==================== design 1
Fig. 1: design 1, clock network drawn from the DEF
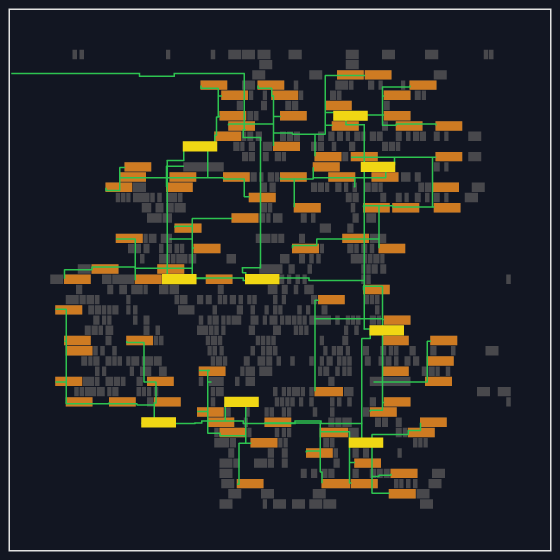

## src/rtl/uart_cmd_pkg.sv

```systemverilog
// Shared constants for the UART command parser: opcodes, ASCII codes, FSM encoding.
// Small helpers classify received bytes.
package uart_cmd_pkg;

  localparam logic [2:0] CMD_NONE      = 3'd0;
  localparam logic [2:0] CMD_START     = 3'd1;
  localparam logic [2:0] CMD_PAUSE     = 3'd2;
  localparam logic [2:0] CMD_CANCEL    = 3'd3;
  localparam logic [2:0] CMD_SET_TIME  = 3'd4;
  localparam logic [2:0] CMD_SET_POWER = 3'd5;

  localparam logic [7:0] ASCII_CR    = 8'h0D;
  localparam logic [7:0] ASCII_LF    = 8'h0A;
  localparam logic [7:0] ASCII_S     = 8'h53;
  localparam logic [7:0] ASCII_P     = 8'h50;
  localparam logic [7:0] ASCII_C     = 8'h43;
  localparam logic [7:0] ASCII_T     = 8'h54;
  localparam logic [7:0] ASCII_L     = 8'h4C;
  localparam logic [7:0] ASCII_K     = 8'h4B;
  localparam logic [7:0] ASCII_QMARK = 8'h3F;
  localparam logic [7:0] ASCII_0     = 8'h30;
  localparam logic [7:0] ASCII_5     = 8'h35;
  localparam logic [7:0] ASCII_9     = 8'h39;

  typedef enum logic [2:0] {
    ST_OP   = 3'd0,
    ST_ARG  = 3'd1,
    ST_END  = 3'd2,
    ST_EXEC = 3'd3,
    ST_ACK  = 3'd4,
    ST_DISC = 3'd5
  } state_t;

  function automatic logic is_term(input logic [7:0] b);
    return (b == ASCII_CR) || (b == ASCII_LF);
  endfunction

  function automatic logic is_digit(input logic [7:0] b);
    return (b >= ASCII_0) && (b <= ASCII_9);
  endfunction

endpackage

```

## src/rtl/uart_cmd_parser_if.sv

```systemverilog
// Bundle of the RX FIFO, TX FIFO and decoded-command signals of uart_cmd_parser.
// master = parser side, slave = UART/controller side.
interface uart_cmd_parser_if;
  import uart_cmd_pkg::*;

  // Handshakes: rd_uart is a one-cycle pop of the RX FIFO head and is only raised when
  // rx_empty was low on that edge; wr_uart is a one-cycle push of w_data, only raised when
  // tx_full was low on that edge. cmd_valid/cmd_err are single-cycle strobes, never together.
  logic [7:0]  r_data;
  logic        rx_empty;
  logic        rd_uart;
  logic        tx_full;
  logic [7:0]  w_data;
  logic        wr_uart;
  logic        cmd_valid;
  logic [2:0]  cmd_code;
  logic [15:0] cmd_time;
  logic [3:0]  cmd_power;
  logic        cmd_err;
  state_t      dbg_state;

  modport master (
    input  r_data, rx_empty, tx_full,
    output rd_uart, w_data, wr_uart, cmd_valid, cmd_code, cmd_time, cmd_power, cmd_err,
           dbg_state
  );

  modport slave (
    output r_data, rx_empty, tx_full,
    input  rd_uart, w_data, wr_uart, cmd_valid, cmd_code, cmd_time, cmd_power, cmd_err,
           dbg_state
  );
endinterface

```

## src/rtl/uart_byte_fetch.sv

```systemverilog
// RX FIFO reader: pops one byte when allowed, latches it and hands it to the parser
// as a one-cycle byte_valid strobe.
module uart_byte_fetch (
  input  logic       clk,
  input  logic       rst,
  input  logic       fetch_en,
  input  logic       rx_empty,
  input  logic [7:0] r_data,
  output logic       rd_uart,
  output logic       byte_valid,
  output logic [7:0] byte_data
);
  logic       rd_q;
  logic [7:0] data_q;
  logic       take;

  // The FIFO only advances on the edge after rd_uart, so the cycle with rd_q high
  // still shows the old head: never fetch back to back.
  assign take = fetch_en && !rx_empty && !rd_q;

  always_ff @(posedge clk) begin
    if (!rst) begin
      rd_q   <= 1'b0;
      data_q <= 8'h00;
    end else begin
      rd_q <= take;
      if (take) data_q <= r_data;
    end
  end

  assign rd_uart    = rd_q;
  assign byte_valid = rd_q;
  assign byte_data  = data_q;
endmodule

```

## src/rtl/uart_cmd_parser.sv

```systemverilog
// ASCII command-line decoder for the microwave controller (S, P, C, Tmmss, Ln).
// Define CMD_ACK_EN to answer each line with 'K' (accepted) or '?' (rejected) on the TX FIFO.
module uart_cmd_parser
  import uart_cmd_pkg::*;
#(
  parameter int TIMEOUT_CYCLES = 1_000_000,
  parameter int TIMEOUT_W      = 20
) (
  input  logic               clk,
  input  logic               rst,
  uart_cmd_parser_if.master  bus
);

  localparam logic [TIMEOUT_W-1:0] TMO_LAST =
    TIMEOUT_W'((TIMEOUT_CYCLES > 0) ? (TIMEOUT_CYCLES - 1) : 0);

  state_t              state;
  logic                fetch_en;
  logic                byte_valid;
  logic [7:0]          byte_data;
  logic                rd_uart;

  logic [TIMEOUT_W-1:0] tmo_cnt;
  logic                 tmo_run;
  logic                 tmo_hit;

  logic [2:0]  op_q;
  logic [2:0]  dig_need;
  logic [2:0]  dig_idx;
  logic [15:0] arg_time;
  logic [3:0]  arg_power;
  logic        digit_ok;

  logic        cmd_valid_q;
  logic        cmd_err_q;
  logic [2:0]  cmd_code_q;
  logic [15:0] cmd_time_q;
  logic [3:0]  cmd_power_q;

`ifdef CMD_ACK_EN
  logic        wr_uart_q;
  logic [7:0]  ack_byte;
`endif

  uart_byte_fetch u_fetch (
    .clk        (clk),
    .rst        (rst),
    .fetch_en   (fetch_en),
    .rx_empty   (bus.rx_empty),
    .r_data     (bus.r_data),
    .rd_uart    (rd_uart),
    .byte_valid (byte_valid),
    .byte_data  (byte_data)
  );

  assign tmo_run = (state == ST_ARG) || (state == ST_END) || (state == ST_DISC);
  assign tmo_hit = (TIMEOUT_CYCLES > 0) && tmo_run && !byte_valid && (tmo_cnt == TMO_LAST);

  // A byte that shows up on the timeout edge is left in the FIFO for the next line.
  assign fetch_en = (state != ST_EXEC) && (state != ST_ACK) && !tmo_hit;

  // Seconds tens digit is the third digit of Tmmss; power level 0 is not a level.
  always_comb begin
    digit_ok = is_digit(byte_data);
    if ((op_q == CMD_SET_TIME) && (dig_idx == 3'd2) && (byte_data > ASCII_5)) digit_ok = 1'b0;
    if ((op_q == CMD_SET_POWER) && (byte_data == ASCII_0)) digit_ok = 1'b0;
  end

  always_ff @(posedge clk) begin
    if (!rst) begin
      state       <= ST_OP;
      tmo_cnt     <= '0;
      op_q        <= CMD_NONE;
      dig_need    <= 3'd0;
      dig_idx     <= 3'd0;
      arg_time    <= 16'h0000;
      arg_power   <= 4'h0;
      cmd_valid_q <= 1'b0;
      cmd_err_q   <= 1'b0;
      cmd_code_q  <= CMD_NONE;
      cmd_time_q  <= 16'h0000;
      cmd_power_q <= 4'h0;
`ifdef CMD_ACK_EN
      wr_uart_q   <= 1'b0;
      ack_byte    <= 8'h00;
`endif
    end else begin
      cmd_valid_q <= 1'b0;
      cmd_err_q   <= 1'b0;
`ifdef CMD_ACK_EN
      wr_uart_q   <= 1'b0;
`endif
      if (!tmo_run || byte_valid) tmo_cnt <= '0;
      else                        tmo_cnt <= tmo_cnt + 1'b1;

      if (tmo_hit) begin
        state     <= ST_EXEC;
        cmd_err_q <= 1'b1;
      end else begin
        case (state)
          ST_OP: begin
            if (byte_valid && !is_term(byte_data)) begin
              dig_idx  <= 3'd0;
              arg_time <= 16'h0000;
              case (byte_data)
                ASCII_S: begin op_q <= CMD_START;     dig_need <= 3'd0; state <= ST_END; end
                ASCII_P: begin op_q <= CMD_PAUSE;     dig_need <= 3'd0; state <= ST_END; end
                ASCII_C: begin op_q <= CMD_CANCEL;    dig_need <= 3'd0; state <= ST_END; end
                ASCII_T: begin op_q <= CMD_SET_TIME;  dig_need <= 3'd4; state <= ST_ARG; end
                ASCII_L: begin op_q <= CMD_SET_POWER; dig_need <= 3'd1; state <= ST_ARG; end
                default: state <= ST_DISC;
              endcase
            end
          end
          ST_ARG: begin
            if (byte_valid) begin
              if (is_term(byte_data)) begin
                // The line already ended, so there is nothing left to discard.
                state     <= ST_EXEC;
                cmd_err_q <= 1'b1;
              end else if (!digit_ok) begin
                state <= ST_DISC;
              end else begin
                arg_time  <= {arg_time[11:0], byte_data[3:0]};
                arg_power <= byte_data[3:0];
                dig_idx   <= dig_idx + 3'd1;
                if (dig_idx + 3'd1 == dig_need) state <= ST_END;
              end
            end
          end
          ST_END: begin
            if (byte_valid) begin
              if (is_term(byte_data)) begin
                state       <= ST_EXEC;
                cmd_valid_q <= 1'b1;
                cmd_code_q  <= op_q;
                if (op_q == CMD_SET_TIME)  cmd_time_q  <= arg_time;
                if (op_q == CMD_SET_POWER) cmd_power_q <= arg_power;
              end else begin
                state <= ST_DISC;
              end
            end
          end
          ST_DISC: begin
            if (byte_valid && is_term(byte_data)) begin
              state     <= ST_EXEC;
              cmd_err_q <= 1'b1;
            end
          end
          ST_EXEC: begin
`ifdef CMD_ACK_EN
            ack_byte <= cmd_valid_q ? ASCII_K : ASCII_QMARK;
            state    <= ST_ACK;
`else
            state <= ST_OP;
`endif
          end
          ST_ACK: begin
`ifdef CMD_ACK_EN
            if (!bus.tx_full) begin
              wr_uart_q <= 1'b1;
              state     <= ST_OP;
            end
`else
            state <= ST_OP;
`endif
          end
          default: state <= ST_OP;
        endcase
      end
    end
  end

  assign bus.rd_uart   = rd_uart;
  assign bus.cmd_valid = cmd_valid_q;
  assign bus.cmd_err   = cmd_err_q;
  assign bus.cmd_code  = cmd_code_q;
  assign bus.cmd_time  = cmd_time_q;
  assign bus.cmd_power = cmd_power_q;
  assign bus.dbg_state = state;
`ifdef CMD_ACK_EN
  assign bus.wr_uart   = wr_uart_q;
  assign bus.w_data    = ack_byte;
`else
  assign bus.wr_uart   = 1'b0;
  assign bus.w_data    = 8'h00;
`endif

endmodule

```

## src/flat_wrapper.sv

```systemverilog
// flat-port wrapper written by rule: the top's interface ports become plain ports
module uart_cmd_parser_flat import uart_cmd_pkg::*;
#(
  parameter int TIMEOUT_CYCLES = 1_000_000,
  parameter int TIMEOUT_W      = 20
)
  (clk, rst, bus_r_data, bus_rx_empty, bus_tx_full, bus_rd_uart, bus_w_data, bus_wr_uart, bus_cmd_valid, bus_cmd_code, bus_cmd_time, bus_cmd_power, bus_cmd_err, bus_dbg_state);
  uart_cmd_parser_if bus_i ();
  input  logic clk;
  input  logic rst;
  input wire logic [$bits(bus_i.r_data)-1:0] bus_r_data;
  input wire logic [$bits(bus_i.rx_empty)-1:0] bus_rx_empty;
  input wire logic [$bits(bus_i.tx_full)-1:0] bus_tx_full;
  output wire logic [$bits(bus_i.rd_uart)-1:0] bus_rd_uart;
  output wire logic [$bits(bus_i.w_data)-1:0] bus_w_data;
  output wire logic [$bits(bus_i.wr_uart)-1:0] bus_wr_uart;
  output wire logic [$bits(bus_i.cmd_valid)-1:0] bus_cmd_valid;
  output wire logic [$bits(bus_i.cmd_code)-1:0] bus_cmd_code;
  output wire logic [$bits(bus_i.cmd_time)-1:0] bus_cmd_time;
  output wire logic [$bits(bus_i.cmd_power)-1:0] bus_cmd_power;
  output wire logic [$bits(bus_i.cmd_err)-1:0] bus_cmd_err;
  output wire logic [$bits(bus_i.dbg_state)-1:0] bus_dbg_state;
  assign bus_i.r_data = bus_r_data;
  assign bus_i.rx_empty = bus_rx_empty;
  assign bus_i.tx_full = bus_tx_full;
  assign bus_rd_uart = bus_i.rd_uart;
  assign bus_w_data = bus_i.w_data;
  assign bus_wr_uart = bus_i.wr_uart;
  assign bus_cmd_valid = bus_i.cmd_valid;
  assign bus_cmd_code = bus_i.cmd_code;
  assign bus_cmd_time = bus_i.cmd_time;
  assign bus_cmd_power = bus_i.cmd_power;
  assign bus_cmd_err = bus_i.cmd_err;
  assign bus_dbg_state = bus_i.dbg_state;
  uart_cmd_parser #(.TIMEOUT_CYCLES(TIMEOUT_CYCLES), .TIMEOUT_W(TIMEOUT_W)) u_core (.clk(clk), .rst(rst), .bus(bus_i));
endmodule
```

## config.mk

```make
export PLATFORM = sky130hd
export DESIGN_NAME = uart_cmd_parser_flat
export DESIGN_NICKNAME = d
export VERILOG_FILES = /design/src/rtl/uart_cmd_pkg.sv /design/src/rtl/uart_cmd_parser_if.sv /design/src/rtl/uart_byte_fetch.sv /design/src/rtl/uart_cmd_parser.sv /design/src/flat_wrapper.sv
export SDC_FILE = /design/constraint.sdc
export NUM_CORES = 1
export LEC_CHECK = 0
export ABC_AREA = 1
export CAP_MARGIN = 20
export CORE_MARGIN = 10
export CORE_UTILIZATION = 25
export CTS_BUF_LIST = sky130_fd_sc_hd__clkbuf_16
export DETAILED_ROUTE_END_ITERATION = 6
export PLACE_DENSITY_LB_ADDON = 0.2
export SYNTH_ARGS = -nofsm -noshare
export SYNTH_HDL_FRONTEND = slang
export SYNTH_SLANG_ARGS = --single-unit
```

## constraint.sdc

```tcl
create_clock -name clk -period 2.1 [get_ports clk]
set_clock_uncertainty 0.1 [all_clocks]
set_input_delay 0.21 -clock clk [delete_from_list [all_inputs] [get_ports clk]]
set_output_delay 0.21 -clock clk [all_outputs]
set_load 0.02 [all_outputs]
```

==================== design 2
$ cat config.mk
export PLATFORM = sky130hd
export DESIGN_NAME = cute_key_sequencer_flat
export DESIGN_NICKNAME = d
export VERILOG_FILES = /design/src/rtl/cute_key_sequencer_if.sv /design/src/rtl/cute_key_sequencer.sv /design/src/flat_wrapper.sv
export SDC_FILE = /design/constraint.sdc
export NUM_CORES = 1
export LEC_CHECK = 0
export CELL_PAD_IN_SITES_DETAIL_PLACEMENT = 1
export CELL_PAD_IN_SITES_GLOBAL_PLACEMENT = 1
export CORE_ASPECT_RATIO = 2
export CORE_MARGIN = 4
export CORE_UTILIZATION = 42
export DETAILED_ROUTE_END_ITERATION = 16
export PLACE_DENSITY_LB_ADDON = 0.1
export SYNTH_ARGS = -nofsm -noshare
export SYNTH_HDL_FRONTEND = slang
export SYNTH_SLANG_ARGS = --single-unit
$ cat constraint.sdc
create_clock -name clk -period 2 [get_ports clk]
set_clock_uncertainty 0.2 [all_clocks]
set_input_delay 0.2 -clock clk [delete_from_list [all_inputs] [get_ports clk]]
set_output_delay 0.2 -clock clk [all_outputs]
set_load 0.02 [all_outputs]
$ cat src/rtl/cute_key_sequencer_if.sv
// Key-provider interface for cute_key_sequencer: the serial load handshake from the
// key store, the clear strobe, and the time-varying key bus to the locked core.
interface cute_key_sequencer_if #(
    parameter int unsigned KEY_W    = 5,
    parameter int unsigned NUM_KEYS = 2
);
    localparam int unsigned PH_W = (NUM_KEYS > 1) ? $clog2(NUM_KEYS) : 1;

    logic             load_valid;
    logic             load_data;
    logic             load_ready;
    logic             clear;
    logic [KEY_W-1:0] key_out;
    logic             key_active;
    logic [PH_W-1:0]  phase_idx;
    logic             load_err;

    modport master (
        output load_valid, load_data, clear,
        input  load_ready, key_out, key_active, phase_idx, load_err
    );

    modport slave (
        input  load_valid, load_data, clear,
        output load_ready, key_out, key_active, phase_idx, load_err
    );
endinterface

$ cat src/rtl/cute_key_sequencer.sv
// Cute-Lock key sequencer: double-banked key schedule played out in step with the
// locked core's phase counter. Optional per-slot even parity: KEYSEQ_PARITY_EN.
module cute_key_sequencer #(
    parameter int unsigned KEY_W     = 5,
    parameter int unsigned NUM_KEYS  = 2,
    parameter int unsigned PHASE_LEN = 2
) (
    input  logic                  clk,
    input  logic                  rst,
    cute_key_sequencer_if.slave   bus
);
    localparam int unsigned P    = NUM_KEYS * PHASE_LEN;
    localparam int unsigned N    = NUM_KEYS * KEY_W;
    localparam int unsigned MC_W = (P > 1) ? $clog2(P) : 1;
    localparam int unsigned PH_W = (NUM_KEYS > 1) ? $clog2(NUM_KEYS) : 1;
`ifdef KEYSEQ_PARITY_EN
    localparam int unsigned SLOT_BITS = KEY_W + 1;
`else
    localparam int unsigned SLOT_BITS = KEY_W;
`endif
    localparam int unsigned POS_W = (SLOT_BITS > 1) ? $clog2(SLOT_BITS) : 1;

    typedef enum logic [1:0] {EMPTY, SHIFT, PENDING, ACTIVE} state_t;

    state_t           state, state_d;
    logic [MC_W-1:0]  mc;
    logic [PH_W-1:0]  phase;
    logic [POS_W-1:0] bit_pos;
    logic [PH_W-1:0]  slot_cnt;
    logic [N-1:0]     shadow_bank, active_bank;
    logic             key_active_q;
    logic             load_ready;
    logic             accept, slot_end, last_bit, is_par, stream_bad;
    logic             commit, drop;

    assign load_ready = (state != PENDING);
    assign accept     = bus.load_valid && load_ready;
    assign slot_end   = (bit_pos == POS_W'(SLOT_BITS - 1));
    assign last_bit   = accept && slot_end && (slot_cnt == PH_W'(NUM_KEYS - 1));

`ifdef KEYSEQ_PARITY_EN
    logic par_acc, par_err, load_err_q, slot_err;

    assign is_par     = (bit_pos == POS_W'(KEY_W));
    assign slot_err   = is_par && (par_acc ^ bus.load_data);
    assign stream_bad = par_err || slot_err;
    assign bus.load_err = load_err_q;
`else
    assign is_par     = 1'b0;
    assign stream_bad = 1'b0;
    assign bus.load_err = 1'b0;
`endif

    // Free-running mirror of the locked core's counter; clear deliberately leaves it alone.
    always_ff @(negedge clk or posedge rst) begin
        if (rst)
            mc <= '0;
        else
            mc <= (mc == MC_W'(P - 1)) ? '0 : mc + 1'b1;
    end

    assign phase = PH_W'(mc / MC_W'(PHASE_LEN));

    always_ff @(negedge clk or posedge rst) begin
        if (rst)
            state <= EMPTY;
        else
            state <= state_d;
    end

    always_comb begin
        state_d = state;
        commit  = 1'b0;
        drop    = 1'b0;
        case (state)
            EMPTY, SHIFT, ACTIVE: begin
                if (accept) begin
                    if (last_bit && stream_bad) begin
                        drop    = 1'b1;
                        state_d = key_active_q ? ACTIVE : EMPTY;
                    end else if (last_bit) begin
                        state_d = PENDING;
                    end else begin
                        state_d = SHIFT;
                    end
                end
            end
            PENDING: begin
                // Commit only at the period boundary so no period mixes old and new keys.
                if (mc == MC_W'(P - 1)) begin
                    commit  = 1'b1;
                    state_d = ACTIVE;
                end
            end
            default: state_d = EMPTY;
        endcase
        if (bus.clear) begin
            state_d = EMPTY;
            commit  = 1'b0;
            drop    = 1'b0;
        end
    end

    always_ff @(negedge clk or posedge rst) begin
        if (rst) begin
            shadow_bank  <= '0;
            active_bank  <= '0;
            key_active_q <= 1'b0;
            bit_pos      <= '0;
            slot_cnt     <= '0;
        end else if (bus.clear) begin
            shadow_bank  <= '0;
            active_bank  <= '0;
            key_active_q <= 1'b0;
            bit_pos      <= '0;
            slot_cnt     <= '0;
        end else begin
            if (commit) begin
                active_bank  <= shadow_bank;
                key_active_q <= 1'b1;
            end
            if (accept) begin
                // Right shift lands the first streamed bit at slot 0, bit 0.
                if (!is_par)
                    shadow_bank <= {bus.load_data, shadow_bank[N-1:1]};
                if (slot_end) begin
                    bit_pos  <= '0;
                    slot_cnt <= last_bit ? '0 : slot_cnt + 1'b1;
                end else begin
                    bit_pos <= bit_pos + 1'b1;
                end
            end
            if (drop)
                shadow_bank <= '0;
        end
    end

`ifdef KEYSEQ_PARITY_EN
    always_ff @(negedge clk or posedge rst) begin
        if (rst) begin
            par_acc    <= 1'b0;
            par_err    <= 1'b0;
            load_err_q <= 1'b0;
        end else if (bus.clear) begin
            par_acc    <= 1'b0;
            par_err    <= 1'b0;
            load_err_q <= 1'b0;
        end else if (accept) begin
            par_acc <= is_par ? 1'b0 : (par_acc ^ bus.load_data);
            if (last_bit)
                par_err <= 1'b0;
            else if (slot_err)
                par_err <= 1'b1;
            if (drop)
                load_err_q <= 1'b1;
        end
    end
`endif

    assign bus.load_ready = load_ready;
    assign bus.key_active = key_active_q;
    assign bus.phase_idx  = phase;
    assign bus.key_out    = key_active_q ? active_bank[int'(phase) * KEY_W +: KEY_W] : '0;

endmodule

$ cat src/flat_wrapper.sv
// flat-port wrapper written by rule: the top's interface ports become plain ports
module cute_key_sequencer_flat 
#(
    parameter int unsigned KEY_W     = 5,
    parameter int unsigned NUM_KEYS  = 2,
    parameter int unsigned PHASE_LEN = 2
)
  (clk, rst, bus_load_valid, bus_load_data, bus_clear, bus_load_ready, bus_key_out, bus_key_active, bus_phase_idx, bus_load_err);
  cute_key_sequencer_if #(.KEY_W(KEY_W), .NUM_KEYS(NUM_KEYS)) bus_i ();
  input  logic clk;
  input  logic rst;
  input wire logic [$bits(bus_i.load_valid)-1:0] bus_load_valid;
  input wire logic [$bits(bus_i.load_data)-1:0] bus_load_data;
  input wire logic [$bits(bus_i.clear)-1:0] bus_clear;
  output wire logic [$bits(bus_i.load_ready)-1:0] bus_load_ready;
  output wire logic [$bits(bus_i.key_out)-1:0] bus_key_out;
  output wire logic [$bits(bus_i.key_active)-1:0] bus_key_active;
  output wire logic [$bits(bus_i.phase_idx)-1:0] bus_phase_idx;
  output wire logic [$bits(bus_i.load_err)-1:0] bus_load_err;
  assign bus_i.load_valid = bus_load_valid;
  assign bus_i.load_data = bus_load_data;
  assign bus_i.clear = bus_clear;
  assign bus_load_ready = bus_i.load_ready;
  assign bus_key_out = bus_i.key_out;
  assign bus_key_active = bus_i.key_active;
  assign bus_phase_idx = bus_i.phase_idx;
  assign bus_load_err = bus_i.load_err;
  cute_key_sequencer #(.KEY_W(KEY_W), .NUM_KEYS(NUM_KEYS), .PHASE_LEN(PHASE_LEN)) u_core (.clk(clk), .rst(rst), .bus(bus_i));
endmodule
==================== design 3
$ cat config.mk
export PLATFORM = sky130hd
export DESIGN_NAME = fsm_aspiradora_ctrl
export DESIGN_NICKNAME = d
export VERILOG_FILES = /design/src/rtl/fsm_aspiradora_ctrl.sv
export SDC_FILE = /design/constraint.sdc
export NUM_CORES = 1
export LEC_CHECK = 0
export CORE_MARGIN = 4
export CORE_UTILIZATION = 49
export CTS_CLUSTER_SIZE = 14
export DETAILED_ROUTE_END_ITERATION = 6
export PLACE_DENSITY = 0.84
export SYNTH_ARGS = -nofsm -noshare
export SYNTH_HDL_FRONTEND = slang
export SYNTH_SLANG_ARGS = --single-unit
$ cat constraint.sdc
create_clock -name clk -period 6.35 [get_ports clk]
set_input_delay 1.905 -clock clk [delete_from_list [all_inputs] [get_ports clk]]
set_output_delay 1.905 -clock clk [all_outputs]
set_load 0.02 [all_outputs]
$ cat src/rtl/fsm_aspiradora_ctrl.sv
// Robot vacuum controller: 6-state Moore FSM driving suction/drive enables, with timed cleaning/evasion and docking.
// Optional stall detection (evasion retry limit with fault flag) is enabled by defining ASPI_STALL_DETECT_EN.
module fsm_aspiradora_ctrl #(
    parameter int N_BUMP    = 4,
    parameter int BAT_W     = 8,
    parameter int BAT_LOW   = 32,
    parameter int BAT_FULL  = 240,
    parameter int CLEAN_MIN = 16,
    parameter int EVADE_CYC = 8,
    parameter int CNT_W     = 8,
    parameter int MAX_RETRY = 3
) (
    input  logic              clk,
    input  logic              power_off_n,
    input  logic              on,
    input  logic              dirt,
    input  logic [N_BUMP-1:0] bump,
    input  logic [BAT_W-1:0]  battery,
    input  logic              docked,
    output logic [2:0]        state,
    output logic              suction_en,
    output logic              drive_en,
    output logic              turn_dir,
    output logic [CNT_W-1:0]  spot_count,
    output logic              fault
);

    typedef enum logic [2:0] {
        S_OFF       = 3'b000,
        S_EXPLORING = 3'b001,
        S_CLEANING  = 3'b010,
        S_EVADING   = 3'b011,
        S_DOCKING   = 3'b100,
        S_CHARGING  = 3'b101
    } state_t;

    localparam int TMAX = (CLEAN_MIN > EVADE_CYC) ? CLEAN_MIN : EVADE_CYC;
    localparam int TW   = (TMAX > 1) ? $clog2(TMAX) : 1;
    localparam int HALF = N_BUMP / 2;

    state_t           state_q, state_d;
    logic [TW-1:0]    timer_q, timer_d;
    logic             turn_q, turn_d;
    logic [CNT_W-1:0] spot_q, spot_d;
    logic             fault_q, fault_d;
    logic             load_evade, load_clean;

    logic low, hit, left_hit, timer_zero;
    assign low        = battery < BAT_W'(BAT_LOW);
    assign hit        = |bump;
    assign left_hit   = |bump[HALF-1:0];
    assign timer_zero = (timer_q == '0);

`ifdef ASPI_STALL_DETECT_EN
    localparam int RW = (MAX_RETRY > 1) ? $clog2(MAX_RETRY + 1) : 1;
    logic [RW-1:0] retry_q, retry_d;
`endif

    always_comb begin
        state_d    = state_q;
        timer_d    = timer_q;
        turn_d     = turn_q;
        spot_d     = spot_q;
        fault_d    = fault_q;
        load_evade = 1'b0;
        load_clean = 1'b0;
`ifdef ASPI_STALL_DETECT_EN
        retry_d    = retry_q;
`endif
        if ((state_q == S_CLEANING || state_q == S_EVADING) && !timer_zero)
            timer_d = timer_q - TW'(1);

        case (state_q)
            S_OFF: begin
                if (on && !fault_q)
                    state_d = S_EXPLORING;
            end
            S_EXPLORING: begin
                if (!on)
                    state_d = S_OFF;
                else if (low)
                    state_d = S_DOCKING;
                else if (hit) begin
                    state_d    = S_EVADING;
                    load_evade = 1'b1;
`ifdef ASPI_STALL_DETECT_EN
                    retry_d    = '0;
`endif
                end else if (dirt) begin
                    state_d    = S_CLEANING;
                    load_clean = 1'b1;
                end
            end
            S_CLEANING: begin
                if (!on)
                    state_d = S_OFF;
                else if (low)
                    state_d = S_DOCKING;
                else if (hit) begin
                    state_d    = S_EVADING;
                    load_evade = 1'b1;
`ifdef ASPI_STALL_DETECT_EN
                    retry_d    = '0;
`endif
                end else if (timer_zero && !dirt) begin
                    state_d = S_EXPLORING;
                    if (spot_q != '1)
                        spot_d = spot_q + CNT_W'(1);
                end
            end
            S_EVADING: begin
                if (!on)
                    state_d = S_OFF;
                else if (timer_zero) begin
                    if (hit) begin
`ifdef ASPI_STALL_DETECT_EN
                        // A reload that would reach the retry limit means we are stuck.
                        if (int'(retry_q) + 1 == MAX_RETRY) begin
                            state_d = S_OFF;
                            fault_d = 1'b1;
                        end else begin
                            load_evade = 1'b1;
                            retry_d    = retry_q + RW'(1);
                        end
`else
                        load_evade = 1'b1;
`endif
                    end else if (low)
                        state_d = S_DOCKING;
                    else
                        state_d = S_EXPLORING;
                end
            end
            S_DOCKING: begin
                if (!on)
                    state_d = S_OFF;
                else if (docked)
                    state_d = S_CHARGING;
            end
            S_CHARGING: begin
                if (!on)
                    state_d = S_OFF;
                else if (battery >= BAT_W'(BAT_FULL))
                    state_d = S_EXPLORING;
                else if (!docked)
                    state_d = S_DOCKING;
            end
            default: state_d = S_OFF;
        endcase

        if (load_evade) begin
            timer_d = TW'(EVADE_CYC - 1);
            turn_d  = left_hit;
        end
        if (load_clean)
            timer_d = TW'(CLEAN_MIN - 1);
`ifdef ASPI_STALL_DETECT_EN
        if (!on)
            fault_d = 1'b0;
`else
        fault_d = 1'b0;
`endif
    end

    always_ff @(posedge clk or negedge power_off_n) begin
        if (!power_off_n) begin
            state_q <= S_OFF;
            timer_q <= '0;
            turn_q  <= 1'b0;
            spot_q  <= '0;
            fault_q <= 1'b0;
`ifdef ASPI_STALL_DETECT_EN
            retry_q <= '0;
`endif
        end else begin
            state_q <= state_d;
            timer_q <= timer_d;
            turn_q  <= turn_d;
            spot_q  <= spot_d;
            fault_q <= fault_d;
`ifdef ASPI_STALL_DETECT_EN
            retry_q <= retry_d;
`endif
        end
    end

    assign state      = state_q;
    assign suction_en = (state_q == S_CLEANING);
    assign drive_en   = (state_q == S_EXPLORING) || (state_q == S_CLEANING) ||
                        (state_q == S_EVADING)   || (state_q == S_DOCKING);
    assign turn_dir   = turn_q;
    assign spot_count = spot_q;
    assign fault      = fault_q;

endmodule

==================== design 4
`src/rtl/sar_search_4bit.sv`:
```
// rtl/sar_search_4bit.sv - successive-approximation search over an external comparator
// Optional SAR_EARLY_EXIT_EN: finish on the first equal comparison.
module sar_search_4bit #(
    parameter int WIDTH = 4
) (
    input  logic             clk,
    input  logic             rst_n,
    input  logic             start,
    input  logic [2:0]       r,
    output logic [WIDTH-1:0] guess,
    output logic             busy,
    output logic             done,
    output logic [WIDTH-1:0] result,
    output logic             err
);
    localparam int IW = (WIDTH > 1) ? $clog2(WIDTH) : 1;
    localparam logic [IW-1:0] TOP_IDX = IW'(WIDTH - 1);

    typedef enum logic [1:0] {
        IDLE,
        SEARCH,
        FIN
    } state_t;

    state_t           state;
    logic [WIDTH-1:0] acc;
    logic [IW-1:0]    idx;
    logic [WIDTH-1:0] bit_mask;
    logic [WIDTH-1:0] next_acc;
    logic             decision_ok;
    logic             last_step;

    assign bit_mask = WIDTH'(1) << idx;
    assign guess    = (state == SEARCH) ? (acc | bit_mask) : '0;
    assign busy     = (state == SEARCH);
    assign done     = (state == FIN);

    // Decode this cycle's comparator answer into the next accumulator value.
    always_comb begin
        next_acc    = acc;
        decision_ok = 1'b1;
        last_step   = (idx == '0);
        case (r)
            3'b100: next_acc = acc | bit_mask;
            3'b001: next_acc = acc & ~bit_mask;
            3'b010: begin
                next_acc = acc | bit_mask;
`ifdef SAR_EARLY_EXIT_EN
                last_step = 1'b1;
`endif
            end
            default: decision_ok = 1'b0;
        endcase
    end

    always_ff @(posedge clk or negedge rst_n) begin
        if (!rst_n) begin
            state  <= IDLE;
            acc    <= '0;
            idx    <= TOP_IDX;
            result <= '0;
            err    <= 1'b0;
        end else begin
            case (state)
                IDLE: begin
                    if (start) begin
                        acc   <= '0;
                        idx   <= TOP_IDX;
                        state <= SEARCH;
                    end
                end
                SEARCH: begin
                    if (!decision_ok) begin
                        // Malformed comparator code: abort with a cleared result.
                        err    <= 1'b1;
                        result <= '0;
                        state  <= FIN;
                    end else begin
                        acc <= next_acc;
                        if (last_step) begin
                            result <= next_acc;
                            err    <= 1'b0;
                            state  <= FIN;
                        end else begin
                            idx <= idx - IW'(1);
                        end
                    end
                end
                FIN:     state <= IDLE;
                default: state <= IDLE;
            endcase
        end
    end
endmodule

```
`config.mk`:
```
export PLATFORM = sky130hd
export DESIGN_NAME = sar_search_4bit
export DESIGN_NICKNAME = d
export VERILOG_FILES = /design/src/rtl/sar_search_4bit.sv
export SDC_FILE = /design/constraint.sdc
export NUM_CORES = 1
export LEC_CHECK = 0
export ABC_AREA = 1
export CAP_MARGIN = 20
export CORE_MARGIN = 2
export CORE_UTILIZATION = 47
export CTS_BUF_LIST = sky130_fd_sc_hd__clkbuf_4
export CTS_CLUSTER_DIAMETER = 100
export DETAILED_ROUTE_END_ITERATION = 10
export PLACE_DENSITY = 0.75
export SLEW_MARGIN = 0
export SYNTH_ARGS = -nofsm -noshare
export SYNTH_HDL_FRONTEND = slang
export SYNTH_SLANG_ARGS = --single-unit
```
`constraint.sdc`:
```
create_clock -name clk -period 3.86 [get_ports clk]
set_input_delay 0.386 -clock clk [delete_from_list [all_inputs] [get_ports clk]]
set_output_delay 0.386 -clock clk [all_outputs]
set_load 0.02 [all_outputs]
```
Fig. 2: design 3, M2 wires
Bar = 20 um.
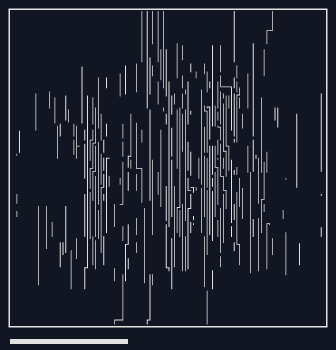
main direction	vertical
nets with wire on the layer	135
wire length on this layer	1230 um
share of all routed wire	52%
longest straight run	29.1 um

==> results_slide.txt, design 3 <==
Key Metrics from the Run

Synthesis
  • Mapped cell area: about 1000 sq um
  • Area share, top type: between 30% and 40%
  • Post-synthesis sequential area ratio: just under 40%
  • Top post-synthesis cells by count: dfrtp_1, nand2_1, inv_1, nor2_1, nand3_1
  • Area leader, netlist: dfrtp_1
  • Top cells, area: dfrtp_1, xnor2_1, xor2_1, nand3_1, nand2_1
  • Dominant Register Cell: dfrtp_1
  • Yosys stat area: 1010 sq um

Global routing
  • First-pass GRT wire length: about 4.0 mm
  • GRT Residual Overflow: 0
  • Largest net degree at the start of global routing: 17
  • Met2 usage: between 30 and 40%

Setup path
  • CP startpoint kind: flop
  • Crit Reg-Reg Startpoint: timer_q[0]$_DFFE_PN0P_
  • Crit path buf inv count: 2
  • Crit path max-delay family: buffers and inverters
  • R2r setup slk: 4.01 ns
  • Slowest stage delay, CP: roughly 0.6 ns
  • Worst Setup EP: suction_en

Cells and area
  • Dominant kind of cell: logic gates
  • Flops: 16
  • Nets: roughly 150
  • Top cells excl fill/tap: clkdlybuf4s50_1, dfrtp_1, nand2_1
  • Max FFs per register: 8

Route
  • Drt total wl: between 2 and 2.5 mm
  • Post-DR vias/cell: slightly below 6
  • M1 WL: roughly 950 um
  • DR WL met3: between 150 and 200 um
  • Routed wire per std cell: between 10 and 15 um

CTS
  • Post-CTS Hold Fix Bufs: 0

Outcome
  • Status: complete, no violations

Power and ir drop
  • Sequential power share: a little over a third
  • Max power group: combinational cells
  • Comb power frac: between 40% and 50%

Hold path
  • WHS Path Cells: 1
  • WHS Endpoint: spot_count[7]$_DFFE_PN0P_

Job
  • Max_cap viols: 0

Placed design
  • Dpl ws: between 2 and 2.5 ns

Die
  • # Taps: 27

Final timing
  • Max-slew headroom: 50.5%
  • Slew @ Worst Pin: roughly 0.74 ns
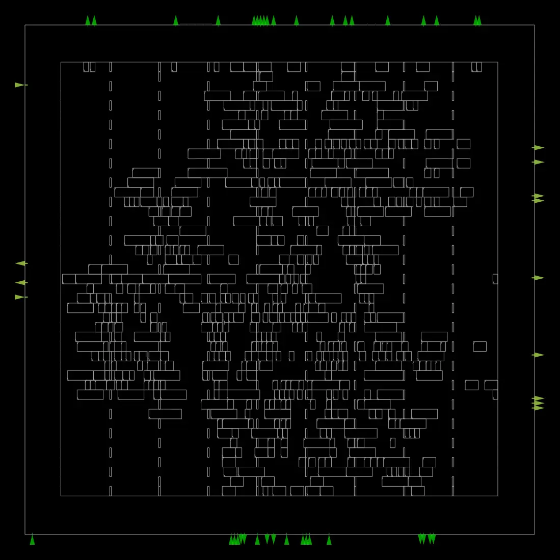
Fig. 3. Cell outlines without signal wires (design 1).
Flops: 85
fillcell total: 1600

## Picture notes: Fig. 1
[flip-flops] orange | count: 85
[clock-net drivers] yellow | count: 9
[clock wires] green | length: 1220 um
routed clock nets	10

==> results_slide.txt, design 1 <==
Key Metrics from the Run

Setup path
  • R2r endpoint: u_core.dig_idx[0]$_SDFFE_PN0P_
  • Worst R2R Path Depth: 11
  • Slowest stage delay, CP: around 0.47 ns
  • CP startpoint: u_core.u_fetch.byte_data[0]$_SDFFE_PN0P_

Placed design
  • Inst Count DP: approximately 750

CTS
  • Clk slew on worst S/H paths: roughly 0.070 ns

Outcome
  • Status: complete, no violations

Global routing
  • Initial antenna violation count: 0
  • Met3 Track Usage GR: around 3%

Cells and area
  • Cell Count, Final, Fillers Out: approximately 770
  • Syn-to-layout area delta: 24.8%

Synthesis
  • Post-synthesis cell count: between 500 and 600
  • Synthesized flop and latch total: 85

Route
  • DR WL met3: around 430 um
  • Post-DR vias/cell: roughly 4.4

Die
  • Total die size: about 21000 sq um
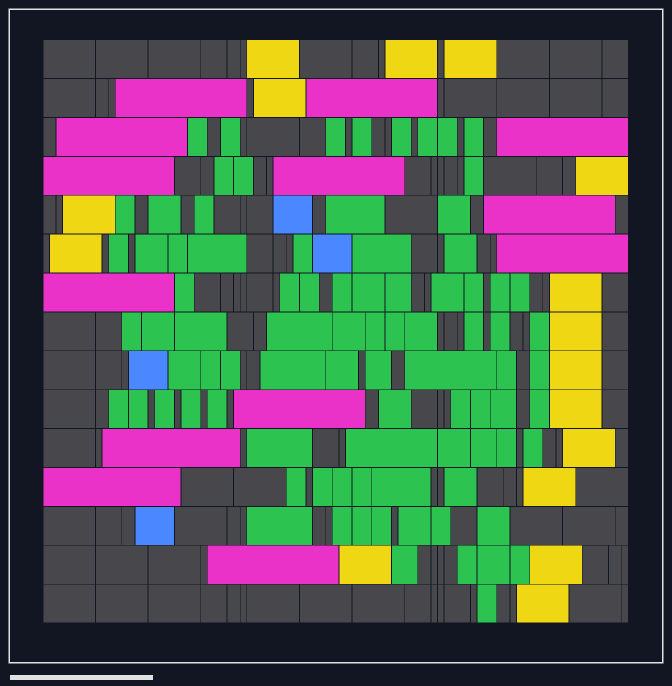
Fig. 4. Cell classes on the final placement (design 4).
Bar = 10 um. Fill, decap, tap and diode cells in gray.
class	color	cells
remaining buffers and delay cells	yellow	16
registers	magenta	13
remaining logic cells	green	87
clock drivers and dummy loads	blue	4

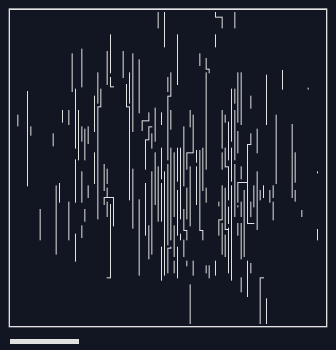
Fig. 5. M2 wires (design 4).
Bar = 10 um.
wire length on this layer	770 um
nets with wire on the layer	103

==> results_slide.txt, design 4 <==
Key Metrics from the Run

Die
  • Row count: 15

Cells and area
  • Sequential portion of the cell area: 32.3%
  • Flops: 13
  • Clock buffer count: 4
  • Dominant logic cell type in the layout: nand2_1
  • Nets: 131
  • Top cells excl fill/tap: nand2_1, clkdlybuf4s50_1, nand4_1, dfrtp_1, nor2_1

Power and ir drop
  • Comb power frac: between 50% and 60%
  • Pwr per Cell Area: slightly below 700 nW/um^2
  • Clk. pwr: approximately 0.00009 W

CTS
  • Clk slew on worst S/H paths: 0.08 ns
  • Clock tree sinks: 13

Route
  • DR WL met3: 67 um
  • Post-DR vias/cell: 5.27
  • M1 WL: slightly below 800 um

Final timing
  • Slew @ Worst Pin: just under 0.6 ns
  • Cycle use final: about three fifths
  • Setup TNS: 0 ns
  • Final setup vio count: 0

Setup path
  • Number of cells on the critical path: 5
  • CP required: roughly 3.5 ns
  • R2r endpoint: acc[0]$_DFFE_PN0P_
  • Critical path's slowest cell: dfstp_2

Hold path
  • Worst min path class: in2async

Global routing
  • First-pass GRT wire length: 2.75 mm

Synthesis
  • Post-synth cell types: 17
  • Async SR Flop Fraction: 100%
  • Synthesized flop and latch total: 13
  • Post-synth EDFFs: 0
  • Yosys simple share: approximately 47%
  • Post-Syn Area per Cell: 8.05 sq um

Outcome
  • Status: complete, no violations
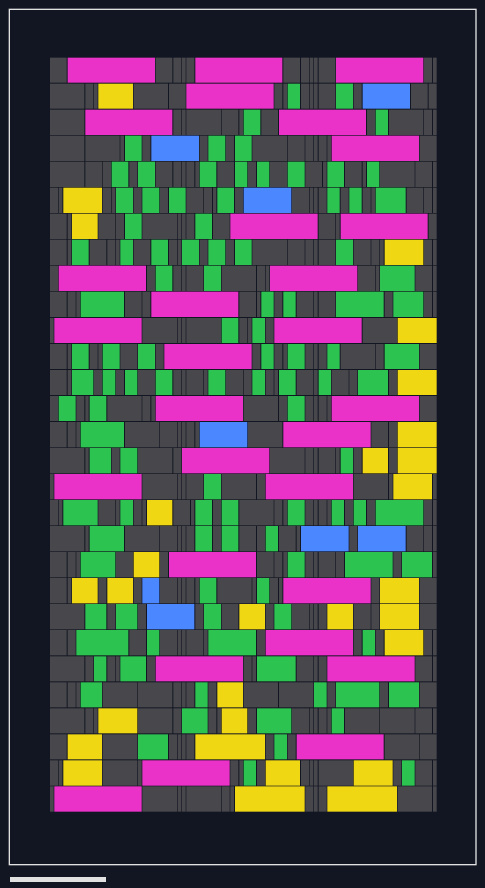
Fig. 6. Cell classes on the final placement (design 2).
Bar = 10 um. Fill, decap, tap and diode cells in gray.
class	color	cells
remaining logic cells	green	106
remaining buffers and delay cells	yellow	29
registers	magenta	29
clock drivers and dummy loads	blue	8

==> results_slide.txt, design 2 <==
Key Metrics from the Run

Final timing
  • Worst setup margin: -0.665 ns
  • Final setup vio count: 8
  • Worst hold slack: approximately 0.16 ns

Route
  • Pre-antenna DRT Iters: 4
  • Initial DRC Count: 4
  • Metal2 WL: approximately 2.1 mm
  • Post-DR vias/cell: 5.60

Setup path
  • CP required: between 1.5 and 2 ns
  • CP Cell Sequence: buf_6, mux2i_2, nor2b_2, buf_6
  • Crit path max-delay family: flip-flops
  • CP startpoint: u_core.mc[1]$_DFF_NP0_
  • Critical path's slowest cell: dfrtn_1
  • CP endpoint kind: output port
  • Most frequent cell on the critical path: buf_6

Cells and area
  • Nets: ~180
  • Flop area: slightly above 700 sq um

Hold path
  • Worst min path class: reg2reg

Die
  • Total die size: ~4300 sq um
  • Die X: ~49 um
  • Core area: around 3200 sq um

Power and ir drop
  • Sequential cell power: 0.000603 W
  • Max power group: sequential cells
  • Pwr per Cell Area: 672 nW/um^2
  • Comb power frac: under 10%

Synthesis
  • Post-synth cell types: 30
  • Area share, top type: between 50% and 60%
  • Top cells, area: dfrtn_1, a21oi_1, nand2_1, nand3_1, o21ai_0
  • Post-synth EDFFs: 0
  • Dominant Register Cell: dfrtn_1
  • Post-Syn Nets: between 150 and 200
  • Mapped cell area: around 1400 sq um

CTS
  • Clock Tree Root: clkbuf_8
  • Clk slew on worst S/H paths: ~0.04 ns

Job
  • OpenROAD warning count: 30

Global routing
  • GR Util All Layers: about 18%
  • GRT Residual Overflow: 0
  • Largest net degree at the start of global routing: 30

Outcome
  • Status: complete, but fails checks
  • Failing checks: negative setup slack

==> notes/layouts.md <==
Pictures saved along the way, in no particular order.

Clock network drawn from the DEF.
picture 1
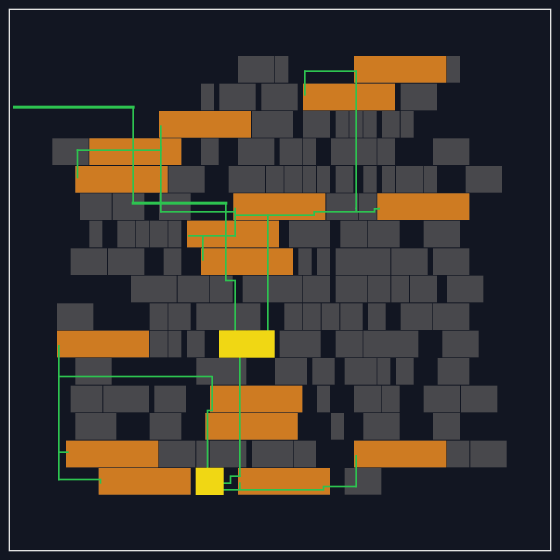
picture 2
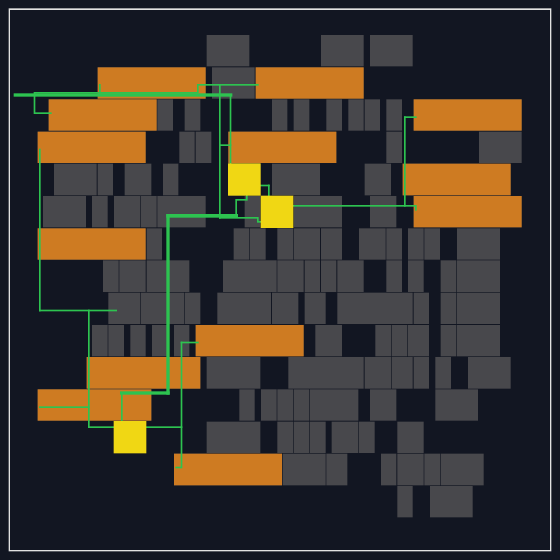
picture 3
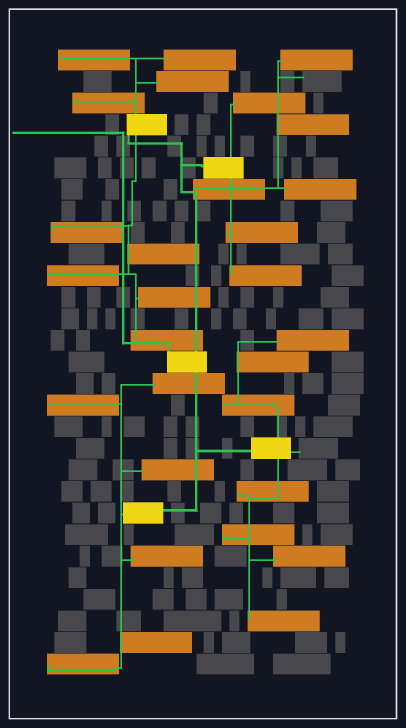
Of these, most sequential cells: picture 3
picture 2: design 4
picture 1: design 3
picture 3: design 2

Key to picture 1:
[flip-flops] orange | count: 16
[clock wires] green | length: 211 um
[clock-net drivers] yellow | count: 3
routed clock nets	4


==================== design 5
**src/rtl/call_return_ctrl_if.sv**
```systemverilog
`default_nettype none
// +----------------------------------------------------------------------------+
// | call_return_ctrl_if                                                        |
// | Bundle between the decode/stack side and the PC / call-return sequencer.   |
// | Rev 1.0 - initial release                                                  |
// +----------------------------------------------------------------------------+
interface call_return_ctrl_if;
    logic        is_call;
    logic        is_callw;
    logic        is_goto;
    logic        is_bra;
    logic        is_brw;
    logic        is_return;
    logic        is_retlw;
    logic        is_retfie;
    logic        skip;
    logic [10:0] k11;
    logic [8:0]  bra_off;
    logic [7:0]  w;
    logic [2:0]  pclath;
    logic        irq;
    logic        gie_wr;
    logic        gie_din;
    logic        flag_clr;
    logic [10:0] stack_out;
    logic [10:0] pc;
    logic        flush;
    logic        push;
    logic        pop;
    logic [10:0] stack_in;
    logic        gie;
    logic        stkovf;
    logic        stkunf;

    modport master (
        output is_call, is_callw, is_goto, is_bra, is_brw,
        output is_return, is_retlw, is_retfie, skip,
        output k11, bra_off, w, pclath, irq, gie_wr, gie_din, flag_clr, stack_out,
        input  pc, flush, push, pop, stack_in, gie, stkovf, stkunf
    );

    modport slave (
        input  is_call, is_callw, is_goto, is_bra, is_brw,
        input  is_return, is_retlw, is_retfie, skip,
        input  k11, bra_off, w, pclath, irq, gie_wr, gie_din, flag_clr, stack_out,
        output pc, flush, push, pop, stack_in, gie, stkovf, stkunf
    );
endinterface
`default_nettype wire

```
**src/rtl/call_return_ctrl.sv**
```systemverilog
`default_nettype none
// +----------------------------------------------------------------------------+
// | call_return_ctrl                                                           |
// | Next-fetch PC, return-stack push/pop, interrupt entry and stack faults.    |
// | Option macro: STACK_FAULT_RESET_EN (stack fault forces a core restart).    |
// | Rev 1.0 - initial release                                                  |
// +----------------------------------------------------------------------------+
module call_return_ctrl #(
    parameter logic [10:0] RESET_VEC = 11'h000,
    parameter logic [10:0] IRQ_VEC   = 11'h004
) (
    input  logic              clk,
    input  logic              rst,
    call_return_ctrl_if.slave bus
);
    localparam logic [4:0] c_MAX_DEPTH = 5'd16;

    logic [10:0] pc_q, pc_d;
    logic        flush_q, flush_d;
    logic        gie_q, gie_d;
    logic        stkovf_q, stkovf_d;
    logic        stkunf_q, stkunf_d;
    logic [4:0]  depth_q, depth_d;

    logic w_exec;
    logic w_call_any;
    logic w_ret_any;
    logic w_xfer;
    logic w_irq_take;
    logic w_push_req;
    logic w_pop_req;
    logic w_ovf;
    logic w_unf;
    logic w_push;
    logic w_pop;

    // A flushed slot holds a discarded fetch: no decode, no interrupt sampling.
    assign w_exec     = ~flush_q;
    assign w_call_any = w_exec & (bus.is_call | bus.is_callw);
    assign w_ret_any  = w_exec & (bus.is_return | bus.is_retlw | bus.is_retfie);
    assign w_xfer     = w_call_any | w_ret_any
                      | (w_exec & (bus.is_goto | bus.is_bra | bus.is_brw));
    assign w_irq_take = w_exec & bus.irq & gie_q & ~w_xfer;
    assign w_push_req = w_call_any | w_irq_take;
    assign w_pop_req  = w_ret_any;
    assign w_ovf      = w_push_req & (depth_q == c_MAX_DEPTH);
    assign w_unf      = w_pop_req & (depth_q == 5'd0);

`ifdef STACK_FAULT_RESET_EN
    logic w_fault;
    assign w_fault = w_ovf | w_unf;
    assign w_push  = w_push_req & ~w_fault & ~rst;
    assign w_pop   = w_pop_req & ~w_fault & ~rst;
`else
    assign w_push  = w_push_req & ~rst;
    assign w_pop   = w_pop_req & ~rst;
`endif

    assign bus.push     = w_push;
    assign bus.pop      = w_pop;
    assign bus.stack_in = w_push ? pc_q : 11'h000;
    assign bus.pc       = pc_q;
    assign bus.flush    = flush_q;
    assign bus.gie      = gie_q;
    assign bus.stkovf   = stkovf_q;
    assign bus.stkunf   = stkunf_q;

    always_comb begin
        pc_d     = pc_q + 11'd1;
        flush_d  = 1'b0;
        gie_d    = gie_q;
        depth_d  = depth_q;
        stkovf_d = stkovf_q;
        stkunf_d = stkunf_q;

        if (bus.flag_clr) begin
            stkovf_d = 1'b0;
            stkunf_d = 1'b0;
        end

        if (w_exec) begin
            if (bus.gie_wr) begin
                gie_d = bus.gie_din;
            end
            if (bus.skip) begin
                flush_d = 1'b1;
            end
            if (bus.is_call) begin
                pc_d    = bus.k11;
                flush_d = 1'b1;
            end else if (bus.is_callw) begin
                pc_d    = {bus.pclath, bus.w};
                flush_d = 1'b1;
            end else if (bus.is_goto) begin
                pc_d    = bus.k11;
                flush_d = 1'b1;
            end else if (bus.is_bra) begin
                pc_d    = pc_q + {{2{bus.bra_off[8]}}, bus.bra_off};
                flush_d = 1'b1;
            end else if (bus.is_brw) begin
                pc_d    = pc_q + {3'b000, bus.w};
                flush_d = 1'b1;
            end else if (bus.is_return | bus.is_retlw) begin
                pc_d    = bus.stack_out;
                flush_d = 1'b1;
            end else if (bus.is_retfie) begin
                pc_d    = bus.stack_out;
                flush_d = 1'b1;
                gie_d   = 1'b1;
            end else if (w_irq_take) begin
                // The ordinary op in this slot retires; its successor becomes the return address.
                pc_d    = IRQ_VEC;
                flush_d = 1'b1;
                gie_d   = 1'b0;
            end
        end

        if (w_push_req & ~w_ovf) begin
            depth_d = depth_q + 5'd1;
        end
        if (w_pop_req & ~w_unf) begin
            depth_d = depth_q - 5'd1;
        end
        if (w_ovf) begin
            stkovf_d = 1'b1;
        end
        if (w_unf) begin
            stkunf_d = 1'b1;
        end

`ifdef STACK_FAULT_RESET_EN
        if (w_fault) begin
            pc_d    = RESET_VEC;
            flush_d = 1'b1;
            depth_d = 5'd0;
            gie_d   = 1'b0;
        end
`endif
    end

    always_ff @(posedge clk or posedge rst) begin
        if (rst) begin
            pc_q     <= RESET_VEC;
            flush_q  <= 1'b1;
            gie_q    <= 1'b0;
            depth_q  <= 5'd0;
            stkovf_q <= 1'b0;
            stkunf_q <= 1'b0;
        end else begin
            pc_q     <= pc_d;
            flush_q  <= flush_d;
            gie_q    <= gie_d;
            depth_q  <= depth_d;
            stkovf_q <= stkovf_d;
            stkunf_q <= stkunf_d;
        end
    end
endmodule
`default_nettype wire

```
**src/flat_wrapper.sv**
```systemverilog
// flat-port wrapper written by rule: the top's interface ports become plain ports
module call_return_ctrl_flat 
#(
    parameter logic [10:0] RESET_VEC = 11'h000,
    parameter logic [10:0] IRQ_VEC   = 11'h004
)
  (clk, rst, bus_is_call, bus_is_callw, bus_is_goto, bus_is_bra, bus_is_brw, bus_is_return, bus_is_retlw, bus_is_retfie, bus_skip, bus_k11, bus_bra_off, bus_w, bus_pclath, bus_irq, bus_gie_wr, bus_gie_din, bus_flag_clr, bus_stack_out, bus_pc, bus_flush, bus_push, bus_pop, bus_stack_in, bus_gie, bus_stkovf, bus_stkunf);
  call_return_ctrl_if bus_i ();
  input  logic clk;
  input  logic rst;
  input wire logic [$bits(bus_i.is_call)-1:0] bus_is_call;
  input wire logic [$bits(bus_i.is_callw)-1:0] bus_is_callw;
  input wire logic [$bits(bus_i.is_goto)-1:0] bus_is_goto;
  input wire logic [$bits(bus_i.is_bra)-1:0] bus_is_bra;
  input wire logic [$bits(bus_i.is_brw)-1:0] bus_is_brw;
  input wire logic [$bits(bus_i.is_return)-1:0] bus_is_return;
  input wire logic [$bits(bus_i.is_retlw)-1:0] bus_is_retlw;
  input wire logic [$bits(bus_i.is_retfie)-1:0] bus_is_retfie;
  input wire logic [$bits(bus_i.skip)-1:0] bus_skip;
  input wire logic [$bits(bus_i.k11)-1:0] bus_k11;
  input wire logic [$bits(bus_i.bra_off)-1:0] bus_bra_off;
  input wire logic [$bits(bus_i.w)-1:0] bus_w;
  input wire logic [$bits(bus_i.pclath)-1:0] bus_pclath;
  input wire logic [$bits(bus_i.irq)-1:0] bus_irq;
  input wire logic [$bits(bus_i.gie_wr)-1:0] bus_gie_wr;
  input wire logic [$bits(bus_i.gie_din)-1:0] bus_gie_din;
  input wire logic [$bits(bus_i.flag_clr)-1:0] bus_flag_clr;
  input wire logic [$bits(bus_i.stack_out)-1:0] bus_stack_out;
  output wire logic [$bits(bus_i.pc)-1:0] bus_pc;
  output wire logic [$bits(bus_i.flush)-1:0] bus_flush;
  output wire logic [$bits(bus_i.push)-1:0] bus_push;
  output wire logic [$bits(bus_i.pop)-1:0] bus_pop;
  output wire logic [$bits(bus_i.stack_in)-1:0] bus_stack_in;
  output wire logic [$bits(bus_i.gie)-1:0] bus_gie;
  output wire logic [$bits(bus_i.stkovf)-1:0] bus_stkovf;
  output wire logic [$bits(bus_i.stkunf)-1:0] bus_stkunf;
  assign bus_i.is_call = bus_is_call;
  assign bus_i.is_callw = bus_is_callw;
  assign bus_i.is_goto = bus_is_goto;
  assign bus_i.is_bra = bus_is_bra;
  assign bus_i.is_brw = bus_is_brw;
  assign bus_i.is_return = bus_is_return;
  assign bus_i.is_retlw = bus_is_retlw;
  assign bus_i.is_retfie = bus_is_retfie;
  assign bus_i.skip = bus_skip;
  assign bus_i.k11 = bus_k11;
  assign bus_i.bra_off = bus_bra_off;
  assign bus_i.w = bus_w;
  assign bus_i.pclath = bus_pclath;
  assign bus_i.irq = bus_irq;
  assign bus_i.gie_wr = bus_gie_wr;
  assign bus_i.gie_din = bus_gie_din;
  assign bus_i.flag_clr = bus_flag_clr;
  assign bus_i.stack_out = bus_stack_out;
  assign bus_pc = bus_i.pc;
  assign bus_flush = bus_i.flush;
  assign bus_push = bus_i.push;
  assign bus_pop = bus_i.pop;
  assign bus_stack_in = bus_i.stack_in;
  assign bus_gie = bus_i.gie;
  assign bus_stkovf = bus_i.stkovf;
  assign bus_stkunf = bus_i.stkunf;
  call_return_ctrl #(.RESET_VEC(RESET_VEC), .IRQ_VEC(IRQ_VEC)) u_core (.clk(clk), .rst(rst), .bus(bus_i));
endmodule
```
**config.mk**
```make
export PLATFORM = sky130hd
export DESIGN_NAME = call_return_ctrl_flat
export DESIGN_NICKNAME = d
export VERILOG_FILES = /design/src/rtl/call_return_ctrl_if.sv /design/src/rtl/call_return_ctrl.sv /design/src/flat_wrapper.sv
export SDC_FILE = /design/constraint.sdc
export NUM_CORES = 1
export LEC_CHECK = 0
export ABC_CLOCK_PERIOD_IN_PS = 6770
export CAP_MARGIN = 20
export CORE_MARGIN = 2
export CORE_UTILIZATION = 52
export CTS_CLUSTER_SIZE = 28
export DETAILED_ROUTE_END_ITERATION = 7
export PLACE_DENSITY = 0.95
export SLEW_MARGIN = 20
export SYNTH_ARGS = -nofsm -noshare
export SYNTH_HDL_FRONTEND = slang
export SYNTH_SLANG_ARGS = --single-unit
```
**constraint.sdc**
```tcl
create_clock -name clk -period 6.77 [get_ports clk]
set_input_delay 1.6925 -clock clk [delete_from_list [all_inputs] [get_ports clk]]
set_output_delay 1.6925 -clock clk [all_outputs]
set_load 0.005 [all_outputs]
```
==================== design 6
===== src/rtl/sa_cache_pkg.sv =====
// Shared sa_cache definitions: address field widths and the miss-controller state encoding.
`timescale 1ns/1ps
package sa_cache_pkg;

    localparam int unsigned TAG_W    = 18;
    localparam int unsigned INDEX_W  = 8;
    localparam int unsigned OFFSET_W = 6;
    localparam int unsigned ADDR_W   = TAG_W + INDEX_W + OFFSET_W;
    localparam int unsigned DATA_W   = 32;

    typedef enum logic [2:0] {
        ST_IDLE = 3'd0,
        ST_WB   = 3'd1,
        ST_FILL = 3'd2,
        ST_RESP = 3'd3,
        ST_ERR  = 3'd4
    } miss_state_e;

endpackage


===== src/rtl/sa_miss_timer.sv =====
// Memory-ack wait counter: cleared on entry to a wait state, counts un-acked cycles, flags TIMEOUT.
`timescale 1ns/1ps
module sa_miss_timer #(
    parameter int unsigned TIMEOUT   = 255,
    parameter int unsigned TIMEOUT_W = 8
) (
    input  logic clk,
    input  logic rst,
    input  logic clear,
    input  logic enable,
    output logic expired
);

    logic [TIMEOUT_W-1:0] count;

    assign expired = (count == TIMEOUT_W'(TIMEOUT));

    always_ff @(posedge clk or negedge rst) begin
        if (!rst) begin
            count <= '0;
        end else if (clear) begin
            count <= '0;
        end else if (enable && !expired) begin
            count <= count + 1'b1;
        end
    end

endmodule


===== src/rtl/sa_cache_miss_ctrl.sv =====
// sa_cache refill sequencer: optional write-back, line fill, one-cycle response pulse.
// Define SA_MISS_CTRL_STATS_EN to build the miss/write-back statistics counters.
`timescale 1ns/1ps
module sa_cache_miss_ctrl #(
    parameter int unsigned ADDR_W    = sa_cache_pkg::ADDR_W,
    parameter int unsigned DATA_W    = sa_cache_pkg::DATA_W,
    parameter int unsigned OFFSET_W  = sa_cache_pkg::OFFSET_W,
    parameter int unsigned TIMEOUT   = 255,
    parameter int unsigned TIMEOUT_W = 8
) (
    input  logic              clk,
    input  logic              rst,
    input  logic              i_cache_miss,
    input  logic [ADDR_W-1:0] i_miss_addr,
    input  logic              i_evict,
    input  logic [ADDR_W-1:0] i_evict_addr,
    input  logic [DATA_W-1:0] i_evict_data,
    output logic [DATA_W-1:0] o_memory_line,
    output logic              o_memory_response,
    output logic              o_stall,
    output logic              o_mem_req,
    output logic              o_mem_we,
    output logic [ADDR_W-1:0] o_mem_addr,
    output logic [DATA_W-1:0] o_mem_wdata,
    input  logic              i_mem_ack,
    input  logic [DATA_W-1:0] i_mem_rdata,
    output logic              o_timeout,
    output logic [15:0]       o_miss_cnt,
    output logic [15:0]       o_evict_cnt
);

    import sa_cache_pkg::*;

    localparam logic [ADDR_W-1:0] LINE_MASK = {{(ADDR_W-OFFSET_W){1'b1}}, {OFFSET_W{1'b0}}};

    miss_state_e       state_q, state_d;
    logic [ADDR_W-1:0] fill_addr_q, fill_addr_d;
    logic [ADDR_W-1:0] evict_addr_q, evict_addr_d;
    logic [DATA_W-1:0] evict_data_q, evict_data_d;
    logic              accept, timer_clear, timer_en, expired;

    always_comb begin
        state_d     = state_q;
        accept      = 1'b0;
        timer_clear = 1'b0;
        case (state_q)
            ST_IDLE: if (i_cache_miss) begin
                accept      = 1'b1;
                timer_clear = 1'b1;
                state_d     = i_evict ? ST_WB : ST_FILL;
            end
            ST_WB: if (i_mem_ack) begin
                timer_clear = 1'b1;
                state_d     = ST_FILL;
            end else if (expired) begin
                state_d = ST_ERR;
            end
            ST_FILL: if (i_mem_ack) state_d = ST_RESP;
                     else if (expired) state_d = ST_ERR;
            ST_RESP: state_d = ST_IDLE;
            ST_ERR:  state_d = ST_ERR;
            default: state_d = ST_IDLE;
        endcase
    end

    assign timer_en     = ((state_q == ST_WB) || (state_q == ST_FILL)) && !i_mem_ack;
    assign fill_addr_d  = accept ? (i_miss_addr & LINE_MASK) : fill_addr_q;
    assign evict_addr_d = accept ? i_evict_addr : evict_addr_q;
    assign evict_data_d = accept ? i_evict_data : evict_data_q;
    assign o_stall      = (state_q != ST_IDLE);

    sa_miss_timer #(
        .TIMEOUT   (TIMEOUT),
        .TIMEOUT_W (TIMEOUT_W)
    ) u_timer (
        .clk     (clk),
        .rst     (rst),
        .clear   (timer_clear),
        .enable  (timer_en),
        .expired (expired)
    );

    // Memory-side outputs are registered from the next state so they line up with the state they belong to.
    always_ff @(posedge clk or negedge rst) begin
        if (!rst) begin
            state_q           <= ST_IDLE;
            fill_addr_q       <= '0;
            evict_addr_q      <= '0;
            evict_data_q      <= '0;
            o_mem_req         <= 1'b0;
            o_mem_we          <= 1'b0;
            o_mem_addr        <= '0;
            o_mem_wdata       <= '0;
            o_memory_line     <= '0;
            o_memory_response <= 1'b0;
            o_timeout         <= 1'b0;
        end else begin
            state_q           <= state_d;
            fill_addr_q       <= fill_addr_d;
            evict_addr_q      <= evict_addr_d;
            evict_data_q      <= evict_data_d;
            o_mem_req         <= (state_d == ST_WB) || (state_d == ST_FILL);
            o_mem_we          <= (state_d == ST_WB);
            if (state_d == ST_WB) begin
                o_mem_addr  <= evict_addr_d;
                o_mem_wdata <= evict_data_d;
            end else if (state_d == ST_FILL) begin
                o_mem_addr  <= fill_addr_d;
            end
            if ((state_q == ST_FILL) && i_mem_ack) begin
                o_memory_line <= i_mem_rdata;
            end
            o_memory_response <= (state_d == ST_RESP);
            o_timeout         <= (state_d == ST_ERR);
        end
    end

`ifdef SA_MISS_CTRL_STATS_EN
    logic wb_done;
    assign wb_done = (state_q == ST_WB) && i_mem_ack;

    always_ff @(posedge clk or negedge rst) begin
        if (!rst) begin
            o_miss_cnt  <= '0;
            o_evict_cnt <= '0;
        end else begin
            if (accept && (o_miss_cnt != '1)) o_miss_cnt <= o_miss_cnt + 1'b1;
            if (wb_done && (o_evict_cnt != '1)) o_evict_cnt <= o_evict_cnt + 1'b1;
        end
    end
`else
    assign o_miss_cnt  = '0;
    assign o_evict_cnt = '0;
`endif

endmodule


===== config.mk =====
export PLATFORM = sky130hd
export DESIGN_NAME = sa_cache_miss_ctrl
export DESIGN_NICKNAME = d
export VERILOG_FILES = /design/src/rtl/sa_cache_pkg.sv /design/src/rtl/sa_miss_timer.sv /design/src/rtl/sa_cache_miss_ctrl.sv
export SDC_FILE = /design/constraint.sdc
export NUM_CORES = 1
export LEC_CHECK = 0
export ABC_AREA = 1
export CAP_MARGIN = 0
export CORE_ASPECT_RATIO = 1.4
export CORE_UTILIZATION = 48
export CTS_CLUSTER_DIAMETER = 30
export DETAILED_ROUTE_END_ITERATION = 16
export PLACE_DENSITY_LB_ADDON = 0.12
export SLEW_MARGIN = 20
export SYNTH_ARGS = -nofsm -noshare
export SYNTH_HDL_FRONTEND = slang
export SYNTH_SLANG_ARGS = --single-unit
export TNS_END_PERCENT = 1

===== constraint.sdc =====
create_clock -name clk -period 2.05 [get_ports clk]
set_input_delay 0.41 -clock clk [delete_from_list [all_inputs] [get_ports clk]]
set_output_delay 0.41 -clock clk [all_outputs]
set_load 0.01 [all_outputs]

==================== design 7
File: src/rtl/syrk_seq_ctrl.sv
// rtl/syrk_seq_ctrl.sv - SYRK loop sequencer: i/j/k issue, C read, delay-matched MAC/write-back tags
module syrk_seq_ctrl #(
    parameter int N        = 100,
    parameter int AW       = 14,
    parameter int PIPE_LAT = 6,
    parameter int TRI      = 0
) (
    input  logic          clk,
    input  logic          rst,
    input  logic          start,
    input  logic          hold,
    output logic          busy,
    output logic          done,
    output logic          a_rd_en,
    output logic [AW-1:0] a_addr_i,
    output logic [AW-1:0] a_addr_j,
    output logic          c_rd_en,
    output logic [AW-1:0] c_rd_addr,
    output logic          mac_valid,
    output logic          mac_first,
    output logic          mac_last,
    output logic          c_wr_en,
    output logic [AW-1:0] c_wr_addr
);

    typedef enum logic [1:0] {IDLE, ISSUE, DRAIN, DONE} state_t;

    localparam logic [AW-1:0] N_A  = AW'(N);
    localparam logic [AW-1:0] N_M1 = AW'(N - 1);

    state_t        state;
    logic [AW-1:0] i, j, k;
    logic [AW-1:0] row_i, row_j;

    logic [PIPE_LAT-1:0] tag_v, tag_f, tag_l;
    logic [AW-1:0]       tag_a [PIPE_LAT];

    logic k_last, j_last, final_tuple, issue_now;

    always_comb begin
        k_last      = (k == N_M1);
        j_last      = (TRI != 0) ? (j == i) : (j == N_M1);
        final_tuple = k_last && j_last && (i == N_M1);
        // the accepting edge already issues tuple 0 so the first a_rd_en lands one cycle after start
        issue_now   = !hold && ((state == ISSUE) || ((state == IDLE) && start));
    end

    always_ff @(posedge clk) begin
        if (rst) begin
            state     <= IDLE;
            busy      <= 1'b0;
            done      <= 1'b0;
            a_rd_en   <= 1'b0;
            a_addr_i  <= '0;
            a_addr_j  <= '0;
            c_rd_en   <= 1'b0;
            c_rd_addr <= '0;
            mac_valid <= 1'b0;
            mac_first <= 1'b0;
            mac_last  <= 1'b0;
            c_wr_en   <= 1'b0;
            c_wr_addr <= '0;
            i         <= '0;
            j         <= '0;
            k         <= '0;
            row_i     <= '0;
            row_j     <= '0;
            tag_v     <= '0;
            tag_f     <= '0;
            tag_l     <= '0;
            for (int p = 0; p < PIPE_LAT; p++) begin
                tag_a[p] <= '0;
            end
        end else begin
            case (state)
                IDLE: begin
                    if (start) begin
                        state <= (issue_now && final_tuple) ? DRAIN : ISSUE;
                        busy  <= 1'b1;
                    end
                end
                ISSUE: begin
                    if (issue_now && final_tuple) begin
                        state <= DRAIN;
                    end
                end
                DRAIN: begin
                    if (!hold && (tag_v == '0)) begin
                        state <= DONE;
                        busy  <= 1'b0;
                        done  <= 1'b1;
                    end
                end
                DONE: begin
                    state <= IDLE;
                    done  <= 1'b0;
                    i     <= '0;
                    j     <= '0;
                    k     <= '0;
                    row_i <= '0;
                    row_j <= '0;
                end
                default: state <= IDLE;
            endcase

            // row bases advance by N on each wrap, so no multiplier sits in the address path
            if (issue_now) begin
                if (k_last) begin
                    k <= '0;
                    if (j_last) begin
                        j     <= '0;
                        row_j <= '0;
                        i     <= i + 1'b1;
                        row_i <= row_i + N_A;
                    end else begin
                        j     <= j + 1'b1;
                        row_j <= row_j + N_A;
                    end
                end else begin
                    k <= k + 1'b1;
                end
            end

            if (hold) begin
                a_rd_en   <= 1'b0;
                c_rd_en   <= 1'b0;
                mac_valid <= 1'b0;
                c_wr_en   <= 1'b0;
            end else begin
                a_rd_en <= issue_now;
                c_rd_en <= issue_now && (k == '0);
                if (issue_now) begin
                    a_addr_i <= row_i + k;
                    a_addr_j <= row_j + k;
                    if (k == '0) begin
                        c_rd_addr <= row_i + j;
                    end
                end

                for (int p = PIPE_LAT - 1; p > 0; p--) begin
                    tag_v[p] <= tag_v[p-1];
                    tag_f[p] <= tag_f[p-1];
                    tag_l[p] <= tag_l[p-1];
                    tag_a[p] <= tag_a[p-1];
                end
                tag_v[0] <= issue_now;
                tag_f[0] <= issue_now && (k == '0);
                tag_l[0] <= issue_now && k_last;
                tag_a[0] <= row_i + j;

                mac_valid <= tag_v[PIPE_LAT-1];
                mac_first <= tag_v[PIPE_LAT-1] && tag_f[PIPE_LAT-1];
                mac_last  <= tag_v[PIPE_LAT-1] && tag_l[PIPE_LAT-1];
                c_wr_en   <= tag_v[PIPE_LAT-1] && tag_l[PIPE_LAT-1];
                if (tag_v[PIPE_LAT-1] && tag_l[PIPE_LAT-1]) begin
                    c_wr_addr <= tag_a[PIPE_LAT-1];
                end
            end
        end
    end

endmodule

File: config.mk
export PLATFORM = sky130hd
export DESIGN_NAME = syrk_seq_ctrl
export DESIGN_NICKNAME = d
export VERILOG_FILES = /design/src/rtl/syrk_seq_ctrl.sv
export SDC_FILE = /design/constraint.sdc
export NUM_CORES = 1
export LEC_CHECK = 0
export ABC_AREA = 1
export CAP_MARGIN = 20
export CORE_UTILIZATION = 40
export DETAILED_ROUTE_END_ITERATION = 10
export MAX_ROUTING_LAYER = met4
export PLACE_DENSITY_LB_ADDON = 0.25
export SLEW_MARGIN = 25
export SYNTH_ARGS = -nofsm -noshare
export SYNTH_HDL_FRONTEND = slang
export SYNTH_SLANG_ARGS = --single-unit
File: constraint.sdc
create_clock -name clk -period 6.75 [get_ports clk]
set_input_delay 2.025 -clock clk [delete_from_list [all_inputs] [get_ports clk]]
set_output_delay 2.025 -clock clk [all_outputs]
set_load 0.03 [all_outputs]
==================== design 8
[config.mk]
export PLATFORM = sky130hd
export DESIGN_NAME = tristate_pin_arbiter_flat
export DESIGN_NICKNAME = d
export VERILOG_FILES = /design/src/rtl/tristate_pin_arbiter_if.sv /design/src/rtl/tristate_pin_arbiter.sv /design/src/flat_wrapper.sv
export SDC_FILE = /design/constraint.sdc
export NUM_CORES = 1
export LEC_CHECK = 0
export CORE_MARGIN = 10
export CORE_UTILIZATION = 35
export CTS_BUF_LIST = sky130_fd_sc_hd__clkbuf_4
export DETAILED_ROUTE_END_ITERATION = 10
export PLACE_DENSITY_LB_ADDON = 0.25
export SYNTH_ARGS = -nofsm -noshare
export SYNTH_HDL_FRONTEND = slang
export SYNTH_SLANG_ARGS = --single-unit
[constraint.sdc]
create_clock -name clk -period 3.9 [get_ports clk]
set_input_delay 0.78 -clock clk [delete_from_list [all_inputs] [get_ports clk]]
set_output_delay 0.78 -clock clk [all_outputs]
set_load 0.02 [all_outputs]
[src/rtl/tristate_pin_arbiter_if.sv]
// rtl/tristate_pin_arbiter_if.sv - requester and pin-drive bundle for the tristate pin arbiter
interface tristate_pin_arbiter_if #(
  parameter int N_REQ = 4
);
  logic [N_REQ-1:0] req;
  logic [N_REQ-1:0] value;
  logic [N_REQ-1:0] grant;
  logic             busy;
  logic             pin_enable;
  logic             pin_value;

  modport master (
    output req,
    output value,
    input  grant,
    input  busy,
    input  pin_enable,
    input  pin_value
  );

  modport slave (
    input  req,
    input  value,
    output grant,
    output busy,
    output pin_enable,
    output pin_value
  );
endinterface

[src/rtl/tristate_pin_arbiter.sv]
// rtl/tristate_pin_arbiter.sv - round-robin owner arbitration for one shared tristate pin
module tristate_pin_arbiter #(
  parameter int N_REQ      = 4,
  parameter int TURNAROUND = 2,
  parameter int MAX_HOLD   = 16
) (
  input  logic                  clk,
  input  logic                  rst_n,
  tristate_pin_arbiter_if.slave bus
);

  localparam int OW = (N_REQ > 1) ? $clog2(N_REQ) : 1;
  localparam int HW = (MAX_HOLD > 0) ? $clog2(MAX_HOLD + 1) : 1;
  localparam int TW = (TURNAROUND > 0) ? $clog2(TURNAROUND + 1) : 1;

  localparam logic [HW-1:0] HOLD_LIMIT = HW'(MAX_HOLD);
  localparam logic [TW-1:0] TURN_LOAD  = TW'(TURNAROUND);
  localparam logic [OW-1:0] LAST_IDX   = OW'(N_REQ - 1);
  localparam logic [OW:0]   N_WIDE     = (OW + 1)'(N_REQ);

  typedef enum logic [1:0] {
    IDLE,
    DRIVE,
    TURN
  } state_t;

  state_t           state;
  logic [OW-1:0]    ptr;
  logic [OW-1:0]    owner;
  logic [HW-1:0]    hold;
  logic [TW-1:0]    turn;
  logic [N_REQ-1:0] grant_q;
  logic             busy_q;
  logic             en_q;
  logic             val_q;

  logic             pick_valid;
  logic [OW-1:0]    pick;
  logic [OW:0]      sum;
  logic             release_now;

  // Walk from the highest offset down so the lowest offset from ptr wins.
  always_comb begin
    pick_valid = 1'b0;
    pick       = '0;
    sum        = '0;
    for (int k = N_REQ - 1; k >= 0; k--) begin
      sum = {1'b0, ptr} + (OW + 1)'(k);
      if (sum >= N_WIDE) begin
        sum = sum - N_WIDE;
      end
      if (bus.req[sum[OW-1:0]]) begin
        pick_valid = 1'b1;
        pick       = sum[OW-1:0];
      end
    end
  end

  always_comb begin
    release_now = !bus.req[owner];
    if ((MAX_HOLD != 0) && (hold == HOLD_LIMIT)) begin
      release_now = 1'b1;
    end
  end

  always_ff @(posedge clk or negedge rst_n) begin
    if (!rst_n) begin
      state   <= IDLE;
      ptr     <= '0;
      owner   <= '0;
      hold    <= '0;
      turn    <= '0;
      grant_q <= '0;
      busy_q  <= 1'b0;
      en_q    <= 1'b0;
      val_q   <= 1'b0;
    end else begin
      case (state)
        IDLE: begin
          if (pick_valid) begin
            state   <= DRIVE;
            owner   <= pick;
            grant_q <= {{(N_REQ - 1){1'b0}}, 1'b1} << pick;
            en_q    <= 1'b1;
            val_q   <= bus.value[pick];
            hold    <= HW'(1);
            busy_q  <= 1'b1;
          end
        end
        DRIVE: begin
          if (release_now) begin
            state   <= TURN;
            grant_q <= '0;
            en_q    <= 1'b0;
            val_q   <= 1'b0;
            ptr     <= (owner == LAST_IDX) ? '0 : owner + 1'b1;
            turn    <= TURN_LOAD;
          end else begin
            val_q <= bus.value[owner];
            // Saturates only matters for unlimited holds; a limited hold releases first.
            if (hold != {HW{1'b1}}) begin
              hold <= hold + 1'b1;
            end
          end
        end
        TURN: begin
          turn <= turn - 1'b1;
          if (turn == TW'(1)) begin
            state  <= IDLE;
            busy_q <= 1'b0;
          end
        end
        default: begin
          state   <= IDLE;
          grant_q <= '0;
          en_q    <= 1'b0;
          val_q   <= 1'b0;
          busy_q  <= 1'b0;
        end
      endcase
    end
  end

  assign bus.grant      = grant_q;
  assign bus.busy       = busy_q;
  assign bus.pin_enable = en_q;
  assign bus.pin_value  = val_q;

endmodule
[src/flat_wrapper.sv]
// flat-port wrapper written by rule: the top's interface ports become plain ports
module tristate_pin_arbiter_flat 
#(
  parameter int N_REQ      = 4,
  parameter int TURNAROUND = 2,
  parameter int MAX_HOLD   = 16
)
  (clk, rst_n, bus_req, bus_value, bus_grant, bus_busy, bus_pin_enable, bus_pin_value);
  tristate_pin_arbiter_if #(.N_REQ(N_REQ)) bus_i ();
  input  logic clk;
  input  logic rst_n;
  input wire logic [$bits(bus_i.req)-1:0] bus_req;
  input wire logic [$bits(bus_i.value)-1:0] bus_value;
  output wire logic [$bits(bus_i.grant)-1:0] bus_grant;
  output wire logic [$bits(bus_i.busy)-1:0] bus_busy;
  output wire logic [$bits(bus_i.pin_enable)-1:0] bus_pin_enable;
  output wire logic [$bits(bus_i.pin_value)-1:0] bus_pin_value;
  assign bus_i.req = bus_req;
  assign bus_i.value = bus_value;
  assign bus_grant = bus_i.grant;
  assign bus_busy = bus_i.busy;
  assign bus_pin_enable = bus_i.pin_enable;
  assign bus_pin_value = bus_i.pin_value;
  tristate_pin_arbiter #(.N_REQ(N_REQ), .TURNAROUND(TURNAROUND), .MAX_HOLD(MAX_HOLD)) u_core (.clk(clk), .rst_n(rst_n), .bus(bus_i));
endmodule

==> screenshots <==
Power grid.
Pins as bars on the die edge. Tap cells in gray.
image #1
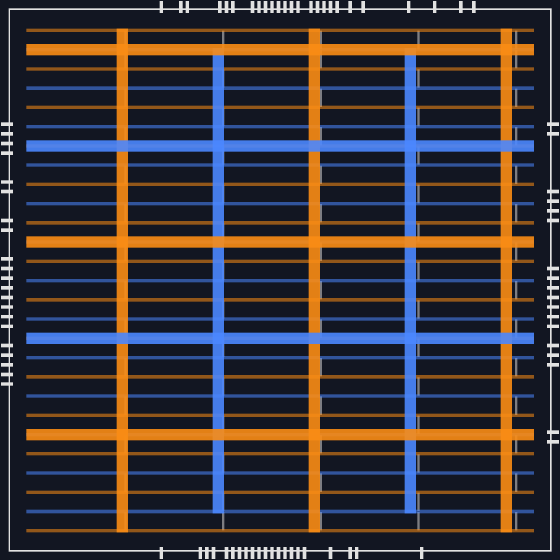
image #2
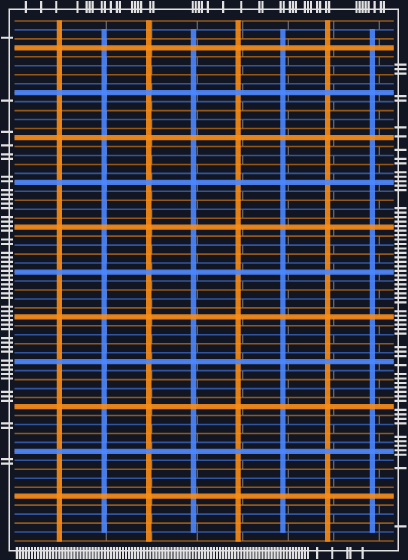
image #3
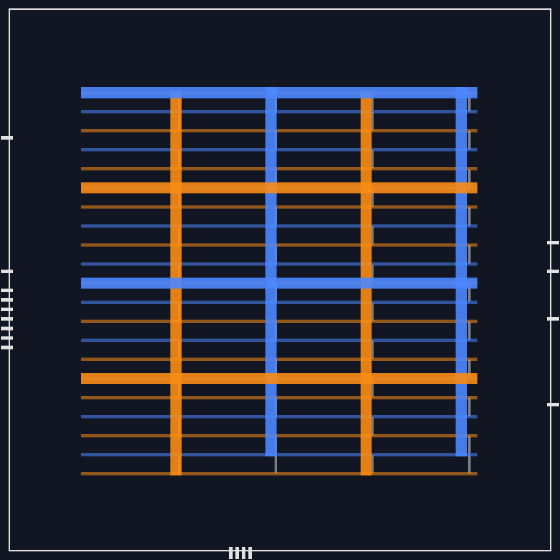
image #4
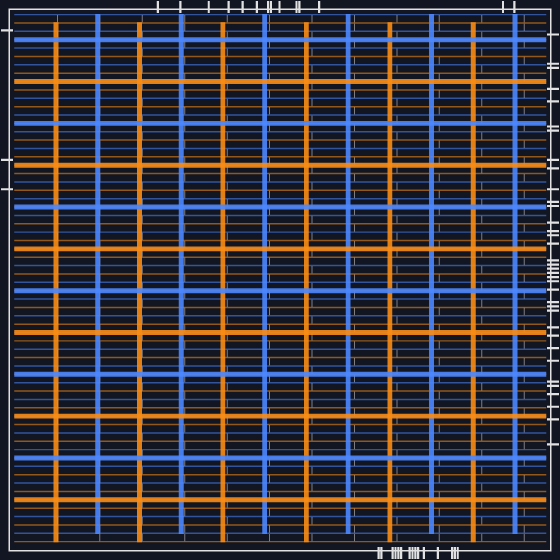
Of these, fewest pins: image #3
Of these, largest die: image #4
| picture | from |
|---|---|
| image #3 | design 8 |
| image #4 | design 7 |
| image #2 | design 6 |
| image #1 | design 5 |

Fig. 7: design 5, M2 wires
Bar = 20 um.
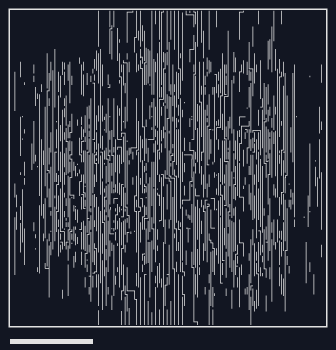
share of all routed wire	49%
longest straight run	43.2 um
nets with wire on the layer	442
main direction	vertical

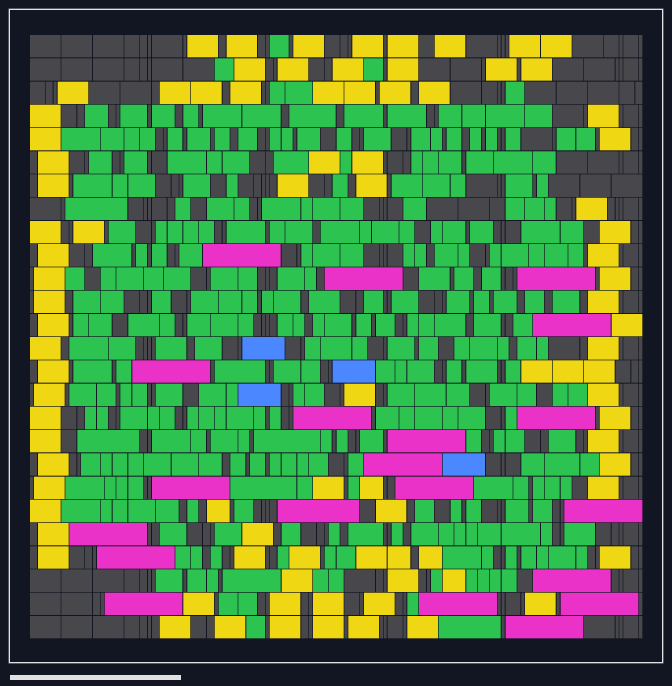
Fig. 8. Cell classes on the final placement (design 5).
Bar = 20 um. Fill, decap, tap and diode cells in gray.
class	color	cells
registers	magenta	20
remaining buffers and delay cells	yellow	89
clock drivers and dummy loads	blue	4
remaining logic cells	green	310

==> results_slide.txt, design 5 <==
Key Metrics from the Run

Synthesis
  • Top cells, area: dfrtp_1, ha_1, xnor2_1, a21oi_1, nor2_1
  • Top logic family: AND-OR/OR-AND gates
  • Mapped cell area: around 2700 sq um
  • Ys Warns: 0
  • Most frequent cell after synthesis: nor2_1
  • Synth mux share: less than 1%

CTS
  • Clk Latency, worst-skew pair: between 0.2 and 0.3 ns
  • Clock tree sinks: 20
  • Max Root-Sink Buffers: 2

Global routing
  • Met2 usage: a little over half

Power and ir drop
  • Sequential power share: between 20% and 30%
  • P_sw: a little under 0.0004 W
  • Internal Power: 0.000478 W
  • Combinational gate power: ~0.00056 W

Job
  • Max_cap viols: 0

Route
  • Top Metal Used: met4
  • DR WL met3: approximately 1.0 mm

Setup path
  • Worst Setup EP: bus_stack_in[3]

Final timing
  • Max-slew headroom: ~40%
  • Unrepaired setup endpoints after global routing: false
  • Fmax: approximately 0.17 GHz
  • Worst hold slack: a little over 0.5 ns

Cells and area
  • Flop area: roughly 500 sq um
  • Top cells excl fill/tap: clkdlybuf4s50_1, nor2_1, a21oi_1
  • Dominant kind of cell: logic gates

Outcome
  • Status: complete, no violations

Die
  • Fp util: between 50 and 60%

Placed design
  • Placed cell area: between 3000 and 4000 sq um
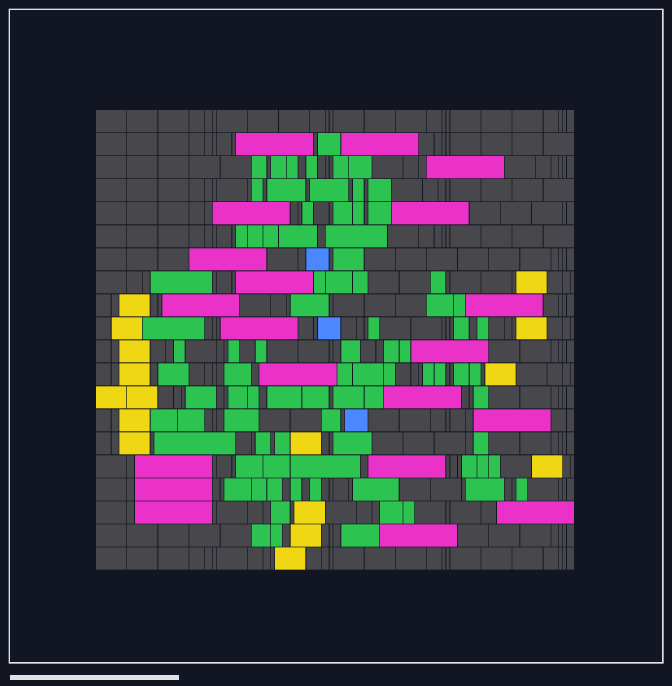
Fig. 9. Cell classes on the final placement (design 8).
Bar = 20 um. Fill, decap, tap and diode cells in gray.
class	color	cells
clock-net drivers	blue	3
remaining buffers and delay cells	yellow	16
registers	magenta	20
remaining logic cells	green	86

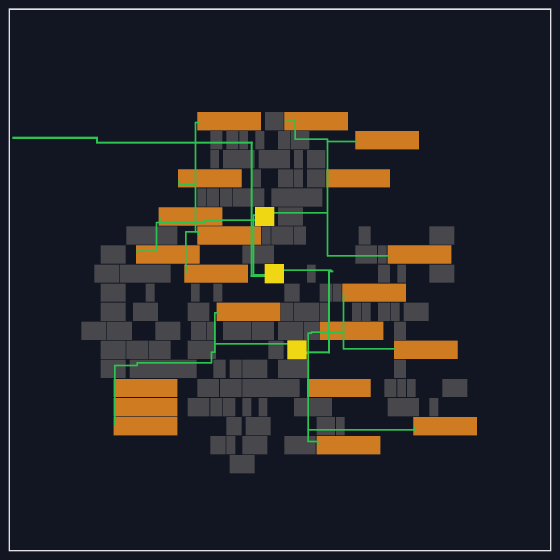
Fig. 10. Clock network drawn from the DEF (design 8).
[clock wires] green | length: 288 um
[flip-flops] orange | count: 20
[clock-net drivers] yellow | count: 3
routed clock nets	4

==> results_slide.txt, design 8 <==
Key Metrics from the Run

Die
  • I/O pin count: 17
  • Die height: roughly 77 um
  • # Taps: 44

Placed design
  • Port Buffers: 16
  • Dpl ws: 1.35 ns

CTS
  • CTS resizes: 0
  • Clk Latency, worst-skew pair: 0.30 ns
  • Max Root-Sink Buffers: 2
  • CTS tree: done
  • Clock Tree Root: clkbuf_4

Final timing
  • Slew @ Worst Pin: 0.931 ns
  • Worst hold slack: around 0.50 ns
  • Final Skew: roughly 0.0054 ns
  • Worst setup margin: 1.68 ns
  • Unrepaired setup endpoints after global routing: false

Route
  • DR WL met3: 163 um
  • Antenna Nets Post-Route: 0

Power and ir drop
  • P_sw: 0.000413 W
  • Comb power frac: between 50% and 60%

Cells and area
  • Dominant kind of cell: logic gates
  • Layout cell share with drive strength beyond 1: between 10 and 15%
  • Core Util, Final: between 40 and 50%
  • N_diodes: 0
  • Inverters: 11

Synthesis
  • Top cells, area: dfrtp_1, ha_1, inv_1, a2bb2o_4, nand2_1
  • Mapped cell area: between 1000 and 1500 sq um
  • Post-synthesis cell count: about 110
  • Async SR Flop Fraction: 100%

Setup path
  • Crit path kind: in2reg
  • Crit path buf inv count: 1

Job
  • OpenROAD warning count: 27

Global routing
  • First-pass GRT wire length: between 3 and 4 mm
  • GRT Residual Overflow: 0
  • Met3 Track Usage GR: 3.15%

Outcome
  • Status: complete, no violations
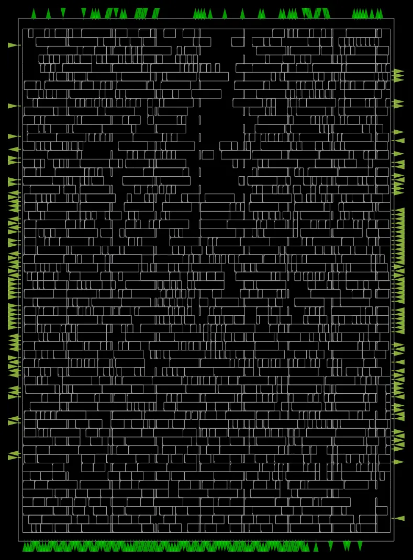
Fig. 11. Cell outlines without signal wires (design 6).
Flops: 207
sequential portion of the cell area: 40.7%
fillcell total: 1421

==> results_slide.txt, design 6 <==
Key Metrics from the Run

Cells and area
  • Clock buffer count: approximately 44
  • Layout cell share with drive strength beyond 1: a little under an eighth
  • Nets: between 1000 and 1500
  • Core Util, Final: roughly 70%
  • Dominant kind of cell: registers
  • Dominant logic cell type in the layout: nand2_1
  • Top cells excl fill/tap: nand2_1, clkdlybuf4s50_1, dfrtp_1
  • Syn-to-layout area delta: 41.9%

Power and ir drop
  • Switching Fraction: approximately a third
  • Pwr per Cell Area: about 1600 nW/um^2
  • Sequential power share: 32.3%
  • Max power group: combinational cells
  • Peak supply drop: approximately 1 mV

Setup path
  • CP startpoint kind: flop
  • Number of cells on the critical path: 1
  • CP required: between 1.5 and 2 ns
  • R2r setup slk: 0.31 ns
  • Worst Setup EP: o_mem_addr[28]

Route
  • Pre-antenna DRT Iters: 5
  • DR vias: 7514
  • Post-DR vias/cell: a little over 5

Die
  • Fp util: between 40% and 50%
  • Die X: about 120 um
  • # Taps: 240

Synthesis
  • Mapped cell area: about 9000 sq um
  • Top post-synthesis cells by count: nand2_1, dfrtp_1, nand3_1, nand4_1, inv_1
  • Post-synth EDFFs: 0
  • Ao+oa area frac: 3.00%

Global routing
  • GRT Residual Overflow: 0
  • Met1 usage: roughly 30%
  • Initial antenna violation count: 1

CTS
  • Clk Latency, worst-skew pair: ~0.5 ns
  • Clock tree sinks: 207
  • Clk slew on worst S/H paths: 0.05 ns

Final timing
  • Setup TNS: 0 ns

Hold path
  • Worst min path class: in2async

Outcome
  • Status: complete, no violations
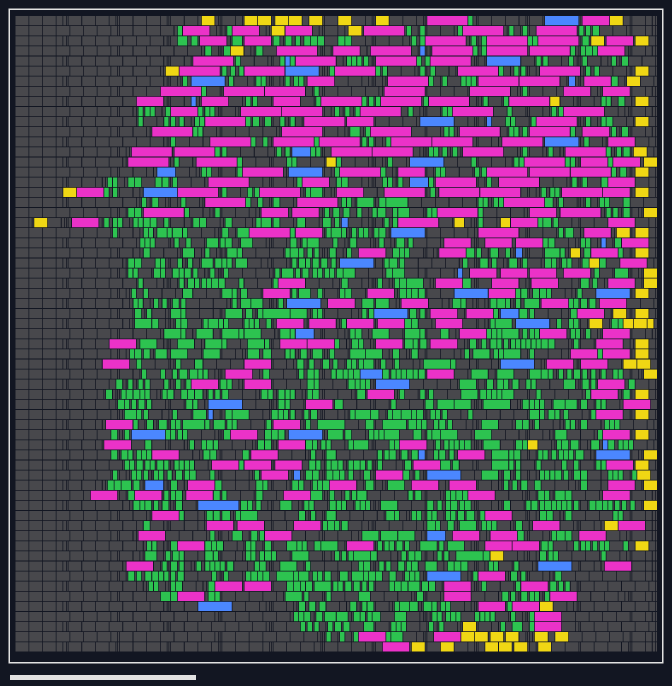
Fig. 12. Cell classes on the final placement (design 7).
Bar = 50 um. Fill, decap, tap and diode cells in gray.
class	color	cells
clock drivers and dummy loads	blue	48
registers	magenta	238
remaining logic cells	green	1272
remaining buffers and delay cells	yellow	75

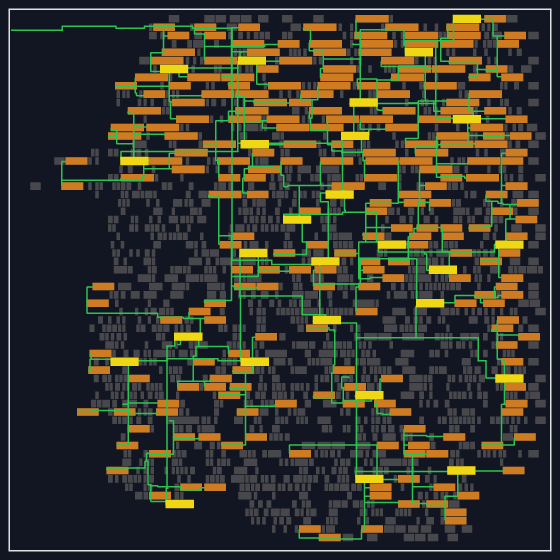
Fig. 13. Clock network drawn from the DEF (design 7).
[clock wires] green | length: 3050 um
[clock-net drivers] yellow | count: 26
[flip-flops] orange | count: 238
flops lie	spread over the die

==> results_slide.txt, design 7 <==
Key Metrics from the Run

Setup path
  • CP endpoint kind: flop
  • Arrival time worst endpoint: 5.40 ns
  • Critical path's slowest cell: nor2_1
  • Most frequent cell on the critical path: nand2_1

Route
  • Routed wire per std cell: 13.9 um

Synthesis
  • Yosys Instances: 1556
  • Synth mux share: 0%
  • Top logic family: simple AND/OR/NAND/NOR gates
  • Most frequent cell after synthesis: nor2_1
  • Area leader, netlist: dfxtp_1

Cells and area
  • Fillcell total: 2974
  • Finished Cell Area: between 10000 and 15000 sq um
  • Dominant logic cell type in the layout: nor2_1
  • Multi-input combinational area share: 38.6%
  • Flop area: 5610 sq um
  • Logic area: 5360 sq um

Global routing
  • First-pass GRT wire length: 46.5 mm
  • Initial antenna violation count: 0

CTS
  • Max Root-Sink Buffers: 3

Die
  • Die X: between 150 and 200 um

Outcome
  • Status: complete, no violations

Final timing
  • Final Hold Vio Count: 0

Placed design
  • Placed cell area: about 13000 sq um

==================== design 9
File: src/rtl/rv_pkg.sv
// Encodings shared by the RV32I multi-cycle sequencer and the instruction decoder:
// opcode classes, sequencer states, trap causes, ALU selects and the legality check.
package rv_pkg;

  localparam logic [6:0] OPC_OP     = 7'b0110011;
  localparam logic [6:0] OPC_OP_IMM = 7'b0010011;
  localparam logic [6:0] OPC_BRANCH = 7'b1100011;

  localparam logic [31:0] INSTR_NOP = 32'h0000_0013;

  typedef enum logic [2:0] {
    ST_IDLE,
    ST_FETCH,
    ST_DECODE,
    ST_EXECUTE,
    ST_WRITEBACK,
    ST_BRANCH,
    ST_TRAP
  } state_t;

  localparam logic [1:0] CAUSE_NONE     = 2'b00;
  localparam logic [1:0] CAUSE_ILLEGAL  = 2'b01;
  localparam logic [1:0] CAUSE_MISALIGN = 2'b10;
  localparam logic [1:0] CAUSE_FETCH_TO = 2'b11;

  localparam logic [3:0] ALU_ADD = 4'b0000;
  localparam logic [3:0] ALU_SUB = 4'b0001;
  localparam logic [3:0] ALU_EQ  = 4'b1000;
  localparam logic [3:0] ALU_NE  = 4'b1001;

  function automatic logic instr_legal(input logic [6:0] opcode,
                                       input logic [2:0] funct3,
                                       input logic [6:0] funct7);
    logic legal;
    legal = 1'b0;
    case (opcode)
      OPC_OP:     legal = (funct7 == 7'b0000000) || (funct7 == 7'b0100000);
      OPC_OP_IMM: legal = 1'b1;
      OPC_BRANCH: legal = (funct3 != 3'b010) && (funct3 != 3'b011);
      default:    legal = 1'b0;
    endcase
    return legal;
  endfunction

endpackage

File: src/rtl/rv_branch_target.sv
// B-type immediate extraction and next-PC selection for a resolved branch;
// flags a taken target that is not 4-byte aligned.
module rv_branch_target #(
  parameter int XLEN = 32
) (
  input  logic [XLEN-1:0] pc,
  input  logic [31:0]     instr,
  input  logic            taken,
  output logic [XLEN-1:0] target,
  output logic            misaligned
);

  logic [12:0]     imm13;
  logic [XLEN-1:0] imm;
  logic            unused_instr_bits;

  assign imm13 = {instr[31], instr[7], instr[30:25], instr[11:8], 1'b0};
  assign imm   = {{(XLEN-13){imm13[12]}}, imm13};

  // Both sums wrap modulo 2^XLEN by construction.
  assign target     = taken ? (pc + imm) : (pc + XLEN'(4));
  assign misaligned = taken & target[1];

  assign unused_instr_bits = ^{instr[24:12], instr[6:0]};

endmodule

File: src/rtl/rv_multicycle_ctrl.sv
// RV32I multi-cycle sequencer: req/ack fetch into the instruction register, legality
// check, execute/writeback/branch sequencing, PC ownership and sticky trap reporting.
module rv_multicycle_ctrl
  import rv_pkg::*;
#(
  parameter int              XLEN          = 32,
  parameter logic [XLEN-1:0] RESET_PC      = '0,
  parameter int              FETCH_TIMEOUT = 16
) (
  input  logic            clk,
  input  logic            rst_n,
  input  logic            run,
  output logic            imem_req,
  output logic [XLEN-1:0] imem_addr,
  input  logic            imem_ack,
  input  logic [31:0]     imem_rdata,
  output logic [31:0]     instr_q,
  input  logic            dec_reg_write,
  input  logic [3:0]      dec_alucontrol,
  output logic [3:0]      alu_op,
  output logic            alu_en,
  input  logic            branch_cond,
  output logic            rf_we,
  output logic [XLEN-1:0] pc,
  output logic            retire,
  output logic            trap,
  output logic [1:0]      trap_cause
);

  localparam logic [7:0]      TIMEOUT_LIMIT = 8'(FETCH_TIMEOUT);
  localparam logic [XLEN-1:0] PC_STEP       = XLEN'(4);

  state_t          state_q, state_d;
  logic [XLEN-1:0] pc_q, pc_d;
  logic [31:0]     instr_d;
  logic [3:0]      alu_op_q, alu_op_d;
  logic            taken_q, taken_d;
  logic [1:0]      cause_q, cause_d;
  logic [7:0]      cnt_q, cnt_d, cnt_inc;

  logic [XLEN-1:0] br_target;
  logic            br_misaligned;
  logic            is_branch;
  logic            legal;

  assign is_branch = (instr_q[6:0] == OPC_BRANCH);
  assign legal     = instr_legal(instr_q[6:0], instr_q[14:12], instr_q[31:25]);
  assign cnt_inc   = cnt_q + 8'd1;

  rv_branch_target #(
    .XLEN(XLEN)
  ) u_branch_target (
    .pc        (pc_q),
    .instr     (instr_q),
    .taken     (taken_q),
    .target    (br_target),
    .misaligned(br_misaligned)
  );

  always_ff @(posedge clk or negedge rst_n) begin
    if (!rst_n) begin
      state_q  <= ST_IDLE;
      pc_q     <= RESET_PC;
      instr_q  <= INSTR_NOP;
      alu_op_q <= ALU_ADD;
      taken_q  <= 1'b0;
      cause_q  <= CAUSE_NONE;
      cnt_q    <= '0;
    end else begin
      state_q  <= state_d;
      pc_q     <= pc_d;
      instr_q  <= instr_d;
      alu_op_q <= alu_op_d;
      taken_q  <= taken_d;
      cause_q  <= cause_d;
      cnt_q    <= cnt_d;
    end
  end

  always_comb begin
    state_d  = state_q;
    pc_d     = pc_q;
    instr_d  = instr_q;
    alu_op_d = alu_op_q;
    taken_d  = taken_q;
    cause_d  = cause_q;
    cnt_d    = cnt_q;
    imem_req = 1'b0;
    alu_en   = 1'b0;
    rf_we    = 1'b0;
    retire   = 1'b0;

    case (state_q)
      ST_IDLE: begin
        if (run) state_d = ST_FETCH;
      end
      ST_FETCH: begin
        imem_req = 1'b1;
        // An ack on the cycle the counter would hit the limit still wins.
        if (imem_ack) begin
          instr_d = imem_rdata;
          state_d = ST_DECODE;
        end else begin
          cnt_d = cnt_inc;
          if (cnt_inc == TIMEOUT_LIMIT) begin
            state_d = ST_TRAP;
            cause_d = CAUSE_FETCH_TO;
          end
        end
      end
      ST_DECODE: begin
        if (!legal) begin
          state_d = ST_TRAP;
          cause_d = CAUSE_ILLEGAL;
        end else begin
          alu_op_d = dec_alucontrol;
          state_d  = ST_EXECUTE;
        end
      end
      ST_EXECUTE: begin
        alu_en  = 1'b1;
        taken_d = is_branch & branch_cond;
        state_d = is_branch ? ST_BRANCH : ST_WRITEBACK;
      end
      ST_WRITEBACK: begin
        rf_we   = dec_reg_write & (instr_q[11:7] != 5'd0);
        retire  = 1'b1;
        pc_d    = pc_q + PC_STEP;
        state_d = run ? ST_FETCH : ST_IDLE;
      end
      ST_BRANCH: begin
        if (br_misaligned) begin
          state_d = ST_TRAP;
          cause_d = CAUSE_MISALIGN;
        end else begin
          retire  = 1'b1;
          pc_d    = br_target;
          state_d = run ? ST_FETCH : ST_IDLE;
        end
      end
      ST_TRAP: begin
        state_d = ST_TRAP;
      end
      default: begin
        state_d = ST_IDLE;
      end
    endcase

    if ((state_d == ST_FETCH) && (state_q != ST_FETCH)) cnt_d = '0;
  end

  assign imem_addr  = pc_q;
  assign pc         = pc_q;
  assign alu_op     = alu_op_q;
  assign trap       = (state_q == ST_TRAP);
  assign trap_cause = cause_q;

endmodule

File: config.mk
export PLATFORM = sky130hd
export DESIGN_NAME = rv_multicycle_ctrl
export DESIGN_NICKNAME = d
export VERILOG_FILES = /design/src/rtl/rv_pkg.sv /design/src/rtl/rv_branch_target.sv /design/src/rtl/rv_multicycle_ctrl.sv
export SDC_FILE = /design/constraint.sdc
export NUM_CORES = 1
export LEC_CHECK = 0
export ABC_AREA = 0
export CORE_UTILIZATION = 40
export CTS_CLUSTER_DIAMETER = 150
export DETAILED_ROUTE_END_ITERATION = 10
export PLACE_DENSITY = 0.69
export SLEW_MARGIN = 20
export SYNTH_ARGS = -nofsm -noshare
export SYNTH_HDL_FRONTEND = slang
export SYNTH_HIERARCHICAL = 1
export SYNTH_SLANG_ARGS = --single-unit
export TNS_END_PERCENT = 10
File: constraint.sdc
create_clock -name clk -period 2.71 [get_ports clk]
set_input_delay 0.542 -clock clk [delete_from_list [all_inputs] [get_ports clk]]
set_output_delay 0.542 -clock clk [all_outputs]
set_load 0.005 [all_outputs]
==================== design 10
**src/rtl/axi_rd_arbiter_pkg.sv**
```systemverilog
// Shared AXI read-path types and default widths for the read arbiter slice.
//   AXI_*WIDTH : default address/data/length/id widths of the downstream port
//   size_t     : beat size field (log2 of bytes per beat)
//   burst_e    : burst type encoding
//   resp_e     : read/write response encoding
package axi_rd_arbiter_pkg;

  localparam int AXI_AWIDTH   = 32;
  localparam int AXI_DWIDTH   = 32;
  localparam int AXI_LENWIDTH = 8;
  localparam int AXI_IDWIDTH  = 4;

  typedef logic [2:0] size_t;

  typedef enum logic [1:0] {
    BURST_FIXED = 2'b00,
    BURST_INCR  = 2'b01,
    BURST_WRAP  = 2'b10
  } burst_e;

  typedef enum logic [1:0] {
    RESP_OKAY   = 2'b00,
    RESP_EXOKAY = 2'b01,
    RESP_SLVERR = 2'b10,
    RESP_DECERR = 2'b11
  } resp_e;

endpackage

```
**src/rtl/axi_rd_arbiter_if.sv**
```systemverilog
// AXI port bundle: full AR and R channels plus the write-side valid/ready
// strobes that a read-only manager ties off.
//   master : drives AR, rready and the write-side strobes
//   slave  : drives arready and the R channel
interface axi_rd_arbiter_if;
  import axi_rd_arbiter_pkg::*;

  logic                    arvalid;
  logic                    arready;
  logic [AXI_AWIDTH-1:0]   araddr;
  logic [AXI_LENWIDTH-1:0] arlen;
  size_t                   arsize;
  burst_e                  arburst;
  logic [AXI_IDWIDTH-1:0]  arid;

  logic                    rvalid;
  logic                    rready;
  logic [AXI_DWIDTH-1:0]   rdata;
  resp_e                   rresp;
  logic                    rlast;
  logic [AXI_IDWIDTH-1:0]  rid;

  logic                    awvalid;
  logic                    wvalid;
  logic                    bready;

  modport master (
    output arvalid, araddr, arlen, arsize, arburst, arid, rready,
           awvalid, wvalid, bready,
    input  arready, rvalid, rdata, rresp, rlast, rid
  );

  modport slave (
    input  arvalid, araddr, arlen, arsize, arburst, arid, rready,
           awvalid, wvalid, bready,
    output arready, rvalid, rdata, rresp, rlast, rid
  );

endinterface

```
**src/rtl/axi_rr_pick.sv**
```systemverilog
// Combinational rotating-priority picker.
//   req_i  : request vector
//   last_i : index of the previous winner; search starts at last_i+1
//   any_o  : at least one request is set
//   idx_o  : winning index (0 when any_o is low)
// N need not be a power of two, so the pointer wrap is an explicit compare.
module axi_rr_pick #(
  parameter int N     = 2,
  parameter int IDX_W = (N > 1) ? $clog2(N) : 1
) (
  input  logic [N-1:0]     req_i,
  input  logic [IDX_W-1:0] last_i,
  output logic             any_o,
  output logic [IDX_W-1:0] idx_o
);

  logic [IDX_W-1:0] cand;

  always_comb begin
    any_o = 1'b0;
    idx_o = '0;
    cand  = (last_i == IDX_W'(N-1)) ? '0 : last_i + IDX_W'(1);
    for (int k = 0; k < N; k++) begin
      if (!any_o && req_i[cand]) begin
        any_o = 1'b1;
        idx_o = cand;
      end
      cand = (cand == IDX_W'(N-1)) ? '0 : cand + IDX_W'(1);
    end
  end

endmodule

```
**src/rtl/axi_rd_arbiter.sv**
```systemverilog
// Round-robin arbiter sharing one AXI read port between NUM_REQ requesters.
// One burst outstanding at a time; R beats go to the owner until RLAST.
//   i_aclk, i_arst        : clock, async active-high reset
//   i_arvalid/o_arready   : per-requester AR handshake
//   i_araddr/arlen/arsize/arburst : per-requester AR payload
//   o_rvalid/i_rready     : per-requester R handshake (owner only)
//   o_rdata/o_rresp/o_rlast : R payload broadcast to all requesters
//   m_axi                 : downstream port, write side tied off
//
// state | meaning
// IDLE  | nothing driven downstream; pick next owner from pending requests
// ADDR  | owner's AR presented downstream, waiting for arready
// DATA  | R beats routed to owner until the RLAST handshake
module axi_rd_arbiter
  import axi_rd_arbiter_pkg::*;
#(
  parameter int NUM_REQ  = 2,
  parameter int AWIDTH   = AXI_AWIDTH,
  parameter int DWIDTH   = AXI_DWIDTH,
  parameter int LENWIDTH = AXI_LENWIDTH
) (
  input  logic                             i_aclk,
  input  logic                             i_arst,
  input  logic [NUM_REQ-1:0]               i_arvalid,
  output logic [NUM_REQ-1:0]               o_arready,
  input  logic [NUM_REQ-1:0][AWIDTH-1:0]   i_araddr,
  input  logic [NUM_REQ-1:0][LENWIDTH-1:0] i_arlen,
  input  size_t [NUM_REQ-1:0]              i_arsize,
  input  burst_e [NUM_REQ-1:0]             i_arburst,
  output logic [NUM_REQ-1:0]               o_rvalid,
  input  logic [NUM_REQ-1:0]               i_rready,
  output logic [DWIDTH-1:0]                o_rdata,
  output resp_e                            o_rresp,
  output logic                             o_rlast,
  axi_rd_arbiter_if.master                 m_axi
);

  localparam int IDX_W = $clog2(NUM_REQ);

  typedef enum logic [1:0] {
    ST_IDLE,
    ST_ADDR,
    ST_DATA
  } rd_arb_state_e;

  rd_arb_state_e    state_q, state_d;
  logic [IDX_W-1:0] grant_q, grant_d;
  logic [IDX_W-1:0] last_q, last_d;

  logic             pick_any;
  logic [IDX_W-1:0] pick_idx;
  logic             ar_fire;
  logic             r_done;

  axi_rr_pick #(
    .N     (NUM_REQ),
    .IDX_W (IDX_W)
  ) u_pick (
    .req_i  (i_arvalid),
    .last_i (last_q),
    .any_o  (pick_any),
    .idx_o  (pick_idx)
  );

  // Payload muxes are static on grant; only the valid/ready strobes are gated by state.
  assign m_axi.araddr  = i_araddr[grant_q];
  assign m_axi.arlen   = i_arlen[grant_q];
  assign m_axi.arsize  = i_arsize[grant_q];
  assign m_axi.arburst = i_arburst[grant_q];
  assign m_axi.arid    = AXI_IDWIDTH'(grant_q);
  assign m_axi.awvalid = 1'b0;
  assign m_axi.wvalid  = 1'b0;
  assign m_axi.bready  = 1'b0;

  assign o_rdata = m_axi.rdata;
  assign o_rresp = m_axi.rresp;
  assign o_rlast = m_axi.rlast;

  assign ar_fire = i_arvalid[grant_q] & m_axi.arready;
  assign r_done  = m_axi.rvalid & i_rready[grant_q] & m_axi.rlast;

  always_ff @(posedge i_aclk or posedge i_arst) begin
    if (i_arst) begin
      state_q <= ST_IDLE;
      grant_q <= '0;
      last_q  <= IDX_W'(NUM_REQ-1);
    end else begin
      state_q <= state_d;
      grant_q <= grant_d;
      last_q  <= last_d;
    end
  end

  always_comb begin
    state_d       = state_q;
    grant_d       = grant_q;
    last_d        = last_q;
    o_arready     = '0;
    o_rvalid      = '0;
    m_axi.arvalid = 1'b0;
    m_axi.rready  = 1'b0;
    unique case (state_q)
      ST_IDLE: begin
        if (pick_any) begin
          grant_d = pick_idx;
          state_d = ST_ADDR;
        end
      end
      ST_ADDR: begin
        m_axi.arvalid      = i_arvalid[grant_q];
        o_arready[grant_q] = m_axi.arready;
        if (ar_fire) state_d = ST_DATA;
      end
      ST_DATA: begin
        o_rvalid[grant_q] = m_axi.rvalid;
        m_axi.rready      = i_rready[grant_q];
        if (r_done) begin
          last_d  = grant_q;
          state_d = ST_IDLE;
        end
      end
      default: state_d = ST_IDLE;
    endcase
  end

`ifndef SYNTHESIS
  a_ar_hold: assert property (@(posedge i_aclk) disable iff (i_arst)
    (state_q == ST_ADDR) |-> i_arvalid[grant_q]);
  a_rid_match: assert property (@(posedge i_aclk) disable iff (i_arst)
    (state_q == ST_DATA && m_axi.rvalid) |-> (m_axi.rid == AXI_IDWIDTH'(grant_q)));
  a_rvalid_onehot0: assert property (@(posedge i_aclk) disable iff (i_arst)
    $onehot0(o_rvalid));
`endif

endmodule

```
**src/flat_wrapper.sv**
```systemverilog
// flat-port wrapper written by rule: the top's interface ports become plain ports
module axi_rd_arbiter_flat import axi_rd_arbiter_pkg::*;
#(
  parameter int NUM_REQ  = 2,
  parameter int AWIDTH   = AXI_AWIDTH,
  parameter int DWIDTH   = AXI_DWIDTH,
  parameter int LENWIDTH = AXI_LENWIDTH
)
  (i_aclk, i_arst, i_arvalid, o_arready, i_araddr, i_arlen, i_arsize, i_arburst, o_rvalid, i_rready, o_rdata, o_rresp, o_rlast, m_axi_arvalid, m_axi_araddr, m_axi_arlen, m_axi_arsize, m_axi_arburst, m_axi_arid, m_axi_rready, m_axi_awvalid, m_axi_wvalid, m_axi_bready, m_axi_arready, m_axi_rvalid, m_axi_rdata, m_axi_rresp, m_axi_rlast, m_axi_rid);
  axi_rd_arbiter_if m_axi_i ();
  input  logic i_aclk;
  input  logic i_arst;
  input  logic [NUM_REQ-1:0] i_arvalid;
  output logic [NUM_REQ-1:0] o_arready;
  input  logic [NUM_REQ-1:0][AWIDTH-1:0] i_araddr;
  input  logic [NUM_REQ-1:0][LENWIDTH-1:0] i_arlen;
  input  size_t [NUM_REQ-1:0] i_arsize;
  input  burst_e [NUM_REQ-1:0] i_arburst;
  output logic [NUM_REQ-1:0] o_rvalid;
  input  logic [NUM_REQ-1:0] i_rready;
  output logic [DWIDTH-1:0] o_rdata;
  output resp_e o_rresp;
  output logic o_rlast;
  output wire logic [$bits(m_axi_i.arvalid)-1:0] m_axi_arvalid;
  output wire logic [$bits(m_axi_i.araddr)-1:0] m_axi_araddr;
  output wire logic [$bits(m_axi_i.arlen)-1:0] m_axi_arlen;
  output wire logic [$bits(m_axi_i.arsize)-1:0] m_axi_arsize;
  output wire logic [$bits(m_axi_i.arburst)-1:0] m_axi_arburst;
  output wire logic [$bits(m_axi_i.arid)-1:0] m_axi_arid;
  output wire logic [$bits(m_axi_i.rready)-1:0] m_axi_rready;
  output wire logic [$bits(m_axi_i.awvalid)-1:0] m_axi_awvalid;
  output wire logic [$bits(m_axi_i.wvalid)-1:0] m_axi_wvalid;
  output wire logic [$bits(m_axi_i.bready)-1:0] m_axi_bready;
  input wire logic [$bits(m_axi_i.arready)-1:0] m_axi_arready;
  input wire logic [$bits(m_axi_i.rvalid)-1:0] m_axi_rvalid;
  input wire logic [$bits(m_axi_i.rdata)-1:0] m_axi_rdata;
  input wire logic [$bits(m_axi_i.rresp)-1:0] m_axi_rresp;
  input wire logic [$bits(m_axi_i.rlast)-1:0] m_axi_rlast;
  input wire logic [$bits(m_axi_i.rid)-1:0] m_axi_rid;
  assign m_axi_arvalid = m_axi_i.arvalid;
  assign m_axi_araddr = m_axi_i.araddr;
  assign m_axi_arlen = m_axi_i.arlen;
  assign m_axi_arsize = m_axi_i.arsize;
  assign m_axi_arburst = m_axi_i.arburst;
  assign m_axi_arid = m_axi_i.arid;
  assign m_axi_rready = m_axi_i.rready;
  assign m_axi_awvalid = m_axi_i.awvalid;
  assign m_axi_wvalid = m_axi_i.wvalid;
  assign m_axi_bready = m_axi_i.bready;
  assign m_axi_i.arready = m_axi_arready;
  assign m_axi_i.rvalid = m_axi_rvalid;
  assign m_axi_i.rdata = m_axi_rdata;
  assign m_axi_i.rresp = m_axi_rresp;
  assign m_axi_i.rlast = m_axi_rlast;
  assign m_axi_i.rid = m_axi_rid;
  axi_rd_arbiter #(.NUM_REQ(NUM_REQ), .AWIDTH(AWIDTH), .DWIDTH(DWIDTH), .LENWIDTH(LENWIDTH)) u_core (.i_aclk(i_aclk), .i_arst(i_arst), .i_arvalid(i_arvalid), .o_arready(o_arready), .i_araddr(i_araddr), .i_arlen(i_arlen), .i_arsize(i_arsize), .i_arburst(i_arburst), .o_rvalid(o_rvalid), .i_rready(i_rready), .o_rdata(o_rdata), .o_rresp(o_rresp), .o_rlast(o_rlast), .m_axi(m_axi_i));
endmodule
```
**config.mk**
```make
export PLATFORM = sky130hd
export DESIGN_NAME = axi_rd_arbiter_flat
export DESIGN_NICKNAME = d
export VERILOG_FILES = /design/src/rtl/axi_rd_arbiter_pkg.sv /design/src/rtl/axi_rd_arbiter_if.sv /design/src/rtl/axi_rr_pick.sv /design/src/rtl/axi_rd_arbiter.sv /design/src/flat_wrapper.sv
export SDC_FILE = /design/constraint.sdc
export NUM_CORES = 1
export LEC_CHECK = 0
export CAP_MARGIN = 10
export CORE_AREA = 2 2 88 90
export DETAILED_ROUTE_END_ITERATION = 10
export DIE_AREA = 0 0 90 92
export HOLD_SLACK_MARGIN = 0.03
export PLACE_DENSITY = 0.69
export SKIP_CTS_REPAIR_TIMING = 1
export SYNTH_ARGS = -nofsm -noshare
export SYNTH_HDL_FRONTEND = slang
export SYNTH_HIERARCHICAL = 1
export SYNTH_SLANG_ARGS = --single-unit
```
**constraint.sdc**
```tcl
create_clock -name i_aclk -period 1.69 [get_ports i_aclk]
set_input_delay 0.169 -clock i_aclk [delete_from_list [all_inputs] [get_ports i_aclk]]
set_output_delay 0.169 -clock i_aclk [all_outputs]
set_load 0.005 [all_outputs]
```
==================== design 11
[src/rtl/linear_pkg.sv]
// Shared constants and types for the KWS linear-layer sequencer.
// Q8.24 sample format, default layer dimensions and the sequencer FSM encoding.
package linear_pkg;

    localparam int FRAC_BITS = 24;
    localparam int INT_BITS  = 7;
    localparam int DATA_W    = 1 + INT_BITS + FRAC_BITS;

    localparam int DEF_IN_DIM  = 20;
    localparam int DEF_OUT_DIM = 20;
    localparam int DEF_RD_LAT  = 1;
    localparam int DEF_MAC_LAT = 1;

    localparam logic SRC_CMVN = 1'b0;
    localparam logic SRC_RELU = 1'b1;

    typedef enum logic [2:0] {
        ST_IDLE  = 3'd0,
        ST_ISSUE = 3'd1,
        ST_DRAIN = 3'd2,
        ST_EMIT  = 3'd3,
        ST_DONE  = 3'd4
    } lin_state_e;

    // Ceil-log2 that never returns zero, so single-entry counters still get one bit.
    function automatic int clog2_min1(input int v);
        int w;
        w = $clog2(v);
        return (w < 1) ? 1 : w;
    endfunction

endpackage

[src/rtl/linear_rr_arb.sv]
// Two-requester round-robin arbiter (CMVN vs ReLU) for the linear layer.
// Combinational pick; last_grant register moves only on the update strobe.
module linear_rr_arb (
    input  logic clk,
    input  logic rst_n,
    input  logic cmvn_req,
    input  logic relu_req,
    input  logic upd,
    input  logic upd_src,
    output logic pick_vld,
    output logic pick_src
);
    import linear_pkg::*;

    logic last_grant_q;

    // Reset points last_grant at ReLU so CMVN wins the first tie.
    always_ff @(posedge clk or negedge rst_n) begin
        if (!rst_n) begin
            last_grant_q <= SRC_RELU;
        end else if (upd) begin
            last_grant_q <= upd_src;
        end
    end

    always_comb begin
        pick_vld = cmvn_req | relu_req;
        if (cmvn_req && relu_req) begin
            pick_src = ~last_grant_q;
        end else begin
            pick_src = relu_req ? SRC_RELU : SRC_CMVN;
        end
    end

endmodule

[src/rtl/linear_sched.sv]
// Sequencer for the 20x20 linear MAC: arbitrates a frame, issues row reads, strobes the MAC, emits rows.
// Row latency IN_DIM+RD_LAT+MAC_LAT+1 cycles; res_valid/res_addr hold and no reads issue while res_ready is low.
module linear_sched
    import linear_pkg::*;
#(
    parameter int IN_DIM  = DEF_IN_DIM,
    parameter int OUT_DIM = DEF_OUT_DIM,
    parameter int RD_LAT  = DEF_RD_LAT,
    parameter int MAC_LAT = DEF_MAC_LAT,
    localparam int IAW = clog2_min1(IN_DIM),
    localparam int WAW = clog2_min1(IN_DIM * OUT_DIM),
    localparam int OAW = clog2_min1(OUT_DIM)
) (
    input  logic           clk,
    input  logic           rst_n,
    input  logic           cmvn_req,
    input  logic           relu_req,
    output logic           cmvn_grant,
    output logic           relu_grant,
    output logic           src_sel,
    output logic           in_rd_en,
    output logic [IAW-1:0] in_rd_addr,
    output logic [WAW-1:0] w_rd_addr,
    output logic           mac_clr,
    output logic           mac_en,
    output logic           mac_last,
    output logic           res_valid,
    output logic [OAW-1:0] res_addr,
    input  logic           res_ready,
    output logic           busy,
    output logic           done
);

    localparam int DW = clog2_min1(MAC_LAT + 1);
    localparam logic [IAW-1:0] I_LAST = IAW'(IN_DIM - 1);
    localparam logic [OAW-1:0] O_LAST = OAW'(OUT_DIM - 1);
    localparam logic [DW-1:0]  D_LAST = DW'(MAC_LAT);

    lin_state_e     state_q;
    logic [IAW-1:0] i_q;
    logic [OAW-1:0] o_q;
    logic [WAW-1:0] w_q;
    logic [DW-1:0]  drain_q;
    logic           in_rd_en_q;
    logic           res_valid_q;
    logic           done_q;
    logic           cmvn_grant_q;
    logic           relu_grant_q;
    logic           src_sel_q;

    // Per stage: [2]=en, [1]=clr, [0]=last.
    logic [RD_LAT-1:0][2:0] pipe_q;
    logic [2:0]             pipe_d;

    logic pick_vld;
    logic pick_src;
    logic arb_upd;

    assign arb_upd = (state_q == ST_DONE);

    linear_rr_arb u_arb (
        .clk      (clk),
        .rst_n    (rst_n),
        .cmvn_req (cmvn_req),
        .relu_req (relu_req),
        .upd      (arb_upd),
        .upd_src  (src_sel_q),
        .pick_vld (pick_vld),
        .pick_src (pick_src)
    );

    always_ff @(posedge clk or negedge rst_n) begin
        if (!rst_n) begin
            state_q      <= ST_IDLE;
            i_q          <= '0;
            o_q          <= '0;
            w_q          <= '0;
            drain_q      <= '0;
            in_rd_en_q   <= 1'b0;
            res_valid_q  <= 1'b0;
            done_q       <= 1'b0;
            cmvn_grant_q <= 1'b0;
            relu_grant_q <= 1'b0;
            src_sel_q    <= 1'b0;
        end else begin
            done_q <= 1'b0;
            case (state_q)
                ST_IDLE: begin
                    if (pick_vld) begin
                        state_q      <= ST_ISSUE;
                        src_sel_q    <= pick_src;
                        cmvn_grant_q <= ~pick_src;
                        relu_grant_q <= pick_src;
                        in_rd_en_q   <= 1'b1;
                        i_q          <= '0;
                        o_q          <= '0;
                        w_q          <= '0;
                    end
                end
                ST_ISSUE: begin
                    if (i_q == I_LAST) begin
                        in_rd_en_q <= 1'b0;
                        drain_q    <= '0;
                        state_q    <= ST_DRAIN;
                    end else begin
                        i_q <= i_q + 1'b1;
                        w_q <= w_q + 1'b1;
                    end
                end
                ST_DRAIN: begin
                    // drain_q counts cycles since the delayed last strobe reached the MAC.
                    if (drain_q != '0) begin
                        if (drain_q == D_LAST) begin
                            drain_q     <= '0;
                            res_valid_q <= 1'b1;
                            state_q     <= ST_EMIT;
                        end else begin
                            drain_q <= drain_q + 1'b1;
                        end
                    end else if (pipe_q[RD_LAT-1][0]) begin
                        drain_q <= DW'(1);
                    end
                end
                ST_EMIT: begin
                    if (res_ready) begin
                        res_valid_q <= 1'b0;
                        i_q         <= '0;
                        if (o_q == O_LAST) begin
                            o_q          <= '0;
                            w_q          <= '0;
                            done_q       <= 1'b1;
                            cmvn_grant_q <= 1'b0;
                            relu_grant_q <= 1'b0;
                            state_q      <= ST_DONE;
                        end else begin
                            // Row base advances by one past the previous row's last weight.
                            o_q        <= o_q + 1'b1;
                            w_q        <= w_q + 1'b1;
                            in_rd_en_q <= 1'b1;
                            state_q    <= ST_ISSUE;
                        end
                    end
                end
                ST_DONE: begin
                    state_q <= ST_IDLE;
                end
                default: begin
                    state_q <= ST_IDLE;
                end
            endcase
        end
    end

    assign pipe_d = {in_rd_en_q,
                     in_rd_en_q && (i_q == '0),
                     in_rd_en_q && (i_q == I_LAST)};

    always_ff @(posedge clk or negedge rst_n) begin
        if (!rst_n) begin
            pipe_q <= '0;
        end else begin
            pipe_q[0] <= pipe_d;
            for (int s = 1; s < RD_LAT; s++) begin
                pipe_q[s] <= pipe_q[s-1];
            end
        end
    end

    assign cmvn_grant = cmvn_grant_q;
    assign relu_grant = relu_grant_q;
    assign src_sel    = src_sel_q;
    assign in_rd_en   = in_rd_en_q;
    assign in_rd_addr = i_q;
    assign w_rd_addr  = w_q;
    assign mac_en     = pipe_q[RD_LAT-1][2];
    assign mac_clr    = pipe_q[RD_LAT-1][1];
    assign mac_last   = pipe_q[RD_LAT-1][0];
    assign res_valid  = res_valid_q;
    assign res_addr   = o_q;
    assign busy       = (state_q != ST_IDLE);
    assign done       = done_q;

endmodule

[config.mk]
export PLATFORM = sky130hd
export DESIGN_NAME = linear_sched
export DESIGN_NICKNAME = d
export VERILOG_FILES = /design/src/rtl/linear_pkg.sv /design/src/rtl/linear_rr_arb.sv /design/src/rtl/linear_sched.sv
export SDC_FILE = /design/constraint.sdc
export NUM_CORES = 1
export LEC_CHECK = 0
export CAP_MARGIN = 10
export CELL_PAD_IN_SITES_DETAIL_PLACEMENT = 0
export CELL_PAD_IN_SITES_GLOBAL_PLACEMENT = 1
export CORE_MARGIN = 4
export CORE_UTILIZATION = 30
export CTS_CLUSTER_DIAMETER = 80
export DETAILED_ROUTE_END_ITERATION = 10
export GPL_TIMING_DRIVEN = 0
export PLACE_DENSITY = 0.64
export SYNTH_ARGS = -nofsm -noshare
export SYNTH_HDL_FRONTEND = slang
export SYNTH_SLANG_ARGS = --single-unit
[constraint.sdc]
create_clock -name clk -period 1.8 [get_ports clk]
set_input_delay 0.18 -clock clk [delete_from_list [all_inputs] [get_ports clk]]
set_output_delay 0.18 -clock clk [all_outputs]
set_load 0.005 [all_outputs]
==================== design 12
## config.mk

```make
export PLATFORM = sky130hd
export DESIGN_NAME = serial_add_seq
export DESIGN_NICKNAME = d
export VERILOG_FILES = /design/src/rtl/serial_add_pkg.sv /design/src/rtl/full_adder_cell.sv /design/src/rtl/serial_add_seq.sv
export SDC_FILE = /design/constraint.sdc
export NUM_CORES = 1
export LEC_CHECK = 0
export CAP_MARGIN = 20
export CORE_MARGIN = 5
export CORE_UTILIZATION = 43
export CTS_CLUSTER_DIAMETER = 40
export CTS_CLUSTER_SIZE = 16
export DETAILED_ROUTE_END_ITERATION = 8
export PLACE_DENSITY = 0.72
export SLEW_MARGIN = 25
export SYNTH_ARGS = -nofsm -noshare
export SYNTH_HDL_FRONTEND = slang
export SYNTH_SLANG_ARGS = --single-unit
```

## constraint.sdc

```tcl
create_clock -name clk -period 1.9 [get_ports clk]
set_input_delay 0.475 -clock clk [delete_from_list [all_inputs] [get_ports clk]]
set_output_delay 0.475 -clock clk [all_outputs]
set_load 0.02 [all_outputs]
```

## src/rtl/serial_add_pkg.sv

```systemverilog
// rtl/serial_add_pkg.sv - shared FSM state type and default width for serial_add_seq
package serial_add_pkg;

    localparam int DEFAULT_WIDTH = 8;

    typedef enum logic [1:0] {
        ST_IDLE  = 2'd0,
        ST_SHIFT = 2'd1,
        ST_DONE  = 2'd2
    } state_t;

endpackage

```

## src/rtl/full_adder_cell.sv

```systemverilog
// rtl/full_adder_cell.sv - single-bit full adder used by the serial adder datapath
module full_adder_cell (
    input  logic a,
    input  logic b,
    input  logic cin,
    output logic sum,
    output logic cout
);

    assign sum  = a ^ b ^ cin;
    assign cout = (a & b) | (cin & (a ^ b));

endmodule

```

## src/rtl/serial_add_seq.sv

```systemverilog
// rtl/serial_add_seq.sv - bit-serial LSB-first adder, one bit per clock; SERIAL_ADD_ACC_EN enables accumulate mode
module serial_add_seq
    import serial_add_pkg::*;
#(
    parameter int WIDTH = DEFAULT_WIDTH
) (
    input  logic             clk,
    input  logic             rst,
    input  logic             start,
    input  logic [WIDTH-1:0] op_a,
    input  logic [WIDTH-1:0] op_b,
    input  logic             cin,
    input  logic             acc_mode,
    input  logic             acc_clr,
    output logic             ready,
    output logic             busy,
    output logic             done,
    output logic [WIDTH-1:0] sum,
    output logic             cout
);

    localparam int CNT_W = (WIDTH > 2) ? $clog2(WIDTH) : 1;
    localparam logic [CNT_W-1:0] LAST_BIT = CNT_W'(WIDTH - 1);

    state_t           r_state;
    state_t           w_next_state;
    logic [WIDTH-1:0] r_a;
    logic [WIDTH-1:0] r_b;
    logic [WIDTH-1:0] r_work;
    logic [WIDTH-1:0] r_sum;
    logic             r_carry;
    logic             r_cout;
    logic [CNT_W-1:0] r_cnt;
    logic [WIDTH-1:0] w_op_a;
    logic             w_clr;
    logic             w_accept;
    logic             w_last;
    logic             w_fa_sum;
    logic             w_fa_cout;

`ifdef SERIAL_ADD_ACC_EN
    // Clear wins over start when both arrive in the same IDLE cycle.
    assign w_clr  = (r_state == ST_IDLE) && acc_clr;
    assign w_op_a = acc_mode ? r_sum : op_a;
`else
    logic w_unused;
    assign w_unused = acc_mode ^ acc_clr;
    assign w_clr    = 1'b0;
    assign w_op_a   = op_a;
`endif

    assign w_accept = (r_state == ST_IDLE) && start && !w_clr;
    assign w_last   = (r_cnt == LAST_BIT);

    full_adder_cell u_fa (
        .a    (r_a[0]),
        .b    (r_b[0]),
        .cin  (r_carry),
        .sum  (w_fa_sum),
        .cout (w_fa_cout)
    );

    always_comb begin
        w_next_state = r_state;
        case (r_state)
            ST_IDLE:  if (w_accept) w_next_state = ST_SHIFT;
            ST_SHIFT: if (w_last)   w_next_state = ST_DONE;
            ST_DONE:  w_next_state = ST_IDLE;
            default:  w_next_state = ST_IDLE;
        endcase
    end

    always_ff @(posedge clk) begin
        if (rst) begin
            r_state <= ST_IDLE;
        end else begin
            r_state <= w_next_state;
        end
    end

    always_ff @(posedge clk) begin
        if (rst) begin
            r_a     <= '0;
            r_b     <= '0;
            r_work  <= '0;
            r_sum   <= '0;
            r_carry <= 1'b0;
            r_cout  <= 1'b0;
            r_cnt   <= '0;
        end else begin
            if (w_accept) begin
                r_a     <= w_op_a;
                r_b     <= op_b;
                r_carry <= cin;
                r_work  <= '0;
                r_cnt   <= '0;
            end else if (r_state == ST_SHIFT) begin
                r_a     <= r_a >> 1;
                r_b     <= r_b >> 1;
                r_carry <= w_fa_cout;
                r_work  <= {w_fa_sum, r_work[WIDTH-1:1]};
                r_cnt   <= r_cnt + 1'b1;
                // The final bit goes straight into the visible result.
                if (w_last) begin
                    r_sum  <= {w_fa_sum, r_work[WIDTH-1:1]};
                    r_cout <= w_fa_cout;
                end
            end
            if (w_clr) begin
                r_sum  <= '0;
                r_cout <= 1'b0;
            end
        end
    end

    assign ready = (r_state == ST_IDLE);
    assign busy  = (r_state == ST_SHIFT);
    assign done  = (r_state == ST_DONE);
    assign sum   = r_sum;
    assign cout  = r_cout;

endmodule

```


==> gallery <==
Clock network drawn from the DEF.
(a)
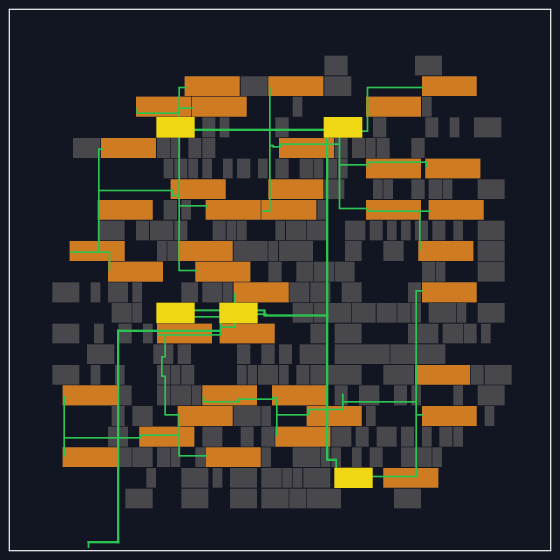
(b)
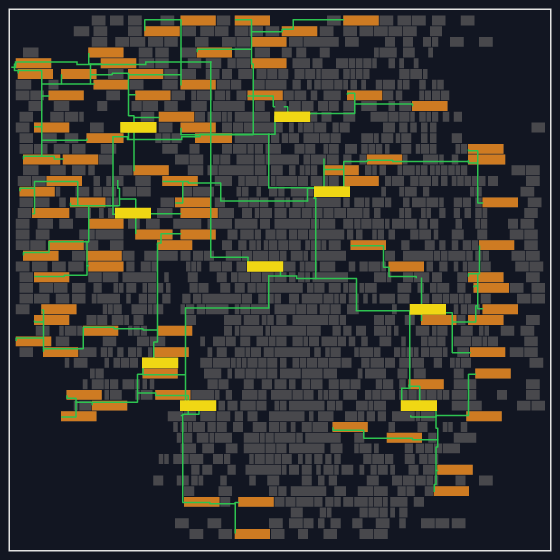
(c)
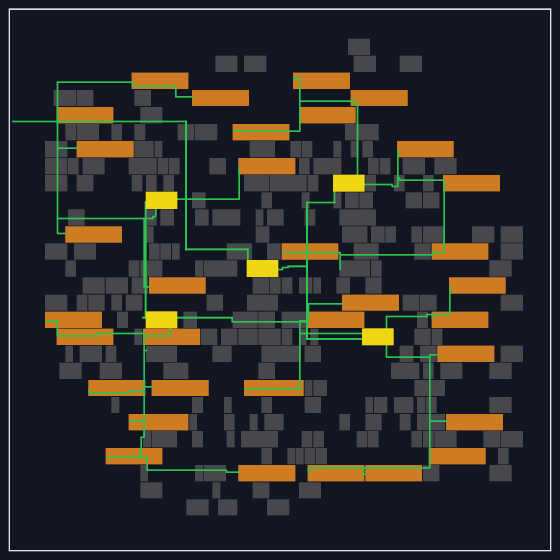
(d)
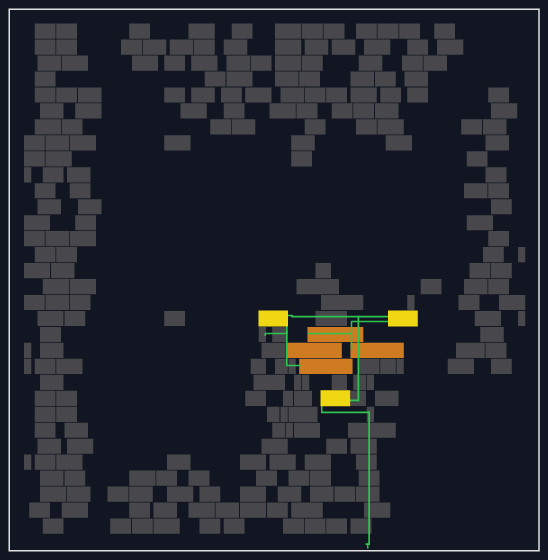
design 12 -> (a)
design 9 -> (b)
design 10 -> (d)
design 11 -> (c)

Fig. 14: design 10, cell classes on the final placement
Bar = 20 um. Fill, decap, tap and diode cells in gray.
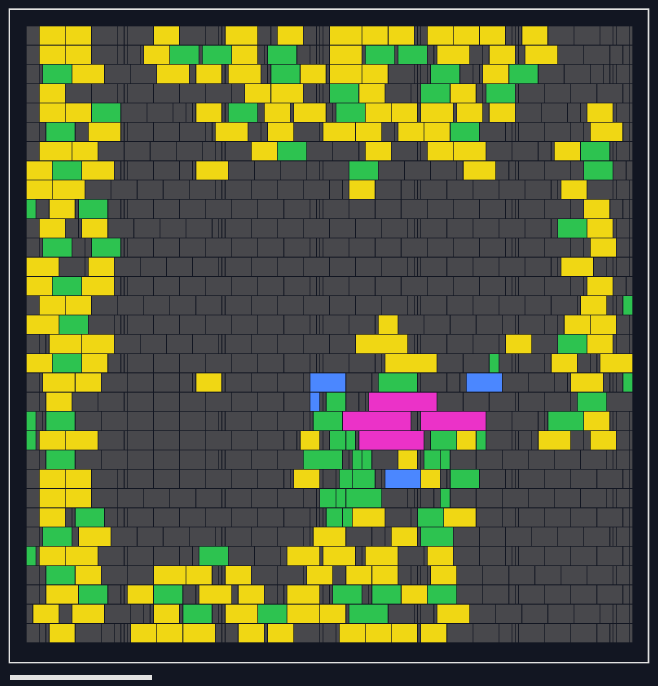
class	color	cells
clock drivers and dummy loads	blue	4
remaining buffers and delay cells	yellow	158
registers	magenta	4
remaining logic cells	green	76

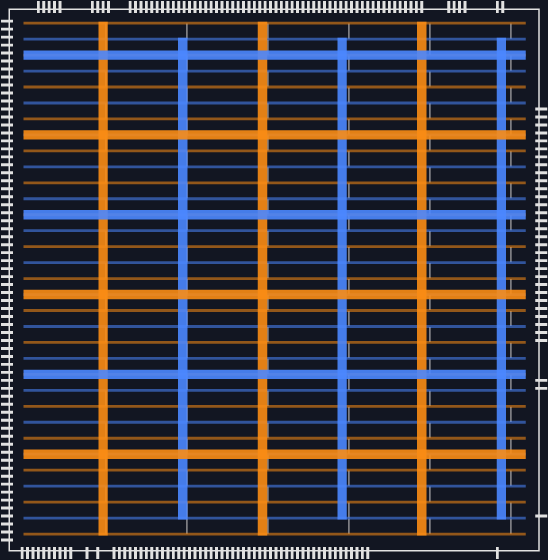
Fig. 15. Power grid (design 10).
Pins as bars on the die edge. Tap cells in gray.
net	color
VSS	orange
VDD	blue
rows	32
met5 straps	6

==> results_slide.txt, design 10 <==
Key Metrics from the Run

Synthesis
  • Yosys stat area: approximately 1100 sq um
  • Area leader, netlist: mux2_2
  • Yosys Instances: about 120
  • Async SR Flop Fraction: 100%
  • Synthesized flop and latch total: 4
  • Adder-cell share of the synthesized area: 0%

Outcome
  • Status: complete, but fails checks
  • Failing checks: negative setup slack

Power and ir drop
  • Pwr per Cell Area: ~890 nW/um^2
  • Sequential cell power: ~0.00019 W
  • Internal Power: ~0.0017 W

Final timing
  • Worst hold slack: roughly 0.13 ns
  • Worst setup margin: -0.132 ns
  • Cycle use final: 108%
  • Final setup vio count: 1

Job
  • OpenROAD warning count: 31

Setup path
  • Crit path kind: reg2out
  • Worst R2R Path Depth: 5
  • Crit path buf inv count: 2
  • Worst Setup EP: m_axi_arlen[6]

Route
  • # DRC: 0
  • M1 WL: approximately 1.3 mm

CTS
  • Max Root-Sink Buffers: 2
  • CTS tree: done

Placed design
  • Port Buffers: 151
  • Final GP Congestion: around 0.70
  • Inst Count DP: approximately 340
  • Dpl ws: between 0.02 and 0.03 ns

Cells and area
  • Largest Register: u_core/state_q
  • Bufs w/o clock: 158
  • Layout cell share with drive strength beyond 1: 26.9%

Global routing
  • First-pass GRT wire length: between 6 and 7 mm
  • Met2 usage: between 15 and 20%
  • GRT Residual Overflow: 0
  • Vias in the first global route: 1284

Die
  • Die X: 90 um
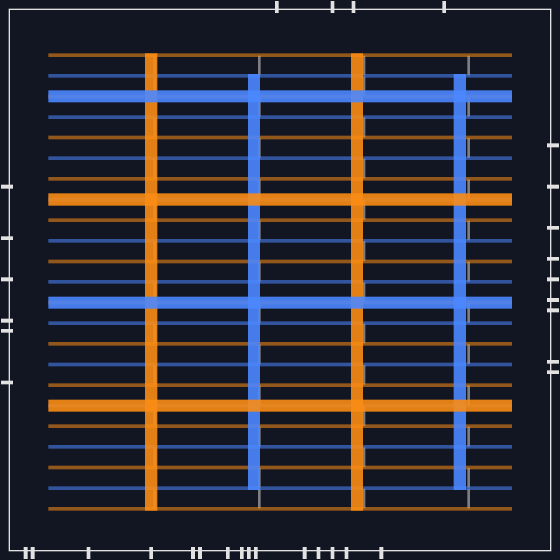
Fig. 16. Power grid (design 12).
Pins as bars on the die edge. Tap cells in gray.
net	color
VSS	orange
VDD	blue
tap cells	48
signal pins	34

==> results_slide.txt, design 12 <==
Key Metrics from the Run

Setup path
  • Number of cells on the critical path: 2
  • Worst Setup EP: ready
  • CP required: 1.42 ns

Cells and area
  • Logic area: roughly 740 sq um
  • Fillcell total: 341

Route
  • Antenna Nets Post-Route: 0
  • DR WL met3: around 200 um
  • M1 WL: between 1.5 and 2 mm

Final timing
  • Setup TNS: 0 ns

Placed design
  • Port Buffers: 31

Power and ir drop
  • Switching Fraction: about a quarter
  • Internal Power: between 0.001 and 0.0015 W
  • Pwr Total: around 0.0016 W

Synthesis
  • Post-synthesis cell count: slightly below 200
  • Top logic family: simple AND/OR/NAND/NOR gates
  • Adder-cell share of the synthesized area: ~2.8%
  • Post-synthesis sequential area ratio: 47.2%

Global routing
  • Met3 Track Usage GR: 5.61%
  • Vias in the first global route: about 1300
  • First-pass GRT wire length: 5.90 mm
  • Met2 usage: between 20% and 30%

CTS
  • H-tree levels: 2
  • Max Root-Sink Buffers: 2
  • CTS Buf Count: 5

Die
  • I/O pin count: 34

Outcome
  • Status: complete, no violations
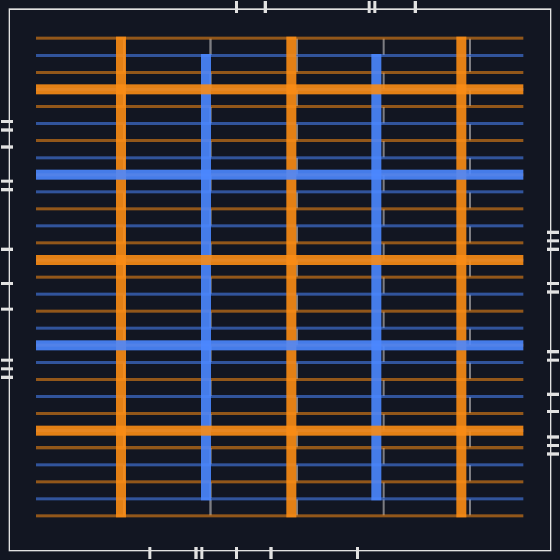
Fig. 17. Power grid (design 11).
Pins as bars on the die edge. Tap cells in gray.
net	color
VSS	orange
VDD	blue
met4 straps	5
met5 straps	5
rows	28
tap cells	75
met1 rails	29

==> results_slide.txt, design 11 <==
Key Metrics from the Run

Outcome
  • Status: complete, no violations

Power and ir drop
  • Switching Fraction: roughly a third
  • Internal Power: approximately 0.0021 W
  • Leak: between 1 and 1.5 nW
  • Peak supply drop: 0.533 mV

Final timing
  • Worst hold slack: ~0.47 ns
  • Final setup vio count: 0

Hold path
  • WHS Path Cells: 0

Global routing
  • Grt peak-use layer: met2
  • GRT Residual Overflow: 0

Synthesis
  • Adder-cell share of the synthesized area: about 2.7%
  • Most frequent cell after synthesis: dfrtp_1
  • Synthesized flop and latch total: 33
  • Mapped cell area: 1830 sq um
  • Area leader, netlist: dfrtp_1

CTS
  • Post-CTS Hold Fix Bufs: 1

Setup path
  • R2r setup slk: roughly 0.07 ns
  • R2r endpoint: w_rd_addr[0]$_DFFE_PN0P_
  • Slowest stage delay, CP: about 0.42 ns
  • CP Cell Sequence: ha_2, nand4bb_1, nand3b_1, buf_6, a21oi_4, mux2_2

Route
  • # DRC: 0

Cells and area
  • Core Util, Final: between 40% and 50%
  • Logic area: between 900 and 1000 sq um
  • Bufs w/o clock: ~51

Placed design
  • Placed cell area: about 2200 sq um

Die
  • I/O pin count: 34
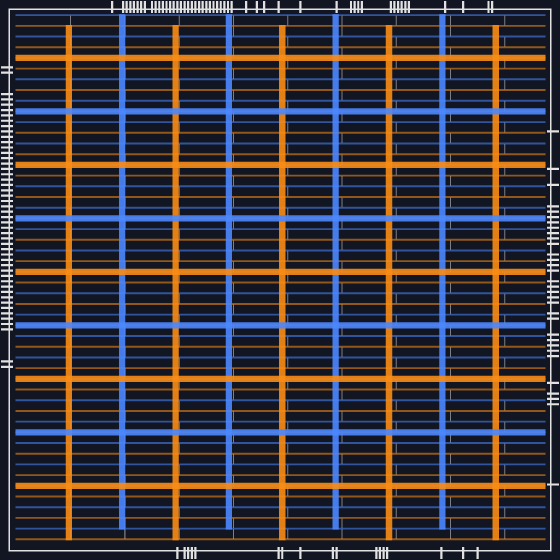
Fig. 18. Power grid (design 9).
Pins as bars on the die edge. Tap cells in gray.
net	color
VDD	blue
VSS	orange
signal pins	149
met1 rails	50
met4 straps	9
tap cells	229

==> results_slide.txt, design 9 <==
Key Metrics from the Run

Synthesis
  • Post-synth EDFFs: 0
  • Top logic family: simple AND/OR/NAND/NOR gates
  • Top post-synthesis cells by count: nand2_1, dfrtp_1, a21oi_1, nor2_1, o21ai_0
  • Post-Syn Nets: about 960
  • Post-Syn Area per Cell: between 8 and 9 sq um

Route
  • Top Metal Used: met4
  • Antenna Nets Post-Route: 0
  • Drt total wl: roughly 26 mm

Outcome
  • Status: complete, but fails checks
  • Failing checks: negative setup slack

Die
  • Die X: ~140 um
  • # Taps: approximately 230
  • Fp util: around 40%
  • Total die size: around 19000 sq um

Power and ir drop
  • Comb power frac: under 10%

Final timing
  • Worst setup margin: -0.0343 ns
  • Final setup vio count: 6
  • Unrepaired setup endpoints after global routing: true
  • Worst hold slack: approximately 0.15 ns
  • Cycle use final: 101%

Placed design
  • Final GP Congestion: between 0.9 and 1
  • Port Buffers: approximately 150

Global routing
  • Met1 usage: between 30% and 40%
  • GR Util All Layers: a little over a quarter

CTS
  • Clk slew on worst S/H paths: approximately 0.070 ns

==================== design 13
--- src/rtl/ahb_uart_pkg.sv ---
// Shared constants and types for the AHB-Lite transmit-only UART.
package ahb_uart_pkg;

  localparam logic [1:0] OFF_DATA   = 2'd0;
  localparam logic [1:0] OFF_STATUS = 2'd1;
  localparam logic [1:0] OFF_BAUD   = 2'd2;

  localparam int ST_BUSY    = 0;
  localparam int ST_FULL    = 1;
  localparam int ST_EMPTY   = 2;
  localparam int ST_OVF     = 3;
  localparam int ST_CNT_LSB = 8;
  localparam int ST_CNT_W   = 8;

  typedef enum logic [1:0] {IDLE, START, DATA, STOP} txState_e;

endpackage

--- src/rtl/ahb_uart_fifo.sv ---
// Generic synchronous FIFO; a push on full is accepted only when a pop frees a slot in the same cycle.
module ahb_uart_fifo #(
  parameter int WIDTH = 8,
  parameter int DEPTH = 16
) (
  input  logic                     clk_i,
  input  logic                     rstn_i,
  input  logic                     push_i,
  input  logic                     pop_i,
  input  logic [WIDTH-1:0]         wdata_i,
  output logic [WIDTH-1:0]         rdata_o,
  output logic                     full_o,
  output logic                     empty_o,
  output logic                     drop_o,
  output logic [$clog2(DEPTH):0]   count_o
);

  localparam int AW = $clog2(DEPTH);

  logic [WIDTH-1:0] mem_q [DEPTH];
  logic [AW-1:0]    wrPtr_q, rdPtr_q;
  logic [AW:0]      count_q, count_d;
  logic             pushOk, popOk;

  assign full_o  = (count_q == (AW+1)'(DEPTH));
  assign empty_o = (count_q == '0);
  assign pushOk  = push_i & (~full_o | pop_i);
  assign popOk   = pop_i & ~empty_o;
  assign drop_o  = push_i & ~pushOk;
  assign rdata_o = mem_q[rdPtr_q];
  assign count_o = count_q;

  always_comb begin
    count_d = count_q;
    if (pushOk && !popOk) count_d = count_q + 1'b1;
    else if (!pushOk && popOk) count_d = count_q - 1'b1;
  end

  always_ff @(posedge clk_i) begin
    if (!rstn_i) begin
      wrPtr_q <= '0;
      rdPtr_q <= '0;
      count_q <= '0;
    end else begin
      if (pushOk) wrPtr_q <= wrPtr_q + 1'b1;
      if (popOk) rdPtr_q <= rdPtr_q + 1'b1;
      count_q <= count_d;
    end
  end

  always_ff @(posedge clk_i) begin
    if (pushOk) mem_q[wrPtr_q] <= wdata_i;
  end

endmodule

--- src/rtl/ahb_uart_tx.sv ---
// AHB-Lite slave with a TX FIFO draining into an 8N1 serialiser on TXD.
module ahb_uart_tx
  import ahb_uart_pkg::*;
#(
  parameter int          FIFO_DEPTH    = 16,
  parameter logic [15:0] BAUDDIV_RESET = 16'd868
) (
  input  logic        HCLK,
  input  logic        HRESETn,
  input  logic        HSEL,
  input  logic [31:0] HADDR,
  input  logic [1:0]  HTRANS,
  input  logic        HWRITE,
  input  logic [2:0]  HSIZE,
  input  logic [31:0] HWDATA,
  input  logic        HREADY,
  output logic        HREADYOUT,
  output logic        HRESP,
  output logic [31:0] HRDATA,
  output logic        TXD,
  output logic        TXINT
);

  localparam int CW = $clog2(FIFO_DEPTH) + 1;

  logic           valid_q, write_q;
  logic [1:0]     off_q;
  logic [15:0]    baud_q, baud_d, baudCnt_q, baudCnt_d, reload;
  logic           ovf_q, ovf_d;
  txState_e       state_q, state_d;
  logic [7:0]     shift_q, shift_d;
  logic [2:0]     bitIdx_q, bitIdx_d;
  logic           txd_q, txd_d;
  logic           dataWr, statusWr, baudWr;
  logic           fifoPop, fifoFull, fifoEmpty, fifoDrop;
  logic [7:0]     fifoData;
  logic [CW-1:0]  fifoCount;
  logic           unusedOk;

  assign unusedOk  = ^{HSIZE, HADDR[31:4], HADDR[1:0], HTRANS[0], HWDATA[31:16]};
  assign dataWr    = valid_q & write_q & (off_q == OFF_DATA);
  assign statusWr  = valid_q & write_q & (off_q == OFF_STATUS);
  assign baudWr    = valid_q & write_q & (off_q == OFF_BAUD);
  assign reload    = baud_q - 16'd1;
  assign HREADYOUT = 1'b1;
  assign HRESP     = 1'b0;
  assign TXD       = txd_q;
  assign TXINT     = fifoEmpty & (state_q == IDLE);

  ahb_uart_fifo #(.WIDTH(8), .DEPTH(FIFO_DEPTH)) u_fifo (
    .clk_i   (HCLK),
    .rstn_i  (HRESETn),
    .push_i  (dataWr),
    .pop_i   (fifoPop),
    .wdata_i (HWDATA[7:0]),
    .rdata_o (fifoData),
    .full_o  (fifoFull),
    .empty_o (fifoEmpty),
    .drop_o  (fifoDrop),
    .count_o (fifoCount)
  );

  // A fresh overflow outranks a W1C in the same cycle.
  always_comb begin
    baud_d = baud_q;
    if (baudWr) baud_d = (HWDATA[15:0] == 16'd0) ? 16'd1 : HWDATA[15:0];
    ovf_d = ovf_q;
    if (statusWr && HWDATA[ST_OVF]) ovf_d = 1'b0;
    if (fifoDrop) ovf_d = 1'b1;
  end

  always_comb begin
    state_d   = state_q;
    shift_d   = shift_q;
    baudCnt_d = baudCnt_q;
    bitIdx_d  = bitIdx_q;
    fifoPop   = 1'b0;
    case (state_q)
      IDLE: begin
        if (!fifoEmpty) begin
          fifoPop   = 1'b1;
          shift_d   = fifoData;
          baudCnt_d = reload;
          state_d   = START;
        end
      end
      START: begin
        if (baudCnt_q == 16'd0) begin
          baudCnt_d = reload;
          bitIdx_d  = 3'd0;
          state_d   = DATA;
        end else begin
          baudCnt_d = baudCnt_q - 16'd1;
        end
      end
      DATA: begin
        if (baudCnt_q == 16'd0) begin
          baudCnt_d = reload;
          if (bitIdx_q == 3'd7) begin
            state_d = STOP;
          end else begin
            bitIdx_d = bitIdx_q + 3'd1;
            shift_d  = shift_q >> 1;
          end
        end else begin
          baudCnt_d = baudCnt_q - 16'd1;
        end
      end
      STOP: begin
        if (baudCnt_q == 16'd0) begin
          if (!fifoEmpty) begin
            fifoPop   = 1'b1;
            shift_d   = fifoData;
            baudCnt_d = reload;
            state_d   = START;
          end else begin
            state_d = IDLE;
          end
        end else begin
          baudCnt_d = baudCnt_q - 16'd1;
        end
      end
      default: state_d = IDLE;
    endcase
    // TXD is registered, so it follows the state being entered.
    case (state_d)
      START:   txd_d = 1'b0;
      DATA:    txd_d = shift_d[0];
      default: txd_d = 1'b1;
    endcase
  end

  always_comb begin
    HRDATA = 32'd0;
    if (valid_q && !write_q) begin
      case (off_q)
        OFF_STATUS: begin
          HRDATA[ST_BUSY]  = (state_q != IDLE);
          HRDATA[ST_FULL]  = fifoFull;
          HRDATA[ST_EMPTY] = fifoEmpty;
          HRDATA[ST_OVF]   = ovf_q;
          HRDATA[ST_CNT_LSB +: ST_CNT_W] = 8'(fifoCount);
        end
        OFF_BAUD: HRDATA[15:0] = baud_q;
        default:  HRDATA = 32'd0;
      endcase
    end
  end

  always_ff @(posedge HCLK) begin
    if (!HRESETn) begin
      valid_q   <= 1'b0;
      write_q   <= 1'b0;
      off_q     <= 2'd0;
      baud_q    <= BAUDDIV_RESET;
      ovf_q     <= 1'b0;
      state_q   <= IDLE;
      shift_q   <= 8'd0;
      baudCnt_q <= 16'd0;
      bitIdx_q  <= 3'd0;
      txd_q     <= 1'b1;
    end else begin
      valid_q   <= HSEL & HREADY & HTRANS[1];
      write_q   <= HWRITE;
      off_q     <= HADDR[3:2];
      baud_q    <= baud_d;
      ovf_q     <= ovf_d;
      state_q   <= state_d;
      shift_q   <= shift_d;
      baudCnt_q <= baudCnt_d;
      bitIdx_q  <= bitIdx_d;
      txd_q     <= txd_d;
    end
  end

endmodule

--- config.mk ---
export PLATFORM = sky130hd
export DESIGN_NAME = ahb_uart_tx
export DESIGN_NICKNAME = d
export VERILOG_FILES = /design/src/rtl/ahb_uart_pkg.sv /design/src/rtl/ahb_uart_fifo.sv /design/src/rtl/ahb_uart_tx.sv
export SDC_FILE = /design/constraint.sdc
export NUM_CORES = 1
export LEC_CHECK = 0
export CAP_MARGIN = 15
export CORE_ASPECT_RATIO = 1.2
export CORE_MARGIN = 5
export CORE_UTILIZATION = 45
export CTS_CLUSTER_SIZE = 8
export DETAILED_ROUTE_END_ITERATION = 7
export PLACE_DENSITY = 0.67
export RECOVER_POWER = 50
export SETUP_SLACK_MARGIN = 0.02
export SYNTH_ARGS = -nofsm -noshare
export SYNTH_HDL_FRONTEND = slang
export SYNTH_SLANG_ARGS = --single-unit
--- constraint.sdc ---
create_clock -name HCLK -period 4.35 [get_ports HCLK]
set_input_delay 0.87 -clock HCLK [delete_from_list [all_inputs] [get_ports HCLK]]
set_output_delay 0.87 -clock HCLK [all_outputs]
set_load 0.02 [all_outputs]
==================== design 14
<file path="src/rtl/ram_1port_pkg.sv">
// Shared definitions for the single-port RAM initiator: controller states,
// default geometry and the RAM enable encoding.
package ram_1port_pkg;

    localparam int DEFAULT_AW = 7;
    localparam int DEFAULT_DW = 4;

    // RAM enb encoding: 1 writes at the clock edge, 0 reads combinationally.
    localparam logic ENB_WRITE = 1'b1;
    localparam logic ENB_READ  = 1'b0;

    typedef enum logic [1:0] {
        IDLE = 2'd0,
        FILL = 2'd1,
        RESP = 2'd2
    } state_t;

endpackage

</file>
<file path="src/rtl/ram_1port_rr_arb.sv">
// Two-requester round-robin arbiter (write vs. read). A lone requester always
// wins. On a tie the pointer picks the winner, then flips so the loser wins
// the next tie. The pointer is untouched on cycles without a tie.
module ram_1port_rr_arb
    import ram_1port_pkg::*;
(
    input  logic clk,
    input  logic rst,
    input  logic enable,
    input  logic req_wr,
    input  logic req_rd,
    output logic grant_wr,
    output logic grant_rd
);

    // ptr = 0 gives the write side priority on a tie, ptr = 1 gives the read side.
    logic ptr;
    logic tie;

    assign tie = enable && req_wr && req_rd;

    // Grant selection: one winner at most, and nothing while disabled.
    always_comb begin
        grant_wr = 1'b0;
        grant_rd = 1'b0;
        if (enable) begin
            if (req_wr && req_rd) begin
                grant_wr = (ptr == 1'b0);
                grant_rd = (ptr == 1'b1);
            end else begin
                grant_wr = req_wr;
                grant_rd = req_rd;
            end
        end
    end

    // Pointer register: the tie winner hands priority to the loser.
    always_ff @(posedge clk) begin
        if (rst) begin
            ptr <= 1'b0;
        end else if (tie) begin
            ptr <= ~ptr;
        end
    end

endmodule

</file>
<file path="src/rtl/ram_1port_master.sv">
// Initiator for the single-port RAM. Serializes client writes and reads onto
// the one RAM port, returns read data on a valid/ready response channel, and
// can sweep the whole array with a constant value for boot-time initialisation.
module ram_1port_master
    import ram_1port_pkg::*;
#(
    parameter int AW = DEFAULT_AW,
    parameter int DW = DEFAULT_DW
) (
    input  logic          clk,
    input  logic          rst,
    input  logic          wr_valid,
    output logic          wr_ready,
    input  logic [AW-1:0] wr_addr,
    input  logic [DW-1:0] wr_data,
    input  logic          rd_valid,
    output logic          rd_ready,
    input  logic [AW-1:0] rd_addr,
    output logic          rsp_valid,
    input  logic          rsp_ready,
    output logic [DW-1:0] rsp_data,
    output logic [AW-1:0] rsp_addr,
    input  logic          fill_start,
    input  logic [DW-1:0] fill_data,
    output logic          fill_busy,
    output logic          ram_enb,
    output logic [AW-1:0] ram_addr,
    output logic [DW-1:0] ram_wdata,
    input  logic [DW-1:0] ram_rdata
);

    localparam logic [AW-1:0] CNT_LAST = '1;

    state_t        state;
    state_t        state_next;
    logic [AW-1:0] fill_cnt;
    logic [DW-1:0] fill_val;
    logic          arb_enable;
    logic          grant_wr;
    logic          grant_rd;

    // Requests are only arbitrated in IDLE, and a fill request pre-empts them.
    assign arb_enable = !rst && (state == IDLE) && !fill_start;

    ram_1port_rr_arb u_arb (
        .clk      (clk),
        .rst      (rst),
        .enable   (arb_enable),
        .req_wr   (wr_valid),
        .req_rd   (rd_valid),
        .grant_wr (grant_wr),
        .grant_rd (grant_rd)
    );

    assign fill_busy = !rst && (state == FILL);

    // Next state and RAM port drive; the port is idle (read, address 0) by default.
    always_comb begin
        state_next = state;
        wr_ready   = 1'b0;
        rd_ready   = 1'b0;
        ram_enb    = ENB_READ;
        ram_addr   = '0;
        ram_wdata  = '0;
        case (state)
            IDLE: begin
                if (fill_start) begin
                    state_next = FILL;
                end else if (grant_wr) begin
                    wr_ready  = 1'b1;
                    ram_enb   = ENB_WRITE;
                    ram_addr  = wr_addr;
                    ram_wdata = wr_data;
                end else if (grant_rd) begin
                    rd_ready   = 1'b1;
                    ram_addr   = rd_addr;
                    state_next = RESP;
                end
            end
            FILL: begin
                ram_enb   = ENB_WRITE;
                ram_addr  = fill_cnt;
                ram_wdata = fill_val;
                if (fill_cnt == CNT_LAST) begin
                    state_next = IDLE;
                end
            end
            RESP: begin
                if (rsp_ready) begin
                    state_next = IDLE;
                end
            end
            default: begin
                state_next = IDLE;
            end
        endcase
        if (rst) begin
            wr_ready = 1'b0;
            rd_ready = 1'b0;
            ram_enb  = ENB_READ;
        end
    end

    // State, response capture and fill sweep registers.
    always_ff @(posedge clk) begin
        if (rst) begin
            state     <= IDLE;
            rsp_valid <= 1'b0;
            rsp_data  <= '0;
            rsp_addr  <= '0;
            fill_cnt  <= '0;
            fill_val  <= '0;
        end else begin
            state <= state_next;
            if (state == IDLE && fill_start) begin
                fill_val <= fill_data;
                fill_cnt <= '0;
            end
            if (rd_ready) begin
                rsp_valid <= 1'b1;
                rsp_data  <= ram_rdata;
                rsp_addr  <= rd_addr;
            end
            if (state == FILL) begin
                fill_cnt <= (fill_cnt == CNT_LAST) ? '0 : fill_cnt + 1'b1;
            end
            if (state == RESP && rsp_ready) begin
                rsp_valid <= 1'b0;
            end
        end
    end

endmodule

</file>
<file path="config.mk">
export PLATFORM = sky130hd
export DESIGN_NAME = ram_1port_master
export DESIGN_NICKNAME = d
export VERILOG_FILES = /design/src/rtl/ram_1port_pkg.sv /design/src/rtl/ram_1port_rr_arb.sv /design/src/rtl/ram_1port_master.sv
export SDC_FILE = /design/constraint.sdc
export NUM_CORES = 1
export LEC_CHECK = 0
export CORE_MARGIN = 4
export CORE_UTILIZATION = 41
export CTS_BUF_LIST = sky130_fd_sc_hd__clkbuf_16
export DETAILED_ROUTE_END_ITERATION = 8
export PLACE_DENSITY = 0.83
export RECOVER_POWER = 100
export SETUP_SLACK_MARGIN = 0.1
export SYNTH_ARGS = -nofsm -noshare
export SYNTH_HDL_FRONTEND = slang
export SYNTH_SLANG_ARGS = --single-unit
</file>
<file path="constraint.sdc">
create_clock -name clk -period 2 [get_ports clk]
set_input_delay 0.3 -clock clk [delete_from_list [all_inputs] [get_ports clk]]
set_output_delay 0.3 -clock clk [all_outputs]
set_load 0.05 [all_outputs]
</file>

==> notes/layouts.md <==
Pictures saved along the way, in no particular order.

Clock network drawn from the DEF.
Plate I
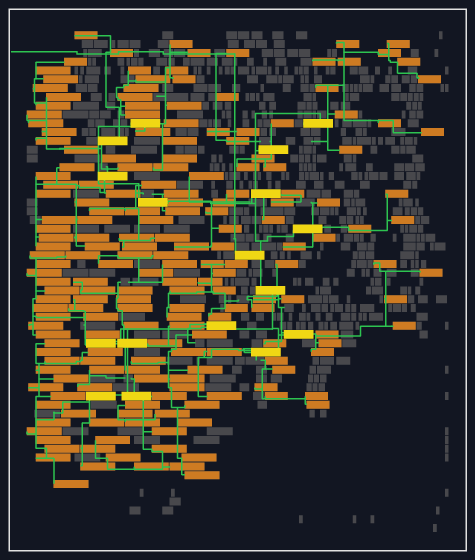
Plate II
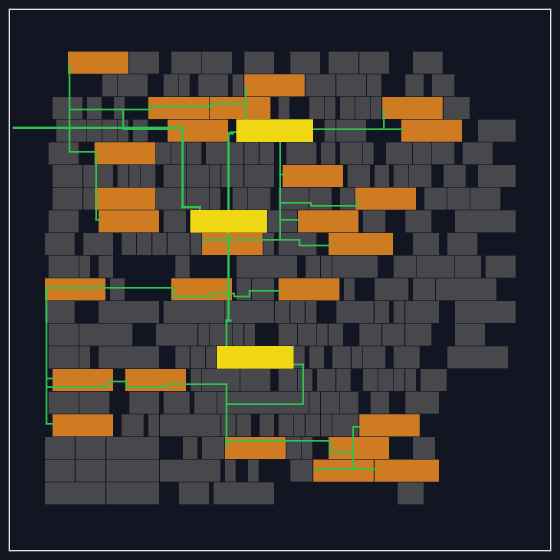
Plate I is design 13.
Plate II is design 14.

Fig. 19: design 14, cell outlines without signal wires
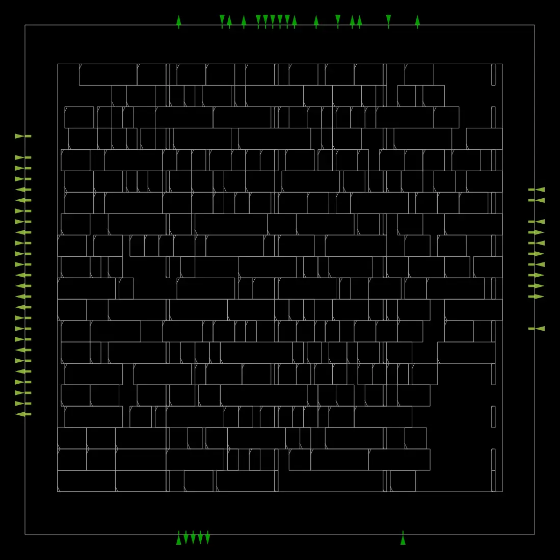
core area: 3080 sq um
fillcell total: 220
Flops: 26
Cell Count, Final, Fillers Out: 285

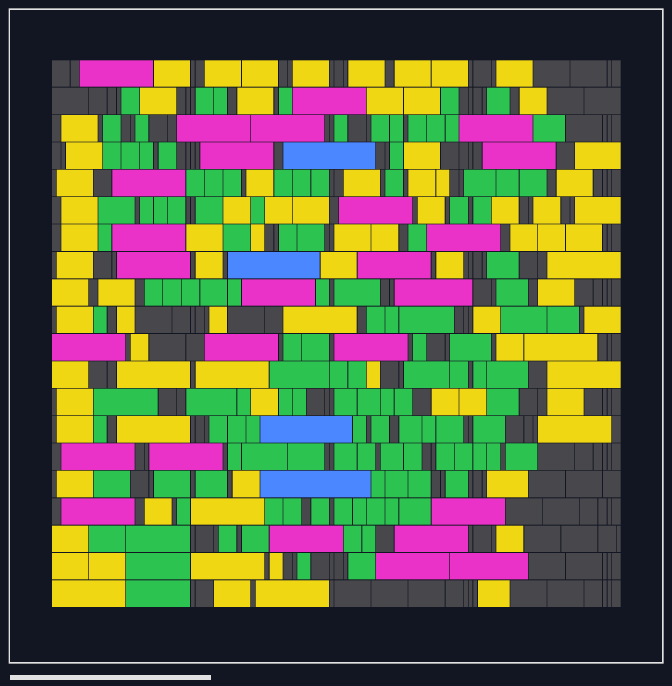
Fig. 20. Cell classes on the final placement (design 14).
Bar = 20 um. Fill, decap, tap and diode cells in gray.
class	color	cells
remaining buffers and delay cells	yellow	84
clock drivers and dummy loads	blue	4
remaining logic cells	green	127
registers	magenta	26

==> results_slide.txt, design 14 <==
Key Metrics from the Run

Cells and area
  • N_diodes: 0
  • Sequential portion of the cell area: around 22%
  • Flop area: 523 sq um

Setup path
  • Worst R2R Path Depth: 7
  • Crit Reg-Reg Startpoint: state[1]$_SDFFE_PP0P_
  • CP endpoint kind: output port

Hold path
  • Worst min path class: reg2reg

Final timing
  • Slew @ Worst Pin: around 0.52 ns
  • Cycle use final: between 90% and 100%

Route
  • Metal2 WL: approximately 2.1 mm
  • Top Metal Used: met4

Outcome
  • Status: complete, no violations

Global routing
  • Grt peak-use layer: met2
  • Vias in the first global route: 1553

Power and ir drop
  • Combinational gate power: just over 0.0004 W
  • Part of the power in the clock network: a little under two fifths

Placed design
  • Port Buffers: 58
  • Placed cell area: roughly 2200 sq um
  • DPL Wire Length: 2.99 mm

CTS
  • Clock tree sinks: 26
  • Clk slew on worst S/H paths: around 0.06 ns

Synthesis
  • Synth mux share: between 3 and 4%
  • Top logic family: simple AND/OR/NAND/NOR gates
  • Yosys simple share: roughly a quarter

Die
  • Total die size: approximately 4200 sq um
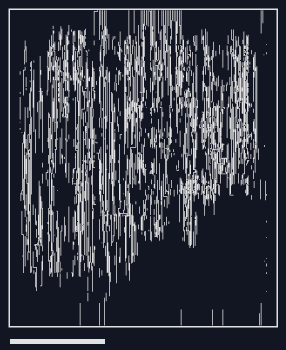
Fig. 21. M2 wires (design 13).
Bar = 50 um.
wire length on this layer	11300 um
share of all routed wire	53%

==> results_slide.txt, design 13 <==
Key Metrics from the Run

Hold path
  • WHS Endpoint: bitIdx_q[2]$_SDFFE_PN0P_

CTS
  • Max Root-Sink Buffers: 2
  • H-tree levels: 4
  • Clk Latency, worst-skew pair: about 0.43 ns
  • CTS tree: done
  • Post-CTS Hold Fix Bufs: 0
  • # Post-CTS Setup Buffers: 0

Route
  • Metal2 WL: roughly 11 mm
  • Antenna Nets Post-Route: 0
  • Pre-antenna DRT Iters: 5
  • Drt total wl: approximately 21 mm
  • Routed wire per std cell: slightly above 20 um

Die
  • Total die size: about 24000 sq um
  • Die height: around 170 um
  • Fp util: between 40% and 50%

Synthesis
  • Synth mux share: 10.6%
  • Post-synth cell types: approximately 74
  • Most frequent cell after synthesis: edfxtp_1
  • Post-synthesis sequential area ratio: 56.4%
  • Area share, top type: around two fifths
  • Top logic family: simple AND/OR/NAND/NOR gates
  • Area leader, netlist: edfxtp_1
  • Synthesized flop and latch total: around 200
  • Top cells, area: edfxtp_1, dfxtp_1, mux4_2, ha_1, nand2_1
  • Yosys Instances: between 700 and 800

Power and ir drop
  • Combinational gate power: between 0.0015 and 0.002 W
  • Pwr per Cell Area: ~570 nW/um^2
  • P_sw: around 0.0021 W
  • Internal Power: 0.00379 W

Outcome
  • Status: complete, no violations

Setup path
  • R2r setup slk: a little under 0.6 ns
  • CP startpoint kind: flop
  • CP Cell Sequence: nor3_1, nand4_2, clkbuf_1, o31ai_1, nand2_1, ha_1, inv_1, ha_1, a21o_1, a21oi_1, xnor2_1, or3_1, a21oi_1
  • Crit Reg-Reg Startpoint: baudCnt_q[12]$_SDFF_PN0_
  • Worst Setup EP: u_fifo.count_o[4]$_SDFFE_PN0P_

Placed design
  • Final GP Congestion: 0.844

Cells and area
  • Nets: a little under 900
  • Cell Count, Final, Fillers Out: about 1000
  • Multi-input combinational area share: around 35%
  • Flop area: between 5000 and 6000 sq um

Global routing
  • Met1 usage: 22.3%
  • GR Util All Layers: between 15 and 20%

Final timing
  • Worst hold slack: 0.481 ns
  • Final setup vio count: 0

==================== design 15
Fig. 22: design 15, M2 wires
Bar = 50 um.
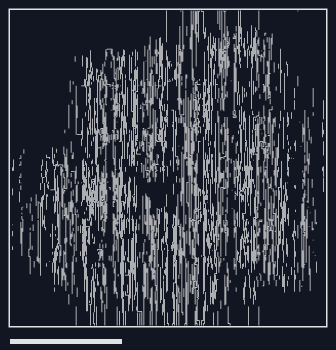

### config.mk
export PLATFORM = sky130hd
export DESIGN_NAME = mute_tile_sched_flat
export DESIGN_NICKNAME = d
export VERILOG_FILES = /design/src/rtl/mute_tile_sched_if.sv /design/src/rtl/mute_tile_sched.sv /design/src/flat_wrapper.sv
export SDC_FILE = /design/constraint.sdc
export NUM_CORES = 1
export LEC_CHECK = 0
export CAP_MARGIN = 10
export CORE_MARGIN = 4
export CORE_UTILIZATION = 50
export CTS_BUF_LIST = sky130_fd_sc_hd__clkbuf_16
export DETAILED_ROUTE_END_ITERATION = 6
export PLACE_DENSITY = 0.79
export SLEW_MARGIN = 15
export SYNTH_ARGS = -nofsm -noshare
export SYNTH_HDL_FRONTEND = slang
export SYNTH_SLANG_ARGS = --single-unit
### constraint.sdc
create_clock -name clk -period 6.65 [get_ports clk]
set_input_delay 1.995 -clock clk [delete_from_list [all_inputs] [get_ports clk]]
set_output_delay 1.995 -clock clk [all_outputs]
set_load 0.02 [all_outputs]
### src/rtl/mute_tile_sched_if.sv
// Handshake bundle between the tile scheduler, its frame controller and mute_cpu.
// i_* signals flow into the scheduler; o_* signals are driven by it.
interface mute_tile_sched_if #(
    parameter int CW = 17
);
    logic          i_start;
    logic [CW-1:0] i_img_rows;
    logic [CW-1:0] i_img_cols;
    logic          i_end_cpu;
    logic [CW-1:0] i_next_row;
    logic [CW-1:0] i_next_column;
    logic [CW-1:0] o_row;
    logic [CW-1:0] o_column;
    logic          o_cpu_rst;
    logic          o_busy;
    logic          o_frame_done;
    logic          o_err;
    logic [15:0]   o_tile_count;

    modport master (
        output i_start, i_img_rows, i_img_cols, i_end_cpu, i_next_row, i_next_column,
        input  o_row, o_column, o_cpu_rst, o_busy, o_frame_done, o_err, o_tile_count
    );

    modport slave (
        input  i_start, i_img_rows, i_img_cols, i_end_cpu, i_next_row, i_next_column,
        output o_row, o_column, o_cpu_rst, o_busy, o_frame_done, o_err, o_tile_count
    );
endinterface

### src/rtl/mute_tile_sched.sv
// Raster-order tile scheduler for mute_cpu: launches one tile per cpu reset pulse,
// follows the cpu-reported next origin, and flags timeouts / non-advancing origins.
module mute_tile_sched #(
    parameter int RST_CYC = 4,
    parameter int TIMEOUT = 65535,
    parameter int CW      = 17
) (
    input logic               clk,
    input logic               rst_n,
    mute_tile_sched_if.slave  bus
);
    localparam logic [2:0] S_IDLE    = 3'd0;
    localparam logic [2:0] S_LAUNCH  = 3'd1;
    localparam logic [2:0] S_WAIT    = 3'd2;
    localparam logic [2:0] S_ADVANCE = 3'd3;
    localparam logic [2:0] S_DONE    = 3'd4;

    logic [2:0]    r_state;
    logic [CW-1:0] r_rows;
    logic [CW-1:0] r_cols;
    logic [CW-1:0] r_row;
    logic [CW-1:0] r_col;
    logic [CW-1:0] r_nr;
    logic [CW-1:0] r_nc;
    logic [31:0]   r_cnt;
    logic          r_cpu_rst;
    logic          r_busy;
    logic          r_frame_done;
    logic          r_err;
    logic [15:0]   r_tile_count;

    logic          w_row_end;
    logic [CW-1:0] w_new_col;
    logic          w_progress;

    // Candidate origin for the next tile; columns past the frame edge wrap to 0.
    assign w_row_end  = (r_nc >= r_cols);
    assign w_new_col  = w_row_end ? '0 : r_nc;
    assign w_progress = (r_nr > r_row) || ((r_nr == r_row) && (w_new_col > r_col));

    always_ff @(posedge clk or negedge rst_n) begin
        if (!rst_n) begin
            r_state      <= S_IDLE;
            r_rows       <= '0;
            r_cols       <= '0;
            r_row        <= '0;
            r_col        <= '0;
            r_nr         <= '0;
            r_nc         <= '0;
            r_cnt        <= '0;
            r_cpu_rst    <= 1'b1;
            r_busy       <= 1'b0;
            r_frame_done <= 1'b0;
            r_err        <= 1'b0;
            r_tile_count <= '0;
        end else begin
            r_frame_done <= 1'b0;
            case (r_state)
                S_IDLE: begin
                    r_cpu_rst <= 1'b1;
                    if (bus.i_start) begin
                        r_rows       <= bus.i_img_rows;
                        r_cols       <= bus.i_img_cols;
                        r_row        <= '0;
                        r_col        <= '0;
                        r_tile_count <= '0;
                        r_err        <= 1'b0;
                        r_busy       <= 1'b1;
                        r_cnt        <= '0;
                        r_state      <= S_LAUNCH;
                    end
                end
                S_LAUNCH: begin
                    r_cpu_rst <= 1'b1;
                    // An empty frame finishes cleanly without ever releasing the cpu.
                    if ((r_rows == '0) || (r_cols == '0)) begin
                        r_busy       <= 1'b0;
                        r_frame_done <= 1'b1;
                        r_state      <= S_DONE;
                    end else if (r_cnt == 32'(RST_CYC - 1)) begin
                        r_cnt     <= '0;
                        r_cpu_rst <= 1'b0;
                        r_state   <= S_WAIT;
                    end else begin
                        r_cnt <= r_cnt + 32'd1;
                    end
                end
                S_WAIT: begin
                    if (bus.i_end_cpu) begin
                        r_nr <= bus.i_next_row;
                        r_nc <= bus.i_next_column;
                        if (r_tile_count != 16'hFFFF) begin
                            r_tile_count <= r_tile_count + 16'd1;
                        end
                        r_state <= S_ADVANCE;
                    end else if (r_cnt == 32'(TIMEOUT - 1)) begin
                        r_err        <= 1'b1;
                        r_cpu_rst    <= 1'b1;
                        r_busy       <= 1'b0;
                        r_frame_done <= 1'b1;
                        r_state      <= S_DONE;
                    end else begin
                        r_cnt <= r_cnt + 32'd1;
                    end
                end
                S_ADVANCE: begin
                    r_cpu_rst <= 1'b1;
                    if (r_nr >= r_rows) begin
                        r_busy       <= 1'b0;
                        r_frame_done <= 1'b1;
                        r_state      <= S_DONE;
                    end else if (!w_progress) begin
                        // A cpu that does not move forward would loop forever; abort the frame.
                        r_err        <= 1'b1;
                        r_busy       <= 1'b0;
                        r_frame_done <= 1'b1;
                        r_state      <= S_DONE;
                    end else begin
                        r_row   <= r_nr;
                        r_col   <= w_new_col;
                        r_cnt   <= '0;
                        r_state <= S_LAUNCH;
                    end
                end
                S_DONE: begin
                    r_cpu_rst <= 1'b1;
                    r_busy    <= 1'b0;
                    r_state   <= S_IDLE;
                end
                default: begin
                    r_cpu_rst <= 1'b1;
                    r_busy    <= 1'b0;
                    r_state   <= S_IDLE;
                end
            endcase
        end
    end

    assign bus.o_row        = r_row;
    assign bus.o_column     = r_col;
    assign bus.o_cpu_rst    = r_cpu_rst;
    assign bus.o_busy       = r_busy;
    assign bus.o_frame_done = r_frame_done;
    assign bus.o_err        = r_err;
    assign bus.o_tile_count = r_tile_count;
endmodule

### src/flat_wrapper.sv
// flat-port wrapper written by rule: the top's interface ports become plain ports
module mute_tile_sched_flat 
#(
    parameter int RST_CYC = 4,
    parameter int TIMEOUT = 65535,
    parameter int CW      = 17
)
  (clk, rst_n, bus_i_start, bus_i_img_rows, bus_i_img_cols, bus_i_end_cpu, bus_i_next_row, bus_i_next_column, bus_o_row, bus_o_column, bus_o_cpu_rst, bus_o_busy, bus_o_frame_done, bus_o_err, bus_o_tile_count);
  mute_tile_sched_if #(.CW(CW)) bus_i ();
  input logic clk;
  input logic rst_n;
  input wire logic [$bits(bus_i.i_start)-1:0] bus_i_start;
  input wire logic [$bits(bus_i.i_img_rows)-1:0] bus_i_img_rows;
  input wire logic [$bits(bus_i.i_img_cols)-1:0] bus_i_img_cols;
  input wire logic [$bits(bus_i.i_end_cpu)-1:0] bus_i_end_cpu;
  input wire logic [$bits(bus_i.i_next_row)-1:0] bus_i_next_row;
  input wire logic [$bits(bus_i.i_next_column)-1:0] bus_i_next_column;
  output wire logic [$bits(bus_i.o_row)-1:0] bus_o_row;
  output wire logic [$bits(bus_i.o_column)-1:0] bus_o_column;
  output wire logic [$bits(bus_i.o_cpu_rst)-1:0] bus_o_cpu_rst;
  output wire logic [$bits(bus_i.o_busy)-1:0] bus_o_busy;
  output wire logic [$bits(bus_i.o_frame_done)-1:0] bus_o_frame_done;
  output wire logic [$bits(bus_i.o_err)-1:0] bus_o_err;
  output wire logic [$bits(bus_i.o_tile_count)-1:0] bus_o_tile_count;
  assign bus_i.i_start = bus_i_start;
  assign bus_i.i_img_rows = bus_i_img_rows;
  assign bus_i.i_img_cols = bus_i_img_cols;
  assign bus_i.i_end_cpu = bus_i_end_cpu;
  assign bus_i.i_next_row = bus_i_next_row;
  assign bus_i.i_next_column = bus_i_next_column;
  assign bus_o_row = bus_i.o_row;
  assign bus_o_column = bus_i.o_column;
  assign bus_o_cpu_rst = bus_i.o_cpu_rst;
  assign bus_o_busy = bus_i.o_busy;
  assign bus_o_frame_done = bus_i.o_frame_done;
  assign bus_o_err = bus_i.o_err;
  assign bus_o_tile_count = bus_i.o_tile_count;
  mute_tile_sched #(.RST_CYC(RST_CYC), .TIMEOUT(TIMEOUT), .CW(CW)) u_core (.clk(clk), .rst_n(rst_n), .bus(bus_i));
endmodule
==================== design 16
===== src/rtl/scroll_ctrl.sv =====
// Rotation sequencer for the 7-position scrolling character display.
// Optional macro SCROLL_BOUNCE_EN: ping-pong motion 0..6..0 driven by an internal direction register.
module scroll_ctrl #(
  parameter int DIV   = 50000000,
  parameter int CNT_W = 26
) (
  input  logic        CLOCK_50,
  input  logic        Reset,
  input  logic        Load,
  input  logic [17:0] Msg,
  input  logic        Run,
  input  logic        Dir,
  input  logic        Step,
  input  logic [1:0]  Speed,
  output logic [2:0]  Rot,
  output logic [17:0] Chars,
  output logic        Tick,
  output logic [1:0]  State
);

  localparam logic [1:0] ST_IDLE  = 2'b00;
  localparam logic [1:0] ST_RUN   = 2'b01;
  localparam logic [1:0] ST_PAUSE = 2'b10;

  localparam logic [CNT_W-1:0] DIV_W = CNT_W'(DIV);
  localparam logic [CNT_W-1:0] ONE_W = CNT_W'(1);
  localparam logic [CNT_W-1:0] ZERO_W = CNT_W'(0);

  logic [1:0]       state_r, state_nxt_s;
  logic [2:0]       rot_r, rot_nxt_s, rot_adv_s;
  logic [17:0]      chars_r, chars_nxt_s;
  logic             tick_r, tick_nxt_s;
  logic [CNT_W-1:0] cnt_r, cnt_nxt_s, limit_s;
  logic             step_q_r, rise_s, adv_s, dir_s;

  // Next rotation index; 7 is never produced.
  function automatic logic [2:0] rot_next(input logic [2:0] r, input logic d);
    logic [2:0] n;
    case (d)
      1'b0:    n = (r >= 3'd6) ? 3'd0 : r + 3'd1;
      1'b1:    n = (r == 3'd0) ? 3'd6 : r - 3'd1;
      default: n = 3'd0;
    endcase
    return n;
  endfunction

  assign rise_s    = Step & ~step_q_r;
  assign limit_s   = (DIV_W >> Speed) - ONE_W;
  assign rot_adv_s = rot_next(rot_r, dir_s);

`ifdef SCROLL_BOUNCE_EN
  logic dir_r, dir_nxt_s;

  assign dir_s = dir_r;

  // Direction register flips when an advance lands on either end of the range.
  always_comb begin
    dir_nxt_s = dir_r;
    if (Load) begin
      dir_nxt_s = Dir;
    end else if (adv_s && (rot_adv_s == 3'd6) && !dir_r) begin
      dir_nxt_s = 1'b1;
    end else if (adv_s && (rot_adv_s == 3'd0) && dir_r) begin
      dir_nxt_s = 1'b0;
    end else begin
      dir_nxt_s = dir_r;
    end
  end

  // Direction state.
  always_ff @(posedge CLOCK_50) begin
    if (Reset) begin
      dir_r <= Dir;
    end else begin
      dir_r <= dir_nxt_s;
    end
  end
`else
  assign dir_s = Dir;
`endif

  // FSM state register.
  always_ff @(posedge CLOCK_50) begin
    if (Reset) begin
      state_r <= ST_IDLE;
    end else begin
      state_r <= state_nxt_s;
    end
  end

  // FSM next-state logic; Load restarts from any state.
  always_comb begin
    state_nxt_s = state_r;
    if (Load) begin
      state_nxt_s = Run ? ST_RUN : ST_PAUSE;
    end else begin
      case (state_r)
        ST_IDLE:  state_nxt_s = ST_IDLE;
        ST_RUN:   state_nxt_s = Run ? ST_RUN : ST_PAUSE;
        ST_PAUSE: state_nxt_s = Run ? ST_RUN : ST_PAUSE;
        default:  state_nxt_s = ST_IDLE;
      endcase
    end
  end

  // FSM output logic: next values of the registered outputs and the prescaler.
  always_comb begin
    rot_nxt_s   = rot_r;
    chars_nxt_s = chars_r;
    cnt_nxt_s   = cnt_r;
    tick_nxt_s  = 1'b0;
    adv_s       = 1'b0;
    if (Load) begin
      chars_nxt_s = Msg;
      rot_nxt_s   = 3'd0;
      cnt_nxt_s   = ZERO_W;
    end else begin
      case (state_r)
        ST_RUN: begin
          // A Run drop wins over a same-cycle wrap; the count is kept for resume.
          if (!Run) begin
            cnt_nxt_s = cnt_r;
          end else if (cnt_r >= limit_s) begin
            cnt_nxt_s = ZERO_W;
            adv_s     = 1'b1;
          end else begin
            cnt_nxt_s = cnt_r + ONE_W;
          end
        end
        ST_PAUSE: begin
          if (rise_s) begin
            adv_s = 1'b1;
          end else begin
            adv_s = 1'b0;
          end
        end
        ST_IDLE: rot_nxt_s = 3'd0;
        default: rot_nxt_s = 3'd0;
      endcase
      if (adv_s) begin
        rot_nxt_s  = rot_adv_s;
        tick_nxt_s = 1'b1;
      end else begin
        tick_nxt_s = 1'b0;
      end
    end
  end

  // Output, prescaler and step-edge registers.
  always_ff @(posedge CLOCK_50) begin
    if (Reset) begin
      rot_r    <= 3'd0;
      chars_r  <= 18'd0;
      tick_r   <= 1'b0;
      cnt_r    <= ZERO_W;
      step_q_r <= 1'b0;
    end else begin
      rot_r    <= rot_nxt_s;
      chars_r  <= chars_nxt_s;
      tick_r   <= tick_nxt_s;
      cnt_r    <= cnt_nxt_s;
      step_q_r <= Step;
    end
  end

  assign Rot   = rot_r;
  assign Chars = chars_r;
  assign Tick  = tick_r;
  assign State = state_r;

endmodule

===== config.mk =====
export PLATFORM = sky130hd
export DESIGN_NAME = scroll_ctrl
export DESIGN_NICKNAME = d
export VERILOG_FILES = /design/src/rtl/scroll_ctrl.sv
export SDC_FILE = /design/constraint.sdc
export NUM_CORES = 1
export LEC_CHECK = 0
export CAP_MARGIN = 25
export CORE_AREA = 2 2 86 88
export CTS_CLUSTER_DIAMETER = 100
export CTS_CLUSTER_SIZE = 8
export DETAILED_ROUTE_END_ITERATION = 10
export DIE_AREA = 0 0 88 90
export PLACE_DENSITY = 0.69
export SYNTH_ARGS = -nofsm -noshare
export SYNTH_HDL_FRONTEND = slang
export SYNTH_SLANG_ARGS = --single-unit

===== constraint.sdc =====
create_clock -name CLOCK_50 -period 4.8 [get_ports CLOCK_50]
set_input_delay 0.48 -clock CLOCK_50 [delete_from_list [all_inputs] [get_ports CLOCK_50]]
set_output_delay 0.48 -clock CLOCK_50 [all_outputs]
set_load 0.05 [all_outputs]

Fig. 23: design 16, M2 wires
Bar = 20 um.
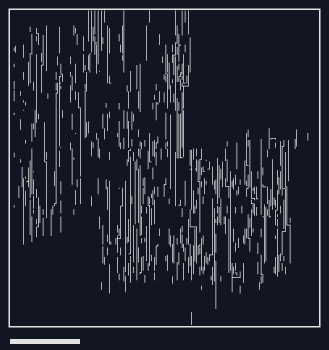
wire length on this layer	2420 um
share of all routed wire	44%

==> results_slide.txt, design 16 <==
Key Metrics from the Run

CTS
  • Post-CTS Hold Fix Bufs: 0
  • Clk slew on worst S/H paths: 0.09 ns
  • H-tree levels: 2

Synthesis
  • Post-synthesis cell count: between 300 and 400
  • Ys Warns: 0
  • Yosys simple share: a little under a quarter
  • Yosys xor share: 7.78%

Setup path
  • Critical path's slowest cell: clkdlybuf4s50_1
  • R2r endpoint: cnt_r[5]$_SDFFE_PP0P_
  • Crit path max-delay family: simple AND/OR/NAND/NOR gates

Cells and area
  • Sequential portion of the cell area: 30.0%
  • Dominant logic cell type in the layout: nor2_1
  • Multi-input combinational area share: 46.8%
  • Flops: roughly 51

Die
  • Total die size: around 7900 sq um
  • I/O pin count: roughly 50

Route
  • M1 WL: roughly 2.6 mm
  • # DRC: 0

Final timing
  • Final Skew: roughly 0.0088 ns
  • Worst hold slack: roughly 0.48 ns
  • Setup TNS: 0 ns
  • Slew @ Worst Pin: about 0.89 ns

Hold path
  • WHS Path Cells: 2

Power and ir drop
  • Leak: 1.40 nW
  • Clk. pwr: 0.000310 W
  • Switching Fraction: between 20% and 30%

Global routing
  • Grt peak-use layer: met2

Placed design
  • DPL Wire Length: 4.16 mm

Outcome
  • Status: complete, no violations
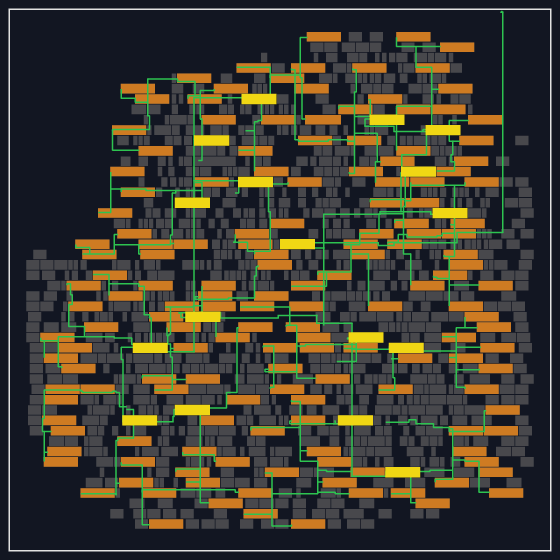
Fig. 24. Clock network drawn from the DEF (design 15).
[clock-net drivers] yellow | count: 17
[flip-flops] orange | count: 157
[clock wires] green | length: 2080 um
routed clock nets	18
flops lie	spread over the die

## Picture notes: Fig. 22
share of all routed wire	47%
nets with wire on the layer	1007

==> results_slide.txt, design 15 <==
Key Metrics from the Run

Route
  • Post-DR vias/cell: around 5.7
  • DR vias: 7242
  • Drt total wl: around 22 mm
  • M1 WL: around 10 mm
  • Metal2 WL: 10.2 mm

Final timing
  • Max-slew headroom: 28.8%
  • Worst setup margin: around 1.2 ns
  • Unrepaired setup endpoints after global routing: false
  • Slew @ Worst Pin: around 1.1 ns
  • Setup TNS: 0 ns
  • Final setup vio count: 0

Power and ir drop
  • Combinational gate power: about 0.002 W
  • Comb power frac: 45.2%
  • Peak supply drop: about 0.25 mV
  • P_sw: between 0.0015 and 0.002 W
  • Sequential cell power: between 0.001 and 0.0015 W
  • Leak: 4.84 nW

Cells and area
  • Layout clock area frac: approximately 4.7%
  • Flop area: approximately 3900 sq um
  • Core Util, Final: ~62%
  • Logic area: 4560 sq um
  • Bufs w/o clock: between 100 and 150
  • Layout cell share with drive strength beyond 1: just under 9%
  • Comb gates: 649

Outcome
  • Status: complete, no violations

Job
  • Max_cap viols: 0

Synthesis
  • Adder-cell share of the synthesized area: between 9 and 10%
  • Top logic family: simple AND/OR/NAND/NOR gates
  • Async SR Flop Fraction: 100%
  • Mapped cell area: between 8000 and 9000 sq um

CTS
  • Clock Tree Root: clkbuf_16
  • Post-CTS Hold Fix Bufs: 0
  • Clk Latency, worst-skew pair: around 0.43 ns

Die
  • Fp util: about half

Placed design
  • Final GP Congestion: just under 0.9
  • Port Buffers: about 130

Setup path
  • Most frequent cell on the critical path: ha_1
  • Worst Setup EP: u_core.bus.o_column[4]$_DFFE_PN0P_
  • R2r setup slk: between 1 and 1.5 ns

Hold path
  • WHS Path Cells: 1

Global routing
  • Met2 usage: 35.5%
  • GRT Residual Overflow: 0

==================== design 17
### src/rtl/rca_lsq_row_arbiter.sv
//------------------------------------------------------------------------------
// rca_lsq_row_arbiter : round-robin sharing of the RCA LSQ between grid rows
// Rev 1.0
//------------------------------------------------------------------------------
`default_nettype none

module rca_lsq_row_arbiter #(
  parameter int NUM_ROWS        = 4,
  parameter int XLEN            = 32,
  parameter int MAX_OUTSTANDING = 2,
  parameter int ROW_ID_W        = (NUM_ROWS > 1) ? $clog2(NUM_ROWS) : 1,
  parameter int CNT_W           = $clog2(MAX_OUTSTANDING + 1)
) (
  input  logic                     clk,
  input  logic                     rst,
  input  logic [NUM_ROWS-1:0]      req_valid,
  input  logic [NUM_ROWS*XLEN-1:0] req_addr,
  input  logic [NUM_ROWS*XLEN-1:0] req_data,
  input  logic [NUM_ROWS*3-1:0]    req_fn3,
  input  logic [NUM_ROWS-1:0]      req_load,
  input  logic [NUM_ROWS-1:0]      req_store,
  output logic [NUM_ROWS-1:0]      req_ready,
  output logic                     lsq_valid,
  output logic [XLEN-1:0]          lsq_addr,
  output logic [XLEN-1:0]          lsq_data,
  output logic [2:0]               lsq_fn3,
  output logic                     lsq_load,
  output logic                     lsq_store,
  output logic [ROW_ID_W-1:0]      lsq_row_id,
  input  logic                     lsq_ready,
  input  logic                     resp_valid,
  input  logic [ROW_ID_W-1:0]      resp_row_id,
  input  logic [XLEN-1:0]          resp_data,
  output logic [NUM_ROWS-1:0]      load_complete,
  output logic [NUM_ROWS*XLEN-1:0] load_data,
  input  logic                     quiesce,
  output logic                     quiesced,
  output logic                     err
);

  localparam logic [1:0]       c_RUN   = 2'd0;
  localparam logic [1:0]       c_DRAIN = 2'd1;
  localparam logic [1:0]       c_QUIET = 2'd2;
  localparam logic [CNT_W-1:0] c_MAX   = CNT_W'(MAX_OUTSTANDING);

  logic [1:0]          r_state, w_state_nxt;
  logic [CNT_W-1:0]    r_cnt [NUM_ROWS];
  logic [ROW_ID_W-1:0] r_last, w_gnt_idx;
  logic [NUM_ROWS-1:0] w_elig, w_inc, w_dec;
  logic                w_found, w_grant, w_slot_free, w_resp_hit, w_cnt_zero;
  logic [XLEN-1:0]     w_sel_addr, w_sel_data;
  logic [2:0]          w_sel_fn3;
  logic                w_sel_load, w_sel_store;

  logic                     r_lsq_valid, r_lsq_load, r_lsq_store, r_err;
  logic [XLEN-1:0]          r_lsq_addr, r_lsq_data;
  logic [2:0]               r_lsq_fn3;
  logic [ROW_ID_W-1:0]      r_lsq_row_id;
  logic [NUM_ROWS-1:0]      r_load_complete;
  logic [NUM_ROWS*XLEN-1:0] r_load_data;

  assign w_slot_free = !r_lsq_valid || lsq_ready;
  assign w_grant     = w_found && w_slot_free;

  always_comb begin
    w_elig     = '0;
    w_resp_hit = 1'b0;
    w_cnt_zero = 1'b1;
    for (int r = 0; r < NUM_ROWS; r++) begin
      w_elig[r] = req_valid[r] && (req_load[r] || req_store[r]) &&
                  (!req_load[r] || (r_cnt[r] < c_MAX)) && (r_state == c_RUN);
      // Row-by-row match also rejects tags beyond NUM_ROWS.
      if ((resp_row_id == ROW_ID_W'(r)) && (r_cnt[r] != '0))
        w_resp_hit = 1'b1;
      if (r_cnt[r] != '0)
        w_cnt_zero = 1'b0;
    end
  end

  // Search starts one past the previous winner and wraps around.
  always_comb begin
    w_found   = 1'b0;
    w_gnt_idx = '0;
    for (int i = 1; i <= NUM_ROWS; i++) begin
      for (int r = 0; r < NUM_ROWS; r++) begin
        if (!w_found && w_elig[r] && (((int'(r_last) + i) % NUM_ROWS) == r)) begin
          w_found   = 1'b1;
          w_gnt_idx = ROW_ID_W'(r);
        end
      end
    end
  end

  always_comb begin
    w_sel_addr  = '0;
    w_sel_data  = '0;
    w_sel_fn3   = '0;
    w_sel_load  = 1'b0;
    w_sel_store = 1'b0;
    req_ready   = '0;
    w_inc       = '0;
    w_dec       = '0;
    for (int r = 0; r < NUM_ROWS; r++) begin
      if (w_gnt_idx == ROW_ID_W'(r)) begin
        w_sel_addr  = req_addr[r*XLEN +: XLEN];
        w_sel_data  = req_data[r*XLEN +: XLEN];
        w_sel_fn3   = req_fn3[r*3 +: 3];
        w_sel_load  = req_load[r];
        w_sel_store = req_store[r];
      end
      req_ready[r] = w_grant && (w_gnt_idx == ROW_ID_W'(r));
      w_inc[r]     = req_ready[r] && req_load[r];
      w_dec[r]     = resp_valid && w_resp_hit && (resp_row_id == ROW_ID_W'(r));
    end
  end

  always_comb begin
    w_state_nxt = r_state;
    case (r_state)
      c_RUN:   if (quiesce) w_state_nxt = c_DRAIN;
      c_DRAIN: begin
        if (!quiesce)
          w_state_nxt = c_RUN;
        else if (!r_lsq_valid && w_cnt_zero)
          w_state_nxt = c_QUIET;
      end
      c_QUIET: if (!quiesce) w_state_nxt = c_RUN;
      default: w_state_nxt = c_RUN;
    endcase
  end

  always_ff @(posedge clk) begin
    if (rst) begin
      r_state         <= c_RUN;
      r_last          <= ROW_ID_W'(NUM_ROWS - 1);
      r_lsq_valid     <= 1'b0;
      r_lsq_addr      <= '0;
      r_lsq_data      <= '0;
      r_lsq_fn3       <= '0;
      r_lsq_load      <= 1'b0;
      r_lsq_store     <= 1'b0;
      r_lsq_row_id    <= '0;
      r_load_complete <= '0;
      r_load_data     <= '0;
      r_err           <= 1'b0;
      for (int r = 0; r < NUM_ROWS; r++) r_cnt[r] <= '0;
    end else begin
      r_state         <= w_state_nxt;
      r_load_complete <= w_dec;
      if (resp_valid && !w_resp_hit)
        r_err <= 1'b1;
      if (w_grant) begin
        r_last       <= w_gnt_idx;
        r_lsq_valid  <= 1'b1;
        r_lsq_addr   <= w_sel_addr;
        r_lsq_data   <= w_sel_data;
        r_lsq_fn3    <= w_sel_fn3;
        r_lsq_load   <= w_sel_load;
        r_lsq_store  <= w_sel_store && !w_sel_load;
        r_lsq_row_id <= w_gnt_idx;
      end else if (lsq_ready) begin
        r_lsq_valid <= 1'b0;
      end
      for (int r = 0; r < NUM_ROWS; r++) begin
        if (w_dec[r])
          r_load_data[r*XLEN +: XLEN] <= resp_data;
        if (w_inc[r] && !w_dec[r])
          r_cnt[r] <= r_cnt[r] + CNT_W'(1);
        else if (w_dec[r] && !w_inc[r])
          r_cnt[r] <= r_cnt[r] - CNT_W'(1);
      end
    end
  end

  assign lsq_valid     = r_lsq_valid;
  assign lsq_addr      = r_lsq_addr;
  assign lsq_data      = r_lsq_data;
  assign lsq_fn3       = r_lsq_fn3;
  assign lsq_load      = r_lsq_load;
  assign lsq_store     = r_lsq_store;
  assign lsq_row_id    = r_lsq_row_id;
  assign load_complete = r_load_complete;
  assign load_data     = r_load_data;
  assign quiesced      = (r_state == c_QUIET);
  assign err           = r_err;

endmodule

`default_nettype wire
### config.mk
export PLATFORM = sky130hd
export DESIGN_NAME = rca_lsq_row_arbiter
export DESIGN_NICKNAME = d
export VERILOG_FILES = /design/src/rtl/rca_lsq_row_arbiter.sv
export SDC_FILE = /design/constraint.sdc
export NUM_CORES = 1
export LEC_CHECK = 0
export CAP_MARGIN = 5
export CORE_AREA = 2 2 207 209
export DETAILED_ROUTE_END_ITERATION = 12
export DIE_AREA = 0 0 209 211
export REMOVE_ABC_BUFFERS = 1
export SETUP_SLACK_MARGIN = 0.02
export SLEW_MARGIN = 5
export SYNTH_ARGS = -nofsm -noshare
export SYNTH_HDL_FRONTEND = slang
export SYNTH_SLANG_ARGS = --single-unit
### constraint.sdc
create_clock -name clk -period 2.35 [get_ports clk]
set_input_delay 0.235 -clock clk [delete_from_list [all_inputs] [get_ports clk]]
set_output_delay 0.235 -clock clk [all_outputs]
set_load 0.02 [all_outputs]
==================== design 18
**src/rtl/duty_slew_pkg.sv**
```systemverilog
// Shared types and arithmetic helpers for the duty-cycle slew limiter.
package duty_slew_pkg;

   localparam int unsigned DUTY_W = 10;

   typedef logic [DUTY_W-1:0] duty_t;

   typedef enum logic [1:0] {
      ST_IDLE      = 2'd0,
      ST_SOFTSTART = 2'd1,
      ST_TRACK     = 2'd2,
      ST_FAULT     = 2'd3
   } state_e;

   function automatic duty_t clamp_duty(input duty_t d, input duty_t lo, input duty_t hi);
      if (d < lo) return lo;
      if (d > hi) return hi;
      return d;
   endfunction

   // One slew step toward tgt; the difference is signed W+1 bits so nothing wraps.
   function automatic duty_t slew_step(input duty_t cur, input duty_t tgt, input duty_t step);
      logic signed [DUTY_W:0] diff;
      logic signed [DUTY_W:0] lim;
      diff = $signed({1'b0, tgt}) - $signed({1'b0, cur});
      lim  = $signed({1'b0, step});
      if (diff > lim)  return cur + step;
      if (diff < -lim) return cur - step;
      return tgt;
   endfunction

endpackage

```
**src/rtl/rise_detect.sv**
```systemverilog
// Registered rising-edge detector; rise_c is high in the first cycle sig_i is sampled high.
module rise_detect (
   input  logic clk,
   input  logic rst_n,
   input  logic sig_i,
   output logic rise_c
);

   logic sig_q;

   always_ff @(posedge clk) begin
      if (!rst_n) sig_q <= 1'b0;
      else        sig_q <= sig_i;
   end

   assign rise_c = sig_i & ~sig_q;

endmodule

```
**src/rtl/duty_slew_limiter.sv**
```systemverilog
// Clamps duty commands and slews d_out toward them on control-period ticks,
// with soft-start after enable and a latched fault shutdown.
module duty_slew_limiter
   import duty_slew_pkg::*;
#(
   parameter int unsigned W       = DUTY_W,
   parameter int unsigned D_MIN   = 20,
   parameter int unsigned D_MAX   = 980,
   parameter int unsigned STEP    = 16,
   parameter int unsigned SS_STEP = 4
) (
   input  logic         clk,
   input  logic         rst_n,
   input  logic         ce,
   input  logic         tick_in,
   input  logic [W-1:0] d_target,
   input  logic         d_valid,
   input  logic         fault,
   output logic [W-1:0] d_out,
   output logic [1:0]   state_o,
   output logic         at_target,
   output logic         fault_latched
);

   localparam duty_t DMIN_C    = W'(D_MIN);
   localparam duty_t DMAX_C    = W'(D_MAX);
   localparam duty_t STEP_C    = W'(STEP);
   localparam duty_t SSSTEP_C  = W'(SS_STEP);

   logic   tick_rise;
   state_e state_q, state_d;
   duty_t  d_out_q, d_out_d;
   duty_t  target_q, target_d;
   logic   at_target_q, at_target_d;
   logic   fault_latched_q, fault_latched_d;

   rise_detect u_tick_rise (
      .clk    (clk),
      .rst_n  (rst_n),
      .sig_i  (tick_in),
      .rise_c (tick_rise)
   );

   // Next-state logic: fault has priority over enable, enable over tick.
   always_comb begin
      state_d  = state_q;
      d_out_d  = d_out_q;
      target_d = d_valid ? clamp_duty(d_target, DMIN_C, DMAX_C) : target_q;

      if (fault) begin
         state_d = ST_FAULT;
         d_out_d = '0;
      end else begin
         case (state_q)
            ST_IDLE: begin
               d_out_d = '0;
               if (ce) state_d = ST_SOFTSTART;
            end
            ST_SOFTSTART: begin
               if (!ce) begin
                  state_d = ST_IDLE;
                  d_out_d = '0;
               end else if (tick_rise) begin
                  // The step uses the target held before any same-cycle capture.
                  d_out_d = slew_step(d_out_q, target_q, SSSTEP_C);
                  if (d_out_d == target_q) state_d = ST_TRACK;
               end
            end
            ST_TRACK: begin
               if (!ce) begin
                  state_d = ST_IDLE;
                  d_out_d = '0;
               end else if (tick_rise) begin
                  d_out_d = slew_step(d_out_q, target_q, STEP_C);
               end
            end
            ST_FAULT: begin
               d_out_d = '0;
               if (!ce) state_d = ST_IDLE;
            end
            default: begin
               state_d = ST_IDLE;
               d_out_d = '0;
            end
         endcase
      end

      at_target_d     = ((state_d == ST_SOFTSTART) || (state_d == ST_TRACK)) &&
                        (d_out_d == target_d);
      fault_latched_d = (state_d == ST_FAULT);
   end

   always_ff @(posedge clk) begin
      if (!rst_n) begin
         state_q         <= ST_IDLE;
         d_out_q         <= '0;
         target_q        <= DMIN_C;
         at_target_q     <= 1'b0;
         fault_latched_q <= 1'b0;
      end else begin
         state_q         <= state_d;
         d_out_q         <= d_out_d;
         target_q        <= target_d;
         at_target_q     <= at_target_d;
         fault_latched_q <= fault_latched_d;
      end
   end

   assign d_out         = d_out_q;
   assign state_o       = state_q;
   assign at_target     = at_target_q;
   assign fault_latched = fault_latched_q;

endmodule

```
**config.mk**
```make
export PLATFORM = sky130hd
export DESIGN_NAME = duty_slew_limiter
export DESIGN_NICKNAME = d
export VERILOG_FILES = /design/src/rtl/duty_slew_pkg.sv /design/src/rtl/rise_detect.sv /design/src/rtl/duty_slew_limiter.sv
export SDC_FILE = /design/constraint.sdc
export NUM_CORES = 1
export LEC_CHECK = 0
export CORE_MARGIN = 1
export CORE_UTILIZATION = 35
export DETAILED_ROUTE_END_ITERATION = 7
export SYNTH_ARGS = -nofsm -noshare
export SYNTH_HDL_FRONTEND = slang
export SYNTH_HIERARCHICAL = 1
export SYNTH_SLANG_ARGS = --single-unit
```
**constraint.sdc**
```tcl
create_clock -name clk -period 6 [get_ports clk]
set_input_delay 1.2 -clock clk [delete_from_list [all_inputs] [get_ports clk]]
set_output_delay 1.2 -clock clk [all_outputs]
set_load 0.05 [all_outputs]
```
==================== design 19
<file path="src/rtl/tree_io_pkg.sv">
// ----------------------------------------------------------------------------
// tree_io_pkg
// Shared definitions for the serial feature-frame loader:
//   - default feature width and feature count
//   - assembler FSM state encoding
//   - helper for sizing counters
// ----------------------------------------------------------------------------
package tree_io_pkg;

  localparam int FEAT_W_DEF = 8;
  localparam int N_FEAT_DEF = 16;

  // IDLE waits for a strobed sframe; SHIFT assembles a frame.
  typedef enum logic {
    ST_IDLE  = 1'b0,
    ST_SHIFT = 1'b1
  } fsm_state_t;

  // Width of a counter that must hold 0..n-1 (at least one bit).
  function automatic int cnt_width(input int n);
    return (n > 1) ? $clog2(n) : 1;
  endfunction

endpackage

</file>
<file path="src/rtl/feat_shift_reg.sv">
// ----------------------------------------------------------------------------
// feat_shift_reg
// Serial-in shift register for one feature word, MSB first, with bit counter.
//   clk         : clock, rising edge
//   rst         : synchronous active-high reset
//   i_shift     : accept i_bit this cycle
//   i_start     : this bit is bit 1 of a new word (counter restarts)
//   i_bit       : serial data bit
//   o_word      : word formed by the stored bits plus the current i_bit;
//                 meaningful in the cycle o_word_done is high
//   o_word_done : i_bit is the last bit of a word
// FEAT_W must be at least 2.
// ----------------------------------------------------------------------------
module feat_shift_reg
  import tree_io_pkg::*;
#(
  parameter int FEAT_W = FEAT_W_DEF
) (
  input  logic              clk,
  input  logic              rst,
  input  logic              i_shift,
  input  logic              i_start,
  input  logic              i_bit,
  output logic [FEAT_W-1:0] o_word,
  output logic              o_word_done
);

  localparam int BC_W = cnt_width(FEAT_W);

  // Only FEAT_W-1 earlier bits need storage: the final bit arrives on
  // i_bit in the cycle the word completes, so the word is available
  // combinationally without an extra cycle of latency.
  logic [FEAT_W-2:0] r_sr;
  logic [BC_W-1:0]   r_bit_cnt;
  logic [BC_W-1:0]   w_bit_idx;

  // A start bit always counts as bit position 0, whatever was pending.
  assign w_bit_idx   = i_start ? '0 : r_bit_cnt;
  assign o_word      = {r_sr, i_bit};
  assign o_word_done = i_shift && (w_bit_idx == BC_W'(FEAT_W - 1));

  always_ff @(posedge clk) begin
    if (rst) begin
      r_sr      <= '0;
      r_bit_cnt <= '0;
    end else if (i_shift) begin
      r_sr      <= o_word[FEAT_W-2:0];
      r_bit_cnt <= o_word_done ? '0 : w_bit_idx + 1'b1;
    end
  end

endmodule

</file>
<file path="src/rtl/feature_frame_loader.sv">
// ----------------------------------------------------------------------------
// feature_frame_loader
// Assembles a serial bit stream into a frame of N_FEAT features of FEAT_W
// bits and presents it as a held, parallel frame with valid/ready handoff.
//   clk        : clock, rising edge
//   rst        : synchronous active-high reset, overrides every input
//   sframe     : frame sync, qualified by sstrobe; marks bit 1 of a frame
//   sdata      : serial data, MSB first, feature 1 first
//   sstrobe    : sdata/sframe qualifier
//   feat_bus   : held frame, feature k (1-based) at [k*FEAT_W-1:(k-1)*FEAT_W]
//   X16        : copy of the last feature of the held frame
//   feat_valid : held frame is valid (the HOLD flag)
//   feat_ready : consumer accepts the held frame
//   overrun    : one-cycle pulse, a completed frame was dropped
//   sync_err   : one-cycle pulse, a partial frame was aborted by sframe
// ----------------------------------------------------------------------------
module feature_frame_loader
  import tree_io_pkg::*;
#(
  parameter int FEAT_W = FEAT_W_DEF,
  parameter int N_FEAT = N_FEAT_DEF
) (
  input  logic                     clk,
  input  logic                     rst,
  input  logic                     sframe,
  input  logic                     sdata,
  input  logic                     sstrobe,
  output logic [N_FEAT*FEAT_W-1:0] feat_bus,
  output logic [FEAT_W-1:0]        X16,
  output logic                     feat_valid,
  input  logic                     feat_ready,
  output logic                     overrun,
  output logic                     sync_err
);

  localparam int FC_W = cnt_width(N_FEAT);

  fsm_state_t      r_state;
  fsm_state_t      w_state_next;

  logic [FC_W-1:0] r_feat_cnt;
  logic [FC_W-1:0] w_feat_idx;
  logic [FC_W-1:0] w_feat_cnt_next;

  logic            w_shift;
  logic            w_start;
  logic            w_sync_abort;
  logic            w_word_done;
  logic            w_frame_done;
  logic            w_load;
  logic            w_drop;
  logic [FEAT_W-1:0] w_word;

  logic            r_hold;
  logic            r_overrun;
  logic            r_sync_err;

  // --------------------------------------------------------------------------
  // Input decode. A strobed sframe always starts a frame; in SHIFT it also
  // aborts the partial one. Plain strobed bits only count while in SHIFT.
  // --------------------------------------------------------------------------
  assign w_start      = sstrobe && sframe;
  assign w_shift      = sstrobe && (sframe || (r_state == ST_SHIFT));
  assign w_sync_abort = w_start && (r_state == ST_SHIFT);

  feat_shift_reg #(
    .FEAT_W (FEAT_W)
  ) u_shift (
    .clk         (clk),
    .rst         (rst),
    .i_shift     (w_shift),
    .i_start     (w_start),
    .i_bit       (sdata),
    .o_word      (w_word),
    .o_word_done (w_word_done)
  );

  // Slot being filled this cycle; a start bit always targets feature 1.
  assign w_feat_idx   = w_start ? '0 : r_feat_cnt;
  assign w_frame_done = w_word_done && (w_feat_idx == FC_W'(N_FEAT - 1));

  always_comb begin
    w_feat_cnt_next = r_feat_cnt;
    if (w_shift) begin
      if (w_word_done) begin
        w_feat_cnt_next = w_frame_done ? '0 : w_feat_idx + 1'b1;
      end else begin
        w_feat_cnt_next = w_feat_idx;
      end
    end
  end

  // --------------------------------------------------------------------------
  // FSM: state register plus next-state / handoff decode.
  // --------------------------------------------------------------------------
  always_ff @(posedge clk) begin
    if (rst) begin
      r_state <= ST_IDLE;
    end else begin
      r_state <= w_state_next;
    end
  end

  always_comb begin
    w_state_next = r_state;
    w_load       = 1'b0;
    w_drop       = 1'b0;
    case (r_state)
      ST_IDLE:  if (w_start) w_state_next = ST_SHIFT;
      ST_SHIFT: w_state_next = ST_SHIFT;
      default:  w_state_next = ST_IDLE;
    endcase
    if (w_frame_done) begin
      w_state_next = ST_IDLE;
      // A held frame is only replaced if the consumer takes it this cycle.
      if (!r_hold || feat_ready) begin
        w_load = 1'b1;
      end else begin
        w_drop = 1'b1;
      end
    end
  end

  // --------------------------------------------------------------------------
  // Counters, HOLD flag and event pulses.
  // --------------------------------------------------------------------------
  always_ff @(posedge clk) begin
    if (rst) begin
      r_feat_cnt <= '0;
      r_hold     <= 1'b0;
      r_overrun  <= 1'b0;
      r_sync_err <= 1'b0;
    end else begin
      r_feat_cnt <= w_feat_cnt_next;
      r_overrun  <= w_drop;
      r_sync_err <= w_sync_abort;
      // A load in the same cycle as an accept keeps the flag set.
      if (w_load) begin
        r_hold <= 1'b1;
      end else if (r_hold && feat_ready) begin
        r_hold <= 1'b0;
      end
    end
  end

  // --------------------------------------------------------------------------
  // Assembly and output banks, one slot per feature. The last slot's word is
  // bypassed straight into the output bank because it completes in the same
  // cycle the frame is handed over.
  // --------------------------------------------------------------------------
  generate
    for (genvar gi = 0; gi < N_FEAT; gi++) begin : g_slot
      logic [FEAT_W-1:0] r_asm_slot;
      logic [FEAT_W-1:0] r_out_slot;
      logic              w_wr_here;

      assign w_wr_here = w_word_done && (w_feat_idx == FC_W'(gi));

      always_ff @(posedge clk) begin
        if (w_wr_here) begin
          r_asm_slot <= w_word;
        end
      end

      always_ff @(posedge clk) begin
        if (rst) begin
          r_out_slot <= '0;
        end else if (w_load) begin
          r_out_slot <= w_wr_here ? w_word : r_asm_slot;
        end
      end

      assign feat_bus[gi*FEAT_W +: FEAT_W] = r_out_slot;
    end
  endgenerate

  assign X16        = feat_bus[N_FEAT*FEAT_W-1 -: FEAT_W];
  assign feat_valid = r_hold;
  assign overrun    = r_overrun;
  assign sync_err   = r_sync_err;

endmodule

</file>
<file path="config.mk">
export PLATFORM = sky130hd
export DESIGN_NAME = feature_frame_loader
export DESIGN_NICKNAME = d
export VERILOG_FILES = /design/src/rtl/tree_io_pkg.sv /design/src/rtl/feat_shift_reg.sv /design/src/rtl/feature_frame_loader.sv
export SDC_FILE = /design/constraint.sdc
export NUM_CORES = 1
export LEC_CHECK = 0
export ABC_CLOCK_PERIOD_IN_PS = 3460
export CAP_MARGIN = 5
export CORE_MARGIN = 5
export CORE_UTILIZATION = 45
export CTS_BUF_LIST = sky130_fd_sc_hd__clkbuf_8
export CTS_CLUSTER_DIAMETER = 40
export DETAILED_ROUTE_END_ITERATION = 8
export PLACE_DENSITY = 0.65
export SLEW_MARGIN = 20
export SYNTH_ARGS = -nofsm -noshare
export SYNTH_HDL_FRONTEND = slang
export SYNTH_HIERARCHICAL = 1
export SYNTH_SLANG_ARGS = --single-unit
</file>
<file path="constraint.sdc">
create_clock -name clk -period 3.46 [get_ports clk]
set_input_delay 0.519 -clock clk [delete_from_list [all_inputs] [get_ports clk]]
set_output_delay 0.519 -clock clk [all_outputs]
set_load 0.01 [all_outputs]
</file>
==================== design 20
<file path="config.mk">
export PLATFORM = sky130hd
export DESIGN_NAME = axil_rd_slice
export DESIGN_NICKNAME = d
export VERILOG_FILES = /design/src/rtl/axil_pkg.sv /design/src/rtl/axil_skid_buf.sv /design/src/rtl/axil_rd_slice.sv
export SDC_FILE = /design/constraint.sdc
export NUM_CORES = 1
export LEC_CHECK = 0
export ABC_AREA = 1
export CORE_MARGIN = 8
export CORE_UTILIZATION = 36
export CTS_CLUSTER_SIZE = 28
export DETAILED_ROUTE_END_ITERATION = 10
export PLACE_DENSITY = 0.86
export SETUP_SLACK_MARGIN = 0.1
export SYNTH_ARGS = -nofsm -noshare
export SYNTH_HDL_FRONTEND = slang
export SYNTH_SLANG_ARGS = --single-unit
</file>
<file path="constraint.sdc">
create_clock -name CLK -period 3.3 [get_ports CLK]
set_input_delay 0.66 -clock CLK [delete_from_list [all_inputs] [get_ports CLK]]
set_output_delay 0.66 -clock CLK [all_outputs]
set_load 0.005 [all_outputs]
</file>
<file path="src/rtl/axil_pkg.sv">
// Shared types for the AXI4-Lite read-channel slice.
package axil_pkg;

  localparam int unsigned PROT_WIDTH = 3;

  typedef enum logic [1:0] {
    OKAY   = 2'b00,
    EXOKAY = 2'b01,
    SLVERR = 2'b10,
    DECERR = 2'b11
  } resp_t;

  typedef enum logic [1:0] {
    EMPTY,
    BUSY,
    FULL
  } skid_state_t;

endpackage

</file>
<file path="src/rtl/axil_skid_buf.sv">
// Two-entry valid/ready skid buffer: full throughput, registered valid and ready,
// no combinational path from either input side to the other.
module axil_skid_buf
  import axil_pkg::*;
#(
  parameter int unsigned WIDTH = 8
) (
  input  logic             clk_i,
  input  logic             rst_i,
  input  logic             in_valid_i,
  output logic             in_ready_o,
  input  logic [WIDTH-1:0] in_data_i,
  output logic             out_valid_o,
  input  logic             out_ready_i,
  output logic [WIDTH-1:0] out_data_o
);

  skid_state_t      state_q, state_d;
  logic [WIDTH-1:0] main_q, main_d;
  logic [WIDTH-1:0] skid_q, skid_d;
  logic             valid_q, ready_q;
  logic             in_hs, out_hs;

  assign in_hs       = in_valid_i & ready_q;
  assign out_hs      = valid_q & out_ready_i;
  assign in_ready_o  = ready_q;
  assign out_valid_o = valid_q;
  assign out_data_o  = main_q;

  // Next state and register loads; main always holds the oldest beat.
  always_comb begin
    state_d = state_q;
    main_d  = main_q;
    skid_d  = skid_q;
    unique case (state_q)
      EMPTY: begin
        if (in_hs) begin
          state_d = BUSY;
          main_d  = in_data_i;
        end
      end
      BUSY: begin
        if (in_hs && !out_hs) begin
          state_d = FULL;
          skid_d  = in_data_i;
        end else if (!in_hs && out_hs) begin
          state_d = EMPTY;
        end else if (in_hs && out_hs) begin
          main_d = in_data_i;
        end
      end
      FULL: begin
        if (out_hs) begin
          state_d = BUSY;
          main_d  = skid_q;
        end
      end
      default: state_d = EMPTY;
    endcase
  end

  // State and payload registers; valid/ready are decoded from the next state
  // so both handshake outputs come straight from flops.
  always_ff @(posedge clk_i) begin
    if (rst_i) begin
      state_q <= EMPTY;
      valid_q <= 1'b0;
      ready_q <= 1'b1;
      main_q  <= '0;
      skid_q  <= '0;
    end else begin
      state_q <= state_d;
      valid_q <= (state_d != EMPTY);
      ready_q <= (state_d != FULL);
      main_q  <= main_d;
      skid_q  <= skid_d;
    end
  end

endmodule

</file>
<file path="src/rtl/axil_rd_slice.sv">
// AXI4-Lite read-channel register slice. AR is always registered through a skid
// buffer; define AXIL_RD_SLICE_R_REG_EN to register R too, otherwise R is wired
// straight through with zero latency.
module axil_rd_slice
  import axil_pkg::*;
#(
  parameter int unsigned DATA_WIDTH = 32,
  parameter int unsigned ADDR_WIDTH = 6
) (
  input  logic                  CLK,
  input  logic                  RST,
  input  logic                  S_ARVALID,
  output logic                  S_ARREADY,
  input  logic [ADDR_WIDTH-1:0] S_ARADDR,
  input  logic [2:0]            S_ARPROT,
  output logic                  M_ARVALID,
  input  logic                  M_ARREADY,
  output logic [ADDR_WIDTH-1:0] M_ARADDR,
  output logic [2:0]            M_ARPROT,
  input  logic                  M_RVALID,
  output logic                  M_RREADY,
  input  logic [DATA_WIDTH-1:0] M_RDATA,
  input  logic [1:0]            M_RRESP,
  output logic                  S_RVALID,
  input  logic                  S_RREADY,
  output logic [DATA_WIDTH-1:0] S_RDATA,
  output logic [1:0]            S_RRESP
);

  localparam int unsigned ArWidth   = ADDR_WIDTH + PROT_WIDTH;
  localparam int unsigned RespWidth = $bits(resp_t);

  axil_skid_buf #(
    .WIDTH (ArWidth)
  ) u_ar_buf (
    .clk_i       (CLK),
    .rst_i       (RST),
    .in_valid_i  (S_ARVALID),
    .in_ready_o  (S_ARREADY),
    .in_data_i   ({S_ARADDR, S_ARPROT}),
    .out_valid_o (M_ARVALID),
    .out_ready_i (M_ARREADY),
    .out_data_o  ({M_ARADDR, M_ARPROT})
  );

`ifdef AXIL_RD_SLICE_R_REG_EN
  localparam int unsigned RWidth = DATA_WIDTH + RespWidth;

  axil_skid_buf #(
    .WIDTH (RWidth)
  ) u_r_buf (
    .clk_i       (CLK),
    .rst_i       (RST),
    .in_valid_i  (M_RVALID),
    .in_ready_o  (M_RREADY),
    .in_data_i   ({M_RDATA, M_RRESP}),
    .out_valid_o (S_RVALID),
    .out_ready_i (S_RREADY),
    .out_data_o  ({S_RDATA, S_RRESP})
  );
`else
  assign S_RVALID = M_RVALID;
  assign M_RREADY = S_RREADY;
  assign S_RDATA  = M_RDATA;
  assign S_RRESP  = M_RRESP[RespWidth-1:0];
`endif

endmodule
</file>
Fig. 25: design 18, clock network drawn from the DEF
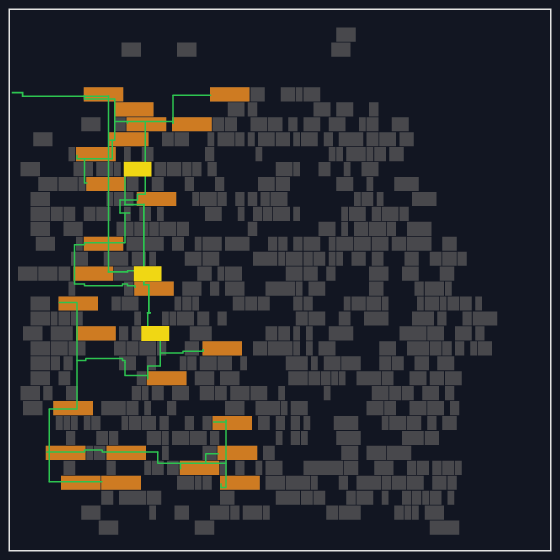
[clock wires] green | length: 346 um
[clock-net drivers] yellow | count: 3
[flip-flops] orange | count: 25
routed clock nets	4

==> results_slide.txt, design 18 <==
Key Metrics from the Run

Power and ir drop
  • Clk. pwr: 0.000103 W
  • Comb power frac: around 49%
  • P_sw: about 0.00024 W
  • Combinational gate power: around 0.00027 W
  • Sequential power share: 32.7%
  • Pwr per Cell Area: approximately 150 nW/um^2
  • Leak: 1.35 nW
  • Peak supply drop: 0.110 mV

Final timing
  • Cycle use final: between 90 and 100%
  • Unrepaired setup endpoints after global routing: false
  • Worst setup margin: 0.418 ns
  • Fmax: between 0.15 and 0.2 GHz

Global routing
  • GR Util All Layers: about 22%

Setup path
  • Crit path max-delay family: simple AND/OR/NAND/NOR gates
  • Crit path buf inv count: 2
  • CP Cell Sequence: inv_1, ha_1, inv_1, fa_1, a211oi_2, o21ai_2, and4_4, or2_4, or4b_4, nor2_2, nor2_1, a311oi_2, o221ai_1, or3_1, o31a_1, ha_1, nand3_1, a21oi_1, o311ai_0, a21oi_1, nand4_1, nor4_2
  • CP required: about 6.2 ns
  • Crit path kind: reg2reg
  • Worst Setup EP: at_target$_SDFF_PN0_

Cells and area
  • Layout clock area frac: 1.22%
  • Bufs w/o clock: roughly 41
  • Dominant logic cell type in the layout: nor2_1
  • Dominant kind of cell: logic gates
  • Comb gates: ~370
  • Flop area: around 500 sq um
  • Syn-to-layout area delta: 13.3%
  • Top cells excl fill/tap: nor2_1, nand2_1, clkdlybuf4s50_1
  • Fillcell total: approximately 950
  • Logic area: ~2500 sq um

Synthesis
  • Area leader, netlist: dfxtp_1
  • Post-synthesis sequential area ratio: 15.4%
  • Post-synthesis cell count: between 400 and 500
  • Synthesized flop and latch total: 25
  • Dominant Register Cell: dfxtp_1
  • Synth mux share: 3.74%

Outcome
  • Status: complete, no violations

Die
  • I/O pin count: 30
  • Die height: ~98 um

Hold path
  • WHS Endpoint: d_out[4]$_SDFF_PN0_
  • Worst min path class: reg2reg

CTS
  • H-tree levels: 1

Placed design
  • DPL Wire Length: 8.20 mm
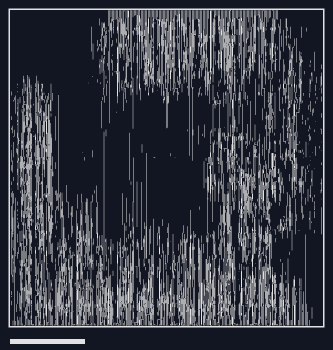
Fig. 26. M2 wires (design 17).
Bar = 50 um.
nets with wire on the layer	1748
wire length on this layer	24.8 mm
main direction	vertical

==> results_slide.txt, design 17 <==
Key Metrics from the Run

Cells and area
  • Core Util, Final: between 40% and 50%
  • Top cells excl fill/tap: clkdlybuf4s50_1, dfxtp_1, nand2_1
  • Clock buffer count: 35
  • Fillcell total: 3824
  • Layout clock area frac: under 10%
  • Finished Cell Area: 19600 sq um
  • Comb gates: between 700 and 800
  • N_diodes: 5

Synthesis
  • Synth mux share: 0.532%
  • Synthesized flop and latch total: between 200 and 250
  • Dominant Register Cell: dfxtp_1
  • Adder-cell share of the synthesized area: less than 1%
  • Area leader, netlist: dfxtp_1
  • Post-synth cell types: ~62

Final timing
  • Final setup vio count: around 46
  • Final Hold Vio Count: 0
  • Cycle use final: 109%
  • Worst setup margin: -0.221 ns
  • Minimum clock period: ~2.6 ns

CTS
  • Clk Latency, worst-skew pair: a little under 0.6 ns
  • # Post-CTS Setup Buffers: 21

Power and ir drop
  • Pwr per Cell Area: just under 700 nW/um^2
  • Pwr Total: 0.0135 W
  • Internal Power: roughly 0.0091 W

Global routing
  • GRT Residual Overflow: 0
  • Vias in the first global route: ~11000

Setup path
  • Arrival time worst endpoint: ~2.3 ns
  • CP startpoint: r_state[0]$_SDFFE_PP0P_
  • Slowest stage delay, CP: about 0.43 ns

Hold path
  • WHS Path Cells: 4
  • Worst Hold Launch: rst
  • WHS Endpoint: lsq_addr[16]$_SDFFE_PP0N_

Outcome
  • Status: complete, but fails checks
  • Failing checks: negative setup slack

Die
  • Row count: approximately 75
  • Fp util: approximately a quarter

Placed design
  • Dpl ws: -0.593 ns
  • Port Buffers: 528

Route
  • Drt total wl: 52.3 mm
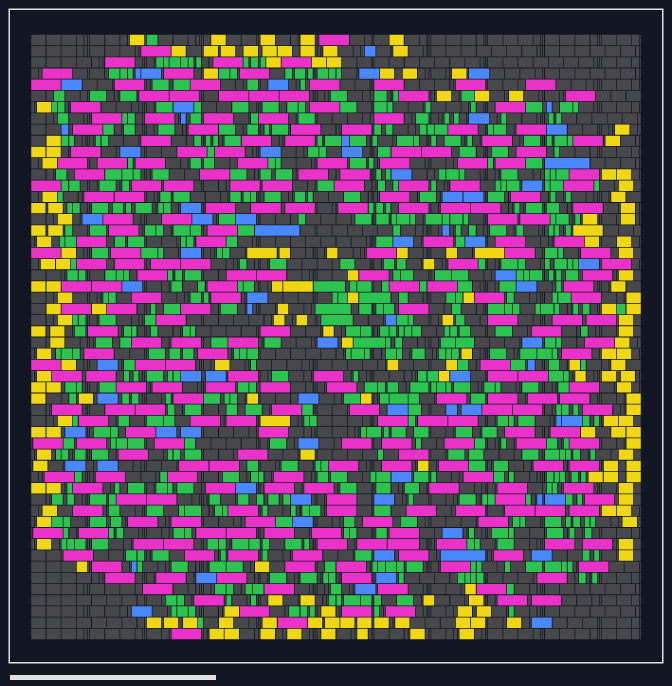
Fig. 27. Cell classes on the final placement (design 19).
Bar = 50 um. Fill, decap, tap and diode cells in gray.
class	color	cells
clock drivers and dummy loads	blue	75
remaining logic cells	green	615
registers	magenta	266
remaining buffers and delay cells	yellow	176

==> results_slide.txt, design 19 <==
Key Metrics from the Run

Outcome
  • Status: complete, no violations

Placed design
  • DPL Wire Length: roughly 14 mm

Setup path
  • CP Cell Sequence: clkdlybuf4s50_1, nand2_1, inv_2, nor2b_1, ha_1, ha_1, and2_2, and3_1, and4_2, buf_12, nor2_1, a311oi_1
  • CP startpoint kind: input pin
  • Arrival time worst endpoint: between 3 and 4 ns
  • Crit Reg-Reg Startpoint: u_shift/r_bit_cnt[0]$_SDFFE_PP0P_
  • Number of cells on the critical path: 12
  • R2r setup slk: ~1 ns
  • Critical path's slowest cell: clkdlybuf4s50_1

Route
  • Metal2 WL: between 9 and 10 mm
  • Antenna Nets Post-Route: 0
  • Initial DRC Count: 258
  • M1 WL: roughly 11 mm

Synthesis
  • Adder-cell share of the synthesized area: 0.253%
  • Yosys stat area: roughly 9900 sq um
  • Synthesized flop and latch total: roughly 270
  • Ao+oa area frac: between 15 and 20%
  • Yosys xor share: less than 1%
  • Post-synthesis sequential area ratio: ~54%
  • Top cells, area: dfxtp_1, mux2_2, o21a_1, a21oi_1, inv_1
  • Post-Syn Nets: 976
  • Async SR Flop Fraction: 0%
  • Top post-synthesis cells by count: dfxtp_1, mux2_2, a21oi_1, inv_1, o21a_1

Cells and area
  • Dominant kind of cell: registers
  • Flops: approximately 270
  • Finished Cell Area: around 13000 sq um
  • Comb gates: around 530
  • Cell Count, Final, Fillers Out: about 1400

Global routing
  • GRT Residual Overflow: 0

Final timing
  • Unrepaired setup endpoints after global routing: false
  • Worst setup margin: ~0.74 ns
  • Max-slew headroom: 25.6%
  • Fmax: about 0.37 GHz
  • Fin. max-slew vios: 0

Power and ir drop
  • Internal Power: approximately 0.0048 W
  • Max power group: sequential cells

CTS
  • Clock Tree Root: clkbuf_8
  • Max Root-Sink Buffers: 3
  • CTS Buf Count: roughly 45
  • # Post-CTS Setup Buffers: 0

Die
  • I/O pin count: ~150
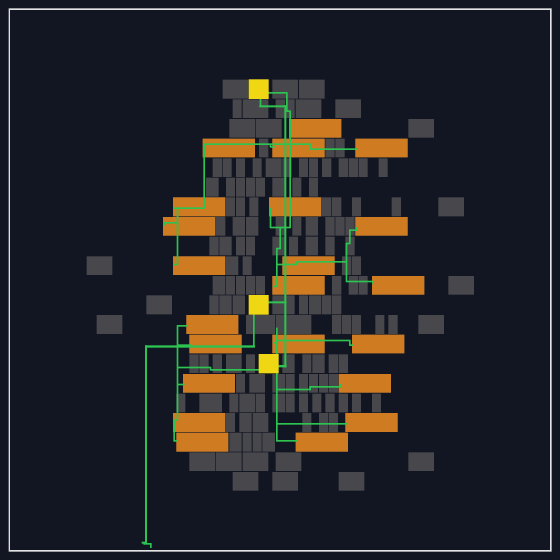
Fig. 28. Clock network drawn from the DEF (design 20).
[clock-net drivers] yellow | count: 3
[flip-flops] orange | count: 22
[clock wires] green | length: 287 um
routed clock nets	4

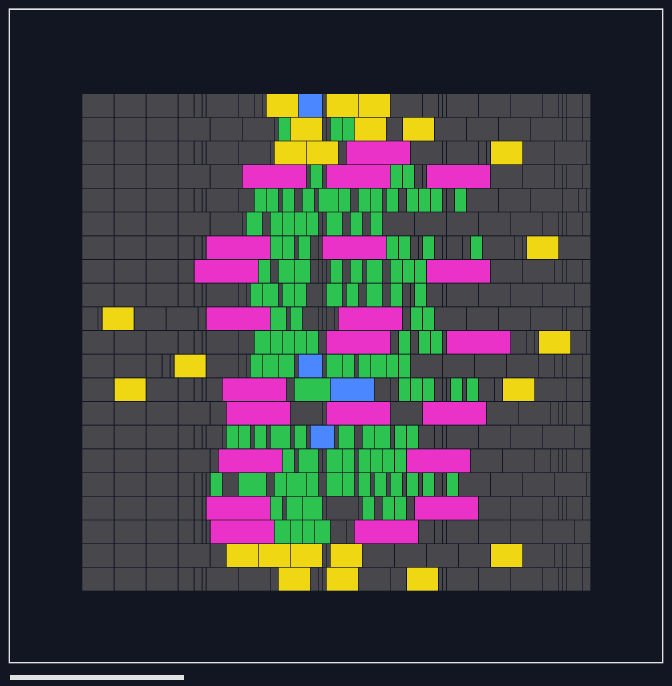
Fig. 29. Cell classes on the final placement (design 20).
Bar = 20 um. Fill, decap, tap and diode cells in gray.
class	color	cells
registers	magenta	22
remaining logic cells	green	120
remaining buffers and delay cells	yellow	23
clock drivers and dummy loads	blue	4

==> results_slide.txt, design 20 <==
Key Metrics from the Run

Global routing
  • First-pass GRT wire length: about 3.7 mm
  • Initial antenna violation count: 0
  • GR Util All Layers: under 10%

Hold path
  • WHS Endpoint: u_ar_buf.out_data_o[3]$_SDFFE_PP0P_
  • Worst min path class: reg2reg

Job
  • Max_cap viols: 0

Cells and area
  • Core Util, Final: around 38%
  • Bufs w/o clock: 23
  • Finished Cell Area: around 1300 sq um
  • Nets: 219
  • Dominant logic cell type in the layout: nand2_1
  • Dominant kind of cell: logic gates
  • Inverters: 14

Final timing
  • Final Hold Vio Count: 0
  • Fin. max-slew vios: 0
  • Max-slew headroom: about 65%

Setup path
  • CP Cell Sequence: clkdlybuf4s50_1, nand3_1, nand2_1, nand2_2, nand2_1, nand2_1, nor2_2
  • R2r endpoint: u_ar_buf.out_valid_o$_SDFF_PP0_

Placed design
  • DPL Wire Length: ~1.7 mm

Route
  • DR vias: approximately 950

Synthesis
  • Dominant Register Cell: dfxtp_1
  • Yosys simple share: a little over 30%
  • Yosys stat area: roughly 1200 sq um

Power and ir drop
  • Switching Fraction: 30.2%

CTS
  • # Post-CTS Setup Buffers: 0
  • Max Root-Sink Buffers: 2

Outcome
  • Status: complete, no violations

Die
  • Total die size: 5610 sq um
  • Die X: 74.9 um


==> gallery <==
Power grid.
Pins as bars on the die edge. Tap cells in gray.
shot_01.png
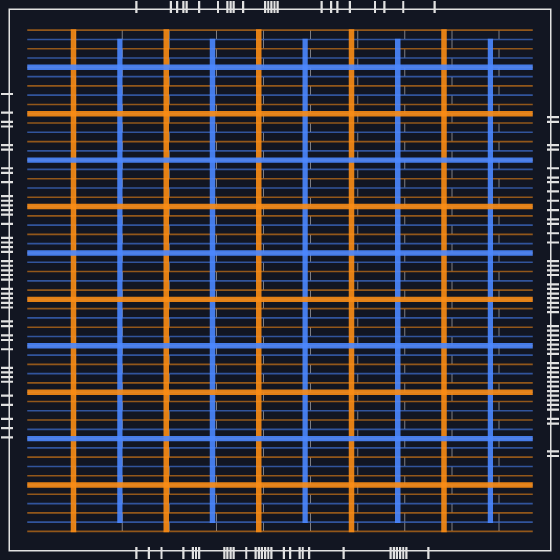
shot_02.png
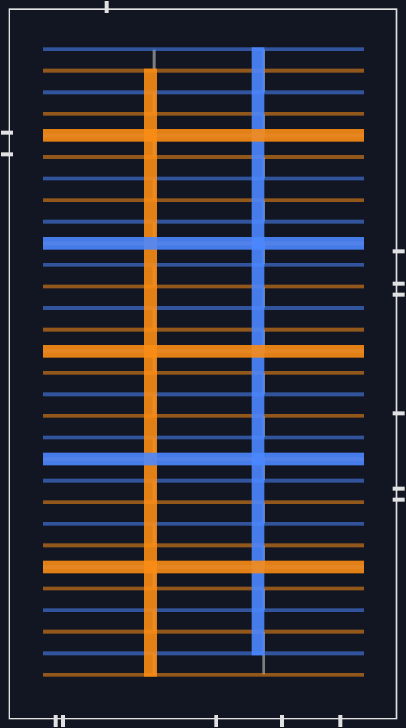
shot_03.png
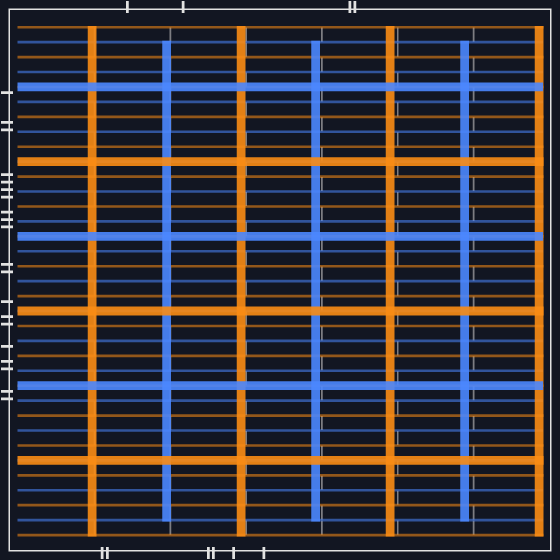
shot_04.png
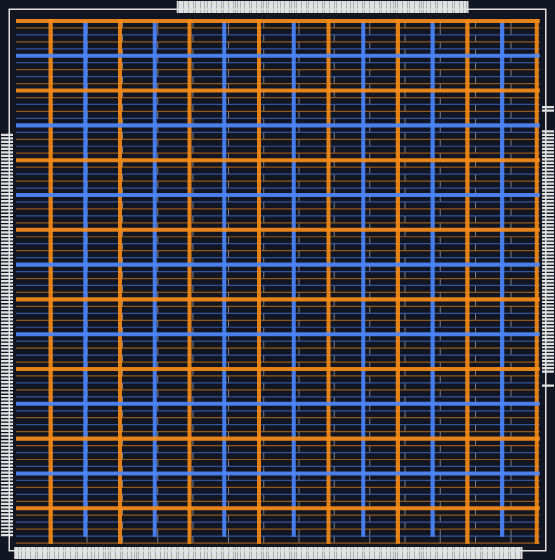
shot_05.png
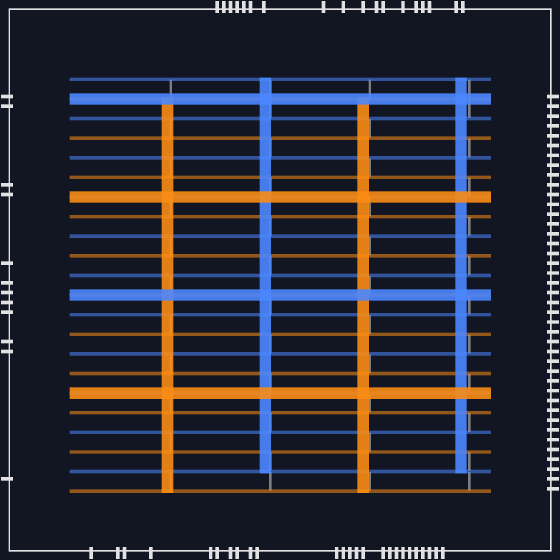
shot_06.png
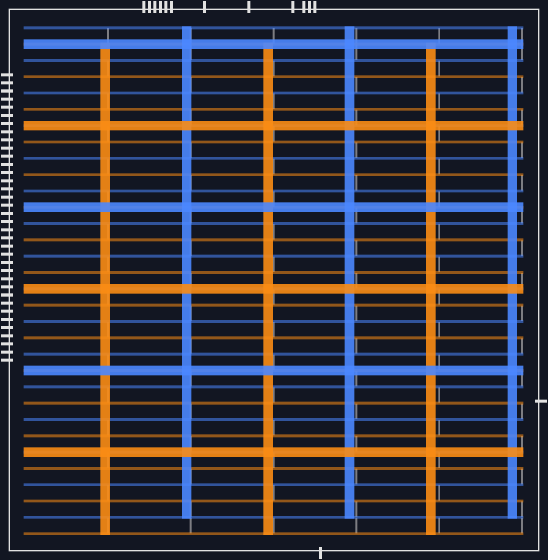
shot_05.png -> design 20
shot_06.png -> design 16
shot_01.png -> design 19
shot_03.png -> design 18
shot_04.png -> design 17
shot_02.png -> design 2
The one with the smallest die is shot_02.png.
The one with the fewest pins is shot_02.png.

Key to shot_04.png:
net	color
VDD	blue
VSS	orange
signal pins	529
rows	75
tap cells	539


## Gallery

M2 wires.
panel A
Bar = 10 um.
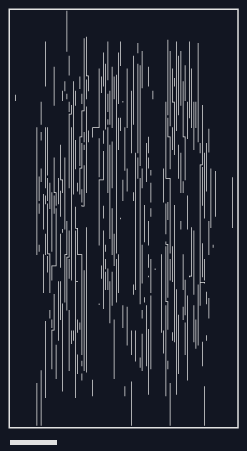
panel B
Bar = 20 um.
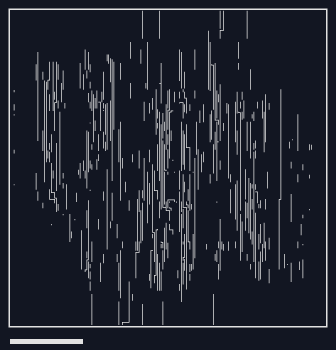
panel C
Bar = 20 um.
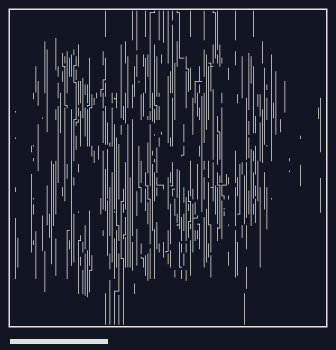
panel D
Bar = 50 um.
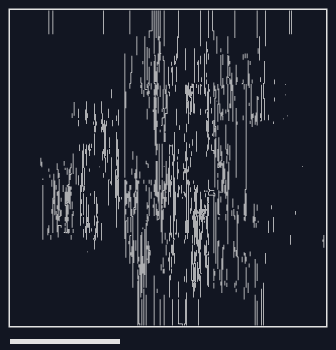
panel E
Bar = 50 um.
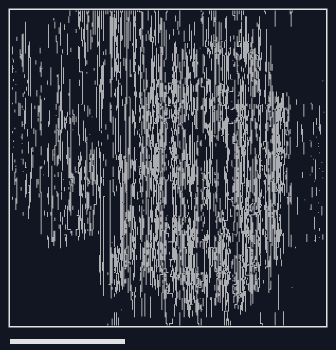
panel F
Bar = 20 um.
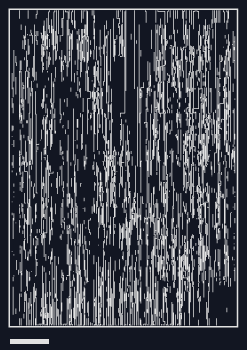
- design 1 = panel D
- design 11 = panel B
- design 2 = panel A
- design 9 = panel E
- design 14 = panel C
- design 6 = panel F

Power is estimated from default activity; no workload was simulated.
